# ---- block 1 ----
[config.mk]
export PLATFORM = sky130hd
export DESIGN_NAME = pll_acc_integrator
export DESIGN_NICKNAME = d
export VERILOG_FILES = /design/src/rtl/pll_acc_integrator.sv
export SDC_FILE = /design/constraint.sdc
export NUM_CORES = 1
export LEC_CHECK = 0
export CAP_MARGIN = 20
export CORE_MARGIN = 4
export CORE_UTILIZATION = 49
export CTS_CLUSTER_SIZE = 28
export DETAILED_ROUTE_END_ITERATION = 10
export PLACE_DENSITY_LB_ADDON = 0.15
export SETUP_SLACK_MARGIN = 0.5
export SKIP_CTS_REPAIR_TIMING = 1
export SYNTH_ARGS = -nofsm -noshare
export SYNTH_HDL_FRONTEND = slang
export SYNTH_SLANG_ARGS = --single-unit
[constraint.sdc]
create_clock -name CLK -period 5.9 [get_ports CLK]
set_clock_uncertainty 0.15 [all_clocks]
set_input_delay 1.18 -clock CLK [delete_from_list [all_inputs] [get_ports CLK]]
set_output_delay 1.18 -clock CLK [all_outputs]
set_load 0.005 [all_outputs]
[src/rtl/pll_acc_integrator.sv]
// Parametrised PLL loop-filter / phase integrator: gain-shifted accumulate with
// saturate-or-wrap overflow, sticky overflow flag, preload and a delay pipeline.
module pll_acc_integrator #(
    parameter int W     = 24,
    parameter int ACC_W = 32,
    parameter int DELAY = 0,
    parameter int SAT   = 1
) (
    input  logic         CLK,
    input  logic         RST,
    input  logic         in_valid,
    input  logic [W-1:0] in_data,
    input  logic [4:0]   ki_shift,
    input  logic         load_en,
    input  logic [W-1:0] load_val,
    output logic         out_valid,
    output logic [W-1:0] out_data,
    output logic         ovf
);

    localparam int MAX_SH = ACC_W - W;
    localparam logic [ACC_W-1:0] ACC_MAX = {1'b0, {(ACC_W-1){1'b1}}};
    localparam logic [ACC_W-1:0] ACC_MIN = {1'b1, {(ACC_W-1){1'b0}}};

    function automatic logic [ACC_W:0] sext_wide(input logic [W-1:0] v);
        logic [ACC_W:0] r;
        r        = {(ACC_W+1){v[W-1]}};
        r[W-1:0] = v;
        return r;
    endfunction

    function automatic logic [ACC_W-1:0] sext_acc(input logic [W-1:0] v);
        logic [ACC_W-1:0] r;
        r        = {ACC_W{v[W-1]}};
        r[W-1:0] = v;
        return r;
    endfunction

    logic [ACC_W-1:0] acc_r;
    logic             valid0_r;
    logic             ovf_r;

    int               shift_s;
    logic [ACC_W:0]   term_s;
    logic [ACC_W:0]   sum_s;
    logic             ovf_now_s;
    logic [ACC_W-1:0] acc_next_s;
    logic [ACC_W-1:0] load_ext_s;

    // Gain-shifted increment, widened sum and overflow resolution.
    always_comb begin
        shift_s    = 0;
        term_s     = '0;
        sum_s      = '0;
        ovf_now_s  = 1'b0;
        acc_next_s = '0;
        load_ext_s = '0;
        if (int'(ki_shift) > MAX_SH) begin
            shift_s = MAX_SH;
        end else begin
            shift_s = int'(ki_shift);
        end
        term_s     = sext_wide(in_data) << shift_s;
        sum_s      = {acc_r[ACC_W-1], acc_r} + term_s;
        ovf_now_s  = sum_s[ACC_W] ^ sum_s[ACC_W-1];
        if (ovf_now_s && (SAT != 0)) begin
            acc_next_s = sum_s[ACC_W] ? ACC_MIN : ACC_MAX;
        end else begin
            acc_next_s = sum_s[ACC_W-1:0];
        end
        load_ext_s = sext_acc(load_val) << MAX_SH;
    end

    // Stage 0: accumulator, update strobe and sticky overflow; load beats accumulate.
    always_ff @(posedge CLK) begin
        if (RST) begin
            acc_r    <= '0;
            valid0_r <= 1'b0;
            ovf_r    <= 1'b0;
        end else if (load_en) begin
            acc_r    <= load_ext_s;
            valid0_r <= 1'b1;
            ovf_r    <= 1'b0;
        end else if (in_valid) begin
            acc_r    <= acc_next_s;
            valid0_r <= 1'b1;
            ovf_r    <= ovf_r | ovf_now_s;
        end else begin
            acc_r    <= acc_r;
            valid0_r <= 1'b0;
            ovf_r    <= ovf_r;
        end
    end

    assign ovf = ovf_r;

    generate
        if (DELAY == 0) begin : g_nodelay
            assign out_valid = valid0_r;
            assign out_data  = acc_r[ACC_W-1 -: W];
        end else begin : g_delay
            logic [DELAY-1:0] pv_r;
            logic [W-1:0]     pd_r [DELAY];

            // Free-running delay line carrying {valid, data}; reset flushes in-flight entries.
            always_ff @(posedge CLK) begin
                if (RST) begin
                    for (int i = 0; i < DELAY; i++) begin
                        pv_r[i] <= 1'b0;
                        pd_r[i] <= '0;
                    end
                end else begin
                    pv_r[0] <= valid0_r;
                    pd_r[0] <= acc_r[ACC_W-1 -: W];
                    for (int i = 1; i < DELAY; i++) begin
                        pv_r[i] <= pv_r[i-1];
                        pd_r[i] <= pd_r[i-1];
                    end
                end
            end

            assign out_valid = pv_r[DELAY-1];
            assign out_data  = pd_r[DELAY-1];
        end
    endgenerate

endmodule

==> summary.txt <==
Results of the implementation run.

The flow ran to the end, and the final reports show no timing, DRC or antenna violations. The number of cell instances on the worst register-to-register path came out at 13. The number of cells produced by synthesis came out at 622. The share of total power dissipated in combinational logic is 65.4%.

The part of the total power dissipated in sequential elements came out at 20.3%. The sort of element at the end of the critical path is a register. The normalized max-slew margin came out at 43.1%. The total routed wirelength came out at 15900 µm. The switching component of the power is 0.597 mW.

The floorplan die area is 11100 µm². For this run, the share of the core covered by cells in the final layout is 71.0%. The wire length the detailed router placed on met1 is 7210 µm. The antenna diode instance count came out at 0.

The largest total area in the synthesized netlist belongs to dfxtp_1. The tightest hold path in the finished design has a slack of 0.332 ns. The met2 routing resource usage after global routing is 41.8%.

The total area of multi-input combinational cells came out at 3990 µm². On the critical path, the stage with the largest delay is an instance of or4_4. Counting the buffers created by CTS gives 5.

The number of buffers on the longest clock path came out at 2. Ranked by flip-flop count, first place goes to acc_r. The tally of filler cells in the layout is 741.

The iteration-0 DRC count of the detailed router came out at 235. Of all nets on the critical path, the largest fanout is 6. The power density relative to cell area came out at 214 nW/µm².

The power in sequential cells came out at 0.285 mW. The data arrival time of the worst path is 5.43 ns. The placement-stage cell area came out at 5930 µm². The combinational power reported by the tool is 0.917 mW.

The clock transition at the registers of the reported paths is 0.09 ns. The number of design rule violations left after detail routing came out at 0. The count of yosys warnings during synthesis came out at 0. The area of the synthesized netlist per yosys stat came out at 4660 µm². The total clock sinks came out at 34. The most critical min-delay path falls under reg2reg. For reference, the critical path is launched at ki_shift[4]. The count of pins over their slew limit is 0. In the hold report, the worst path ends at acc_r[0]. The proportion of total power due to net switching is 42.6%. The layout report gives the multi-input gate share of total cell area as 60.8%.

The capture point of the critical path was reported as acc_r[30]. The first-pass GRT wire length is 23500 µm. The completed layout was analyzed and its total power is 1.40 mW.

The tree is rooted in a clkbuf_8. Counting tap cells, the placed design contains a total of 846 instances. The register area is 681 µm². The number of core rows came out at 35.

Leaving out fill and tap cells, the most frequent cell in the layout is clkdlybuf4s50_1. Total global-route track usage over all layers is 25.6%. The register area share after synthesis is 14.6%.

The layout report gives the register share of total cell area as 10.4%. Entering global routing, the biggest net connects 51 pins. Summing the areas of all fa, ha and maj instances in the mapped netlist gives 9.29% of the synthesized area. The most instantiated flip-flop cell in the synthesis netlist is dfxtp_1. Yosys attributes the largest share of cell area to dfxtp_1 15%, mux2i_1 13%, ha_1 8.9%. Detailed placement finished with a half-perimeter wire length of 11900 µm. For this run, the slowest stage of the critical path takes 0.51 ns. After synthesis, the largest area contributor takes up 14.6% of total cell area. The report counts max-capacitance violations totalling 0.

Looking at the area split, the leading class of cells is logic gates. Non-clock buffers make up 24.5% of the layout cell area. The reported leakage power is 2.84 nW. The total number of warnings across the stage logs came out at 26.
Block 1, clock routing:
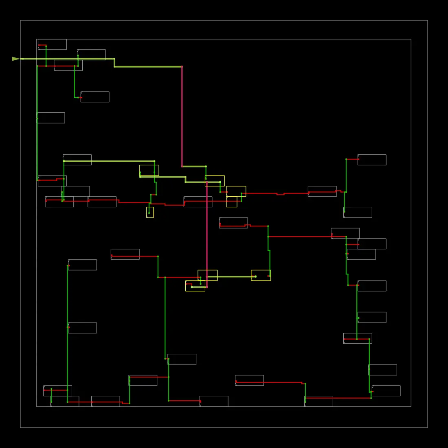
insertion delay of the later-clocked pin in the worst-skew pair: 0.30 ns
clock network power: 0.200 mW
seq_cells: 34

Block 1, cell sizes after repair:
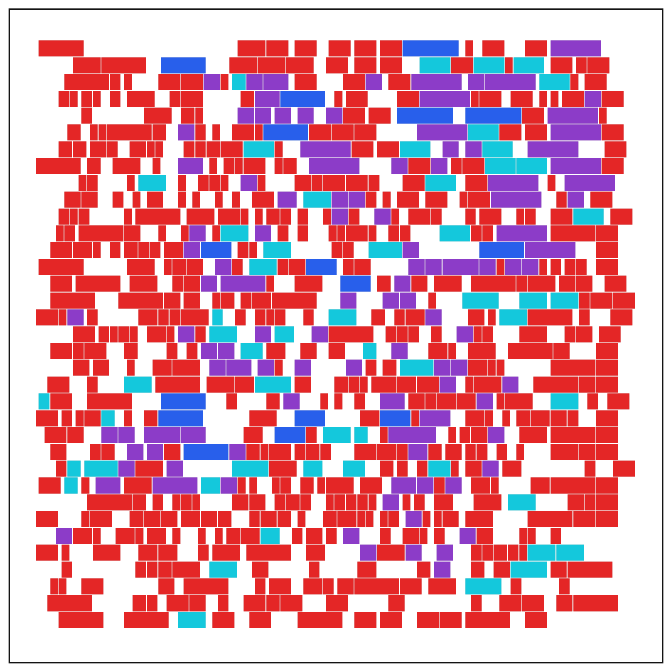
| colour | size | cells |
|---|---|---|
| blue | _6 and larger | 16 |
| cyan | _2 cells | 54 |
| red | _0 and _1 cells | 556 |
| purple | _3 and _4 cells | 108 |
synthesis-to-layout area growth: 40.8%
Buffers excl. clock: 167
post-route cell area: 6560 µm²


# ---- block 2 ----
Block 2, routed clock nets over the placement:
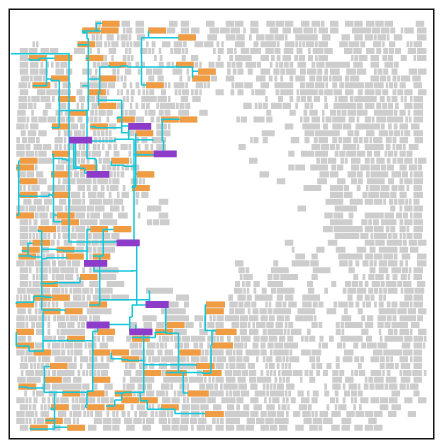
Block 2, cell sizes after repair:
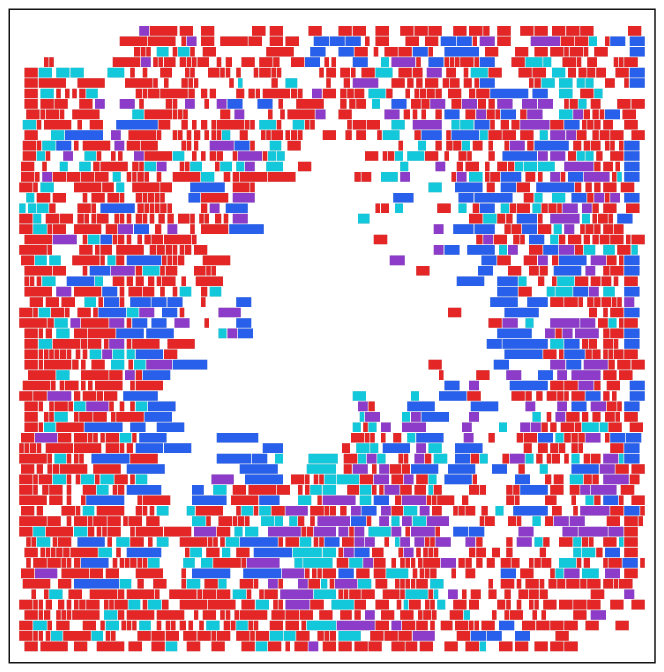
--- src/rtl/id_operand_issue.sv ---
// Decode-stage operand issue: ID pipeline register, priority bypass over a
// generic set of producer channels, load-use interlock and perf counters.
module id_operand_issue #(
  parameter int unsigned XLEN    = 32,
  parameter int unsigned NUM_FWD = 3,
  parameter int unsigned RA_W    = 5,
  parameter int unsigned CNT_W   = 16
) (
  input  logic                    clk,
  input  logic                    rst_n,
  input  logic                    in_valid,
  input  logic [XLEN-1:0]         in_pc,
  input  logic [31:0]             in_inst,
  output logic                    id_allow_in,
  output logic [XLEN-1:0]         id_pc,
  output logic [31:0]             id_inst,
  input  logic                    rs1_en,
  input  logic                    rs2_en,
  output logic [RA_W-1:0]         rf_raddr1,
  output logic [RA_W-1:0]         rf_raddr2,
  input  logic [XLEN-1:0]         rf_rdata1,
  input  logic [XLEN-1:0]         rf_rdata2,
  input  logic [NUM_FWD-1:0]      fwd_valid,
  input  logic [NUM_FWD-1:0]      fwd_we,
  input  logic [NUM_FWD-1:0]      fwd_ready,
  input  logic [NUM_FWD*RA_W-1:0] fwd_addr,
  input  logic [NUM_FWD*XLEN-1:0] fwd_data,
  input  logic                    hold,
  input  logic                    flush,
  input  logic                    out_allow_in,
  output logic                    out_valid,
  output logic [XLEN-1:0]         out_rs1,
  output logic [XLEN-1:0]         out_rs2,
  input  logic                    clr_cnt,
  output logic [CNT_W-1:0]        stall_cnt,
  output logic [CNT_W-1:0]        hazard_cnt
);

  localparam logic [31:0] NOP = 32'h0000_0013;

  logic            id_valid;
  logic            haz1;
  logic            haz2;
  logic            hazard;
  logic            ready_go;
  logic [XLEN:0]   res1;
  logic [XLEN:0]   res2;

  // Returns {hazard, operand}. Channels are scanned oldest to youngest so the
  // lowest-index match overwrites any older one; x0 is forced last.
  function automatic logic [XLEN:0] resolve(
    input logic [RA_W-1:0]         rs,
    input logic [XLEN-1:0]         rf,
    input logic [NUM_FWD-1:0]      f_valid,
    input logic [NUM_FWD-1:0]      f_we,
    input logic [NUM_FWD-1:0]      f_ready,
    input logic [NUM_FWD*RA_W-1:0] f_addr,
    input logic [NUM_FWD*XLEN-1:0] f_data
  );
    logic [XLEN:0]   r;
    logic [RA_W-1:0] a;
    r = {1'b0, rf};
    for (int unsigned i = NUM_FWD; i > 0; i--) begin
      a = f_addr[(i-1)*RA_W +: RA_W];
      if (f_valid[i-1] && f_we[i-1] && (a != '0) && (a == rs)) begin
        r = {!f_ready[i-1], f_data[(i-1)*XLEN +: XLEN]};
      end
    end
    if (rs == '0) begin
      r = '0;
    end
    return r;
  endfunction

  assign rf_raddr1 = id_inst[15 +: RA_W];
  assign rf_raddr2 = id_inst[20 +: RA_W];

  always_comb begin
    res1 = resolve(rf_raddr1, rf_rdata1, fwd_valid, fwd_we, fwd_ready, fwd_addr, fwd_data);
    res2 = resolve(rf_raddr2, rf_rdata2, fwd_valid, fwd_we, fwd_ready, fwd_addr, fwd_data);
  end

  assign haz1        = res1[XLEN];
  assign haz2        = res2[XLEN];
  assign out_rs1     = res1[XLEN-1:0];
  assign out_rs2     = res2[XLEN-1:0];

  assign hazard      = id_valid && ((rs1_en && haz1) || (rs2_en && haz2));
  assign ready_go    = !hazard && !hold;
  assign id_allow_in = !id_valid || (ready_go && out_allow_in);
  assign out_valid   = id_valid && ready_go && !flush;

  always_ff @(posedge clk) begin
    if (!rst_n) begin
      id_valid <= 1'b0;
      id_pc    <= '0;
      id_inst  <= NOP;
    end else begin
      if (flush) begin
        id_valid <= 1'b0;
      end else if (id_allow_in) begin
        id_valid <= in_valid;
      end
      if (id_allow_in && in_valid && !flush) begin
        id_pc   <= in_pc;
        id_inst <= in_inst;
      end
    end
  end

  always_ff @(posedge clk) begin
    if (!rst_n || clr_cnt) begin
      stall_cnt  <= '0;
      hazard_cnt <= '0;
    end else begin
      if (id_valid && !ready_go && !flush && (stall_cnt != '1)) begin
        stall_cnt <= stall_cnt + 1'b1;
      end
      if (hazard && (hazard_cnt != '1)) begin
        hazard_cnt <= hazard_cnt + 1'b1;
      end
    end
  end

endmodule

--- config.mk ---
export PLATFORM = sky130hd
export DESIGN_NAME = id_operand_issue
export DESIGN_NICKNAME = d
export VERILOG_FILES = /design/src/rtl/id_operand_issue.sv
export SDC_FILE = /design/constraint.sdc
export NUM_CORES = 1
export LEC_CHECK = 0
export ABC_AREA = 1
export ABC_CLOCK_PERIOD_IN_PS = 2200
export CAP_MARGIN = 20
export CORE_AREA = 2 2 166 168
export CTS_CLUSTER_DIAMETER = 50
export DETAILED_ROUTE_END_ITERATION = 10
export DIE_AREA = 0 0 168 170
export PLACE_DENSITY = 0.73
export SLEW_MARGIN = 20
export SYNTH_ARGS = -nofsm -noshare
export SYNTH_HDL_FRONTEND = slang
export SYNTH_SLANG_ARGS = --single-unit
--- constraint.sdc ---
create_clock -name clk -period 2.2 [get_ports clk]
set_input_delay 0.33 -clock clk [delete_from_list [all_inputs] [get_ports clk]]
set_output_delay 0.33 -clock clk [all_outputs]
set_load 0.02 [all_outputs]
==> summary.txt <==
Results of the implementation run.

The flow ran to the end, but the final reports show violations. The final reports fail on setup timing. The synthesized netlist net count came out at 1596.

The iteration-0 DRC count of the detailed router came out at 821. Per the cell usage report, the commonest logic cells after layout are 346 x clkdlybuf4s50_1, 192 x nand2_1, 174 x inv_1, 102 x buf_6, 96 x nor2_1. The total power of the final layout came out at 6.73 mW. The number of different library cells in the post-synthesis netlist is 33. The xor and xnor fraction of the mapped netlist area is 4.45%. The number of cell instances on the worst register-to-register path is 19.

The final number of setup-violating endpoints is 162. The proportion of total power due to net switching is 34.3%. The reported leakage power is 7.19 nW. Ranked by total cell area, the synthesized netlist is headed by dfxtp_1 25%, nand2_1 12%, nand3_1 10%. Global routing used 30.2% of the available met1 tracks. The plain and repair buffers instantiated in the layout total 621. Registers are responsible for 28.5% of the overall power.

The number of levels the H-tree was split into came out at 3. The number of design rule violations left after detail routing is 0. The register area share after synthesis is 24.7%.

The script reports the combined buffer and inverter count of the critical path as 5. The core region is 26700 µm². The critical path is of the reg2out type. The path with the worst hold slack has its endpoint at hazard_cnt[0]. The multiplexer share of the synthesized area is 0%. The switching component of the power came out at 2.31 mW. The number of buffers on the longest clock path came out at 2. The max-cap check violation count is 0.

The post-CTS hold buffer count recorded in the log is 0. The number of clock buffers in the layout came out at 9. The power density relative to cell area is 399 nW/µm². The post-route worst setup slack is -0.400 ns. The placement-stage cell area is 13200 µm². The utilization of the core after routing is 63.3%. Setup repair after global routing could not meet its margin everywhere.

The total number of warnings across the stage logs came out at 31. The number of clock sinks came to 97. OpenSTA, run right after detailed placement, puts the worst setup slack at -0.901 ns.

Before any placement, the netlist area is recorded as 7870 µm².
## Picture notes: 'routed clock nets over the placement' of block 2
[cyan] clock wires | length: 1390 µm
[orange] flip-flops | count: 97
[purple] clock drivers | count: 9
routed clock nets: 10
Clk network pwr share: 26.8%
worst setup skew after layout: 0.0147 ns

## Picture notes: 'cell sizes after repair' of block 2
| colour | size | cells |
|---|---|---|
| cyan | _2 cells | 249 |
| purple | _3 and _4 cells | 180 |
| blue | _6 and larger | 189 |
| red | _0 and _1 cells | 1255 |
PnR worst setup slack: -0.400 ns
synthesis-to-layout area growth: 114%


# ---- block 3 ----
Block 3, M1 wires:
Supply wires on this layer in grey. Cells faint in the background.
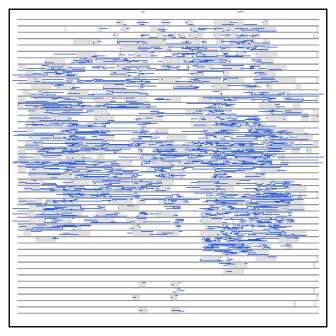
Block 3, routed clock nets over the placement:
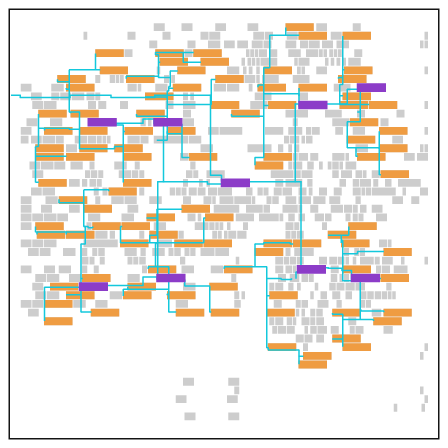
--- src/rtl/nand_seq_pkg.sv ---
// Shared types and constants for the NAND command/address sequencer.
package nand_seq_pkg;

  localparam int SEQ_BYTE_W     = 8;      // width of one command/address byte
  localparam int T_WB_DEF       = 5;      // default tWB delay in cycles
  localparam int RB_TIMEOUT_DEF = 65535;  // default R/B# wait limit in cycles
  localparam int MAX_ADDR_DEF   = 5;      // default maximum address bytes
  localparam int GUARD_CYC      = 2;      // cycles of ignored busy after an activate

  typedef enum logic [3:0] {
    IDLE,
    CMD1,
    CMD1_WAIT,
    ADDR,
    ADDR_WAIT,
    CMD2,
    CMD2_WAIT,
    TWB,
    RB_WAIT,
    DONE
  } seq_state_t;

  // Select address byte i (byte 0 is the least significant, sent first).
  function automatic logic [SEQ_BYTE_W-1:0] addr_byte(input logic [39:0] a,
                                                      input logic [2:0]  i);
    case (i)
      3'd0:    addr_byte = a[7:0];
      3'd1:    addr_byte = a[15:8];
      3'd2:    addr_byte = a[23:16];
      3'd3:    addr_byte = a[31:24];
      3'd4:    addr_byte = a[39:32];
      default: addr_byte = '0;
    endcase
  endfunction

endpackage

--- src/rtl/nand_rb_sync.sv ---
// R/B# two-flop synchroniser. With NAND_RB_TIMEOUT_EN it also hosts the
// counter that bounds how long the sequencer sits waiting for ready.
module nand_rb_sync
`ifdef NAND_RB_TIMEOUT_EN
  import nand_seq_pkg::*;
#(
  parameter int RB_TIMEOUT = RB_TIMEOUT_DEF
)
`endif
(
  input  logic clk,
  input  logic nreset,
  input  logic rb_i,
`ifdef NAND_RB_TIMEOUT_EN
  input  logic cnt_en_i,
  output logic timeout_o,
`endif
  output logic rb_o
);

  logic rb_meta_q, rb_sync_q;

  // Two-stage synchroniser; resets to "busy" so nothing is mistaken for ready.
  always_ff @(posedge clk or negedge nreset) begin
    if (!nreset) begin
      rb_meta_q <= 1'b0;
      rb_sync_q <= 1'b0;
    end else begin
      rb_meta_q <= rb_i;
      rb_sync_q <= rb_meta_q;
    end
  end

  assign rb_o = rb_sync_q;

`ifdef NAND_RB_TIMEOUT_EN
  localparam logic [15:0] TO_LAST = 16'(RB_TIMEOUT - 1);

  logic [15:0] cnt_q;

  // Counts cycles spent waiting; cleared whenever the wait is not active.
  always_ff @(posedge clk or negedge nreset) begin
    if (!nreset)               cnt_q <= '0;
    else if (!cnt_en_i)        cnt_q <= '0;
    else if (cnt_q != 16'hFFFF) cnt_q <= cnt_q + 16'd1;
  end

  // Fires on the last permitted wait cycle so the exit lands exactly on the limit.
  assign timeout_o = cnt_en_i && (cnt_q == TO_LAST);
`endif

endmodule

--- src/rtl/nand_cmd_sequencer.sv ---
// NAND command/address transaction sequencer: CMD1, 0..MAX_ADDR address
// bytes, optional CMD2, optional tWB + R/B# wait, then a done pulse.
// Optional feature macro: NAND_RB_TIMEOUT_EN (adds RB_TIMEOUT and rb_error).
module nand_cmd_sequencer
  import nand_seq_pkg::*;
#(
  parameter int T_WB     = T_WB_DEF,
  parameter int MAX_ADDR = MAX_ADDR_DEF
`ifdef NAND_RB_TIMEOUT_EN
  , parameter int RB_TIMEOUT = RB_TIMEOUT_DEF
`endif
) (
  input  logic        clk,
  input  logic        nreset,
  input  logic        req_valid,
  output logic        req_ready,
  input  logic [7:0]  cmd1,
  input  logic [7:0]  cmd2,
  input  logic        cmd2_en,
  input  logic [2:0]  addr_cnt,
  input  logic [39:0] addr,
  input  logic        wait_rb,
  output logic        cle_activate,
  output logic [15:0] cle_data,
  input  logic        cle_busy,
  output logic        ale_activate,
  output logic [15:0] ale_data,
  input  logic        ale_busy,
  input  logic        nand_rb,
  output logic        busy,
  output logic        done
`ifdef NAND_RB_TIMEOUT_EN
  , output logic      rb_error
`endif
);

  localparam logic [2:0]  MAX_A      = 3'(MAX_ADDR);
  localparam logic [1:0]  GUARD_LAST = 2'(GUARD_CYC);
  localparam logic [15:0] TWB_LAST   = 16'(T_WB - 1);

  seq_state_t            state_q;
  logic [7:0]            cmd1_q, cmd2_q;
  logic                  cmd2_en_q, wait_rb_q;
  logic [39:0]           addr_q;
  logic [2:0]            eff_cnt_q, idx_q;
  logic [1:0]            guard_q;
  logic [15:0]           twb_q;
  logic                  cle_act_q, ale_act_q, done_q;
  logic [SEQ_BYTE_W-1:0] cle_byte_q, ale_byte_q;

  logic [2:0]  eff_cnt_d, idx_d;
  logic        guard_done;
  seq_state_t  chain_st;
  logic        rb_sync;

`ifdef NAND_RB_TIMEOUT_EN
  logic rb_timeout, rb_err_q;

  nand_rb_sync #(.RB_TIMEOUT(RB_TIMEOUT)) u_rb_sync (
    .clk       (clk),
    .nreset    (nreset),
    .rb_i      (nand_rb),
    .cnt_en_i  (state_q == RB_WAIT),
    .timeout_o (rb_timeout),
    .rb_o      (rb_sync)
  );

  assign rb_error = rb_err_q;
`else
  nand_rb_sync u_rb_sync (
    .clk    (clk),
    .nreset (nreset),
    .rb_i   (nand_rb),
    .rb_o   (rb_sync)
  );
`endif

  assign eff_cnt_d  = (addr_cnt > MAX_A) ? MAX_A : addr_cnt;
  assign idx_d      = idx_q + 3'd1;
  assign guard_done = (guard_q == GUARD_LAST);

  // Step that follows CMD1 or the final address byte.
  always_comb begin
    chain_st = DONE;
    if (cmd2_en_q)      chain_st = CMD2;
    else if (wait_rb_q) chain_st = TWB;
  end

  assign req_ready    = (state_q == IDLE);
  assign busy         = (state_q != IDLE);
  assign done         = done_q;
  assign cle_activate = cle_act_q;
  assign ale_activate = ale_act_q;
  assign cle_data     = {8'h00, cle_byte_q};
  assign ale_data     = {8'h00, ale_byte_q};

  // Sequencer FSM; strobes are registered and set on entry to their state.
  always_ff @(posedge clk or negedge nreset) begin
    if (!nreset) begin
      state_q    <= IDLE;
      cmd1_q     <= '0;
      cmd2_q     <= '0;
      cmd2_en_q  <= 1'b0;
      wait_rb_q  <= 1'b0;
      addr_q     <= '0;
      eff_cnt_q  <= '0;
      idx_q      <= '0;
      guard_q    <= '0;
      twb_q      <= '0;
      cle_act_q  <= 1'b0;
      ale_act_q  <= 1'b0;
      cle_byte_q <= '0;
      ale_byte_q <= '0;
      done_q     <= 1'b0;
`ifdef NAND_RB_TIMEOUT_EN
      rb_err_q   <= 1'b0;
`endif
    end else begin
      cle_act_q <= 1'b0;
      ale_act_q <= 1'b0;
      done_q    <= 1'b0;
      case (state_q)
        IDLE: if (req_valid) begin
          cmd1_q     <= cmd1;
          cmd2_q     <= cmd2;
          cmd2_en_q  <= cmd2_en;
          wait_rb_q  <= wait_rb;
          addr_q     <= addr;
          eff_cnt_q  <= eff_cnt_d;
          idx_q      <= '0;
          cle_act_q  <= 1'b1;
          cle_byte_q <= cmd1;
          state_q    <= CMD1;
`ifdef NAND_RB_TIMEOUT_EN
          rb_err_q   <= 1'b0;
`endif
        end
        CMD1: begin
          guard_q <= '0;
          state_q <= CMD1_WAIT;
        end
        CMD1_WAIT: begin
          if (!guard_done) guard_q <= guard_q + 2'd1;
          else if (!cle_busy) begin
            if (eff_cnt_q != 3'd0) begin
              ale_act_q  <= 1'b1;
              ale_byte_q <= addr_byte(addr_q, 3'd0);
              state_q    <= ADDR;
            end else begin
              state_q   <= chain_st;
              cle_act_q <= (chain_st == CMD2);
              done_q    <= (chain_st == DONE);
              twb_q     <= '0;
              if (chain_st == CMD2) cle_byte_q <= cmd2_q;
            end
          end
        end
        ADDR: begin
          guard_q <= '0;
          state_q <= ADDR_WAIT;
        end
        ADDR_WAIT: begin
          if (!guard_done) guard_q <= guard_q + 2'd1;
          else if (!ale_busy) begin
            idx_q <= idx_d;
            if (idx_d == eff_cnt_q) begin
              state_q   <= chain_st;
              cle_act_q <= (chain_st == CMD2);
              done_q    <= (chain_st == DONE);
              twb_q     <= '0;
              if (chain_st == CMD2) cle_byte_q <= cmd2_q;
            end else begin
              ale_act_q  <= 1'b1;
              ale_byte_q <= addr_byte(addr_q, idx_d);
              state_q    <= ADDR;
            end
          end
        end
        CMD2: begin
          guard_q <= '0;
          state_q <= CMD2_WAIT;
        end
        CMD2_WAIT: begin
          if (!guard_done) guard_q <= guard_q + 2'd1;
          else if (!cle_busy) begin
            twb_q <= '0;
            if (wait_rb_q) state_q <= TWB;
            else begin
              state_q <= DONE;
              done_q  <= 1'b1;
            end
          end
        end
        TWB: begin
          if (twb_q == TWB_LAST) state_q <= RB_WAIT;
          else                   twb_q   <= twb_q + 16'd1;
        end
        RB_WAIT: begin
          if (rb_sync) begin
            state_q <= DONE;
            done_q  <= 1'b1;
          end
`ifdef NAND_RB_TIMEOUT_EN
          else if (rb_timeout) begin
            state_q  <= DONE;
            done_q   <= 1'b1;
            rb_err_q <= 1'b1;
          end
`endif
        end
        DONE:    state_q <= IDLE;
        default: state_q <= IDLE;
      endcase
    end
  end

endmodule
--- config.mk ---
export PLATFORM = sky130hd
export DESIGN_NAME = nand_cmd_sequencer
export DESIGN_NICKNAME = d
export VERILOG_FILES = /design/src/rtl/nand_seq_pkg.sv /design/src/rtl/nand_rb_sync.sv /design/src/rtl/nand_cmd_sequencer.sv
export SDC_FILE = /design/constraint.sdc
export NUM_CORES = 1
export LEC_CHECK = 0
export CORE_MARGIN = 3
export CORE_UTILIZATION = 31
export DETAILED_ROUTE_END_ITERATION = 7
export MAX_ROUTING_LAYER = met4
export SYNTH_ARGS = -nofsm -noshare
export SYNTH_HDL_FRONTEND = slang
export SYNTH_HIERARCHICAL = 1
export SYNTH_SLANG_ARGS = --single-unit
--- constraint.sdc ---
create_clock -name clk -period 2.4 [get_ports clk]
set_input_delay 0.36 -clock clk [delete_from_list [all_inputs] [get_ports clk]]
set_output_delay 0.36 -clock clk [all_outputs]
set_load 0.1 [all_outputs]
==> summary.txt <==
Results of the implementation run.

The design area is 6650 µm². At the end of the flow, the number of nets in the layout was 654. The clock passes through at most 2 buffers. The max-cap check violation count is 0. The part of the total power dissipated in sequential elements came out at 30.6%. The number of flip-flops under the largest register name came out at 40.

The core area is 16100 µm². The number of buffers added to fix hold violations after cts came out at 1. The launching instance or port of the critical path is idx_q[0]. In this run the full chip footprint comes out at 18100 µm². The clock root buffer master is clkbuf_16. The register-to-register setup slack came out at 0.15 ns.

The synthesized netlist devotes 2.15% of its cell area to adder and majority cells. The tightest min-delay check is of the reg2reg type. The layout has 10 clock buffers.

The repair_antennas step left the layout with diodes totalling 0. The iteration-0 DRC count of the detailed router came out at 223. The tally of nets with antenna violations remaining after routing is 0. Per the timing report, the biggest fanout along the worst path comes to 10. The routed design uses 698 µm of met3 wire. The synthesis run shows the most used standard cells to be 99 x dfrtp_1, 59 x mux2_2, 56 x nand2_1, 44 x nand3_1, 20 x buf_4.

The cell class contributing the biggest share of worst-path delay is simple AND/OR/NAND/NOR gates. The number of flops mapped to enable cells by yosys is 0. In the hold report, the worst path ends at u_rb_sync/rb_o. The basic-gate share of the synthesized area counting and, or, nand and nor cells is 17.5%. Leaving out fill and tap cells, the most frequent cells in the layout are 99 x dfrtp_1, 65 x clkdlybuf4s50_1, 55 x nand2_1, 54 x mux2_2, 44 x nand3_1. The number of global-route vias before repair is 4024. The wire length the detailed router placed on met1 came out at 5630 µm. The portion of synthesized area spent on multiplexers is 14.2%. The utilization of the core after routing came out at 41.4%.

After synthesis, the largest family of logic cells by area is simple AND/OR/NAND/NOR gates. In the final design, more cell area goes to logic gates than to any other class. The total overflow reported by the global router came out at 0.

Clock-pin slew was measured on the worst setup and hold paths at 0.07 ns. The synthesis-to-finish area growth came out at 29.7%. The flow ran to the end, and the final reports show no timing, DRC or antenna violations. The buffer count excluding the clock tree in the final layout is 110. Yosys reported that registers with async set or reset make up 100%. The launch point of the worst register-to-register path is recorded as idx_q[0]. The most heavily used metal layer in global routing is met2. The number of design rule violations left after detail routing came out at 0. The final critical path takes up 93.8% of the cycle. The endpoint identified for the worst register-to-register timing path is twb_q[9]. The floorplan report lists the tap cell count as 216.

The clock tree from TritonCTS is yes. The top cell type's share of synthesized area came out at 48.3%. The cell count along the critical path is 7.

Routability-driven placement finished with a final weighted congestion of 0.873. From bottom edge to top edge, the die measures 135 µm. Setup total negative slack on the finished layout was measured at 0 ns. The number of cells produced by synthesis came out at 485. The total clock sinks is 99. The register area came out at 2480 µm². Across all setup checks in the final design, the least slack found is 0.149 ns. The total power of the final layout is 9.28 mW. STA classifies the critical path startpoint as a register. The number of different library cells in the post-synthesis netlist came out at 59.

The clock period minus worst slack came out at 2.25 ns. The layout contains a multi-input combinational cell count of 350. The cell sequence reported for the critical path is inv_1 > ha_1 > xnor2_2 > a31o_4 > nand3_4 > or4_1 > a21oi_1. The first-pass iteration count of the detailed router is 4.

The tally of filler cells in the layout is 1533. The internal power of the cells is 5.13 mW. The per-cell via count in the routed design is 5.05. The number of antenna violations at the first check in global routing came out at 0.
About 'M1 wires' of block 3:
wire length on this layer: 5630 µm
main direction: horizontal
share of all routed wire: 45%
vias after detailed routing: 4041
detailed-route wire length: 12600 µm
global routing met1 resource utilization: 18.9%

About 'routed clock nets over the placement' of block 3:
[purple] clock drivers | count: 9
[cyan] clock wires | length: 1240 µm
[orange] flip-flops | count: 99
routed clock nets: 10
Clk network pwr share: 17.2%
insertion delay of the later-clocked pin in the worst-skew pair: 0.35 ns
worst setup skew after layout: 0.00578 ns
clock network power: 1.60 mW


# ---- block 4 ----
Block 4, placement by cell class:
Bar = 10 µm.
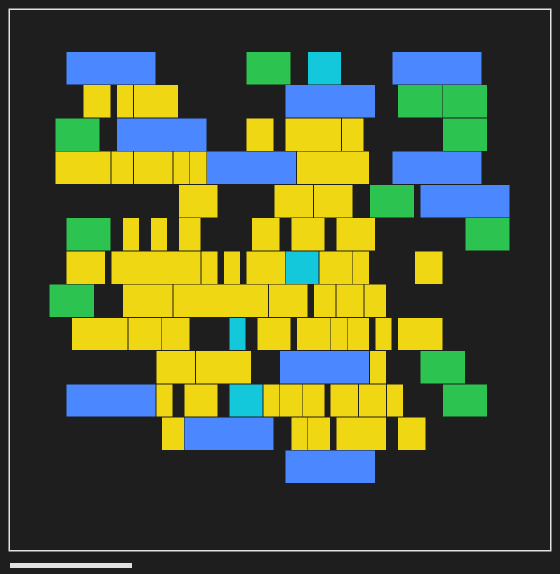
Block 4, routed clock nets over the placement:
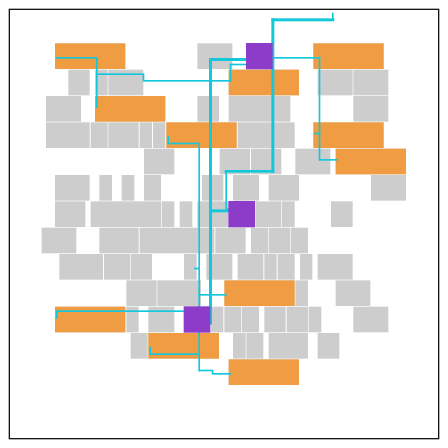
### src/rtl/almacen_plant_if.sv
// Actuator/sensor bundle between a warehouse axis controller and its plant model.
// The controller drives the actuators (A, C); the plant drives the sensors.
interface almacen_plant_if #(
  parameter int W = 4
);
  logic         A;
  logic         C;
  logic         S1;
  logic         S2;
  logic         moving;
  logic         fault;
  logic [W-1:0] pos;

  modport master (
    output A, C,
    input  S1, S2, moving, fault, pos
  );

  modport slave (
    input  A, C,
    output S1, S2, moving, fault, pos
  );
endinterface

### src/rtl/almacen_plant.sv
// Behavioural plant of one shuttle/gate axis: turns advance/return commands
// into a travelling position with home/end limit switches, a move indicator
// and a latched fault when both actuators are driven at once.
module almacen_plant #(
  parameter int TRAVEL = 8,
  parameter int DIV    = 2,
  parameter int W      = 4
) (
  input  logic          clk,
  input  logic          rstn,
  almacen_plant_if.slave bus
);

  localparam int PW = (DIV > 1) ? $clog2(DIV) : 1;
  localparam logic [W-1:0]  TRAVEL_W = W'(TRAVEL);
  localparam logic [PW-1:0] DIV_LAST = PW'(DIV - 1);

  typedef enum logic [1:0] {
    IDLE  = 2'd0,
    FWD   = 2'd1,
    REV   = 2'd2,
    FAULT = 2'd3
  } state_t;

  state_t         state;
  state_t         state_next;
  logic [PW-1:0]  presc;
  logic [PW-1:0]  presc_next;
  logic [W-1:0]   pos_q;
  logic [W-1:0]   pos_next;
  logic [PW-1:0]  presc_eff;
  logic           can_move;

  // Next-state decode, prescaler and saturating position update.
  always_comb begin
    // NOTE: every combinational output gets a default first so no path
    // through the block leaves it unassigned, which would infer a latch.
    state_next = IDLE;
    presc_next = '0;
    pos_next   = pos_q;
    presc_eff  = '0;
    can_move   = 1'b0;

    if (state == FAULT) begin
      state_next = (bus.A || bus.C) ? FAULT : IDLE;
    end else begin
      unique case ({bus.A, bus.C})
        2'b10:   state_next = FWD;
        2'b01:   state_next = REV;
        2'b11:   state_next = FAULT;
        default: state_next = IDLE;
      endcase
    end

    can_move = ((state_next == FWD) && (pos_q < TRAVEL_W)) ||
               ((state_next == REV) && (pos_q != '0));

    // A direction change restarts the count: this edge is the first of the
    // new run, so the partial count from the old direction is dropped.
    presc_eff = (state_next == state) ? presc : '0;

    if (can_move) begin
      if (presc_eff == DIV_LAST) begin
        presc_next = '0;
        pos_next   = (state_next == FWD) ? pos_q + 1'b1 : pos_q - 1'b1;
      end else begin
        presc_next = presc_eff + 1'b1;
      end
    end
  end

  // State, position and registered sensor outputs, all updated together.
  always_ff @(posedge clk) begin
    // NOTE: sequential state uses non-blocking assignments so every register
    // samples the pre-edge values regardless of statement order.
    if (!rstn) begin
      state      <= IDLE;
      presc      <= '0;
      pos_q      <= '0;
      bus.S1     <= 1'b1;
      bus.S2     <= 1'b0;
      bus.moving <= 1'b0;
      bus.fault  <= 1'b0;
    end else begin
      state      <= state_next;
      presc      <= presc_next;
      pos_q      <= pos_next;
      bus.S1     <= (pos_next == '0);
      bus.S2     <= (pos_next == TRAVEL_W);
      bus.moving <= ((state_next == FWD) && (pos_next < TRAVEL_W)) ||
                    ((state_next == REV) && (pos_next != '0));
      bus.fault  <= (state_next == FAULT);
    end
  end

  assign bus.pos = pos_q;

endmodule

### src/flat_wrapper.sv
// flat-port wrapper written by rule: the top's interface ports become plain ports
module almacen_plant_flat 
#(
  parameter int TRAVEL = 8,
  parameter int DIV    = 2,
  parameter int W      = 4
)
  (clk, rstn, bus_A, bus_C, bus_S1, bus_S2, bus_moving, bus_fault, bus_pos);
  almacen_plant_if #(.W(W)) bus_i ();
  input  logic clk;
  input  logic rstn;
  input wire logic [$bits(bus_i.A)-1:0] bus_A;
  input wire logic [$bits(bus_i.C)-1:0] bus_C;
  output wire logic [$bits(bus_i.S1)-1:0] bus_S1;
  output wire logic [$bits(bus_i.S2)-1:0] bus_S2;
  output wire logic [$bits(bus_i.moving)-1:0] bus_moving;
  output wire logic [$bits(bus_i.fault)-1:0] bus_fault;
  output wire logic [$bits(bus_i.pos)-1:0] bus_pos;
  assign bus_i.A = bus_A;
  assign bus_i.C = bus_C;
  assign bus_S1 = bus_i.S1;
  assign bus_S2 = bus_i.S2;
  assign bus_moving = bus_i.moving;
  assign bus_fault = bus_i.fault;
  assign bus_pos = bus_i.pos;
  almacen_plant #(.TRAVEL(TRAVEL), .DIV(DIV), .W(W)) u_core (.clk(clk), .rstn(rstn), .bus(bus_i));
endmodule
### config.mk
export PLATFORM = sky130hd
export DESIGN_NAME = almacen_plant_flat
export DESIGN_NICKNAME = d
export VERILOG_FILES = /design/src/rtl/almacen_plant_if.sv /design/src/rtl/almacen_plant.sv /design/src/flat_wrapper.sv
export SDC_FILE = /design/constraint.sdc
export NUM_CORES = 1
export LEC_CHECK = 0
export CAP_MARGIN = 20
export CORE_MARGIN = 3
export CORE_UTILIZATION = 45
export DETAILED_ROUTE_END_ITERATION = 10
export GPL_TIMING_DRIVEN = 0
export PLACE_DENSITY_LB_ADDON = 0.08
export SLEW_MARGIN = 15
export SYNTH_ARGS = -nofsm -noshare
export SYNTH_HDL_FRONTEND = slang
export SYNTH_SLANG_ARGS = --single-unit
### constraint.sdc
create_clock -name clk -period 5.81 [get_ports clk]
set_input_delay 0.8715 -clock clk [delete_from_list [all_inputs] [get_ports clk]]
set_output_delay 0.8715 -clock clk [all_outputs]
set_load 0.02 [all_outputs]
==> summary.txt <==
Results of the implementation run.

In this run, the number of DRC markers left after iteration 0 of detailed routing was 5. The maximum fanout along the worst path came out at 8. The analysis reports a worst IR drop on VDD of 0.120 mV.

The post-synthesis cell area is 657 µm². The detail-routed net length per standard cell came out at 13.2 µm. The first-pass GRT wire length came out at 2180 µm. The max-cap check violation count came out at 0. The number of vias in the routed layout came out at 547.

Among the non-sequential cells, AND-OR/OR-AND gates take the most area. The number of design rule violations left after detail routing came out at 0. The total overflow reported by the global router came out at 0. The global routing usage on met3 is 2.85%.

Per the synthesis report, the single largest cell type by area occupies 33.5% of cell area. The total length of routed met3 wires is 71 µm. The total routed wirelength came out at 1330 µm. The area of the synthesized netlist per yosys stat came out at 657 µm². The cell family contributing the most delay on the critical path is AND-OR/OR-AND gates. STA shows the worst min-delay path finishing at u_core.bus.pos[1]. The most critical setup path has its endpoint at u_core.bus.moving. The proportion of layout cells with a drive suffix above 1 came out at 11.6%. The run finished with clean final reports. Of all cell types, the one taking the most synthesized area is dfxtp_1. After floorplanning, the die was sized to cover 1950 µm². The reported leakage power came out at 0.324 nW.
## Picture notes: 'placement by cell class' of block 4
| colour | class | cells | share of their area |
|---|---|---|---|
| green | other buffers and delay cells | 11 | 14% |
| yellow | combinational and other logic | 60 | 55% |
| blue | flops | 11 | 28% |
| cyan | clock drivers and dummy loads | 4 | 3.3% |
post-route cell area: 812 µm²
std cell rows: 13
core area: 1330 µm²
Post-Route Utilization: 60.9%

## Picture notes: 'routed clock nets over the placement' of block 4
[purple] clock drivers | count: 3
[orange] flip-flops | count: 11
[cyan] clock wires | length: 171 µm
routed clock nets: 4
insertion delay of the later-clocked pin in the worst-skew pair: 0.28 ns
Clk network pwr share: 34.1%


# ---- block 5 ----
### src/rtl/spi_master_shifter_if.sv
// Bus between the CPU-side SPI registers / clock divider and the mode-0 shift engine.
// The shifter connects through the slave modport; the environment uses the master modport.
interface spi_master_shifter_if #(
    parameter int DATA_W = 8
);
    logic              start;
    logic [DATA_W-1:0] tx_data;
    logic              sck_in;
    logic              miso;
    logic              div_en;
    logic              cs_n;
    logic              mosi;
    logic [DATA_W-1:0] rx_data;
    logic              busy;
    logic              done;

    modport slave (
        input  start, tx_data, sck_in, miso,
        output div_en, cs_n, mosi, rx_data, busy, done
    );

    modport master (
        output start, tx_data, sck_in, miso,
        input  div_en, cs_n, mosi, rx_data, busy, done
    );
endinterface

### src/rtl/spi_master_shifter.sv
// Mode-0 SPI shift engine for one word; SCK from the divider is edge-detected on clk_cpu.
// Build option SPI_LSB_FIRST_EN: word bit 0 travels first on MOSI and MISO (default MSB-first).
module spi_master_shifter #(
    parameter int DATA_W = 8
) (
    input  logic                clk_cpu,
    input  logic                rst,
    spi_master_shifter_if.slave bus
);
    localparam int CNT_W = $clog2(DATA_W + 1);
    localparam logic [CNT_W-1:0] LAST_CNT = CNT_W'(DATA_W);

    typedef enum logic {
        IDLE,
        XFER
    } state_t;

    state_t            state_q,    state_d;
    logic [CNT_W-1:0]  bit_cnt_q,  bit_cnt_d;
    logic [DATA_W-1:0] tx_shift_q, tx_shift_d;
    logic [DATA_W-1:0] rx_shift_q, rx_shift_d;
    logic [DATA_W-1:0] rx_data_q,  rx_data_d;
    logic              sck_q,      sck_d;
    logic              div_en_q,   div_en_d;
    logic              cs_n_q,     cs_n_d;
    logic              mosi_q,     mosi_d;
    logic              busy_q,     busy_d;
    logic              done_q,     done_d;

    logic rise;
    logic fall;

    assign rise = bus.sck_in & ~sck_q;
    assign fall = ~bus.sck_in & sck_q;

    always_ff @(posedge clk_cpu or posedge rst) begin
        if (rst) begin
            state_q    <= IDLE;
            bit_cnt_q  <= '0;
            tx_shift_q <= '0;
            rx_shift_q <= '0;
            rx_data_q  <= '0;
            sck_q      <= 1'b0;
            div_en_q   <= 1'b0;
            cs_n_q     <= 1'b1;
            mosi_q     <= 1'b0;
            busy_q     <= 1'b0;
            done_q     <= 1'b0;
        end else begin
            state_q    <= state_d;
            bit_cnt_q  <= bit_cnt_d;
            tx_shift_q <= tx_shift_d;
            rx_shift_q <= rx_shift_d;
            rx_data_q  <= rx_data_d;
            sck_q      <= sck_d;
            div_en_q   <= div_en_d;
            cs_n_q     <= cs_n_d;
            mosi_q     <= mosi_d;
            busy_q     <= busy_d;
            done_q     <= done_d;
        end
    end

    always_comb begin
        state_d    = state_q;
        bit_cnt_d  = bit_cnt_q;
        tx_shift_d = tx_shift_q;
        rx_shift_d = rx_shift_q;
        rx_data_d  = rx_data_q;
        sck_d      = bus.sck_in;
        div_en_d   = div_en_q;
        cs_n_d     = cs_n_q;
        mosi_d     = mosi_q;
        busy_d     = busy_q;
        done_d     = 1'b0;

        case (state_q)
            IDLE: begin
                div_en_d = 1'b0;
                cs_n_d   = 1'b1;
                busy_d   = 1'b0;
                if (bus.start) begin
                    tx_shift_d = bus.tx_data;
                    rx_shift_d = '0;
                    bit_cnt_d  = '0;
                    cs_n_d     = 1'b0;
                    div_en_d   = 1'b1;
                    busy_d     = 1'b1;
`ifdef SPI_LSB_FIRST_EN
                    mosi_d     = bus.tx_data[0];
`else
                    mosi_d     = bus.tx_data[DATA_W-1];
`endif
                    state_d    = XFER;
                end
            end

            XFER: begin
                if (rise) begin
`ifdef SPI_LSB_FIRST_EN
                    rx_shift_d = {bus.miso, rx_shift_q[DATA_W-1:1]};
`else
                    rx_shift_d = {rx_shift_q[DATA_W-2:0], bus.miso};
`endif
                    bit_cnt_d  = bit_cnt_q + CNT_W'(1);
                end else if (fall) begin
                    // The last fall closes the word; earlier falls advance MOSI.
                    if (bit_cnt_q == LAST_CNT) begin
                        div_en_d  = 1'b0;
                        cs_n_d    = 1'b1;
                        busy_d    = 1'b0;
                        rx_data_d = rx_shift_q;
                        done_d    = 1'b1;
                        mosi_d    = 1'b0;
                        state_d   = IDLE;
                    end else begin
`ifdef SPI_LSB_FIRST_EN
                        tx_shift_d = tx_shift_q >> 1;
                        mosi_d     = tx_shift_q[1];
`else
                        tx_shift_d = tx_shift_q << 1;
                        mosi_d     = tx_shift_q[DATA_W-2];
`endif
                    end
                end
            end

            default: state_d = IDLE;
        endcase
    end

    assign bus.div_en  = div_en_q;
    assign bus.cs_n    = cs_n_q;
    assign bus.mosi    = mosi_q;
    assign bus.rx_data = rx_data_q;
    assign bus.busy    = busy_q;
    assign bus.done    = done_q;

endmodule

### src/flat_wrapper.sv
// flat-port wrapper written by rule: the top's interface ports become plain ports
module spi_master_shifter_flat 
#(
    parameter int DATA_W = 8
)
  (clk_cpu, rst, bus_start, bus_tx_data, bus_sck_in, bus_miso, bus_div_en, bus_cs_n, bus_mosi, bus_rx_data, bus_busy, bus_done);
  spi_master_shifter_if #(.DATA_W(DATA_W)) bus_i ();
  input  logic clk_cpu;
  input  logic rst;
  input wire logic [$bits(bus_i.start)-1:0] bus_start;
  input wire logic [$bits(bus_i.tx_data)-1:0] bus_tx_data;
  input wire logic [$bits(bus_i.sck_in)-1:0] bus_sck_in;
  input wire logic [$bits(bus_i.miso)-1:0] bus_miso;
  output wire logic [$bits(bus_i.div_en)-1:0] bus_div_en;
  output wire logic [$bits(bus_i.cs_n)-1:0] bus_cs_n;
  output wire logic [$bits(bus_i.mosi)-1:0] bus_mosi;
  output wire logic [$bits(bus_i.rx_data)-1:0] bus_rx_data;
  output wire logic [$bits(bus_i.busy)-1:0] bus_busy;
  output wire logic [$bits(bus_i.done)-1:0] bus_done;
  assign bus_i.start = bus_start;
  assign bus_i.tx_data = bus_tx_data;
  assign bus_i.sck_in = bus_sck_in;
  assign bus_i.miso = bus_miso;
  assign bus_div_en = bus_i.div_en;
  assign bus_cs_n = bus_i.cs_n;
  assign bus_mosi = bus_i.mosi;
  assign bus_rx_data = bus_i.rx_data;
  assign bus_busy = bus_i.busy;
  assign bus_done = bus_i.done;
  spi_master_shifter #(.DATA_W(DATA_W)) u_core (.clk_cpu(clk_cpu), .rst(rst), .bus(bus_i));
endmodule
### config.mk
export PLATFORM = sky130hd
export DESIGN_NAME = spi_master_shifter_flat
export DESIGN_NICKNAME = d
export VERILOG_FILES = /design/src/rtl/spi_master_shifter_if.sv /design/src/rtl/spi_master_shifter.sv /design/src/flat_wrapper.sv
export SDC_FILE = /design/constraint.sdc
export NUM_CORES = 1
export LEC_CHECK = 0
export ABC_CLOCK_PERIOD_IN_PS = 2900
export CAP_MARGIN = 5
export CORE_MARGIN = 2
export CORE_UTILIZATION = 45
export CTS_CLUSTER_SIZE = 40
export DETAILED_ROUTE_END_ITERATION = 16
export PLACE_DENSITY = 0.7
export SYNTH_ARGS = -nofsm -noshare
export SYNTH_HDL_FRONTEND = slang
export SYNTH_SLANG_ARGS = --single-unit
### constraint.sdc
create_clock -name clk_cpu -period 2.9 [get_ports clk_cpu]
set_input_delay 0.58 -clock clk_cpu [delete_from_list [all_inputs] [get_ports clk_cpu]]
set_output_delay 0.58 -clock clk_cpu [all_outputs]
set_load 0.01 [all_outputs]
Block 5, M1 wires:
Supply wires on this layer in grey. Cells faint in the background.
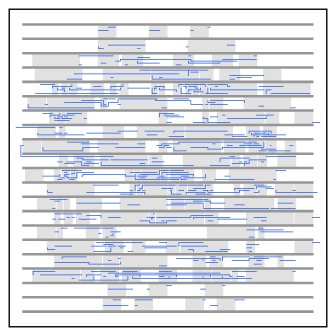
wire length on this layer: 1180 µm
share of all routed wire: 47%
longest straight run: 22.5 µm
vias after detailed routing: 989
detailed-route wire length: 2510 µm
global routing met1 resource utilization: 22.1%

==> summary.txt <==
Results of the implementation run.

The flow ran to the end, and the final reports show no timing, DRC or antenna violations. The clock network fraction of total power came out at 17.8%. The global-route usage over all layers is 16.8%. The number of levels the H-tree was split into came out at 2. On the critical path, the stage with the largest delay is an instance of dfstp_2.

The initial cell density of the core is 46.7%. In this run, power in combinational logic comes to 0.450 mW. The part of the total power dissipated in sequential elements came out at 51.0%. In the Yosys stats the netlist draws on 25 distinct library cells. The number of clock buffers in the layout is 7. The synthesized design devotes to its leading area cell type 57.0% of total area.

The first-pass iteration count of the detailed router came out at 4. The area of the synthesized netlist per yosys stat is 1400 µm². The first global-routing pass estimated 4310 µm of wire. The clock tree cell share of total cell area is 3.18%. The sequential cell count is 33. The power drawn by the clock network came out at 0.257 mW. The cell count along the critical path is 1. The die width came out at 59.9 µm. The total of buffers placed on input and output ports is 25.

STA classifies the critical path endpoint as a primary output. The total clock sinks came out at 33. The mean instance size in the synthesized netlist came out at 11.5 µm².

According to the floorplan report, the placeable core area is 3000 µm². The number of buffers added to fix hold violations after cts came out at 0. Buffers added to address setup during post-CTS repair amount to 0. The launching instance or port of the critical path is u_core.bus.cs_n. The buffering stage count on the worst path with inverters included came out at 1.

Prior to clock tree synthesis, the placed netlist has a worst setup slack of 0.827 ns. The number of core rows came out at 20. In this run the full chip footprint comes out at 3580 µm². For reference, the final report shows the hold violation count at 0. The total overflow left after global routing is 0. The highest cell delay on the worst timing path came out at 0.54 ns. The critical path goes through clkdlybuf4s50_1. The register area is 827 µm². The routed wirelength on the met1 layer is recorded as 1180 µm. The number of global-route vias before repair was 954. The count of inserted tapcells came out at 33. Sorting the synthesized cells by area gives the leading types as dfrtp_1 57%, mux2_2 6.4%, nand2_1 5.9%.

The total length of routed met3 wires came out at 135 µm. The library cells used most frequently in the layout, excluding fill and tap cells, are 32 x dfrtp_1, 25 x clkdlybuf4s50_1, 22 x nand2_1, 10 x nand3_1, 8 x mux2_2. In this run the most critical hold path is launched from u_core.rx_shift_q[4]. The met2 routing resource usage after global routing is 24.8%. The layout summary lists the proportion of cells stronger than drive strength 1 as 14.0%. The total I/O pin count came out at 26. The tightest hold path in the finished design has a slack of 0.501 ns. The area share of buffers outside the clock network came out at 16.2%.

In the detailed route, the total length drawn on met2 is 1150 µm. The multiplexer share of the synthesized area is 7.84%. The buffer count excluding the clock tree in the final layout is 29. The commonest register cell is dfrtp_1.

In the hold report, the worst path ends at u_core.rx_shift_q[5]. STA puts the critical path data arrival time at 1.40 ns. Setup repair after global routing left no endpoint under its margin. The total area of multi-input combinational cells is 504 µm². The proportion of total power due to net switching came out at 31.7%. The power density relative to cell area is 834 nW/µm².

met2 is the most crowded layer. The worst hold path class is reg2reg. Per Yosys stat, the portion of area used by sequential elements is 58.9%.

# ---- block 6 ----
Block 6, placement by cell class:
Bar = 20 µm.
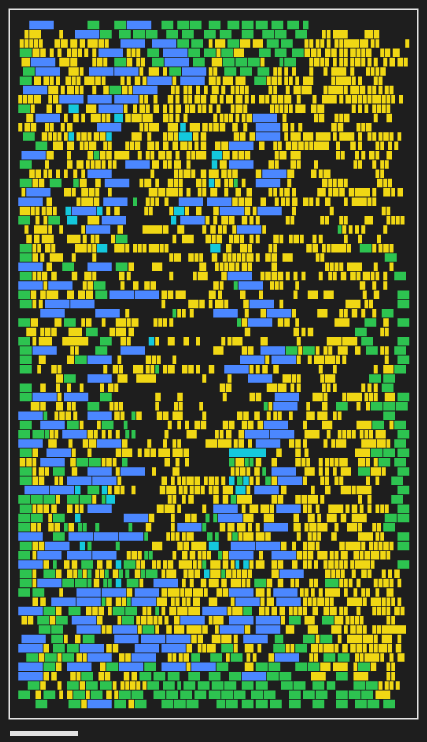
Block 6, clock routing:
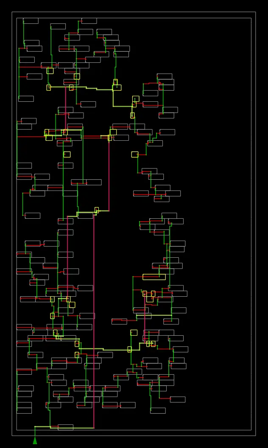
[src/rtl/if_fetch_unit.sv]
// Fetch stage of the P5 MIPS pipeline: F-stage PC, IF/ID register, next-PC selection, fetch range check.
// Optional build macro IF_FLUSH_EN adds a flush input that squashes the word entering IF/ID.
module if_fetch_unit #(
  parameter logic [31:0] PC_RESET = 32'h0000_3000,
  parameter logic [31:0] IM_BASE  = 32'h0000_3000,
  parameter int          IM_DEPTH = 4096
) (
  input  logic        clk,
  input  logic        reset,
  input  logic        stall,
  input  logic [1:0]  npc_sel,
  input  logic        branch_taken,
  input  logic [15:0] d_imm16,
  input  logic [25:0] d_index26,
  input  logic [31:0] jr_target,
  input  logic [31:0] im_instr,
`ifdef IF_FLUSH_EN
  input  logic        flush,
`endif
  output logic [31:0] F_PC,
  output logic [31:0] D_instr,
  output logic [31:0] D_pc,
  output logic [31:0] D_pc8,
  output logic        D_valid,
  output logic        fetch_err,
  output logic [31:0] fetch_cnt
);

  localparam logic [1:0] SEL_SEQ    = 2'b00;
  localparam logic [1:0] SEL_BRANCH = 2'b01;
  localparam logic [1:0] SEL_JUMP   = 2'b10;
  localparam logic [1:0] SEL_JR     = 2'b11;

  // 33-bit limit so a memory ending exactly at 2^32 does not wrap the compare
  localparam logic [32:0] IM_LIMIT = {1'b0, IM_BASE} + (33'(IM_DEPTH) << 2);

  logic [31:0] r_f_pc;
  logic [31:0] r_d_instr;
  logic [31:0] r_d_pc;
  logic [31:0] r_d_pc8;
  logic        r_d_valid;
  logic        r_fetch_err;
  logic [31:0] r_fetch_cnt;

  logic [31:0] w_npc;
  logic [31:0] w_f_pc4;
  logic [31:0] w_d_pc4;
  logic [31:0] w_br_off;
  logic        w_in_range;
  logic [31:0] w_fetch_word;
  logic        w_flush;

`ifdef IF_FLUSH_EN
  assign w_flush = flush;
`else
  assign w_flush = 1'b0;
`endif

  assign w_f_pc4  = r_f_pc + 32'd4;
  assign w_d_pc4  = r_d_pc + 32'd4;
  assign w_br_off = {{14{d_imm16[15]}}, d_imm16, 2'b00};

  assign w_in_range = ({1'b0, r_f_pc} >= {1'b0, IM_BASE}) &&
                      ({1'b0, r_f_pc} <  IM_LIMIT) &&
                      (r_f_pc[1:0] == 2'b00);
  assign w_fetch_word = w_in_range ? im_instr : 32'h0000_0000;

  // Redirects use D_pc because the branch/jump sits in D while its delay slot is fetched
  always_comb begin
    w_npc = w_f_pc4;
    case (npc_sel)
      SEL_SEQ:    w_npc = w_f_pc4;
      SEL_BRANCH: w_npc = branch_taken ? (w_d_pc4 + w_br_off) : w_f_pc4;
      SEL_JUMP:   w_npc = {w_d_pc4[31:28], d_index26, 2'b00};
      SEL_JR:     w_npc = jr_target;
      default:    w_npc = w_f_pc4;
    endcase
  end

  always_ff @(posedge clk) begin
    if (reset) begin
      r_f_pc      <= PC_RESET;
      r_d_instr   <= 32'h0000_0000;
      r_d_pc      <= 32'h0000_0000;
      r_d_pc8     <= 32'h0000_0008;
      r_d_valid   <= 1'b0;
      r_fetch_err <= 1'b0;
      r_fetch_cnt <= 32'h0000_0000;
    end else if (!stall) begin
      r_f_pc  <= w_npc;
      r_d_pc  <= r_f_pc;
      r_d_pc8 <= r_f_pc + 32'd8;
      if (w_flush) begin
        r_d_instr <= 32'h0000_0000;
        r_d_valid <= 1'b0;
      end else begin
        r_d_instr <= w_fetch_word;
        r_d_valid <= 1'b1;
        if (r_fetch_cnt != 32'hFFFF_FFFF) begin
          r_fetch_cnt <= r_fetch_cnt + 32'd1;
        end
      end
      if (!w_in_range) begin
        r_fetch_err <= 1'b1;
      end
    end
  end

  assign F_PC      = r_f_pc;
  assign D_instr   = r_d_instr;
  assign D_pc      = r_d_pc;
  assign D_pc8     = r_d_pc8;
  assign D_valid   = r_d_valid;
  assign fetch_err = r_fetch_err;
  assign fetch_cnt = r_fetch_cnt;

endmodule

[config.mk]
export PLATFORM = sky130hd
export DESIGN_NAME = if_fetch_unit
export DESIGN_NICKNAME = d
export VERILOG_FILES = /design/src/rtl/if_fetch_unit.sv
export SDC_FILE = /design/constraint.sdc
export NUM_CORES = 1
export LEC_CHECK = 0
export ABC_AREA = 1
export ABC_CLOCK_PERIOD_IN_PS = 7700
export CAP_MARGIN = 15
export CORE_AREA = 2 2 117 205
export CTS_BUF_LIST = sky130_fd_sc_hd__clkbuf_2
export DETAILED_ROUTE_END_ITERATION = 12
export DIE_AREA = 0 0 119 207
export GPL_TIMING_DRIVEN = 0
export PLACE_DENSITY = 0.88
export SLEW_MARGIN = 5
export SYNTH_ARGS = -nofsm -noshare
export SYNTH_HDL_FRONTEND = slang
export SYNTH_SLANG_ARGS = --single-unit
[constraint.sdc]
create_clock -name clk -period 7.7 [get_ports clk]
set_input_delay 2.31 -clock clk [delete_from_list [all_inputs] [get_ports clk]]
set_output_delay 2.31 -clock clk [all_outputs]
set_load 0.01 [all_outputs]
==> summary.txt <==
Results of the implementation run.

The flow ran to the end, and the final reports show no timing, DRC or antenna violations. The post-synthesis cell area came out at 11400 µm². The endpoint identified for the worst register-to-register timing path is F_PC[21]. Of the total power, registers draw 46.5%.

The fraction of cell area in sequential cells is reported as 21.7%. The number of cell instances on the worst register-to-register path came out at 22. By area the synthesized netlist is led by dfxtp_1 28%, nand2_1 14%, inv_1 8.5%. The proportion of total power due to net switching is 37.4%. Per the synthesis report, the dominant area consumer among library cells is dfxtp_1. The final number of setup-violating endpoints came out at 0. The buffering stage count on the worst path with inverters included came out at 3. STA shows the worst min-delay path finishing at D_pc8[3]. The internal power of the cells is 1.25 mW.

The count of inserted tapcells came out at 304. The global-route usage over all layers is 40.1%. The number of antenna violations at the first check in global routing came out at 2. The max-cap check violation count came out at 0. The accumulated negative setup slack came out at 0 ns. The most numerous cell type found on the critical path is nand4_1. The last element of the critical path is F_PC[21]. The tool warning count for the run is 33.

The tally of filler cells in the layout is 2192. The total half-perimeter wirelength after legalization and detailed placement is 41700 µm. The total clock sinks came out at 159.

The met2 routing resource usage after global routing came out at 74.5%. STA classifies the critical path startpoint as a primary input. The part of the power in combinational logic came out at 30.4%.

The top cell type's share of synthesized area is 28.0%. The floorplan die area is 24600 µm². The worst hold path class is reg2reg. At the floorplan stage, the core utilization is reported as 49.3%. Per the cell usage report, the commonest logic cells after layout are 420 x nand2_1, 270 x clkdlybuf4s50_1, 257 x inv_1, 214 x nor2_1, 159 x dfxtp_1. The register area share after synthesis came out at 28.0%. According to the timing report, the critical path is launched from d_imm16[15]. The number of different library cells in the post-synthesis netlist came out at 56. The worst vdd rail ir drop is 0.125 mV. The cell-mix breakdown from Yosys lists the compound-gate area share as 15.4%. The synth_stat.txt file lists the number of cells as 1823. The number of core rows came out at 74. For this run, the top clock speed supported by timing is 0.210 GHz. The tally of nets with antenna violations remaining after routing is 0. Yosys instantiated no cell more often than nand2_1.
Notes on 'placement by cell class' of block 6 above:
| colour | class | cells | share of their area |
|---|---|---|---|
| yellow | combinational and other logic | 1598 | 55% |
| blue | flops | 159 | 22% |
| cyan | clock drivers and dummy loads | 32 | 1.6% |
| green | other buffers and delay cells | 336 | 21% |
post-route cell area: 14700 µm²
core area: 23100 µm²

Notes on 'clock routing' of block 6 above:
clock network power: 0.461 mW
TritonCTS Buffers: 17
worst setup skew after layout: 0.0519 ns


# ---- block 7 ----
[config.mk]
export PLATFORM = sky130hd
export DESIGN_NAME = bcd_display_scanner
export DESIGN_NICKNAME = d
export VERILOG_FILES = /design/src/rtl/bcd_display_scanner.sv
export SDC_FILE = /design/constraint.sdc
export NUM_CORES = 1
export LEC_CHECK = 0
export ABC_CLOCK_PERIOD_IN_PS = 1700
export CORE_ASPECT_RATIO = 1.1
export CORE_MARGIN = 2
export CORE_UTILIZATION = 48
export CTS_CLUSTER_DIAMETER = 80
export CTS_CLUSTER_SIZE = 16
export DETAILED_ROUTE_END_ITERATION = 8
export PLACE_DENSITY_LB_ADDON = 0.08
export SKIP_LAST_GASP = 1
export SLEW_MARGIN = 20
export SYNTH_ARGS = -nofsm -noshare
export SYNTH_HDL_FRONTEND = slang
export SYNTH_SLANG_ARGS = --single-unit
[constraint.sdc]
create_clock -name clk -period 1.7 [get_ports clk]
set_input_delay 0.34 -clock clk [delete_from_list [all_inputs] [get_ports clk]]
set_output_delay 0.34 -clock clk [all_outputs]
set_load 0.02 [all_outputs]
[src/rtl/bcd_display_scanner.sv]
// bcd_display_scanner: time-multiplexed N-digit BCD display scanner with dead time and leading-zero blanking
module bcd_display_scanner #(
  parameter int DIGITS = 4,
  parameter int DIV = 50000,
  parameter int BLANK_CYCLES = 1000,
  parameter int AN_ACTIVE_LOW = 1
) (
  input  logic                          clk,
  input  logic                          rst_n,
  input  logic                          en,
  input  logic [4*DIGITS-1:0]           digits_in,
  input  logic [DIGITS-1:0]             dp_in,
  input  logic                          lz_blank,
  output logic [3:0]                    bcd,
  output logic                          dp,
  output logic [DIGITS-1:0]             an,
  output logic [(DIGITS>2 ? $clog2(DIGITS) : 1)-1:0] sel,
  output logic                          frame_start
);
  localparam int CW = DIV > 1 ? $clog2(DIV) : 1;
  localparam int SW = DIGITS > 2 ? $clog2(DIGITS) : 1;
  localparam logic [CW-1:0] LAST = CW'(DIV - 1);
  localparam logic [CW-1:0] BL = CW'(BLANK_CYCLES);
  localparam logic [SW-1:0] SMAX = SW'(DIGITS - 1);
  localparam logic [DIGITS-1:0] OFF = {DIGITS{AN_ACTIVE_LOW != 0}};
  logic [CW-1:0] cnt;
  logic [SW-1:0] sel_q;
  logic [4*DIGITS-1:0] shadow;
  logic [DIGITS-1:0] shadow_dp;
  logic first_load;
  logic wrap_q;
  logic [DIGITS-1:0] zero_from;
  logic [DIGITS-1:0] onehot;
  logic [DIGITS-1:0] lit;
  logic [3:0] nib;
  logic blank;
  logic slot_end;
  logic boundary;
  // zero_from[i]: shadow digits i..DIGITS-1 are all zero
  always_comb begin
    zero_from = '0;
    for (int i = 0; i < DIGITS; i++) zero_from[i] = (shadow >> (4 * i)) == '0;
  end
  always_comb begin
    nib = shadow[4*sel_q +: 4];
    blank = lz_blank && sel_q != '0 && zero_from[sel_q];
    onehot = DIGITS'(1) << sel_q;
    lit = AN_ACTIVE_LOW != 0 ? ~onehot : onehot;
    slot_end = cnt == LAST;
    boundary = slot_end && sel_q == SMAX;
  end
  always_ff @(posedge clk or negedge rst_n) begin
    if (!rst_n) begin
      cnt <= '0;
      sel_q <= '0;
      shadow <= '0;
      shadow_dp <= '0;
      first_load <= 1'b1;
      wrap_q <= 1'b0;
      bcd <= '0;
      dp <= 1'b0;
      an <= OFF;
      sel <= '0;
      frame_start <= 1'b0;
    end else begin
      wrap_q <= en && !first_load && boundary;
      frame_start <= wrap_q;
      sel <= sel_q;
      if (en) begin
        cnt <= slot_end ? '0 : cnt + 1'b1;
        if (slot_end) sel_q <= sel_q == SMAX ? '0 : sel_q + 1'b1;
        if (first_load || boundary) begin
          shadow <= digits_in;
          shadow_dp <= dp_in;
        end
        first_load <= 1'b0;
        bcd <= blank ? 4'd0 : nib;
        dp <= !blank && shadow_dp[sel_q];
        an <= (cnt < BL || blank) ? OFF : lit;
      end else begin
        an <= OFF;
      end
    end
  end
endmodule
Block 7, M1 wires:
Supply wires on this layer in grey. Cells faint in the background.
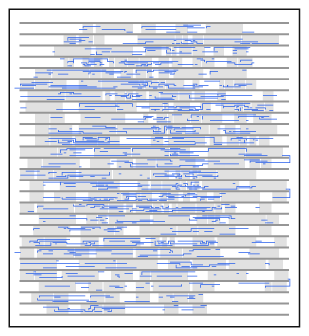
share of all routed wire: 42%
longest straight run: 32.2 µm
global routing met1 resource utilization: 27.3%
detailed-route wire length: 5530 µm
vias after detailed routing: 1678

Block 7, routed clock nets over the placement:
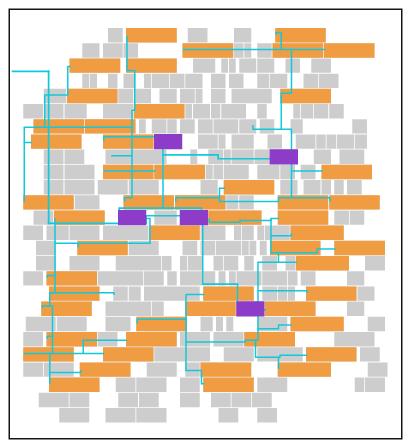
[cyan] clock wires | length: 583 µm
[orange] flip-flops | count: 52
[purple] clock drivers | count: 5
flops lie: widely spread
Clk network pwr share: 31.2%
insertion delay of the later-clocked pin in the worst-skew pair: 0.31 ns
worst setup skew after layout: 0.0107 ns

==> summary.txt <==
Results of the implementation run.

The flow ran to the end, but the final reports show violations. The checks that failed: setup timing. The analysis attributes to cell leakage a power of 1.59 nW.

The worst-margin pin slew is 0.516 ns. The post-route worst setup slack came out at -0.172 ns. The core area is 4620 µm². Cells with a size suffix above 1 make up 37.3% of the layout. The part of the total power dissipated in sequential elements came out at 49.2%. The number of different library cells in the post-synthesis netlist is 33. In the final routed layout, each cell accounts on average for 17.8 µm. In the final design database the tool counted 283 nets.

Walking the critical path from launch to capture passes 7 cell instances. The internal power of the cells came out at 2.07 mW. The xor and xnor fraction of the mapped netlist area came out at 4.95%. The cell sequence reported for the critical path is nor4_2 > buf_4 > and4_4 > a22oi_2 > buf_6 > buf_16 > mux2_4. The max-cap check violation count came out at 0. In this run the vertical extent of the chip is 76.6 µm.

The total combinational power came out at 0.548 mW. The clock root buffer master is clkbuf_8. The number of buffers on the longest clock path came out at 2. Once placement completed, the tool counted placed cells totaling 295. The number of cell instances on the worst register-to-register path came out at 7.

The data arrival time of the worst path came out at 2.06 ns. The global routing usage on met3 is 4.23%. The clock tree cell share of total cell area is 3.48%. The final tally of hold violations is 0. Looking at the worst setup and hold paths, the clock pins of their registers show a slew of 0.10 ns. For this run the aggregate overflow at the end of global routing stands at 0. The top cell type's share of synthesized area came out at 51.1%. The top logic cell family in the synthesized netlist is multiplexers.

The slowest stage of the critical path is the dfrtp_1 cell. The cell class contributing the biggest share of worst-path delay is simple AND/OR/NAND/NOR gates. For reference, full adder, half adder and majority cells occupy 2.72% of the area reported after synthesis. After detailed routing, the number of remaining DRC violations is 0. The type of element launching the critical path is a register. TritonCTS built the clock tree.

The number of global-route vias before repair is 1783. The total area of multi-input combinational cells is 1050 µm². There are 52 flip-flops and latches. For this run, the leading register cell type out of synthesis is dfrtp_1. OpenSTA, run right after detailed placement, puts the worst setup slack at -0.362 ns.

The total length of routed met3 wires is 207 µm. The worst-case reg-to-reg setup slack stands at -0.17 ns. The multiplexer share of the synthesized area came out at 18.0%. The number of setup buffers added after CTS is 3.

STA lists the endpoint of the worst register-to-register path as shadow[13]. The power in sequential cells came out at 1.37 mW. The initial cell density of the core came out at 49.8%.

The basic-gate share of the synthesized area counting and, or, nand and nor cells came out at 12.9%. The launching point of the worst reg2reg path is cnt[13]. The tally of filler cells in the layout came out at 313. The number of cells traversed by the worst hold path came out at 0.

Setup violations remaining at the end of the flow were counted as 22.

# ---- block 8 ----
===== config.mk =====
export PLATFORM = sky130hd
export DESIGN_NAME = booth_mul_seq_flat
export DESIGN_NICKNAME = d
export VERILOG_FILES = /design/src/rtl/booth_mul_seq_if.sv /design/src/rtl/booth_mul_seq.sv /design/src/flat_wrapper.sv
export SDC_FILE = /design/constraint.sdc
export NUM_CORES = 1
export LEC_CHECK = 0
export ABC_AREA = 1
export CORE_UTILIZATION = 45
export CTS_CLUSTER_DIAMETER = 120
export DETAILED_ROUTE_END_ITERATION = 6
export HOLD_SLACK_MARGIN = 0.06
export PLACE_DENSITY_LB_ADDON = 0.3
export SLEW_MARGIN = 30
export SYNTH_ARGS = -nofsm -noshare
export SYNTH_HDL_FRONTEND = slang
export SYNTH_SLANG_ARGS = --single-unit

===== constraint.sdc =====
create_clock -name clk -period 2.35 [get_ports clk]
set_input_delay 0.47 -clock clk [delete_from_list [all_inputs] [get_ports clk]]
set_output_delay 0.47 -clock clk [all_outputs]
set_load 0.005 [all_outputs]

===== src/rtl/booth_mul_seq_if.sv =====
// Byte-wide operand/product bus for booth_mul_seq, shared with the divider slot.
// Exposes the multiplier FSM state on dbg_state for checker binding.
interface booth_mul_seq_if;
  // Protocol: a one-cycle begin_mul in IDLE starts an operation. The bus then
  // carries M on the next edge and Q on the edge after that. Later, fin is high
  // for exactly two cycles: out_bus carries the product high byte, then the low
  // byte. There is no backpressure, and begin_mul outside IDLE is dropped.
  logic       begin_mul;
  logic [7:0] in_bus;
  logic       fin;
  logic [7:0] out_bus;
  logic [2:0] dbg_state;

  modport master (
    output begin_mul,
    output in_bus,
    input  fin,
    input  out_bus,
    input  dbg_state
  );

  modport slave (
    input  begin_mul,
    input  in_bus,
    output fin,
    output out_bus,
    output dbg_state
  );
endinterface


===== src/rtl/booth_mul_seq.sv =====
// Sequential signed 8x8 radix-2 Booth multiplier with a byte-wide in/out bus.
// Optional macro BOOTH_MUL_SKIP_EN: skip the ADD cycle on 00/11 Booth pairs.
module booth_mul_seq (
  input  logic            clk,
  input  logic            rst,
  booth_mul_seq_if.slave  bus
);

  typedef enum logic [2:0] {
    S_IDLE   = 3'd0,
    S_LD_M   = 3'd1,
    S_LD_Q   = 3'd2,
    S_ADD    = 3'd3,
    S_SHIFT  = 3'd4,
    S_OUT_HI = 3'd5,
    S_OUT_LO = 3'd6
  } state_t;

  state_t     state;
  logic [8:0] acc;
  logic [8:0] mcand;
  logic [7:0] mplier;
  logic       q_1;
  logic [2:0] cnt;
  logic       fin_r;
  logic [7:0] out_r;

  // Datapath results, computed from the current register contents.
  logic [8:0] acc_sum;
  logic [8:0] acc_dif;
  logic [8:0] acc_sh;
  logic [7:0] mplier_sh;
  logic       q_1_sh;
  logic [1:0] pair_cur;
  logic [1:0] pair_ld;
  logic [1:0] pair_sh;
  state_t     ld_next;
  state_t     sh_next;

  // The 9-bit width keeps -(-128) representable; wrap is modulo 2^9.
  always_comb begin
    acc_sum   = acc + mcand;
    acc_dif   = acc - mcand;
    acc_sh    = {acc[8], acc[8:1]};
    mplier_sh = {acc[0], mplier[7:1]};
    q_1_sh    = mplier[0];
    pair_cur  = {mplier[0], q_1};
    pair_ld   = {bus.in_bus[0], q_1};
    pair_sh   = mplier[1:0];
  end

`ifdef BOOTH_MUL_SKIP_EN
  // Only 01/10 pairs change the accumulator, so other pairs go straight to SHIFT.
  always_comb begin
    ld_next = (pair_ld[1] ^ pair_ld[0]) ? S_ADD : S_SHIFT;
    sh_next = (pair_sh[1] ^ pair_sh[0]) ? S_ADD : S_SHIFT;
  end
`else
  always_comb begin
    ld_next = S_ADD;
    sh_next = S_ADD;
  end
`endif

  always_ff @(posedge clk) begin
    if (!rst) begin
      state  <= S_IDLE;
      acc    <= 9'd0;
      mcand  <= 9'd0;
      mplier <= 8'd0;
      q_1    <= 1'b0;
      cnt    <= 3'd0;
      fin_r  <= 1'b0;
      out_r  <= 8'd0;
    end else begin
      case (state)
        S_IDLE: begin
          fin_r <= 1'b0;
          out_r <= 8'd0;
          if (bus.begin_mul) begin
            state <= S_LD_M;
          end
        end

        S_LD_M: begin
          mcand <= {bus.in_bus[7], bus.in_bus};
          acc   <= 9'd0;
          q_1   <= 1'b0;
          cnt   <= 3'd0;
          state <= S_LD_Q;
        end

        S_LD_Q: begin
          mplier <= bus.in_bus;
          state  <= ld_next;
        end

        S_ADD: begin
          case (pair_cur)
            2'b01:   acc <= acc_sum;
            2'b10:   acc <= acc_dif;
            default: acc <= acc;
          endcase
          state <= S_SHIFT;
        end

        S_SHIFT: begin
          acc    <= acc_sh;
          mplier <= mplier_sh;
          q_1    <= q_1_sh;
          cnt    <= cnt + 3'd1;
          if (cnt == 3'd7) begin
            // Load the high byte now so it is valid during the first fin cycle.
            fin_r <= 1'b1;
            out_r <= acc_sh[7:0];
            state <= S_OUT_HI;
          end else begin
            state <= sh_next;
          end
        end

        S_OUT_HI: begin
          fin_r <= 1'b1;
          out_r <= mplier;
          state <= S_OUT_LO;
        end

        S_OUT_LO: begin
          fin_r <= 1'b0;
          out_r <= 8'd0;
          state <= S_IDLE;
        end

        default: begin
          fin_r <= 1'b0;
          out_r <= 8'd0;
          state <= S_IDLE;
        end
      endcase
    end
  end

  assign bus.fin       = fin_r;
  assign bus.out_bus   = out_r;
  assign bus.dbg_state = state;

endmodule


===== src/flat_wrapper.sv =====
// flat-port wrapper written by rule: the top's interface ports become plain ports
module booth_mul_seq_flat 
  (clk, rst, bus_begin_mul, bus_in_bus, bus_fin, bus_out_bus, bus_dbg_state);
  booth_mul_seq_if bus_i ();
  input  logic clk;
  input  logic rst;
  input wire logic [$bits(bus_i.begin_mul)-1:0] bus_begin_mul;
  input wire logic [$bits(bus_i.in_bus)-1:0] bus_in_bus;
  output wire logic [$bits(bus_i.fin)-1:0] bus_fin;
  output wire logic [$bits(bus_i.out_bus)-1:0] bus_out_bus;
  output wire logic [$bits(bus_i.dbg_state)-1:0] bus_dbg_state;
  assign bus_i.begin_mul = bus_begin_mul;
  assign bus_i.in_bus = bus_in_bus;
  assign bus_fin = bus_i.fin;
  assign bus_out_bus = bus_i.out_bus;
  assign bus_dbg_state = bus_i.dbg_state;
  booth_mul_seq u_core (.clk(clk), .rst(rst), .bus(bus_i));
endmodule

Block 8, M1 wires:
Supply wires on this layer in grey. Cells faint in the background.
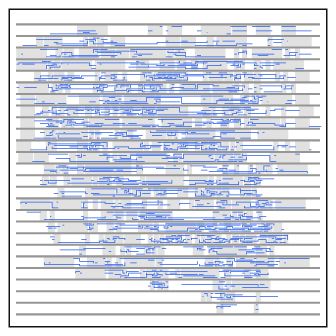
share of all routed wire: 49%
nets with wire on the layer: 356
wire length on this layer: 2840 µm
longest straight run: 36.3 µm
main direction: horizontal
detailed-route wire length: 5770 µm
global routing met1 resource utilization: 31.9%
vias after detailed routing: 2231

==> summary.txt <==
Results of the implementation run.

The flow ran to the end, and the final reports show no timing, DRC or antenna violations. The combinational gate count came out at 230. The number of global-route vias before repair was 1990.

The total length of routed met3 wires is 180 µm. At the worst endpoint, the required time is 2.53 ns. The highest cell delay on the worst timing path is 0.34 ns. The first-pass iteration count of the detailed router is 4. Sorting the synthesized cells by area gives the leading types as dfxtp_1 35%, nand2_1 9.1%, a21oi_1 8.6%. The tightest hold margin is 0.469 ns. The register area share after synthesis came out at 35.1%.

The synthesis-to-finish area growth is 22.0%. The combinational fraction of the cell area came out at 47.9%. The launching point of the worst reg2reg path is u_core.mcand[1]. The largest register by flop count is u_core.acc. The post-route worst setup slack came out at 0.111 ns.

The number of flops mapped to enable cells by yosys is 0. The total overflow reported by the global router came out at 0. The critical path's slowest cell is dfxtp_1. The maximum frequency from static timing analysis came out at 0.447 GHz. For this design, Yosys synthesis ends with a cell count of 326. The maximum number of pins on one net before global-route repair is 27. After synthesis, the most frequently instantiated cells are 57 x nand2_1, 41 x dfxtp_1, 40 x a21oi_1, 35 x inv_1, 25 x nor2_1. The cell count along the critical path came out at 13. The final tally of hold violations is 0. The sequential cell count is 41.
Block 8, routed clock nets over the placement:
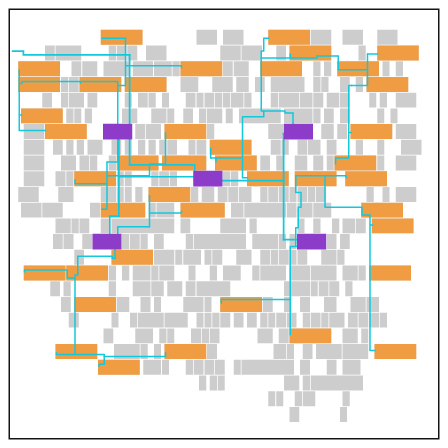
[orange] flip-flops | count: 41
[purple] clock drivers | count: 5
[cyan] clock wires | length: 518 µm
flops lie: widely spread
clock network power: 0.606 mW
Clk network pwr share: 27.6%
insertion delay of the later-clocked pin in the worst-skew pair: 0.30 ns
worst setup skew after layout: 0.00618 ns


# ---- block 9 ----
Block 9, routed clock nets over the placement:
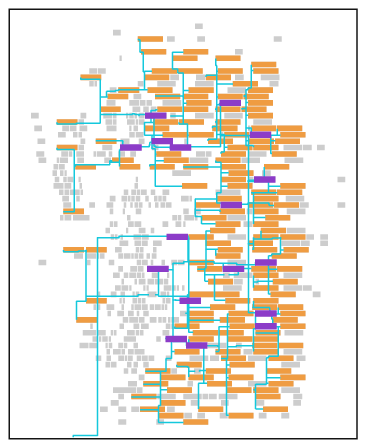
Block 9, placement by cell class:
Bar = 50 µm.
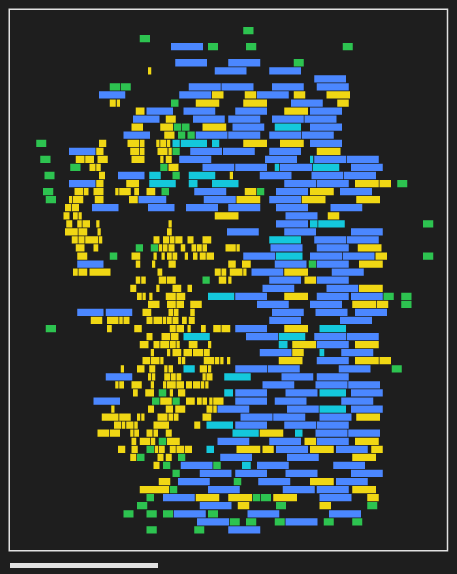
Block 9, clock routing:
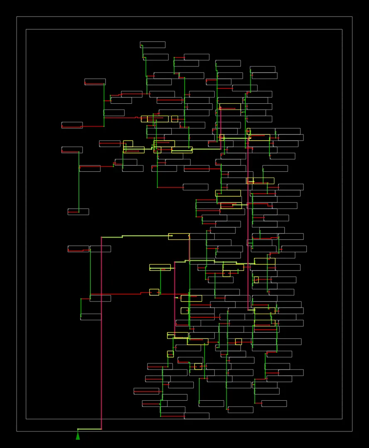
===== config.mk =====
export PLATFORM = sky130hd
export DESIGN_NAME = ps2_key_decoder
export DESIGN_NICKNAME = d
export VERILOG_FILES = /design/src/rtl/ps2_key_decoder.sv
export SDC_FILE = /design/constraint.sdc
export NUM_CORES = 1
export LEC_CHECK = 0
export CAP_MARGIN = 15
export CORE_ASPECT_RATIO = 1.25
export CORE_MARGIN = 4
export CORE_UTILIZATION = 31
export CTS_BUF_LIST = sky130_fd_sc_hd__clkbuf_16
export CTS_CLUSTER_DIAMETER = 50
export CTS_CLUSTER_SIZE = 14
export DETAILED_ROUTE_END_ITERATION = 10
export SLEW_MARGIN = 0
export SYNTH_ARGS = -nofsm -noshare
export SYNTH_HDL_FRONTEND = slang
export SYNTH_SLANG_ARGS = --single-unit

===== constraint.sdc =====
create_clock -name clk -period 4.6 [get_ports clk]
set_input_delay 0.46 -clock clk [delete_from_list [all_inputs] [get_ports clk]]
set_output_delay 0.46 -clock clk [all_outputs]
set_load 0.005 [all_outputs]

===== src/rtl/ps2_key_decoder.sv =====
// PS/2 set-2 scancode decoder: tracks E0/F0 prefixes and shift state, maps
// printable keys to ASCII and queues key events in a first-word-fall-through FIFO.
module ps2_key_decoder #(
  parameter int unsigned DEPTH_LOG2 = 3
) (
  input  logic                  clk,
  input  logic                  rst,
  input  logic                  kbd_ready,
  input  logic [7:0]            kbd_scancode,
  input  logic                  ev_pop,
  input  logic                  ovf_clr,
  output logic                  ev_valid,
  output logic [17:0]           ev_data,
  output logic [DEPTH_LOG2:0]   ev_count,
  output logic                  overflow,
  output logic                  shift_held
);

  localparam int unsigned DEPTH = 1 << DEPTH_LOG2;
  localparam int unsigned CNT_W = DEPTH_LOG2 + 1;
  localparam int unsigned EV_W  = 18;

  typedef enum logic [1:0] {ST_IDLE, ST_E0, ST_F0, ST_E0F0} state_t;

  state_t                  state_q, state_d;
  logic                    emit, brk, ext;
  logic                    shift_l_q, shift_r_q;
  logic [EV_W-1:0]         mem [DEPTH];
  logic [DEPTH_LOG2-1:0]   wr_ptr_q, rd_ptr_q;
  logic [CNT_W-1:0]        count_q;
  logic                    full, pop, push_ok, drop;
  logic [7:0]              ascii;
  logic [EV_W-1:0]         entry;

  // Keyboard-controller chatter that never starts a key event
  function automatic logic is_discard(input logic [7:0] code);
    case (code)
      8'h00, 8'hAA, 8'hEE, 8'hFA, 8'hFC, 8'hFE, 8'hFF, 8'hE1: is_discard = 1'b1;
      default: is_discard = 1'b0;
    endcase
  endfunction

  function automatic logic [7:0] key_ascii(input logic [7:0] code, input logic shift);
    logic [7:0] a;
    a = 8'h00;
    case (code)
      8'h1C: a = 8'h61;  8'h32: a = 8'h62;  8'h21: a = 8'h63;  8'h23: a = 8'h64;
      8'h24: a = 8'h65;  8'h2B: a = 8'h66;  8'h34: a = 8'h67;  8'h33: a = 8'h68;
      8'h43: a = 8'h69;  8'h3B: a = 8'h6A;  8'h42: a = 8'h6B;  8'h4B: a = 8'h6C;
      8'h3A: a = 8'h6D;  8'h31: a = 8'h6E;  8'h44: a = 8'h6F;  8'h4D: a = 8'h70;
      8'h15: a = 8'h71;  8'h2D: a = 8'h72;  8'h1B: a = 8'h73;  8'h2C: a = 8'h74;
      8'h3C: a = 8'h75;  8'h2A: a = 8'h76;  8'h1D: a = 8'h77;  8'h22: a = 8'h78;
      8'h35: a = 8'h79;  8'h1A: a = 8'h7A;
      8'h45: a = shift ? 8'h29 : 8'h30;
      8'h16: a = shift ? 8'h21 : 8'h31;
      8'h1E: a = shift ? 8'h40 : 8'h32;
      8'h26: a = shift ? 8'h23 : 8'h33;
      8'h25: a = shift ? 8'h24 : 8'h34;
      8'h2E: a = shift ? 8'h25 : 8'h35;
      8'h36: a = shift ? 8'h5E : 8'h36;
      8'h3D: a = shift ? 8'h26 : 8'h37;
      8'h3E: a = shift ? 8'h2A : 8'h38;
      8'h46: a = shift ? 8'h28 : 8'h39;
      8'h29: a = 8'h20;  8'h5A: a = 8'h0A;  8'h66: a = 8'h08;
      8'h0D: a = 8'h09;  8'h76: a = 8'h1B;
      default: a = 8'h00;
    endcase
    // Only the letter range is shifted to uppercase; digit symbols were resolved above
    if (shift && (a >= 8'h61) && (a <= 8'h7A)) a = a - 8'h20;
    key_ascii = a;
  endfunction

  // Prefix state register
  always_ff @(posedge clk or posedge rst) begin
    if (rst) state_q <= ST_IDLE;
    else     state_q <= state_d;
  end

  // Prefix next-state and event emission
  always_comb begin
    state_d = state_q;
    emit    = 1'b0;
    brk     = 1'b0;
    ext     = 1'b0;
    if (kbd_ready) begin
      if (kbd_scancode == 8'hE0) begin
        state_d = ST_E0;
      end else if (kbd_scancode == 8'hF0) begin
        case (state_q)
          ST_IDLE: state_d = ST_F0;
          ST_E0:   state_d = ST_E0F0;
          default: state_d = state_q;
        endcase
      end else if ((state_q == ST_IDLE) && is_discard(kbd_scancode)) begin
        state_d = ST_IDLE;
      end else begin
        emit    = 1'b1;
        brk     = (state_q == ST_F0) || (state_q == ST_E0F0);
        ext     = (state_q == ST_E0) || (state_q == ST_E0F0);
        state_d = ST_IDLE;
      end
    end
  end

  assign ascii = ext ? 8'h00 : key_ascii(kbd_scancode, shift_held);
  assign entry = {brk, ext, kbd_scancode, ascii};

  // Shift tracking on non-extended make/break of either shift key
  always_ff @(posedge clk or posedge rst) begin
    if (rst) begin
      shift_l_q <= 1'b0;
      shift_r_q <= 1'b0;
    end else if (emit && !ext) begin
      if (kbd_scancode == 8'h12) shift_l_q <= !brk;
      if (kbd_scancode == 8'h59) shift_r_q <= !brk;
    end
  end

  assign shift_held = shift_l_q | shift_r_q;

  assign full    = (count_q == CNT_W'(DEPTH));
  assign pop     = ev_pop && ev_valid;
  assign push_ok = emit && (!full || pop);
  assign drop    = emit && full && !pop;

  always_ff @(posedge clk) begin
    if (push_ok) mem[wr_ptr_q] <= entry;
  end

  // FIFO pointers and occupancy
  always_ff @(posedge clk or posedge rst) begin
    if (rst) begin
      wr_ptr_q <= '0;
      rd_ptr_q <= '0;
      count_q  <= '0;
    end else begin
      if (push_ok) wr_ptr_q <= wr_ptr_q + DEPTH_LOG2'(1);
      if (pop)     rd_ptr_q <= rd_ptr_q + DEPTH_LOG2'(1);
      case ({push_ok, pop})
        2'b10:   count_q <= count_q + CNT_W'(1);
        2'b01:   count_q <= count_q - CNT_W'(1);
        default: count_q <= count_q;
      endcase
    end
  end

  // Sticky drop flag; a drop in the same cycle as a clear keeps it set
  always_ff @(posedge clk or posedge rst) begin
    if (rst)          overflow <= 1'b0;
    else if (drop)    overflow <= 1'b1;
    else if (ovf_clr) overflow <= 1'b0;
  end

  assign ev_valid = (count_q != '0);
  assign ev_count = count_q;
  assign ev_data  = mem[rd_ptr_q];

endmodule


==> summary.txt <==
Results of the implementation run.

The global routing report lists combined usage of all routing layers as 13.7%. The maximum fanout along the worst path is 16. The clock root buffer master is clkbuf_16. The number of multi-input combinational cells in the layout is 288. The highest cell delay on the worst timing path came out at 0.72 ns.

By instance count after routing, the leading logic cell type is edfxtp_1. Per the synthesis report, the AND-OR/OR-AND share of the synthesized area is 7.68%. The normalized max-slew margin came out at 27.1%. The detailed router reported a total wirelength of 17900 µm. There are 159 flip-flops and latches. In this run the top signal layer used is met4. The tally of filler cells in the layout came out at 2270. The number of flip-flops and latches in the synthesized netlist came out at 159. Adding up every negative setup slack in the final design gives 0 ns. The floorplan step defined a die boundary enclosing 26900 µm².

The worst setup path is captured at a register. After detailed routing, the number of vias per cell comes to 5.17. The run finished with clean final reports. The register with the most flip-flops in the layout has 144 of them. The count of inserted tapcells came out at 325. Registers take 4700 µm².

The arithmetic-cell share of the synthesized area counting full adders, half adders and majority gates came out at 1.10%. The cell count along the critical path is 11. The number of global-route vias before repair came out at 4778.

After global routing, the most crowded layer is met2. The power density relative to cell area is 550 nW/µm². Measured along the x axis, the die boundary spans 148 µm. The number of different library cells in the post-synthesis netlist came out at 71. The clock tree from TritonCTS is yes.

The wire length the detailed router placed on met1 is 7230 µm.
## Picture notes: 'routed clock nets over the placement' of block 9
[cyan] clock wires | length: 1780 µm
[orange] flip-flops | count: 159
[purple] clock drivers | count: 17
routed clock nets: 18
clock network power: 1.33 mW
insertion delay of the later-clocked pin in the worst-skew pair: 0.42 ns

## Picture notes: 'placement by cell class' of block 9
| colour | class | cells | share of their area |
|---|---|---|---|
| cyan | clock drivers and dummy loads | 32 | 6.6% |
| green | other buffers and delay cells | 66 | 6.9% |
| blue | flops | 159 | 55% |
| yellow | combinational and other logic | 301 | 31% |
Post-Route Utilization: 37.6%
sequential fraction of total cell area: 52.5%
post-route cell area: 8950 µm²
std cell rows: 63
core area: 23800 µm²

## Picture notes: 'clock routing' of block 9
TritonCTS Buffers: 17
clock sinks: 159
clock buffer count: 17
worst setup skew after layout: 0.0113 ns


# ---- block 10 ----
Block 10, placement by cell class:
Bar = 50 µm.
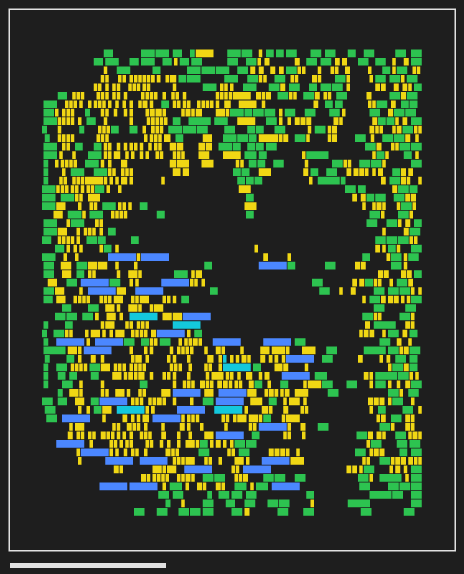
Block 10, routed clock nets over the placement:
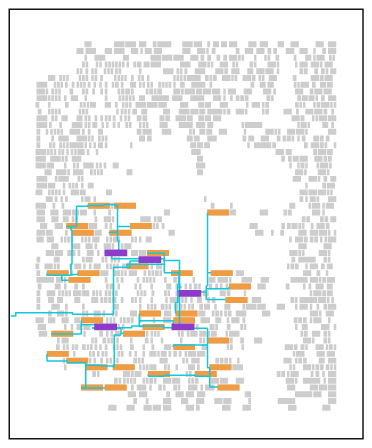
### config.mk
export PLATFORM = sky130hd
export DESIGN_NAME = dcache_snoop_agent
export DESIGN_NICKNAME = d
export VERILOG_FILES = /design/src/rtl/dcache_snoop_agent_pkg.sv /design/src/rtl/dcache_snoop_agent_lookup.sv /design/src/rtl/dcache_snoop_agent.sv
export SDC_FILE = /design/constraint.sdc
export NUM_CORES = 1
export LEC_CHECK = 0
export ABC_AREA = 1
export CORE_ASPECT_RATIO = 1.25
export CORE_MARGIN = 10
export CORE_UTILIZATION = 25
export DETAILED_ROUTE_END_ITERATION = 12
export PLACE_DENSITY_LB_ADDON = 0.3
export SLEW_MARGIN = 10
export SYNTH_ARGS = -nofsm -noshare
export SYNTH_HDL_FRONTEND = slang
export SYNTH_HIERARCHICAL = 1
export SYNTH_SLANG_ARGS = --single-unit
### constraint.sdc
create_clock -name CLK -period 4.6 [get_ports CLK]
set_input_delay 1.38 -clock CLK [delete_from_list [all_inputs] [get_ports CLK]]
set_output_delay 1.38 -clock CLK [all_outputs]
set_load 0.03 [all_outputs]
### src/rtl/dcache_snoop_agent_pkg.sv
// Shared definitions for the data-cache snoop agent: FSM states and address field layout.
package dcache_snoop_agent_pkg;

  localparam int unsigned ADDR_W     = 32;
  localparam int unsigned DATA_W     = 32;
  localparam int unsigned BYTE_LSB   = 0;
  localparam int unsigned BYTE_W     = 2;
  localparam int unsigned WORD_LSB   = 2;
  localparam int unsigned IDX_LSB    = 3;
  localparam int unsigned BLK_WORDS  = 2;
  localparam int unsigned BLK_ADDR_W = ADDR_W - IDX_LSB;
  localparam int unsigned CNT_W      = 2;

  typedef enum logic [1:0] {
    S_IDLE   = 2'd0,
    S_SUPPLY = 2'd1,
    S_UPDATE = 2'd2,
    S_DONE   = 2'd3
  } snp_state_e;

  // Tag width once the index has taken its bits out of the block address.
  function automatic int unsigned tag_width(input int unsigned idxw);
    return BLK_ADDR_W - idxw;
  endfunction

endpackage

### src/rtl/dcache_snoop_agent_lookup.sv
// Combinational snoop lookup: hit, lowest hitting way and its dirty state.
module dcache_snoop_agent_lookup #(
  parameter int unsigned WAYS = 2,
  parameter int unsigned TAGW = 26,
  parameter int unsigned WAYW = 1
) (
  input  logic [TAGW-1:0]      tag_i,
  input  logic [WAYS*TAGW-1:0] way_tag_i,
  input  logic [WAYS-1:0]      way_valid_i,
  input  logic [WAYS-1:0]      way_dirty_i,
  output logic                 hit_o,
  output logic [WAYW-1:0]      hway_o,
  output logic                 mod_o
);

  // Scan from the highest way down so the lowest matching way wins.
  always_comb begin
    hit_o  = 1'b0;
    hway_o = '0;
    mod_o  = 1'b0;
    for (int w = int'(WAYS) - 1; w >= 0; w--) begin
      if (way_valid_i[w] && (way_tag_i[w*TAGW +: TAGW] == tag_i)) begin
        hit_o  = 1'b1;
        hway_o = WAYW'(w);
        mod_o  = way_dirty_i[w];
      end
    end
  end

endmodule

### src/rtl/dcache_snoop_agent.sv
// Cache-side coherence agent: forwards own bus requests, answers snoops,
// supplies dirty blocks and downgrades snooped frames.
module dcache_snoop_agent
  import dcache_snoop_agent_pkg::*;
#(
  parameter int unsigned SETS = 8,
  parameter int unsigned WAYS = 2,
  localparam int unsigned IDXW = $clog2(SETS),
  localparam int unsigned WAYW = (WAYS > 1) ? $clog2(WAYS) : 1,
  localparam int unsigned TAGW = tag_width(IDXW)
) (
  input  logic                   CLK,
  input  logic                   RST,
  input  logic                   req_trans,
  input  logic                   req_write,
  output logic                   cctrans,
  output logic                   ccwrite,
  input  logic                   ccwait,
  input  logic                   ccinv,
  input  logic [31:0]            ccsnoopaddr,
  input  logic                   dwait,
  output logic [31:0]            dstore,
  output logic [IDXW-1:0]        snp_idx,
  input  logic [WAYS*TAGW-1:0]   way_tag,
  input  logic [WAYS-1:0]        way_valid,
  input  logic [WAYS-1:0]        way_dirty,
  input  logic [WAYS*2*32-1:0]   way_data,
  output logic                   upd_en,
  output logic [IDXW-1:0]        upd_idx,
  output logic [WAYW-1:0]        upd_way,
  output logic                   upd_valid,
  output logic                   snp_busy,
  input  logic                   link_valid,
  input  logic [31:0]            link_addr,
  output logic                   link_clr
);

  localparam int unsigned TAG_LSB = IDX_LSB + IDXW;

  snp_state_e            state_q, state_d;
  logic [BLK_ADDR_W-1:0] blk_q, blk_d;
  logic [WAYW-1:0]       way_q, way_d;
  logic                  inv_q, inv_d;
  logic [CNT_W-1:0]      cnt_q, cnt_d;

  logic                  hit;
  logic [WAYW-1:0]       hway;
  logic                  mod;
  logic                  link_match_snp;
  logic                  link_match_lat;
  logic [WAYW:0]         word_sel;
  logic                  unused_addr_bits;

  dcache_snoop_agent_lookup #(
    .WAYS (WAYS),
    .TAGW (TAGW),
    .WAYW (WAYW)
  ) u_lookup (
    .tag_i       (ccsnoopaddr[ADDR_W-1:TAG_LSB]),
    .way_tag_i   (way_tag),
    .way_valid_i (way_valid),
    .way_dirty_i (way_dirty),
    .hit_o       (hit),
    .hway_o      (hway),
    .mod_o       (mod)
  );

  // Once a snoop is accepted the frame arrays are read at the latched set.
  assign snp_idx = (state_q == S_IDLE) ? ccsnoopaddr[IDX_LSB +: IDXW] : blk_q[IDXW-1:0];

  assign link_match_snp = (link_addr[ADDR_W-1:IDX_LSB] == ccsnoopaddr[ADDR_W-1:IDX_LSB]);
  assign link_match_lat = (link_addr[ADDR_W-1:IDX_LSB] == blk_q);
  assign word_sel       = {way_q, ccsnoopaddr[WORD_LSB]};

  // Byte offsets never participate in block matching.
  assign unused_addr_bits = ^{ccsnoopaddr[BYTE_LSB +: BYTE_W], link_addr[IDX_LSB-1:0]};

  // State and snoop context registers.
  always_ff @(posedge CLK or posedge RST) begin
    if (RST) begin
      state_q <= S_IDLE;
      blk_q   <= '0;
      way_q   <= '0;
      inv_q   <= 1'b0;
      cnt_q   <= '0;
    end else begin
      state_q <= state_d;
      blk_q   <= blk_d;
      way_q   <= way_d;
      inv_q   <= inv_d;
      cnt_q   <= cnt_d;
    end
  end

  // Next-state logic; an early ccwait drop in SUPPLY still downgrades the frame.
  always_comb begin
    state_d = state_q;
    unique case (state_q)
      S_IDLE: begin
        if (ccwait) begin
          if (mod)                state_d = S_SUPPLY;
          else if (hit && ccinv)  state_d = S_UPDATE;
          else                    state_d = S_DONE;
        end
      end
      S_SUPPLY: begin
        if (!ccwait || (!dwait && (cnt_q == CNT_W'(BLK_WORDS - 1))))
          state_d = S_UPDATE;
      end
      S_UPDATE: state_d = S_DONE;
      S_DONE: begin
        if (!ccwait) state_d = S_IDLE;
      end
      default: state_d = S_IDLE;
    endcase
  end

  // Snoop context capture, invalidate accumulation and accepted-word count.
  always_comb begin
    blk_d = blk_q;
    way_d = way_q;
    inv_d = inv_q;
    cnt_d = cnt_q;
    if (state_q == S_IDLE) begin
      if (ccwait) begin
        blk_d = ccsnoopaddr[ADDR_W-1:IDX_LSB];
        way_d = hway;
        inv_d = ccinv;
        cnt_d = '0;
      end
    end else if (state_q == S_SUPPLY) begin
      inv_d = inv_q | ccinv;
      if (ccwait && !dwait) cnt_d = cnt_q + CNT_W'(1);
    end
  end

  // Bus, data and frame-update outputs decoded from state and live inputs.
  always_comb begin
    cctrans   = req_trans;
    ccwrite   = req_write && !ccwait;
    dstore    = '0;
    upd_en    = 1'b0;
    upd_idx   = blk_q[IDXW-1:0];
    upd_way   = way_q;
    upd_valid = 1'b0;
    snp_busy  = 1'b0;
    link_clr  = 1'b0;
    unique case (state_q)
      S_IDLE: begin
        if (ccwait && mod) ccwrite = 1'b1;
        if (ccwait && !hit && ccinv && link_valid && link_match_snp) link_clr = 1'b1;
      end
      S_SUPPLY: begin
        ccwrite  = 1'b1;
        snp_busy = 1'b1;
        dstore   = way_data[32'(word_sel) * DATA_W +: DATA_W];
      end
      S_UPDATE: begin
        snp_busy  = 1'b1;
        upd_en    = 1'b1;
        upd_valid = !inv_q;
        link_clr  = link_valid && inv_q && link_match_lat;
      end
      S_DONE: ;
      default: ;
    endcase
  end

endmodule

==> summary.txt <==
Results of the implementation run.

The launching instance or port of the critical path is ccsnoopaddr[24]. The tightest hold margin came out at 0.496 ns. Per the cell usage report, the commonest logic cell in the layout is nand2_1. The area of the synthesized netlist per yosys stat is 4680 µm². For this run, global-route usage on met1 was measured as 20.4%.

The maximum frequency from static timing analysis is 0.224 GHz. The total number of nets in the final design came out at 1480. The cell area that synthesis handed to floorplanning was 4680 µm². Dividing total power by cell area gives a power density of 300 nW/µm². The buffering stage count on the worst path with inverters included came out at 5. The clock period minus worst slack came out at 4.46 ns. The count of yosys warnings during synthesis is 6. TritonCTS created 5 clock buffers. The post-route worst setup slack came out at 0.137 ns.

The register area is 876 µm². The endpoint of the worst hold path is reported as blk_q[24]. Combinational logic burns 65.5% of the power. The number of cell instances on the worst register-to-register path is 5. Per the detailed placement report, the placed cell area equals 8050 µm². The flow ran to the end, and the final reports show no timing, DRC or antenna violations. The tally of nets with antenna violations remaining after routing is 0. The synthesized netlist was found by Yosys to have 888 cells. The number of instances resized during post-cts repair is 51.
Notes on 'placement by cell class' of block 10 above:
| colour | class | cells | share of their area |
|---|---|---|---|
| blue | flops | 35 | 11% |
| yellow | combinational and other logic | 819 | 46% |
| green | other buffers and delay cells | 358 | 42% |
| cyan | clock drivers and dummy loads | 6 | 1.6% |
core area: 18200 µm²
Post-Route Utilization: 46.6%
post-route cell area: 8500 µm²
std cell rows: 55
sequential fraction of total cell area: 10.3%

Notes on 'routed clock nets over the placement' of block 10 above:
[purple] clock drivers | count: 5
[cyan] clock wires | length: 603 µm
[orange] flip-flops | count: 35
routed clock nets: 6
insertion delay of the later-clocked pin in the worst-skew pair: 0.28 ns
Clk network pwr share: 12.7%


# ---- block 11 ----
File: src/rtl/ssd_mux_driver.sv
// ----------------------------------------------------------------------------
// ssd_mux_driver
//
// Time-multiplexed driver for a NUM_DIGITS-digit, 7-segment hex display.
// A free-running prescaler sets the length of each digit slot. digit_sel steps
// through the digits, one per slot. A new value is staged in a pending register
// and is copied to the display register only at a frame boundary, so a single
// frame never mixes nibbles from two different values. Segment output can be
// dimmed by PWM, blanked, or have its leading zeros suppressed.
//
// Ports
//   clk         : clock; all state changes on the rising edge
//   rst_n       : asynchronous active-low reset; its release is synchronised
//                 internally
//   value       : new display value; nibble k drives digit k (digit 0 is the LSD)
//   load        : when high, value is captured into the pending register
//   lzs         : leading-zero suppression enable
//   blank       : turns all segments off
//   brightness  : duty level; 15 is full on, 0 is 1/16 of each slot
//   segments    : registered segment drive, active-high
//   digit_sel   : registered index of the lit digit
//   pending     : high while a loaded value waits for the next frame boundary
// ----------------------------------------------------------------------------
module ssd_mux_driver #(
  parameter int NUM_DIGITS = 2,   // 2..8
  parameter int DIV_WIDTH  = 15   // 4..24; one slot lasts 2**DIV_WIDTH clocks
) (
  input  logic                          clk,
  input  logic                          rst_n,
  input  logic [4*NUM_DIGITS-1:0]       value,
  input  logic                          load,
  input  logic                          lzs,
  input  logic                          blank,
  input  logic [3:0]                    brightness,
  output logic [6:0]                    segments,
  output logic [$clog2(NUM_DIGITS)-1:0] digit_sel,
  output logic                          pending
);

  localparam int SEL_W = $clog2(NUM_DIGITS);
  localparam int VAL_W = 4 * NUM_DIGITS;
  localparam logic [SEL_W-1:0] LAST_SEL = SEL_W'(NUM_DIGITS - 1);

  // Reset release synchroniser. Reset assertion clears the chain at once, but
  // 'run' goes high only two edges after rst_n rises. The first timer count
  // therefore never lands on the edge where reset is released.
  logic [1:0] rst_sync;
  logic       run;

  always_ff @(posedge clk or negedge rst_n) begin
    if (!rst_n) rst_sync <= '0;
    else        rst_sync <= {rst_sync[0], 1'b1};
  end

  assign run = rst_sync[1];

  logic [DIV_WIDTH-1:0] timer, timer_nxt;
  logic [VAL_W-1:0]     disp, disp_nxt;
  logic [VAL_W-1:0]     pend_val, pend_val_nxt;
  logic [SEL_W-1:0]     sel_nxt;
  logic                 pend_nxt;
  logic                 tick, wrap;
  logic                 pwm_off, suppress;
  logic [3:0]           nibble;
  logic [6:0]           seg_nxt;

  function automatic logic [6:0] hex_to_seg(input logic [3:0] nib);
    logic [6:0] seg;
    unique case (nib)
      4'h0: seg = 7'b1111011;
      4'h1: seg = 7'b0110000;
      4'h2: seg = 7'b1011101;
      4'h3: seg = 7'b1111100;
      4'h4: seg = 7'b0110110;
      4'h5: seg = 7'b1101110;
      4'h6: seg = 7'b1101111;
      4'h7: seg = 7'b0111000;
      4'h8: seg = 7'b1111111;
      4'h9: seg = 7'b1111110;
      4'hA: seg = 7'b0111111;
      4'hB: seg = 7'b1100111;
      4'hC: seg = 7'b1001011;
      4'hD: seg = 7'b1110101;
      4'hE: seg = 7'b1001111;
      4'hF: seg = 7'b0001111;
    endcase
    return seg;
  endfunction

  // The segment pattern is computed from the values the timer, digit_sel and
  // display register will hold after this edge. The segments register then
  // always matches the digit_sel register that is updated on the same edge,
  // and a frame-boundary display update shows up on the first digit of the
  // new frame.
  always_comb begin
    // NOTE: every signal gets a default first, so no path through this block
    // leaves a value unassigned and no latch is inferred.
    timer_nxt    = timer + DIV_WIDTH'(1);
    tick         = &timer;
    wrap         = tick && (digit_sel == LAST_SEL);
    sel_nxt      = digit_sel;
    disp_nxt     = disp;
    pend_val_nxt = pend_val;
    pend_nxt     = pending;

    // An explicit wrap at the last digit keeps a non-power-of-2 digit count
    // within range.
    if (tick) sel_nxt = wrap ? '0 : digit_sel + SEL_W'(1);

    // At a frame boundary, a staged value moves to the display. A load on the
    // same edge becomes the next staged value, so pending stays set.
    if (wrap && pending) disp_nxt = pend_val;
    if (load) begin
      pend_val_nxt = value;
      pend_nxt     = 1'b1;
    end else if (wrap) begin
      pend_nxt = 1'b0;
    end

    pwm_off  = timer_nxt[DIV_WIDTH-1 -: 4] > brightness;
    suppress = lzs && (sel_nxt != '0) && ((disp_nxt >> {sel_nxt, 2'b00}) == '0);
    nibble   = disp_nxt[{sel_nxt, 2'b00} +: 4];

    if (blank || pwm_off || suppress) seg_nxt = 7'b0000000;
    else                              seg_nxt = hex_to_seg(nibble);
  end

  // NOTE: sequential state uses non-blocking assignments only. All flops read
  // their pre-edge values, whatever order the simulator evaluates them in.
  always_ff @(posedge clk or negedge rst_n) begin
    if (!rst_n) begin
      timer     <= '0;
      digit_sel <= '0;
      disp      <= '0;
      pend_val  <= '0;
      pending   <= 1'b0;
      segments  <= 7'b0000000;
    end else if (!run) begin
      // Hold the reset state until the synchronised release arrives.
      timer     <= '0;
      digit_sel <= '0;
      disp      <= '0;
      pend_val  <= '0;
      pending   <= 1'b0;
      segments  <= 7'b0000000;
    end else begin
      timer     <= timer_nxt;
      digit_sel <= sel_nxt;
      disp      <= disp_nxt;
      pend_val  <= pend_val_nxt;
      pending   <= pend_nxt;
      segments  <= seg_nxt;
    end
  end

endmodule
File: config.mk
export PLATFORM = sky130hd
export DESIGN_NAME = ssd_mux_driver
export DESIGN_NICKNAME = d
export VERILOG_FILES = /design/src/rtl/ssd_mux_driver.sv
export SDC_FILE = /design/constraint.sdc
export NUM_CORES = 1
export LEC_CHECK = 0
export ABC_CLOCK_PERIOD_IN_PS = 4400
export CAP_MARGIN = 5
export CORE_MARGIN = 2
export CORE_UTILIZATION = 52
export CTS_BUF_LIST = sky130_fd_sc_hd__clkbuf_16
export DETAILED_ROUTE_END_ITERATION = 6
export DONT_BUFFER_PORTS = 1
export PLACE_DENSITY = 0.75
export SLEW_MARGIN = 40
export SYNTH_ARGS = -nofsm -noshare
export SYNTH_HDL_FRONTEND = slang
export SYNTH_SLANG_ARGS = --single-unit
File: constraint.sdc
create_clock -name clk -period 4.4 [get_ports clk]
set_input_delay 1.1 -clock clk [delete_from_list [all_inputs] [get_ports clk]]
set_output_delay 1.1 -clock clk [all_outputs]
set_load 0.01 [all_outputs]
Block 11, routed clock nets over the placement:
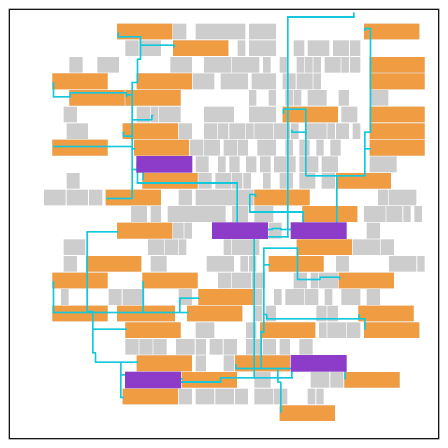
[cyan] clock wires | length: 506 µm
[purple] clock drivers | count: 5
[orange] flip-flops | count: 42
flops lie: widely spread
clock network power: 0.342 mW
Clk network pwr share: 44.1%
insertion delay of the later-clocked pin in the worst-skew pair: 0.28 ns
worst setup skew after layout: 0.00359 ns

==> summary.txt <==
Results of the implementation run.

The run finished with clean final reports. In this run the remaining antenna-violating nets after routing total 0. After detailed routing, the met2 layer carries 1890 µm of wire. The post-route worst setup slack came out at 0.549 ns.

The sort of element at the end of the critical path is a register. Of the total standard cell area in the layout, the sequential portion is 43.1%. The final tally of hold violations is 0. The clock period minus worst slack came out at 3.85 ns.

The register-to-register setup slack came out at 0.55 ns. The count of inserted tapcells is 52. Yosys mapped a number of flops with a built-in enable equal to 0. The detailed router reported a total wirelength of 4260 µm. Buffers outside the clock tree occupy 0% of the routed design's cell area. The number of global-route vias before repair is 1487. Pin placement for this block handled 26 I/O pins. The floorplan die area came out at 4920 µm². The most repeated cell in the gate-level netlist after synthesis is dfrtp_1.

According to the floorplan report, the placeable core area is 4290 µm². The number of core rows is 24. Tracing the worst setup path back leads to its startpoint at timer[0]. Clock tree synthesis selected as its root buffer the cell clkbuf_16. The number of vias in the routed layout is 1505.

In the final layout, the registers with the most flip-flops are timer: 15 flops, disp: 8 flops, pend_val: 8 flops. The buffering stage count on the worst path with inverters included came out at 1. TritonRoute reported its final design rule violation total as 0. The and-or/or-and share of the synthesized area came out at 8.30%.

Once placement completed, the tool counted placed cells totaling 262. The accumulated negative setup slack came out at 0 ns. Measured on the finished design, the core utilization comes to 56.8%. Setup repair after global routing left no endpoint under its margin.

# ---- block 12 ----
[src/rtl/gcd_req_scheduler.sv]
`default_nettype none
// ============================================================================
// Module   : gcd_req_scheduler
// Purpose  : Round-robin arbiter feeding one iterative (Euclid, one modulo
//            step per cycle) 8-bit GCD engine shared by four requesters.
// Revision : 1.0 - initial release
// ============================================================================
module gcd_req_scheduler #(
    parameter int NREQ = 4
) (
    input  logic                  clk,
    input  logic                  rst_n,
    input  logic [NREQ-1:0]       req,
    input  logic [NREQ-1:0]       req_mask,
    input  logic [8*NREQ-1:0]     a_flat,
    input  logic [8*NREQ-1:0]     b_flat,
    output logic [NREQ-1:0]       gnt,
    output logic                  busy,
    output logic                  done,
    output logic [1:0]            done_id,
    output logic [7:0]            gcd_out
);

    localparam int c_DW  = 8;
    localparam int c_IDW = 2;

    typedef enum logic [1:0] {
        IDLE = 2'd0,
        CALC = 2'd1,
        DONE = 2'd2
    } state_t;

    state_t            r_state;
    state_t            w_next_state;

    logic [c_IDW-1:0]  r_ptr;
    logic [c_IDW-1:0]  r_owner;
    logic [c_DW-1:0]   r_a;
    logic [c_DW-1:0]   r_b;

    logic [NREQ-1:0]   w_active;
    logic              w_any;
    logic              w_found;
    logic [c_IDW-1:0]  w_idx;
    logic [c_IDW-1:0]  w_win;
    logic [NREQ-1:0]   w_onehot;
    logic [c_DW-1:0]   w_sel_a;
    logic [c_DW-1:0]   w_sel_b;
    logic [c_DW-1:0]   w_max;
    logic [c_DW-1:0]   w_min;
    logic [c_DW-1:0]   w_mod;

    logic [c_DW-1:0]   w_a_arr [NREQ];
    logic [c_DW-1:0]   w_b_arr [NREQ];

    generate
        for (genvar gi = 0; gi < NREQ; gi++) begin : g_unpack
            assign w_a_arr[gi] = a_flat[gi*c_DW +: c_DW];
            assign w_b_arr[gi] = b_flat[gi*c_DW +: c_DW];
        end
    endgenerate

    assign w_active = req & req_mask;
    assign w_any    = |w_active;

    // Rotating priority: first active index at or above the pointer wins.
    always_comb begin
        w_found = 1'b0;
        w_win   = r_ptr;
        w_idx   = r_ptr;
        for (int k = 0; k < NREQ; k++) begin
            w_idx = r_ptr + k[c_IDW-1:0];
            if (!w_found && w_active[w_idx]) begin
                w_found = 1'b1;
                w_win   = w_idx;
            end
        end
    end

    assign w_onehot = {{(NREQ-1){1'b0}}, 1'b1} << w_win;
    assign w_sel_a  = w_a_arr[w_win];
    assign w_sel_b  = w_b_arr[w_win];
    assign w_max    = (w_sel_a >= w_sel_b) ? w_sel_a : w_sel_b;
    assign w_min    = (w_sel_a >= w_sel_b) ? w_sel_b : w_sel_a;
    // Guarded so the divider never sees a zero divisor.
    assign w_mod    = (r_b != '0) ? (r_a % r_b) : '0;

    assign busy = (r_state != IDLE);

    always_ff @(posedge clk or negedge rst_n) begin
        if (!rst_n) begin
            r_state <= IDLE;
        end else begin
            r_state <= w_next_state;
        end
    end

    always_comb begin
        w_next_state = IDLE;
        case (r_state)
            IDLE:    w_next_state = w_any ? CALC : IDLE;
            CALC:    w_next_state = (r_b == '0) ? DONE : CALC;
            DONE:    w_next_state = IDLE;
            default: w_next_state = IDLE;
        endcase
    end

    always_ff @(posedge clk or negedge rst_n) begin
        if (!rst_n) begin
            r_ptr   <= '0;
            r_owner <= '0;
            r_a     <= '0;
            r_b     <= '0;
            gnt     <= '0;
            done    <= 1'b0;
            done_id <= '0;
            gcd_out <= '0;
        end else begin
            gnt  <= '0;
            done <= 1'b0;
            case (r_state)
                IDLE: begin
                    if (w_any) begin
                        r_a     <= w_max;
                        r_b     <= w_min;
                        r_owner <= w_win;
                        r_ptr   <= w_win + 1'b1;
                        gnt     <= w_onehot;
                    end
                end
                CALC: begin
                    if (r_b != '0) begin
                        r_a <= r_b;
                        r_b <= w_mod;
                    end else begin
                        gcd_out <= r_a;
                        done_id <= r_owner;
                        done    <= 1'b1;
                    end
                end
                default: begin
                end
            endcase
        end
    end

endmodule
`default_nettype wire

[config.mk]
export PLATFORM = sky130hd
export DESIGN_NAME = gcd_req_scheduler
export DESIGN_NICKNAME = d
export VERILOG_FILES = /design/src/rtl/gcd_req_scheduler.sv
export SDC_FILE = /design/constraint.sdc
export NUM_CORES = 1
export LEC_CHECK = 0
export CORE_UTILIZATION = 50
export DETAILED_ROUTE_END_ITERATION = 12
export PLACE_DENSITY = 0.78
export SLEW_MARGIN = 25
export SYNTH_ARGS = -nofsm -noshare
export SYNTH_HDL_FRONTEND = slang
export SYNTH_SLANG_ARGS = --single-unit
export TNS_END_PERCENT = 30
[constraint.sdc]
create_clock -name clk -period 17.8 [get_ports clk]
set_clock_uncertainty 0.05 [all_clocks]
set_input_delay 3.56 -clock clk [delete_from_list [all_inputs] [get_ports clk]]
set_output_delay 3.56 -clock clk [all_outputs]
set_load 0.03 [all_outputs]
Block 12, clock routing:
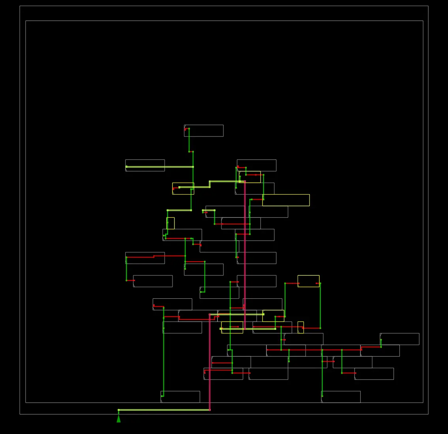
seq_cells: 36
TritonCTS Buffers: 5
clock sinks: 36

Block 12, cell sizes after repair:
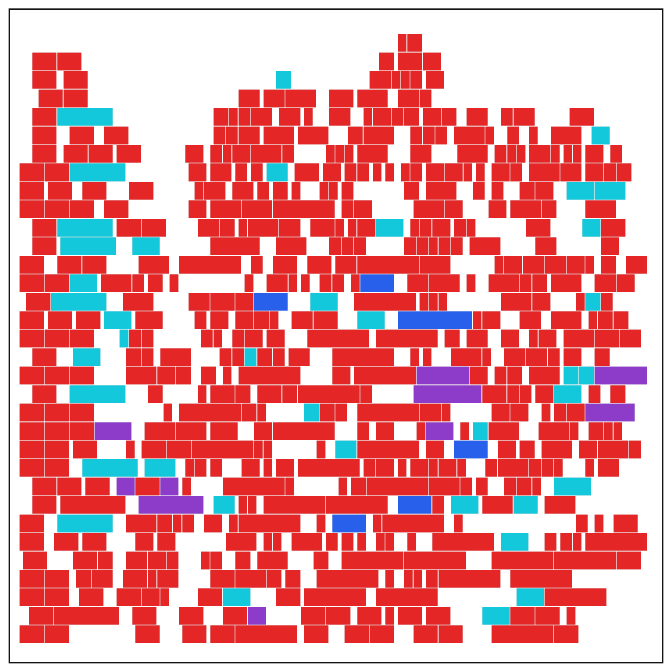
| colour | size | cells |
|---|---|---|
| blue | _6 and larger | 6 |
| purple | _3 and _4 cells | 10 |
| red | _0 and _1 cells | 526 |
| cyan | _2 cells | 39 |
synthesis-to-layout area growth: 23.8%
PnR worst setup slack: 5.00 ns
Buffers excl. clock: 92
post-route cell area: 5470 µm²

==> summary.txt <==
Results of the implementation run.

The routed wirelength on the met1 layer is recorded as 5060 µm. Summing the areas of all and, or, nand and nor instances in the mapped netlist gives 18.2% of the synthesized area. The number of antenna violations at the first check in global routing is 0.

In this run the worst setup path begins at r_b[6]. The number of placed cells counting well taps is 678. The number of design rule violations left after detail routing came out at 0. The total routed wirelength is 11900 µm.

Summed over its instances, the top area cell type makes up 20.4% of the synthesized netlist area. The number of instances resized during post-cts repair came out at 0.

The data arrival time of the worst path came out at 12.94 ns. Note, the detailed placer reported a final HPWL of 9710 µm. The maximum fanout along the worst path came out at 12.

The worst hold path class is reg2reg. Looking at the global route congestion table, the highest-usage layer is met2. Buffers placed on the I/O ports in this run total 89. The run finished with clean final reports. Looking at the critical path, the single cell with the biggest stage delay is a31oi_1.

The clock tree cell share of total cell area is 1.97%. For this run, global-route usage on met1 was measured as 35.4%. The number of global-route vias before repair was 4189. In this run the remaining antenna-violating nets after routing total 0.

The detailed router reports a met3 wire length of 847 µm. Non-clock buffering takes up 16.7% of total cell area after layout.

The initial cell density of the core is 52.7%. The arithmetic-cell share of the synthesized area counting full adders, half adders and majority gates came out at 14.3%. The placement-stage cell area came out at 5360 µm². The number of flops mapped to enable cells by yosys is 0. The register-to-register setup slack is 5.00 ns. The number of non-clock inverters in the layout came out at 31. The region available for standard cell placement spans 8380 µm². The worst setup path is captured at a register.

# ---- block 13 ----
Block 13, M1 wires:
Supply wires on this layer in grey. Cells faint in the background.
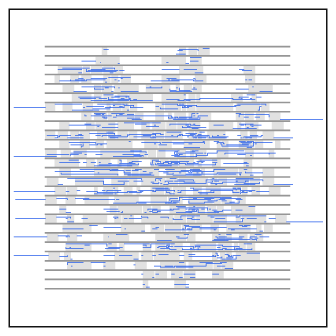
==> config.mk <==
export PLATFORM = sky130hd
export DESIGN_NAME = unidade_hazard_forward_flat
export DESIGN_NICKNAME = d
export VERILOG_FILES = /design/src/rtl/pipeline_pkg.sv /design/src/rtl/unidade_hazard_forward_if.sv /design/src/rtl/seletor_forward.sv /design/src/rtl/unidade_hazard_forward.sv /design/src/flat_wrapper.sv
export SDC_FILE = /design/constraint.sdc
export NUM_CORES = 1
export LEC_CHECK = 0
export CAP_MARGIN = 30
export CORE_MARGIN = 10
export CORE_UTILIZATION = 30
export CTS_BUF_LIST = sky130_fd_sc_hd__clkbuf_4 sky130_fd_sc_hd__clkbuf_8
export DETAILED_ROUTE_END_ITERATION = 10
export GPL_ROUTABILITY_DRIVEN = 0
export PLACE_DENSITY_LB_ADDON = 0.12
export RECOVER_POWER = 50
export REMOVE_ABC_BUFFERS = 1
export SETUP_SLACK_MARGIN = 0.05
export SLEW_MARGIN = 20
export SYNTH_ARGS = -nofsm -noshare
export SYNTH_HDL_FRONTEND = slang
export SYNTH_SLANG_ARGS = --single-unit
==> constraint.sdc <==
create_clock -name clock -period 1.76 [get_ports clock]
set_input_delay 0.176 -clock clock [delete_from_list [all_inputs] [get_ports clock]]
set_output_delay 0.176 -clock clock [all_outputs]
set_load 0.005 [all_outputs]
==> src/rtl/pipeline_pkg.sv <==
// Shared pipeline types: forward-select encodings, register index width and the shadow-entry record.
package pipeline_pkg;

  localparam int REG_BITS = 4;

  localparam logic [1:0] FWD_REG   = 2'b00;
  localparam logic [1:0] FWD_EXMEM = 2'b10;
  localparam logic [1:0] FWD_MEMWB = 2'b01;

  typedef struct packed {
    logic                valid;
    logic [REG_BITS-1:0] dest;
    logic                writes;
    logic                isLoad;
  } sombra_t;

  // r0 is hardwired to zero, so it never needs forwarding.
  function automatic logic produz(sombra_t s, logic [REG_BITS-1:0] r, logic usa);
    return s.valid && s.writes && (s.dest == r) && (r != '0) && usa;
  endfunction

endpackage

==> src/rtl/unidade_hazard_forward_if.sv <==
// ID-stage instruction info into the hazard unit, stall/flush/forward controls back out.
interface unidade_hazard_forward_if #(
  parameter int REG_BITS  = 4,
  parameter int CONT_BITS = 16
);
  logic                 valido_ID;
  logic [REG_BITS-1:0]  regR1_ID;
  logic [REG_BITS-1:0]  regR2_ID;
  logic                 usaR1_ID;
  logic                 usaR2_ID;
  logic [REG_BITS-1:0]  regDest_ID;
  logic                 escreveReg_ID;
  logic                 leMem_ID;
  logic                 desvioTomado;
  logic [1:0]           forwardA;
  logic [1:0]           forwardB;
  logic                 pcEscreve;
  logic                 ifidEscreve;
  logic                 bolhaEX;
  logic                 flushIFID;
  logic [CONT_BITS-1:0] contaStalls;

  modport master (
    output valido_ID, regR1_ID, regR2_ID, usaR1_ID, usaR2_ID, regDest_ID,
           escreveReg_ID, leMem_ID, desvioTomado,
    input  forwardA, forwardB, pcEscreve, ifidEscreve, bolhaEX, flushIFID, contaStalls
  );

  modport slave (
    input  valido_ID, regR1_ID, regR2_ID, usaR1_ID, usaR2_ID, regDest_ID,
           escreveReg_ID, leMem_ID, desvioTomado,
    output forwardA, forwardB, pcEscreve, ifidEscreve, bolhaEX, flushIFID, contaStalls
  );
endinterface

==> src/rtl/seletor_forward.sv <==
// Combinational forward select for one source operand; the youngest producer (sEX) wins over sMEM.
module seletor_forward
  import pipeline_pkg::*;
(
  input  logic [REG_BITS-1:0] reg_i,
  input  logic                usa_i,
  input  sombra_t             sEX_i,
  input  sombra_t             sMEM_i,
  output logic [1:0]          sel_o
);

  always_comb begin
    sel_o = FWD_REG;
    if (produz(sEX_i, reg_i, usa_i)) begin
      sel_o = FWD_EXMEM;
    end else if (produz(sMEM_i, reg_i, usa_i)) begin
      sel_o = FWD_MEMWB;
    end
  end

endmodule

==> src/rtl/unidade_hazard_forward.sv <==
// Hazard/forward controller: shadow EX/MEM/WB destination tracking, registered forward selects,
// one-cycle load-use stall, taken-branch flush and a saturating stall counter.
module unidade_hazard_forward #(
  parameter int REG_BITS  = 4,
  parameter int CONT_BITS = 16
) (
  input  logic                     clock,
  input  logic                     reset,
  unidade_hazard_forward_if.slave  hf
);
  import pipeline_pkg::*;

  sombra_t              sEX_q, sEX_d, sMEM_q, sWB_q;
  logic [1:0]           fwdA_q, fwdA_d, fwdB_q, fwdB_d;
  logic [1:0]           selA, selB;
  logic [CONT_BITS-1:0] cont_q, cont_d;
  logic                 hazard, stall, bolha;

  seletor_forward u_sel_a (
    .reg_i  (hf.regR1_ID),
    .usa_i  (hf.usaR1_ID),
    .sEX_i  (sEX_q),
    .sMEM_i (sMEM_q),
    .sel_o  (selA)
  );

  seletor_forward u_sel_b (
    .reg_i  (hf.regR2_ID),
    .usa_i  (hf.usaR2_ID),
    .sEX_i  (sEX_q),
    .sMEM_i (sMEM_q),
    .sel_o  (selB)
  );

  always_comb begin
    hazard = hf.valido_ID && sEX_q.valid && sEX_q.isLoad &&
             (produz(sEX_q, hf.regR1_ID, hf.usaR1_ID) ||
              produz(sEX_q, hf.regR2_ID, hf.usaR2_ID));
    // A taken branch discards the ID instruction, so its hazard never stalls.
    stall  = hazard && !hf.desvioTomado;
    bolha  = hazard || hf.desvioTomado;

    sEX_d = '0;
    if (!bolha) begin
      sEX_d.valid  = hf.valido_ID;
      sEX_d.dest   = hf.regDest_ID;
      sEX_d.writes = hf.escreveReg_ID;
      sEX_d.isLoad = hf.leMem_ID;
    end

    fwdA_d = bolha ? FWD_REG : selA;
    fwdB_d = bolha ? FWD_REG : selB;

    cont_d = cont_q;
    if (stall && (cont_q != '1)) begin
      cont_d = cont_q + 1'b1;
    end
  end

  always_ff @(posedge clock) begin
    if (reset) begin
      sEX_q  <= '0;
      sMEM_q <= '0;
      sWB_q  <= '0;
      fwdA_q <= FWD_REG;
      fwdB_q <= FWD_REG;
      cont_q <= '0;
    end else begin
      sEX_q  <= sEX_d;
      sMEM_q <= sEX_q;
      sWB_q  <= sMEM_q;
      fwdA_q <= fwdA_d;
      fwdB_q <= fwdB_d;
      cont_q <= cont_d;
    end
  end

  assign hf.forwardA    = fwdA_q;
  assign hf.forwardB    = fwdB_q;
  assign hf.pcEscreve   = !stall;
  assign hf.ifidEscreve = !stall;
  assign hf.bolhaEX     = bolha;
  assign hf.flushIFID   = hf.desvioTomado;
  assign hf.contaStalls = cont_q;

endmodule

==> src/flat_wrapper.sv <==
// flat-port wrapper written by rule: the top's interface ports become plain ports
module unidade_hazard_forward_flat import pipeline_pkg::*;
#(
  parameter int REG_BITS  = 4,
  parameter int CONT_BITS = 16
)
  (clock, reset, hf_valido_ID, hf_regR1_ID, hf_regR2_ID, hf_usaR1_ID, hf_usaR2_ID, hf_regDest_ID, hf_escreveReg_ID, hf_leMem_ID, hf_desvioTomado, hf_forwardA, hf_forwardB, hf_pcEscreve, hf_ifidEscreve, hf_bolhaEX, hf_flushIFID, hf_contaStalls);
  unidade_hazard_forward_if #(.REG_BITS(REG_BITS), .CONT_BITS(CONT_BITS)) hf_i ();
  input  logic clock;
  input  logic reset;
  input wire logic [$bits(hf_i.valido_ID)-1:0] hf_valido_ID;
  input wire logic [$bits(hf_i.regR1_ID)-1:0] hf_regR1_ID;
  input wire logic [$bits(hf_i.regR2_ID)-1:0] hf_regR2_ID;
  input wire logic [$bits(hf_i.usaR1_ID)-1:0] hf_usaR1_ID;
  input wire logic [$bits(hf_i.usaR2_ID)-1:0] hf_usaR2_ID;
  input wire logic [$bits(hf_i.regDest_ID)-1:0] hf_regDest_ID;
  input wire logic [$bits(hf_i.escreveReg_ID)-1:0] hf_escreveReg_ID;
  input wire logic [$bits(hf_i.leMem_ID)-1:0] hf_leMem_ID;
  input wire logic [$bits(hf_i.desvioTomado)-1:0] hf_desvioTomado;
  output wire logic [$bits(hf_i.forwardA)-1:0] hf_forwardA;
  output wire logic [$bits(hf_i.forwardB)-1:0] hf_forwardB;
  output wire logic [$bits(hf_i.pcEscreve)-1:0] hf_pcEscreve;
  output wire logic [$bits(hf_i.ifidEscreve)-1:0] hf_ifidEscreve;
  output wire logic [$bits(hf_i.bolhaEX)-1:0] hf_bolhaEX;
  output wire logic [$bits(hf_i.flushIFID)-1:0] hf_flushIFID;
  output wire logic [$bits(hf_i.contaStalls)-1:0] hf_contaStalls;
  assign hf_i.valido_ID = hf_valido_ID;
  assign hf_i.regR1_ID = hf_regR1_ID;
  assign hf_i.regR2_ID = hf_regR2_ID;
  assign hf_i.usaR1_ID = hf_usaR1_ID;
  assign hf_i.usaR2_ID = hf_usaR2_ID;
  assign hf_i.regDest_ID = hf_regDest_ID;
  assign hf_i.escreveReg_ID = hf_escreveReg_ID;
  assign hf_i.leMem_ID = hf_leMem_ID;
  assign hf_i.desvioTomado = hf_desvioTomado;
  assign hf_forwardA = hf_i.forwardA;
  assign hf_forwardB = hf_i.forwardB;
  assign hf_pcEscreve = hf_i.pcEscreve;
  assign hf_ifidEscreve = hf_i.ifidEscreve;
  assign hf_bolhaEX = hf_i.bolhaEX;
  assign hf_flushIFID = hf_i.flushIFID;
  assign hf_contaStalls = hf_i.contaStalls;
  unidade_hazard_forward #(.REG_BITS(REG_BITS), .CONT_BITS(CONT_BITS)) u_core (.clock(clock), .reset(reset), .hf(hf_i));
endmodule
==> summary.txt <==
Results of the implementation run.

In this run the register-to-register setup slack is -0.09 ns. The clock transition at the registers of the reported paths is 0.08 ns. The most critical min-delay path falls under in2reg.

The count of nets left with antenna violations once routing finished came out at 0. The number of different library cells in the post-synthesis netlist is 37. The power in sequential cells is 0.766 mW.

The cell class contributing the biggest share of worst-path delay is simple AND/OR/NAND/NOR gates. In the post-route analysis, the smallest setup slack over all paths is -0.0883 ns. met2 is the most crowded layer. The checks that failed: setup timing.

Registers are responsible for 46.0% of the overall power. The maximum fanout along the worst path is 5. Endpoints with negative setup slack in the final report add up to 15.

The total overflow reported by the global router is 0. The multiplexer share of the synthesized area is 2.08%. The number of levels the H-tree was split into is 2. After synthesis, the cell types taking the most area are dfxtp_1 42%, xor2_1 10%, nor2b_1 3.6%. The final tally of hold violations came out at 0. In this run, power in combinational logic comes to 0.145 mW.

The finished layout holds 339 standard cells, fillers aside. The run finished, with violations left. In this run the worst setup path begins at u_core.hf.contaStalls[1]. The dominant cell type by area after synthesis is dfxtp_1. The highest cell delay on the worst timing path is 0.49 ns. The die height came out at 92.3 µm. The worst min-delay path startpoint is hf_usaR1_ID.
About 'M1 wires' of block 13:
share of all routed wire: 39%
longest straight run: 21.6 µm
nets with wire on the layer: 262
wire length on this layer: 2070 µm
global routing met1 resource utilization: 12.8%
detailed-route wire length: 5330 µm
vias after detailed routing: 1650


# ---- block 14 ----
Block 14, placement by cell class:
Bar = 200 µm.
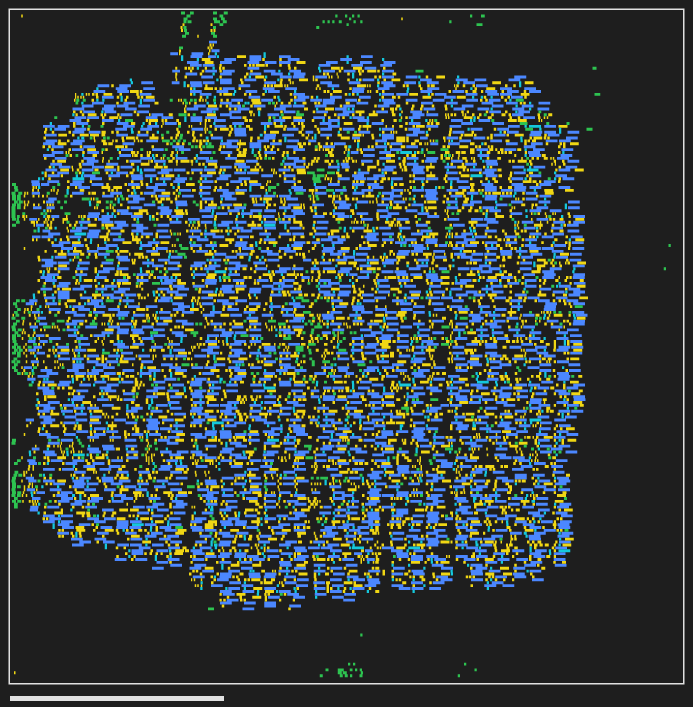
Block 14, M1 wires:
Supply wires on this layer in grey. Cells faint in the background.
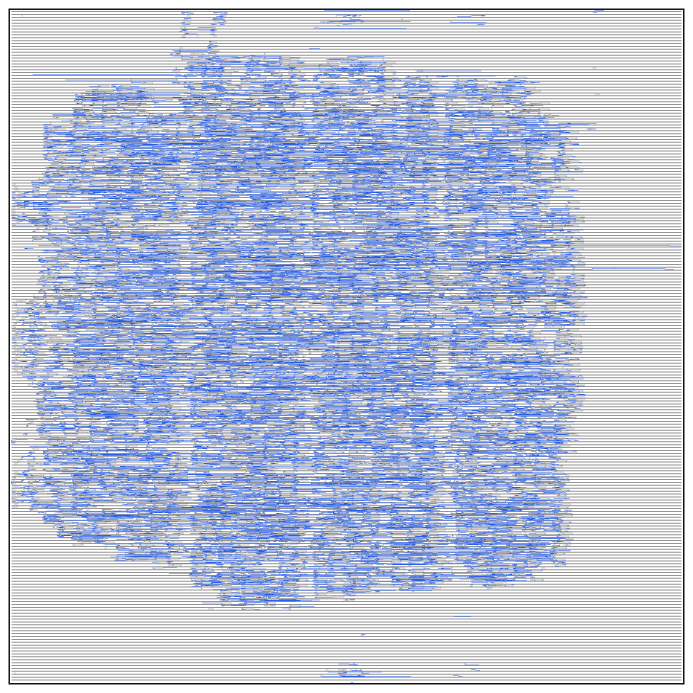
`src/rtl/axil_regfile_slave.sv`:
```
// AXI-Lite slave register file: DEPTH words of DATA_WIDTH bits with byte strobes.
// Define AXIL_REGFILE_SLVERR_EN to answer SLVERR for word indices >= DEPTH instead of wrapping them.
module axil_regfile_slave #(
   parameter int unsigned ADDR_WIDTH = 10,
   parameter int unsigned DATA_WIDTH = 32,
   parameter int unsigned DEPTH      = 64
) (
   input  logic                    clk,
   input  logic                    rst,
   input  logic [ADDR_WIDTH-1:0]   AW_ADDR,
   input  logic [2:0]              AW_PROT,
   input  logic                    AW_VALID,
   output logic                    AW_READY,
   input  logic [DATA_WIDTH-1:0]   W_DATA,
   input  logic [DATA_WIDTH/8-1:0] W_STRB,
   input  logic                    W_VALID,
   output logic                    W_READY,
   output logic [1:0]              B_RESP,
   output logic                    B_valid,
   input  logic                    B_ready,
   input  logic [ADDR_WIDTH-1:0]   AR_ADDR,
   input  logic [2:0]              AR_PROT,
   input  logic                    AR_VALID,
   output logic                    AR_READY,
   output logic [DATA_WIDTH-1:0]   R_DATA,
   output logic [1:0]              R_RESP,
   output logic                    R_VALID,
   input  logic                    R_READY
);

   localparam int unsigned STRB_W = DATA_WIDTH / 8;
   localparam int unsigned OFFS   = $clog2(STRB_W);
   localparam int unsigned IDX_W  = (DEPTH > 1) ? $clog2(DEPTH) : 1;
   localparam logic [ADDR_WIDTH-1:0] DEPTH_A = ADDR_WIDTH'(DEPTH);
   localparam logic [1:0] RESP_OKAY   = 2'b00;
   localparam logic [1:0] RESP_SLVERR = 2'b10;

   logic                  r_live;
   logic                  r_aw_full;
   logic [ADDR_WIDTH-1:0] r_aw_addr;
   logic                  r_w_full;
   logic [DATA_WIDTH-1:0] r_w_data;
   logic [STRB_W-1:0]     r_w_strb;
   logic                  r_b_valid;
   logic [1:0]            r_b_resp;
   logic                  r_r_valid;
   logic [DATA_WIDTH-1:0] r_r_data;
   logic [1:0]            r_r_resp;
   logic [DATA_WIDTH-1:0] r_mem [DEPTH];

   logic                  w_aw_hs;
   logic                  w_w_hs;
   logic                  w_ar_hs;
   logic                  w_b_hs;
   logic                  w_r_hs;
   logic                  w_commit;
   logic [ADDR_WIDTH-1:0] w_aw_word;
   logic [ADDR_WIDTH-1:0] w_ar_word;
   logic [IDX_W-1:0]      w_aw_idx;
   logic [IDX_W-1:0]      w_ar_idx;
   logic                  w_aw_err;
   logic                  w_ar_err;
   logic                  w_unused;

   // r_live keeps all ready signals low until the first edge after reset
   assign AW_READY = r_live & ~r_aw_full;
   assign W_READY  = r_live & ~r_w_full;
   assign AR_READY = r_live & ~r_r_valid;
   assign B_valid  = r_b_valid;
   assign B_RESP   = r_b_resp;
   assign R_VALID  = r_r_valid;
   assign R_DATA   = r_r_data;
   assign R_RESP   = r_r_resp;

   assign w_aw_hs  = AW_VALID & AW_READY;
   assign w_w_hs   = W_VALID & W_READY;
   assign w_ar_hs  = AR_VALID & AR_READY;
   assign w_b_hs   = r_b_valid & B_ready;
   assign w_r_hs   = r_r_valid & R_READY;
   assign w_commit = r_aw_full & r_w_full & ~r_b_valid;

   assign w_aw_word = r_aw_addr >> OFFS;
   assign w_ar_word = AR_ADDR >> OFFS;
   assign w_aw_idx  = IDX_W'(w_aw_word % DEPTH_A);
   assign w_ar_idx  = IDX_W'(w_ar_word % DEPTH_A);

`ifdef AXIL_REGFILE_SLVERR_EN
   assign w_aw_err = (w_aw_word >= DEPTH_A);
   assign w_ar_err = (w_ar_word >= DEPTH_A);
`else
   assign w_aw_err = 1'b0;
   assign w_ar_err = 1'b0;
`endif

   assign w_unused = &{1'b0, AW_PROT, AR_PROT};

   // Holding registers, write response and read response channels
   always_ff @(posedge clk) begin
      if (rst) begin
         r_live    <= 1'b0;
         r_aw_full <= 1'b0;
         r_aw_addr <= '0;
         r_w_full  <= 1'b0;
         r_w_data  <= '0;
         r_w_strb  <= '0;
         r_b_valid <= 1'b0;
         r_b_resp  <= RESP_OKAY;
         r_r_valid <= 1'b0;
         r_r_data  <= '0;
         r_r_resp  <= RESP_OKAY;
      end else begin
         r_live <= 1'b1;

         if (w_aw_hs) begin
            r_aw_full <= 1'b1;
            r_aw_addr <= AW_ADDR;
         end else if (w_commit) begin
            r_aw_full <= 1'b0;
         end

         if (w_w_hs) begin
            r_w_full <= 1'b1;
            r_w_data <= W_DATA;
            r_w_strb <= W_STRB;
         end else if (w_commit) begin
            r_w_full <= 1'b0;
         end

         if (w_commit) begin
            r_b_valid <= 1'b1;
            r_b_resp  <= w_aw_err ? RESP_SLVERR : RESP_OKAY;
         end else if (w_b_hs) begin
            r_b_valid <= 1'b0;
         end

         // Storage is updated with <=, so a same-edge commit is not visible here
         if (w_ar_hs) begin
            r_r_valid <= 1'b1;
            r_r_data  <= w_ar_err ? '0 : r_mem[w_ar_idx];
            r_r_resp  <= w_ar_err ? RESP_SLVERR : RESP_OKAY;
         end else if (w_r_hs) begin
            r_r_valid <= 1'b0;
         end
      end
   end

   // Word storage with per-byte-lane write enables
   always_ff @(posedge clk) begin
      if (rst) begin
         for (int unsigned i = 0; i < DEPTH; i++) begin
            r_mem[IDX_W'(i)] <= '0;
         end
      end else if (w_commit && !w_aw_err) begin
         for (int unsigned b = 0; b < STRB_W; b++) begin
            if (r_w_strb[b]) begin
               r_mem[w_aw_idx][b*8 +: 8] <= r_w_data[b*8 +: 8];
            end
         end
      end
   end

endmodule
```
`config.mk`:
```
export PLATFORM = sky130hd
export DESIGN_NAME = axil_regfile_slave
export DESIGN_NICKNAME = d
export VERILOG_FILES = /design/src/rtl/axil_regfile_slave.sv
export SDC_FILE = /design/constraint.sdc
export NUM_CORES = 2
export LEC_CHECK = 0
export CELL_PAD_IN_SITES_DETAIL_PLACEMENT = 1
export CELL_PAD_IN_SITES_GLOBAL_PLACEMENT = 2
export CORE_UTILIZATION = 25
export CTS_BUF_LIST = sky130_fd_sc_hd__clkbuf_2
export DETAILED_ROUTE_END_ITERATION = 16
export HOLD_SLACK_MARGIN = 0.02
export PLACE_DENSITY = 0.59
export REMOVE_ABC_BUFFERS = 1
export SKIP_CTS_REPAIR_TIMING = 1
export SLEW_MARGIN = 5
export SYNTH_ARGS = -nofsm -noshare
export SYNTH_HDL_FRONTEND = slang
export SYNTH_SLANG_ARGS = --single-unit
export TNS_END_PERCENT = 1
```
`constraint.sdc`:
```
create_clock -name clk -period 4.36 [get_ports clk]
set_input_delay 1.308 -clock clk [delete_from_list [all_inputs] [get_ports clk]]
set_output_delay 1.308 -clock clk [all_outputs]
set_load 0.05 [all_outputs]
```
==> summary.txt <==
Results of the implementation run.

The flow ran to the end, but the final reports show violations. The final reports fail on setup timing. After detailed placement, the total cell area comes to 107000 µm². The post-route worst setup slack is -0.100 ns.

For this run, the number of standard cells in the final layout without fillers is 13.1k. Counting flops and latches in the post-synthesis netlist gives 2127. The iteration count recorded for the first detailed-route pass is 5. The worst-margin pin slew is 1.21 ns. On met3, the global router reports a usage of 2.84%. The final tally of hold violations came out at 0. The number of clock buffers in the layout is 874.

After synthesis, flip-flops and latches occupy 64.0% of the total area. The iteration-0 DRC count of the detailed router is 5957. The number of buffers on the longest clock path came out at 4.

The fraction of registers with async set or reset after synthesis came out at 0%. The internal power of the cells came out at 30.6 mW. In the final report, the number of endpoints failing setup comes to 3.

The per-cell via count in the routed design is 4.99. The required time of the critical path came out at 3.05 ns. In this run, power in flip-flops and latches comes to 23.3 mW. The yosys cell count is 7130. The total clock sinks is 2127.

The area of the synthesized netlist per yosys stat is 98500 µm². The xor and xnor fraction of the mapped netlist area is 0%. The final max-slew violation count recorded for this run is 0. The total half-perimeter wirelength after legalization and detailed placement came out at 242000 µm. Tracing the worst setup path back leads to its startpoint at r_live.

The power density relative to cell area came out at 374 nW/µm². The power drawn by the clock network is 15.6 mW. The register area came out at 63200 µm². The initial cell density of the core is 25.1%.

The critical path maximum fanout is 6. In the synthesized netlist, the cells that appear most often are 2050 x and3_1, 2048 x edfxtp_1, 784 x clkbuf_1, 726 x nand2_1, 429 x mux4_2. Looking at the critical path, the single cell with the biggest stage delay is dfxtp_4. Routed signal wires occupy layers up through met5. The design has 2127 sequential cells. The number of cell instances on the worst register-to-register path is 4. The number of different library cells in the post-synthesis netlist is 50. The cell count along the critical path is 3. Across all stage logs, warnings added up to 44. The clock period minus worst slack came out at 4.46 ns. The largest register by flop count is r_mem. The arithmetic-cell share of the synthesized area counting full adders, half adders and majority gates is 0%. The dominant kind of cell is sequential cells. The wire length the detailed router placed on met1 is 156000 µm. In this run the register-to-register setup slack is 1.21 ns.

Logged for this run, the post-placement worst setup slack is 0.278 ns. The maximum frequency from static timing analysis came out at 0.224 GHz.
Notes on 'placement by cell class' of block 14 above:
| colour | class | cells | share of their area |
|---|---|---|---|
| blue | flops | 2127 | 59% |
| cyan | clock drivers and dummy loads | 1052 | 5.3% |
| green | other buffers and delay cells | 638 | 5.5% |
| yellow | combinational and other logic | 4077 | 30% |
core area: 392000 µm²
std cell rows: 230
sequential fraction of total cell area: 55.7%
Post-Route Utilization: 28.9%
post-route cell area: 113000 µm²

Notes on 'M1 wires' of block 14 above:
nets with wire on the layer: 7346
longest straight run: 138 µm
share of all routed wire: 43%
detailed-route wire length: 367000 µm
vias after detailed routing: 65.5k
global routing met1 resource utilization: 23.3%


# ---- block 15 ----
Block 15, clock routing:
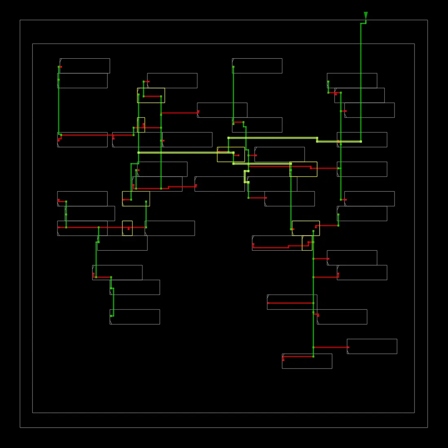
Block 15, routed clock nets over the placement:
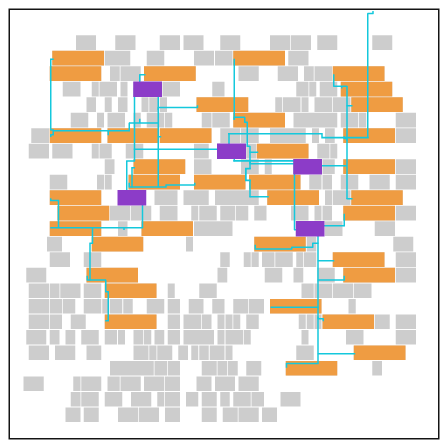
Block 15, cell sizes after repair:
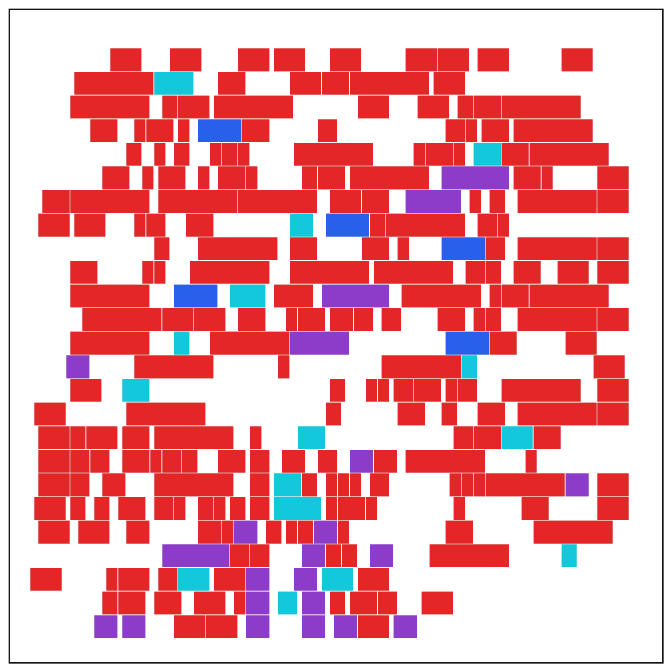
<file path="config.mk">
export PLATFORM = sky130hd
export DESIGN_NAME = mc_main_fsm
export DESIGN_NICKNAME = d
export VERILOG_FILES = /design/src/rtl/mc_ctrl_pkg.sv /design/src/rtl/mc_main_fsm.sv
export SDC_FILE = /design/constraint.sdc
export NUM_CORES = 1
export LEC_CHECK = 0
export CAP_MARGIN = 0
export CORE_MARGIN = 2
export CORE_UTILIZATION = 40
export CTS_CLUSTER_DIAMETER = 50
export DETAILED_ROUTE_END_ITERATION = 10
export PLACE_DENSITY = 0.68
export SLEW_MARGIN = 20
export SYNTH_ARGS = -nofsm -noshare
export SYNTH_HDL_FRONTEND = slang
export SYNTH_SLANG_ARGS = --single-unit
export TNS_END_PERCENT = 1
</file>
<file path="constraint.sdc">
create_clock -name clk -period 4.2 [get_ports clk]
set_clock_uncertainty 0.05 [all_clocks]
set_input_delay 0.84 -clock clk [delete_from_list [all_inputs] [get_ports clk]]
set_output_delay 0.84 -clock clk [all_outputs]
set_load 0.1 [all_outputs]
</file>
<file path="src/rtl/mc_ctrl_pkg.sv">
// mc_ctrl_pkg: state encoding, opcodes and datapath select encodings for the multi-cycle control FSM
package mc_ctrl_pkg;
  typedef enum logic [3:0] {
    S_FETCH    = 4'd0,
    S_DECODE   = 4'd1,
    S_MEMADR   = 4'd2,
    S_MEMREAD  = 4'd3,
    S_MEMWB    = 4'd4,
    S_MEMWRITE = 4'd5,
    S_EXECR    = 4'd6,
    S_EXECI    = 4'd7,
    S_ALUWB    = 4'd8,
    S_BRANCH   = 4'd9,
    S_JAL      = 4'd10,
    S_TRAP     = 4'd11
  } state_e;
  localparam logic [6:0] OP_LOAD   = 7'b0000011;
  localparam logic [6:0] OP_STORE  = 7'b0100011;
  localparam logic [6:0] OP_R      = 7'b0110011;
  localparam logic [6:0] OP_I      = 7'b0010011;
  localparam logic [6:0] OP_BRANCH = 7'b1100011;
  localparam logic [6:0] OP_JAL    = 7'b1101111;
  localparam logic [1:0] A_PC      = 2'b00;
  localparam logic [1:0] A_OLDPC   = 2'b01;
  localparam logic [1:0] A_RS1     = 2'b10;
  localparam logic [1:0] B_RS2     = 2'b00;
  localparam logic [1:0] B_IMM     = 2'b01;
  localparam logic [1:0] B_FOUR    = 2'b10;
  localparam logic [1:0] RES_ALUOUT = 2'b00;
  localparam logic [1:0] RES_DATA   = 2'b01;
  localparam logic [1:0] RES_ALU    = 2'b10;
  localparam logic [1:0] ALU_ADD   = 2'b00;
  localparam logic [1:0] ALU_SUB   = 2'b01;
  localparam logic [1:0] ALU_FUNCT = 2'b10;
endpackage

</file>
<file path="src/rtl/mc_main_fsm.sv">
// mc_main_fsm: main control FSM of the multi-cycle RV32I core with retired-instruction counter
module mc_main_fsm
  import mc_ctrl_pkg::*;
#(
  parameter int CNT_W           = 32,
  parameter bit TRAP_ON_ILLEGAL = 1'b1
) (
  input  logic             clk,
  input  logic             rst_n,
  input  logic [6:0]       op,
  input  logic [2:0]       funct3,
  input  logic             zero,
  input  logic             mem_ready,
  output logic             mem_req,
  output logic             mem_write,
  output logic             adr_src,
  output logic             ir_write,
  output logic             pc_write,
  output logic             reg_write,
  output logic [1:0]       alu_src_a,
  output logic [1:0]       alu_src_b,
  output logic [1:0]       result_src,
  output logic [1:0]       alu_op,
  output logic             retire,
  output logic [CNT_W-1:0] instret,
  output logic             illegal,
  output logic [3:0]       state
);
  state_e state_q, state_d;
  logic [CNT_W-1:0] instret_q;
  logic illegal_q;
  logic req_c, wr_c, ir_c, pc_c, rw_c, ret_c;
  always_comb begin
    state_d    = state_q;
    req_c      = 1'b0;
    wr_c       = 1'b0;
    ir_c       = 1'b0;
    pc_c       = 1'b0;
    rw_c       = 1'b0;
    ret_c      = 1'b0;
    adr_src    = 1'b0;
    alu_src_a  = A_PC;
    alu_src_b  = B_RS2;
    result_src = RES_ALUOUT;
    alu_op     = ALU_ADD;
    case (state_q)
      S_FETCH: begin
        req_c      = 1'b1;
        alu_src_b  = B_FOUR;
        result_src = RES_ALU;
        ir_c       = mem_ready;
        pc_c       = mem_ready;
        state_d    = mem_ready ? S_DECODE : S_FETCH;
      end
      S_DECODE: begin
        alu_src_a = A_OLDPC;
        alu_src_b = B_IMM;
        if (op == OP_LOAD || op == OP_STORE) state_d = S_MEMADR;
        else if (op == OP_R) state_d = S_EXECR;
        else if (op == OP_I) state_d = S_EXECI;
        else if (op == OP_BRANCH && funct3[2:1] == 2'b00) state_d = S_BRANCH;
        else if (op == OP_JAL) state_d = S_JAL;
        else if (TRAP_ON_ILLEGAL) state_d = S_TRAP;
        else begin
          ret_c   = 1'b1;
          state_d = S_FETCH;
        end
      end
      S_MEMADR: begin
        alu_src_a = A_RS1;
        alu_src_b = B_IMM;
        state_d   = op[5] ? S_MEMWRITE : S_MEMREAD;
      end
      S_MEMREAD: begin
        req_c   = 1'b1;
        adr_src = 1'b1;
        state_d = mem_ready ? S_MEMWB : S_MEMREAD;
      end
      S_MEMWB: begin
        result_src = RES_DATA;
        rw_c       = 1'b1;
        ret_c      = 1'b1;
        state_d    = S_FETCH;
      end
      S_MEMWRITE: begin
        req_c   = 1'b1;
        wr_c    = 1'b1;
        adr_src = 1'b1;
        ret_c   = mem_ready;
        state_d = mem_ready ? S_FETCH : S_MEMWRITE;
      end
      S_EXECR: begin
        alu_src_a = A_RS1;
        alu_op    = ALU_FUNCT;
        state_d   = S_ALUWB;
      end
      S_EXECI: begin
        alu_src_a = A_RS1;
        alu_src_b = B_IMM;
        alu_op    = ALU_FUNCT;
        state_d   = S_ALUWB;
      end
      S_ALUWB: begin
        rw_c    = 1'b1;
        ret_c   = 1'b1;
        state_d = S_FETCH;
      end
      S_BRANCH: begin
        alu_src_a = A_RS1;
        alu_op    = ALU_SUB;
        pc_c      = zero ^ funct3[0];
        ret_c     = 1'b1;
        state_d   = S_FETCH;
      end
      S_JAL: begin
        alu_src_a = A_OLDPC;
        alu_src_b = B_FOUR;
        pc_c      = 1'b1;
        state_d   = S_ALUWB;
      end
      S_TRAP: state_d = S_TRAP;
      default: state_d = S_FETCH;
    endcase
  end
  always_ff @(posedge clk or negedge rst_n) begin
    if (!rst_n) begin
      state_q   <= S_FETCH;
      instret_q <= '0;
      illegal_q <= 1'b0;
    end else begin
      state_q <= state_d;
      if (ret_c) instret_q <= instret_q + CNT_W'(1);
      if (state_d == S_TRAP) illegal_q <= 1'b1;
    end
  end
  // strobes are masked combinationally so an asserted reset kills them without waiting for a clock
  assign mem_req   = req_c & rst_n;
  assign mem_write = wr_c & rst_n;
  assign ir_write  = ir_c & rst_n;
  assign pc_write  = pc_c & rst_n;
  assign reg_write = rw_c & rst_n;
  assign retire    = ret_c & rst_n;
  assign instret   = instret_q;
  assign illegal   = illegal_q;
  assign state     = state_q;
endmodule

</file>
==> summary.txt <==
Results of the implementation run.

The run finished with clean final reports. Measured in cells, the most critical reg-to-reg path has a length of 5. The mean instance size in the synthesized netlist is 9.91 µm². The number of core rows came out at 25. Setup slack on the worst reg-to-reg path comes out at 1.98 ns. The critical path maximum fanout is 7. The maximum frequency from static timing analysis is 0.299 GHz. Per the OpenROAD floorplan log, the area of the core is 4790 µm².

After detailed placement, the design holds a cell count of 331. Counting along the longest clock path gives a buffer depth of 2. Per the synthesis report, the single largest cell type by area occupies 45.8% of cell area. The total length of routed met3 wires came out at 202 µm. The number of cells reported by Yosys stat comes to 204. The total routed wirelength came out at 4340 µm. In the layout the commonest cells are 48 x clkdlybuf4s50_1, 37 x dfrtp_1, 20 x nor2_1, 20 x xnor2_1, 17 x buf_4.

Entering global routing, the biggest net connects 35 pins. The count of inserted tapcells is 67. The total combinational power came out at 1.34 mW. The clock period minus worst slack is 3.34 ns. The most frequently used library cell after synthesis is dfrtp_1.

After layout the clock buffers and inverters come to 2.95% of cell area. The part of the total power dissipated in sequential elements is 25.5%.
About 'clock routing' of block 15:
TritonCTS Buffers: 5
clock network power: 0.229 mW
seq_cells: 37
clock buffer count: 6

About 'routed clock nets over the placement' of block 15:
[purple] clock drivers | count: 5
[orange] flip-flops | count: 37
[cyan] clock wires | length: 404 µm
routed clock nets: 6
Clk network pwr share: 10.9%
insertion delay of the later-clocked pin in the worst-skew pair: 0.28 ns

About 'cell sizes after repair' of block 15:
| colour | size | cells |
|---|---|---|
| red | _0 and _1 cells | 230 |
| purple | _3 and _4 cells | 22 |
| blue | _6 and larger | 5 |
| cyan | _2 cells | 15 |
post-route cell area: 2800 µm²
PnR worst setup slack: 0.861 ns


# ---- block 16 ----
Block 16, placement by cell class:
Bar = 20 µm.
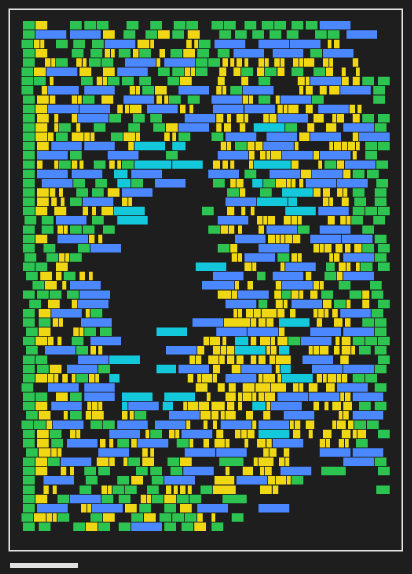
Block 16, routed clock nets over the placement:
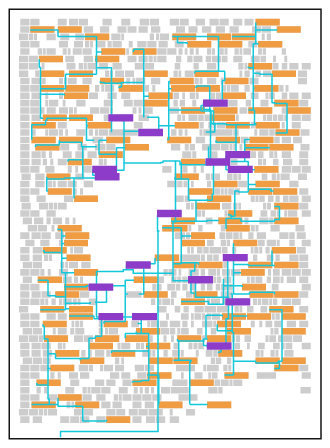
[src/rtl/turf_register_arbiter_if.sv]
// TURF register bus channel. The same bundle carries a requester-to-arbiter
// link and the arbiter-to-target link; master drives the request side.
interface turf_register_arbiter_if;
    logic        en;
    logic        wr;
    logic [27:0] adr;
    logic [31:0] dat_w;
    logic        ack;
    logic [31:0] dat_r;

    modport master (output en, wr, adr, dat_w, input  ack, dat_r);
    modport slave  (input  en, wr, adr, dat_w, output ack, dat_r);
endinterface

[src/rtl/turf_register_arbiter.sv]
// Two-requester round-robin arbiter for the TURF register bus with a
// watchdog that force-completes transactions the target never acks.
//
// state | meaning
// IDLE  | no transaction; pick a requester and latch its fields
// ISSUE | one-cycle en_o strobe on the bus; watchdog counter cleared
// WAIT  | waiting for ack_i; watchdog counting
// RESP  | one-cycle ack and read data back to the granted requester
module turf_register_arbiter #(
    parameter int unsigned TIMEOUT      = 64,
    parameter logic [31:0] TIMEOUT_DATA = 32'hDEADBEEF
) (
    input  logic                           clk,
    input  logic                           rst_n,
    turf_register_arbiter_if.slave         m0,
    turf_register_arbiter_if.slave         m1,
    turf_register_arbiter_if.master        bus,
    output logic [1:0]                     grant_o,
    output logic                           timeout_o,
    input  logic                           timeout_clr_i
);

    localparam logic [15:0] CNT_LAST = 16'(TIMEOUT - 1);

    typedef enum logic [1:0] {
        S_IDLE  = 2'd0,
        S_ISSUE = 2'd1,
        S_WAIT  = 2'd2,
        S_RESP  = 2'd3
    } state_t;

    state_t      state_q, state_d;
    logic [1:0]  grant_q, grant_d;
    logic        last_m1_q, last_m1_d;
    logic        wr_q, wr_d;
    logic [27:0] adr_q, adr_d;
    logic [31:0] wdat_q, wdat_d;
    logic [15:0] cnt_q, cnt_d;
    logic [31:0] m0_dat_q, m0_dat_d;
    logic [31:0] m1_dat_q, m1_dat_d;
    logic        timeout_q, timeout_d;

    logic        req_any;
    logic        pick_m1;
    logic        bus_done;
    logic        wdog_hit;
    logic        complete;
    logic [31:0] cap_dat;

    // Arbitration decision and completion events for the current cycle.
    // On a tie the requester that did not own the last transaction wins.
    always_comb begin
        req_any  = m0.en | m1.en;
        pick_m1  = m1.en & (~m0.en | ~last_m1_q);
        bus_done = ((state_q == S_ISSUE) || (state_q == S_WAIT)) && bus.ack;
        // A real ack in the final watchdog cycle takes precedence over the timeout.
        wdog_hit = (state_q == S_WAIT) && !bus.ack && (cnt_q == CNT_LAST);
        complete = bus_done | wdog_hit;
        cap_dat  = bus_done ? bus.dat_r : TIMEOUT_DATA;
    end

    // State register.
    always_ff @(posedge clk or negedge rst_n) begin
        if (!rst_n) begin
            state_q <= S_IDLE;
        end else begin
            state_q <= state_d;
        end
    end

    // Next-state logic.
    always_comb begin
        state_d = state_q;
        case (state_q)
            S_IDLE:  if (req_any)  state_d = S_ISSUE;
            S_ISSUE: state_d = bus.ack ? S_RESP : S_WAIT;
            S_WAIT:  if (complete) state_d = S_RESP;
            S_RESP:  state_d = S_IDLE;
            default: state_d = S_IDLE;
        endcase
    end

    // Output decode: bus strobe only in ISSUE, requester ack only in RESP.
    always_comb begin
        bus.en = (state_q == S_ISSUE);
        m0.ack = (state_q == S_RESP) && grant_q[0];
        m1.ack = (state_q == S_RESP) && grant_q[1];
    end

    // Datapath next values: grant/field latch, watchdog, response capture.
    always_comb begin
        grant_d   = grant_q;
        last_m1_d = last_m1_q;
        wr_d      = wr_q;
        adr_d     = adr_q;
        wdat_d    = wdat_q;
        cnt_d     = cnt_q;
        m0_dat_d  = m0_dat_q;
        m1_dat_d  = m1_dat_q;
        timeout_d = timeout_q;

        if ((state_q == S_IDLE) && req_any) begin
            grant_d = pick_m1 ? 2'b10 : 2'b01;
            wr_d    = pick_m1 ? m1.wr    : m0.wr;
            adr_d   = pick_m1 ? m1.adr   : m0.adr;
            wdat_d  = pick_m1 ? m1.dat_w : m0.dat_w;
        end

        if (state_q == S_ISSUE) begin
            cnt_d = '0;
        end else if (state_q == S_WAIT) begin
            cnt_d = cnt_q + 16'd1;
        end

        // Response data is written straight into the owner's hold register
        // so it is already valid during the RESP ack cycle.
        if (complete) begin
            if (grant_q[1]) begin
                m1_dat_d = cap_dat;
            end else begin
                m0_dat_d = cap_dat;
            end
        end

        if (state_q == S_RESP) begin
            grant_d   = 2'b00;
            last_m1_d = grant_q[1];
        end

        if (wdog_hit) begin
            timeout_d = 1'b1;
        end else if (timeout_clr_i) begin
            timeout_d = 1'b0;
        end
    end

    // Datapath registers; last owner resets to m1 so m0 wins the first tie.
    always_ff @(posedge clk or negedge rst_n) begin
        if (!rst_n) begin
            grant_q   <= 2'b00;
            last_m1_q <= 1'b1;
            wr_q      <= 1'b0;
            adr_q     <= '0;
            wdat_q    <= '0;
            cnt_q     <= '0;
            m0_dat_q  <= '0;
            m1_dat_q  <= '0;
            timeout_q <= 1'b0;
        end else begin
            grant_q   <= grant_d;
            last_m1_q <= last_m1_d;
            wr_q      <= wr_d;
            adr_q     <= adr_d;
            wdat_q    <= wdat_d;
            cnt_q     <= cnt_d;
            m0_dat_q  <= m0_dat_d;
            m1_dat_q  <= m1_dat_d;
            timeout_q <= timeout_d;
        end
    end

    assign bus.wr    = wr_q;
    assign bus.adr   = adr_q;
    assign bus.dat_w = wdat_q;
    assign m0.dat_r  = m0_dat_q;
    assign m1.dat_r  = m1_dat_q;
    assign grant_o   = grant_q;
    assign timeout_o = timeout_q;

endmodule

[src/flat_wrapper.sv]
// flat-port wrapper written by rule: the top's interface ports become plain ports
module turf_register_arbiter_flat 
#(
    parameter int unsigned TIMEOUT      = 64,
    parameter logic [31:0] TIMEOUT_DATA = 32'hDEADBEEF
)
  (clk, rst_n, grant_o, timeout_o, timeout_clr_i, m0_en, m0_wr, m0_adr, m0_dat_w, m0_ack, m0_dat_r, m1_en, m1_wr, m1_adr, m1_dat_w, m1_ack, m1_dat_r, bus_en, bus_wr, bus_adr, bus_dat_w, bus_ack, bus_dat_r);
  turf_register_arbiter_if m0_i ();
  turf_register_arbiter_if m1_i ();
  turf_register_arbiter_if bus_i ();
  input  logic clk;
  input  logic rst_n;
  output logic [1:0] grant_o;
  output logic timeout_o;
  input  logic timeout_clr_i;
  input wire logic [$bits(m0_i.en)-1:0] m0_en;
  input wire logic [$bits(m0_i.wr)-1:0] m0_wr;
  input wire logic [$bits(m0_i.adr)-1:0] m0_adr;
  input wire logic [$bits(m0_i.dat_w)-1:0] m0_dat_w;
  output wire logic [$bits(m0_i.ack)-1:0] m0_ack;
  output wire logic [$bits(m0_i.dat_r)-1:0] m0_dat_r;
  input wire logic [$bits(m1_i.en)-1:0] m1_en;
  input wire logic [$bits(m1_i.wr)-1:0] m1_wr;
  input wire logic [$bits(m1_i.adr)-1:0] m1_adr;
  input wire logic [$bits(m1_i.dat_w)-1:0] m1_dat_w;
  output wire logic [$bits(m1_i.ack)-1:0] m1_ack;
  output wire logic [$bits(m1_i.dat_r)-1:0] m1_dat_r;
  output wire logic [$bits(bus_i.en)-1:0] bus_en;
  output wire logic [$bits(bus_i.wr)-1:0] bus_wr;
  output wire logic [$bits(bus_i.adr)-1:0] bus_adr;
  output wire logic [$bits(bus_i.dat_w)-1:0] bus_dat_w;
  input wire logic [$bits(bus_i.ack)-1:0] bus_ack;
  input wire logic [$bits(bus_i.dat_r)-1:0] bus_dat_r;
  assign m0_i.en = m0_en;
  assign m0_i.wr = m0_wr;
  assign m0_i.adr = m0_adr;
  assign m0_i.dat_w = m0_dat_w;
  assign m0_ack = m0_i.ack;
  assign m0_dat_r = m0_i.dat_r;
  assign m1_i.en = m1_en;
  assign m1_i.wr = m1_wr;
  assign m1_i.adr = m1_adr;
  assign m1_i.dat_w = m1_dat_w;
  assign m1_ack = m1_i.ack;
  assign m1_dat_r = m1_i.dat_r;
  assign bus_en = bus_i.en;
  assign bus_wr = bus_i.wr;
  assign bus_adr = bus_i.adr;
  assign bus_dat_w = bus_i.dat_w;
  assign bus_i.ack = bus_ack;
  assign bus_i.dat_r = bus_dat_r;
  turf_register_arbiter #(.TIMEOUT(TIMEOUT), .TIMEOUT_DATA(TIMEOUT_DATA)) u_core (.clk(clk), .rst_n(rst_n), .m0(m0_i), .m1(m1_i), .bus(bus_i), .grant_o(grant_o), .timeout_o(timeout_o), .timeout_clr_i(timeout_clr_i));
endmodule
[config.mk]
export PLATFORM = sky130hd
export DESIGN_NAME = turf_register_arbiter_flat
export DESIGN_NICKNAME = d
export VERILOG_FILES = /design/src/rtl/turf_register_arbiter_if.sv /design/src/rtl/turf_register_arbiter.sv /design/src/flat_wrapper.sv
export SDC_FILE = /design/constraint.sdc
export NUM_CORES = 1
export LEC_CHECK = 0
export CAP_MARGIN = 20
export CORE_ASPECT_RATIO = 1.4
export CORE_MARGIN = 3
export CORE_UTILIZATION = 41
export DETAILED_ROUTE_END_ITERATION = 10
export GPL_ROUTABILITY_DRIVEN = 0
export PLACE_DENSITY = 0.78
export SYNTH_ARGS = -nofsm -noshare
export SYNTH_HDL_FRONTEND = slang
export SYNTH_SLANG_ARGS = --single-unit
export TNS_END_PERCENT = 10
[constraint.sdc]
create_clock -name clk -period 4.26 [get_ports clk]
set_input_delay 1.278 -clock clk [delete_from_list [all_inputs] [get_ports clk]]
set_output_delay 1.278 -clock clk [all_outputs]
set_load 0.02 [all_outputs]
==> summary.txt <==
Results of the implementation run.

The flow ran to the end, and the final reports show no timing, DRC or antenna violations. The number of sequential cells reported for the layout is 147. The mean instance size in the synthesized netlist came out at 9.84 µm².

In the layout the commonest cells are 289 x clkdlybuf4s50_1, 146 x dfrtp_1, 91 x nand2_1, 88 x o21ai_0. The power drawn by the clock network came out at 1.56 mW. The total area of multi-input combinational cells came out at 2890 µm². The clock root buffer master is clkbuf_16. For reference, XOR and XNOR gates occupy 0.646% of the area reported after synthesis.

The area recorded from the Yosys report for this design is 6780 µm². The maximum fanout along the worst path came out at 9. Non-clock buffering takes up 28.6% of total cell area after layout.

The internal power of the cells is 4.60 mW. The worst path uses 76.0% of the clock period. The synthesis-to-finish area growth came out at 54.2%. Among all stages on the critical path, the maximum delay recorded is 0.67 ns. According to the timing report, the critical path is launched from u_core.state_q[1]. The placement-stage cell area came out at 9840 µm². Hold is met by 0.478 ns.

The per-cell via count in the routed design came out at 5.28. The total of buffers placed on input and output ports is 290. The clock transition at the registers of the reported paths came out at 0.06 ns. Per the layout report, the design carries 297 non-clock buffers. Counting the clock-network buffers in the layout gives 17. The detail-routed net length per standard cell came out at 16.9 µm. The floorplan die area is 18100 µm². Setup repair after global routing left no endpoint under its margin. The largest individual stage delay along the critical path comes from the cell clkdlybuf4s50_1. The post-route report lists met1 wire length as 7410 µm.

The number of antenna violations at the first check in global routing came out at 0. Per the synth stats, the flop cell with the highest instance count is dfrtp_1. The first routing iteration left 526 violations.

The total number of nets in the final design is 1123. The antenna diode instance count is 0. The normalized max-slew margin came out at 41.4%. The worst hold path begins at u_core.bus.adr[22].

By count the netlist is led by 146 x dfrtp_1, 91 x nand2_1, 88 x o21ai_0, 62 x mux2i_1, 62 x nor2_1. For this design the static power due to leakage is 4.46 nW. The maximum frequency from static timing analysis came out at 0.309 GHz. The core area is 16200 µm².

The number of placed cells counting well taps is 1138. The endpoint identified for the worst register-to-register timing path is u_core.m0.dat_r[5]. Sorting the synthesized cells by area gives the leading types as dfrtp_1 54%, mux2i_1 9.2%, o21ai_0 6.5%.

The worst vdd rail ir drop came out at 0.399 mV. The number of vias in the routed layout came out at 6181. The count of buffers added by post-CTS timing repair for setup came out at 0. The post-synthesis cell area is 6780 µm².

The part of the power in combinational logic came out at 48.7%. The number of non-clock inverters in the layout is 8. The worst setup path is of the reg2out kind.
## Picture notes: 'placement by cell class' of block 16
| colour | class | cells | share of their area |
|---|---|---|---|
| cyan | clock drivers and dummy loads | 32 | 6.0% |
| yellow | combinational and other logic | 495 | 29% |
| green | other buffers and delay cells | 297 | 29% |
| blue | flops | 147 | 36% |
Post-Route Utilization: 64.7%
std cell rows: 55
sequential fraction of total cell area: 35.2%
post-route cell area: 10500 µm²

## Picture notes: 'routed clock nets over the placement' of block 16
[cyan] clock wires | length: 1930 µm
[purple] clock drivers | count: 17
[orange] flip-flops | count: 147
routed clock nets: 18
flops lie: widely spread
worst setup skew after layout: 0.0146 ns
Clk network pwr share: 20.1%



==> screenshots <==
M1 wires.
Supply wires on this layer in grey. Cells faint in the background.
panel A
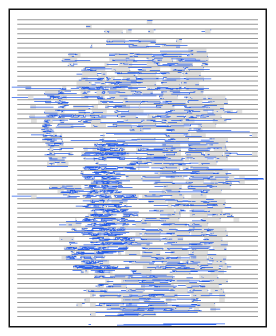
panel B
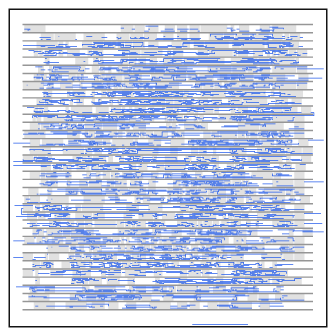
panel C
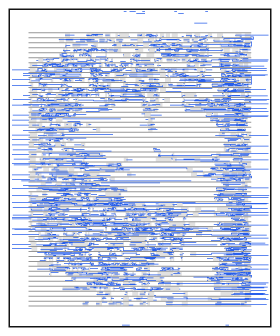
panel D
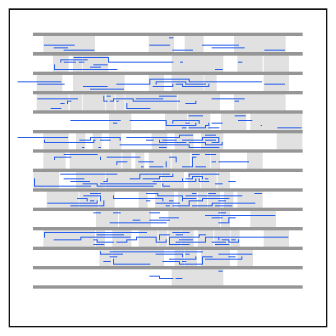
panel E
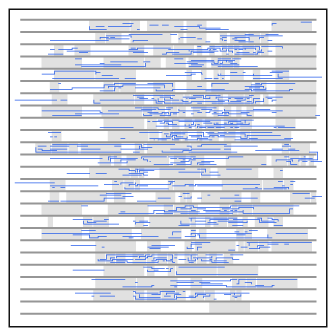
panel F
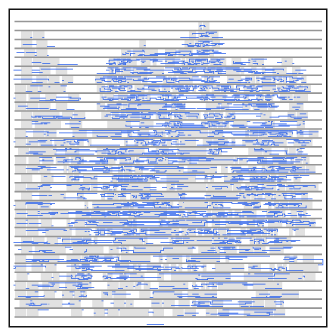
- panel A = block 9
- panel C = block 10
- panel E = block 11
- panel F = block 12
- panel B = block 1
- panel D = block 4


==> gallery <==
Clock routing.
picture 1
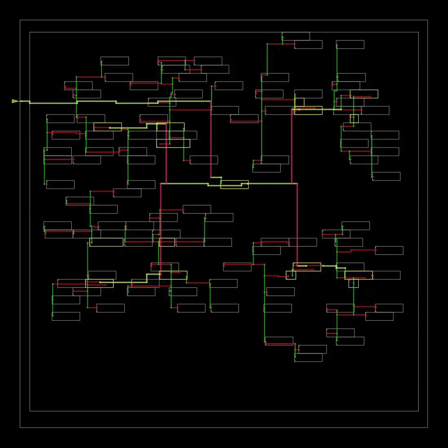
picture 2
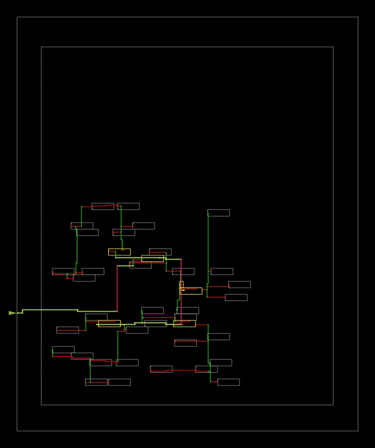
picture 3
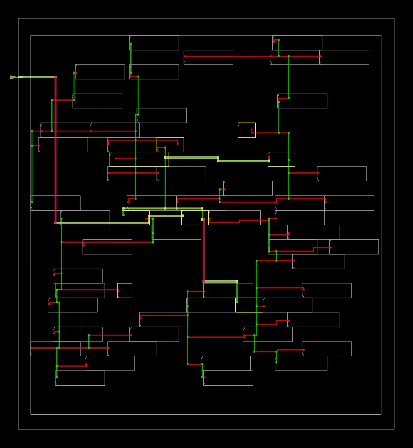
picture 4
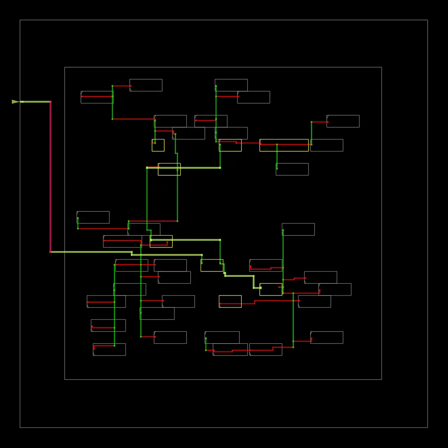
picture 5
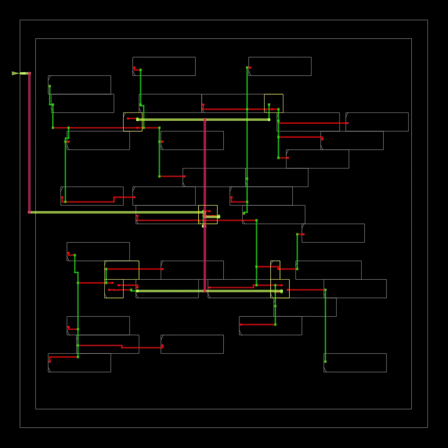
picture 6
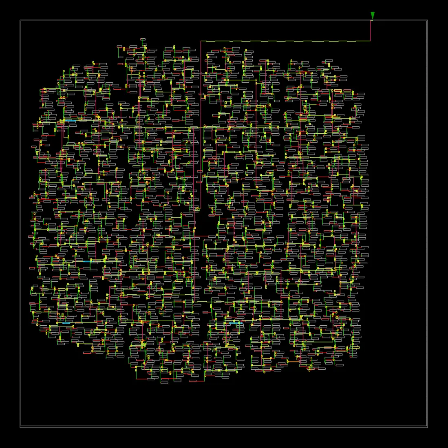
Block 14 is picture 6.
Block 5 is picture 5.
Block 13 is picture 4.
Block 3 is picture 1.
Block 7 is picture 3.
Block 10 is picture 2.
- most sequential cells: picture 6
- most clock buffers: picture 6

Power figures rest on the tool's default switching activity, not on a simulated workload.
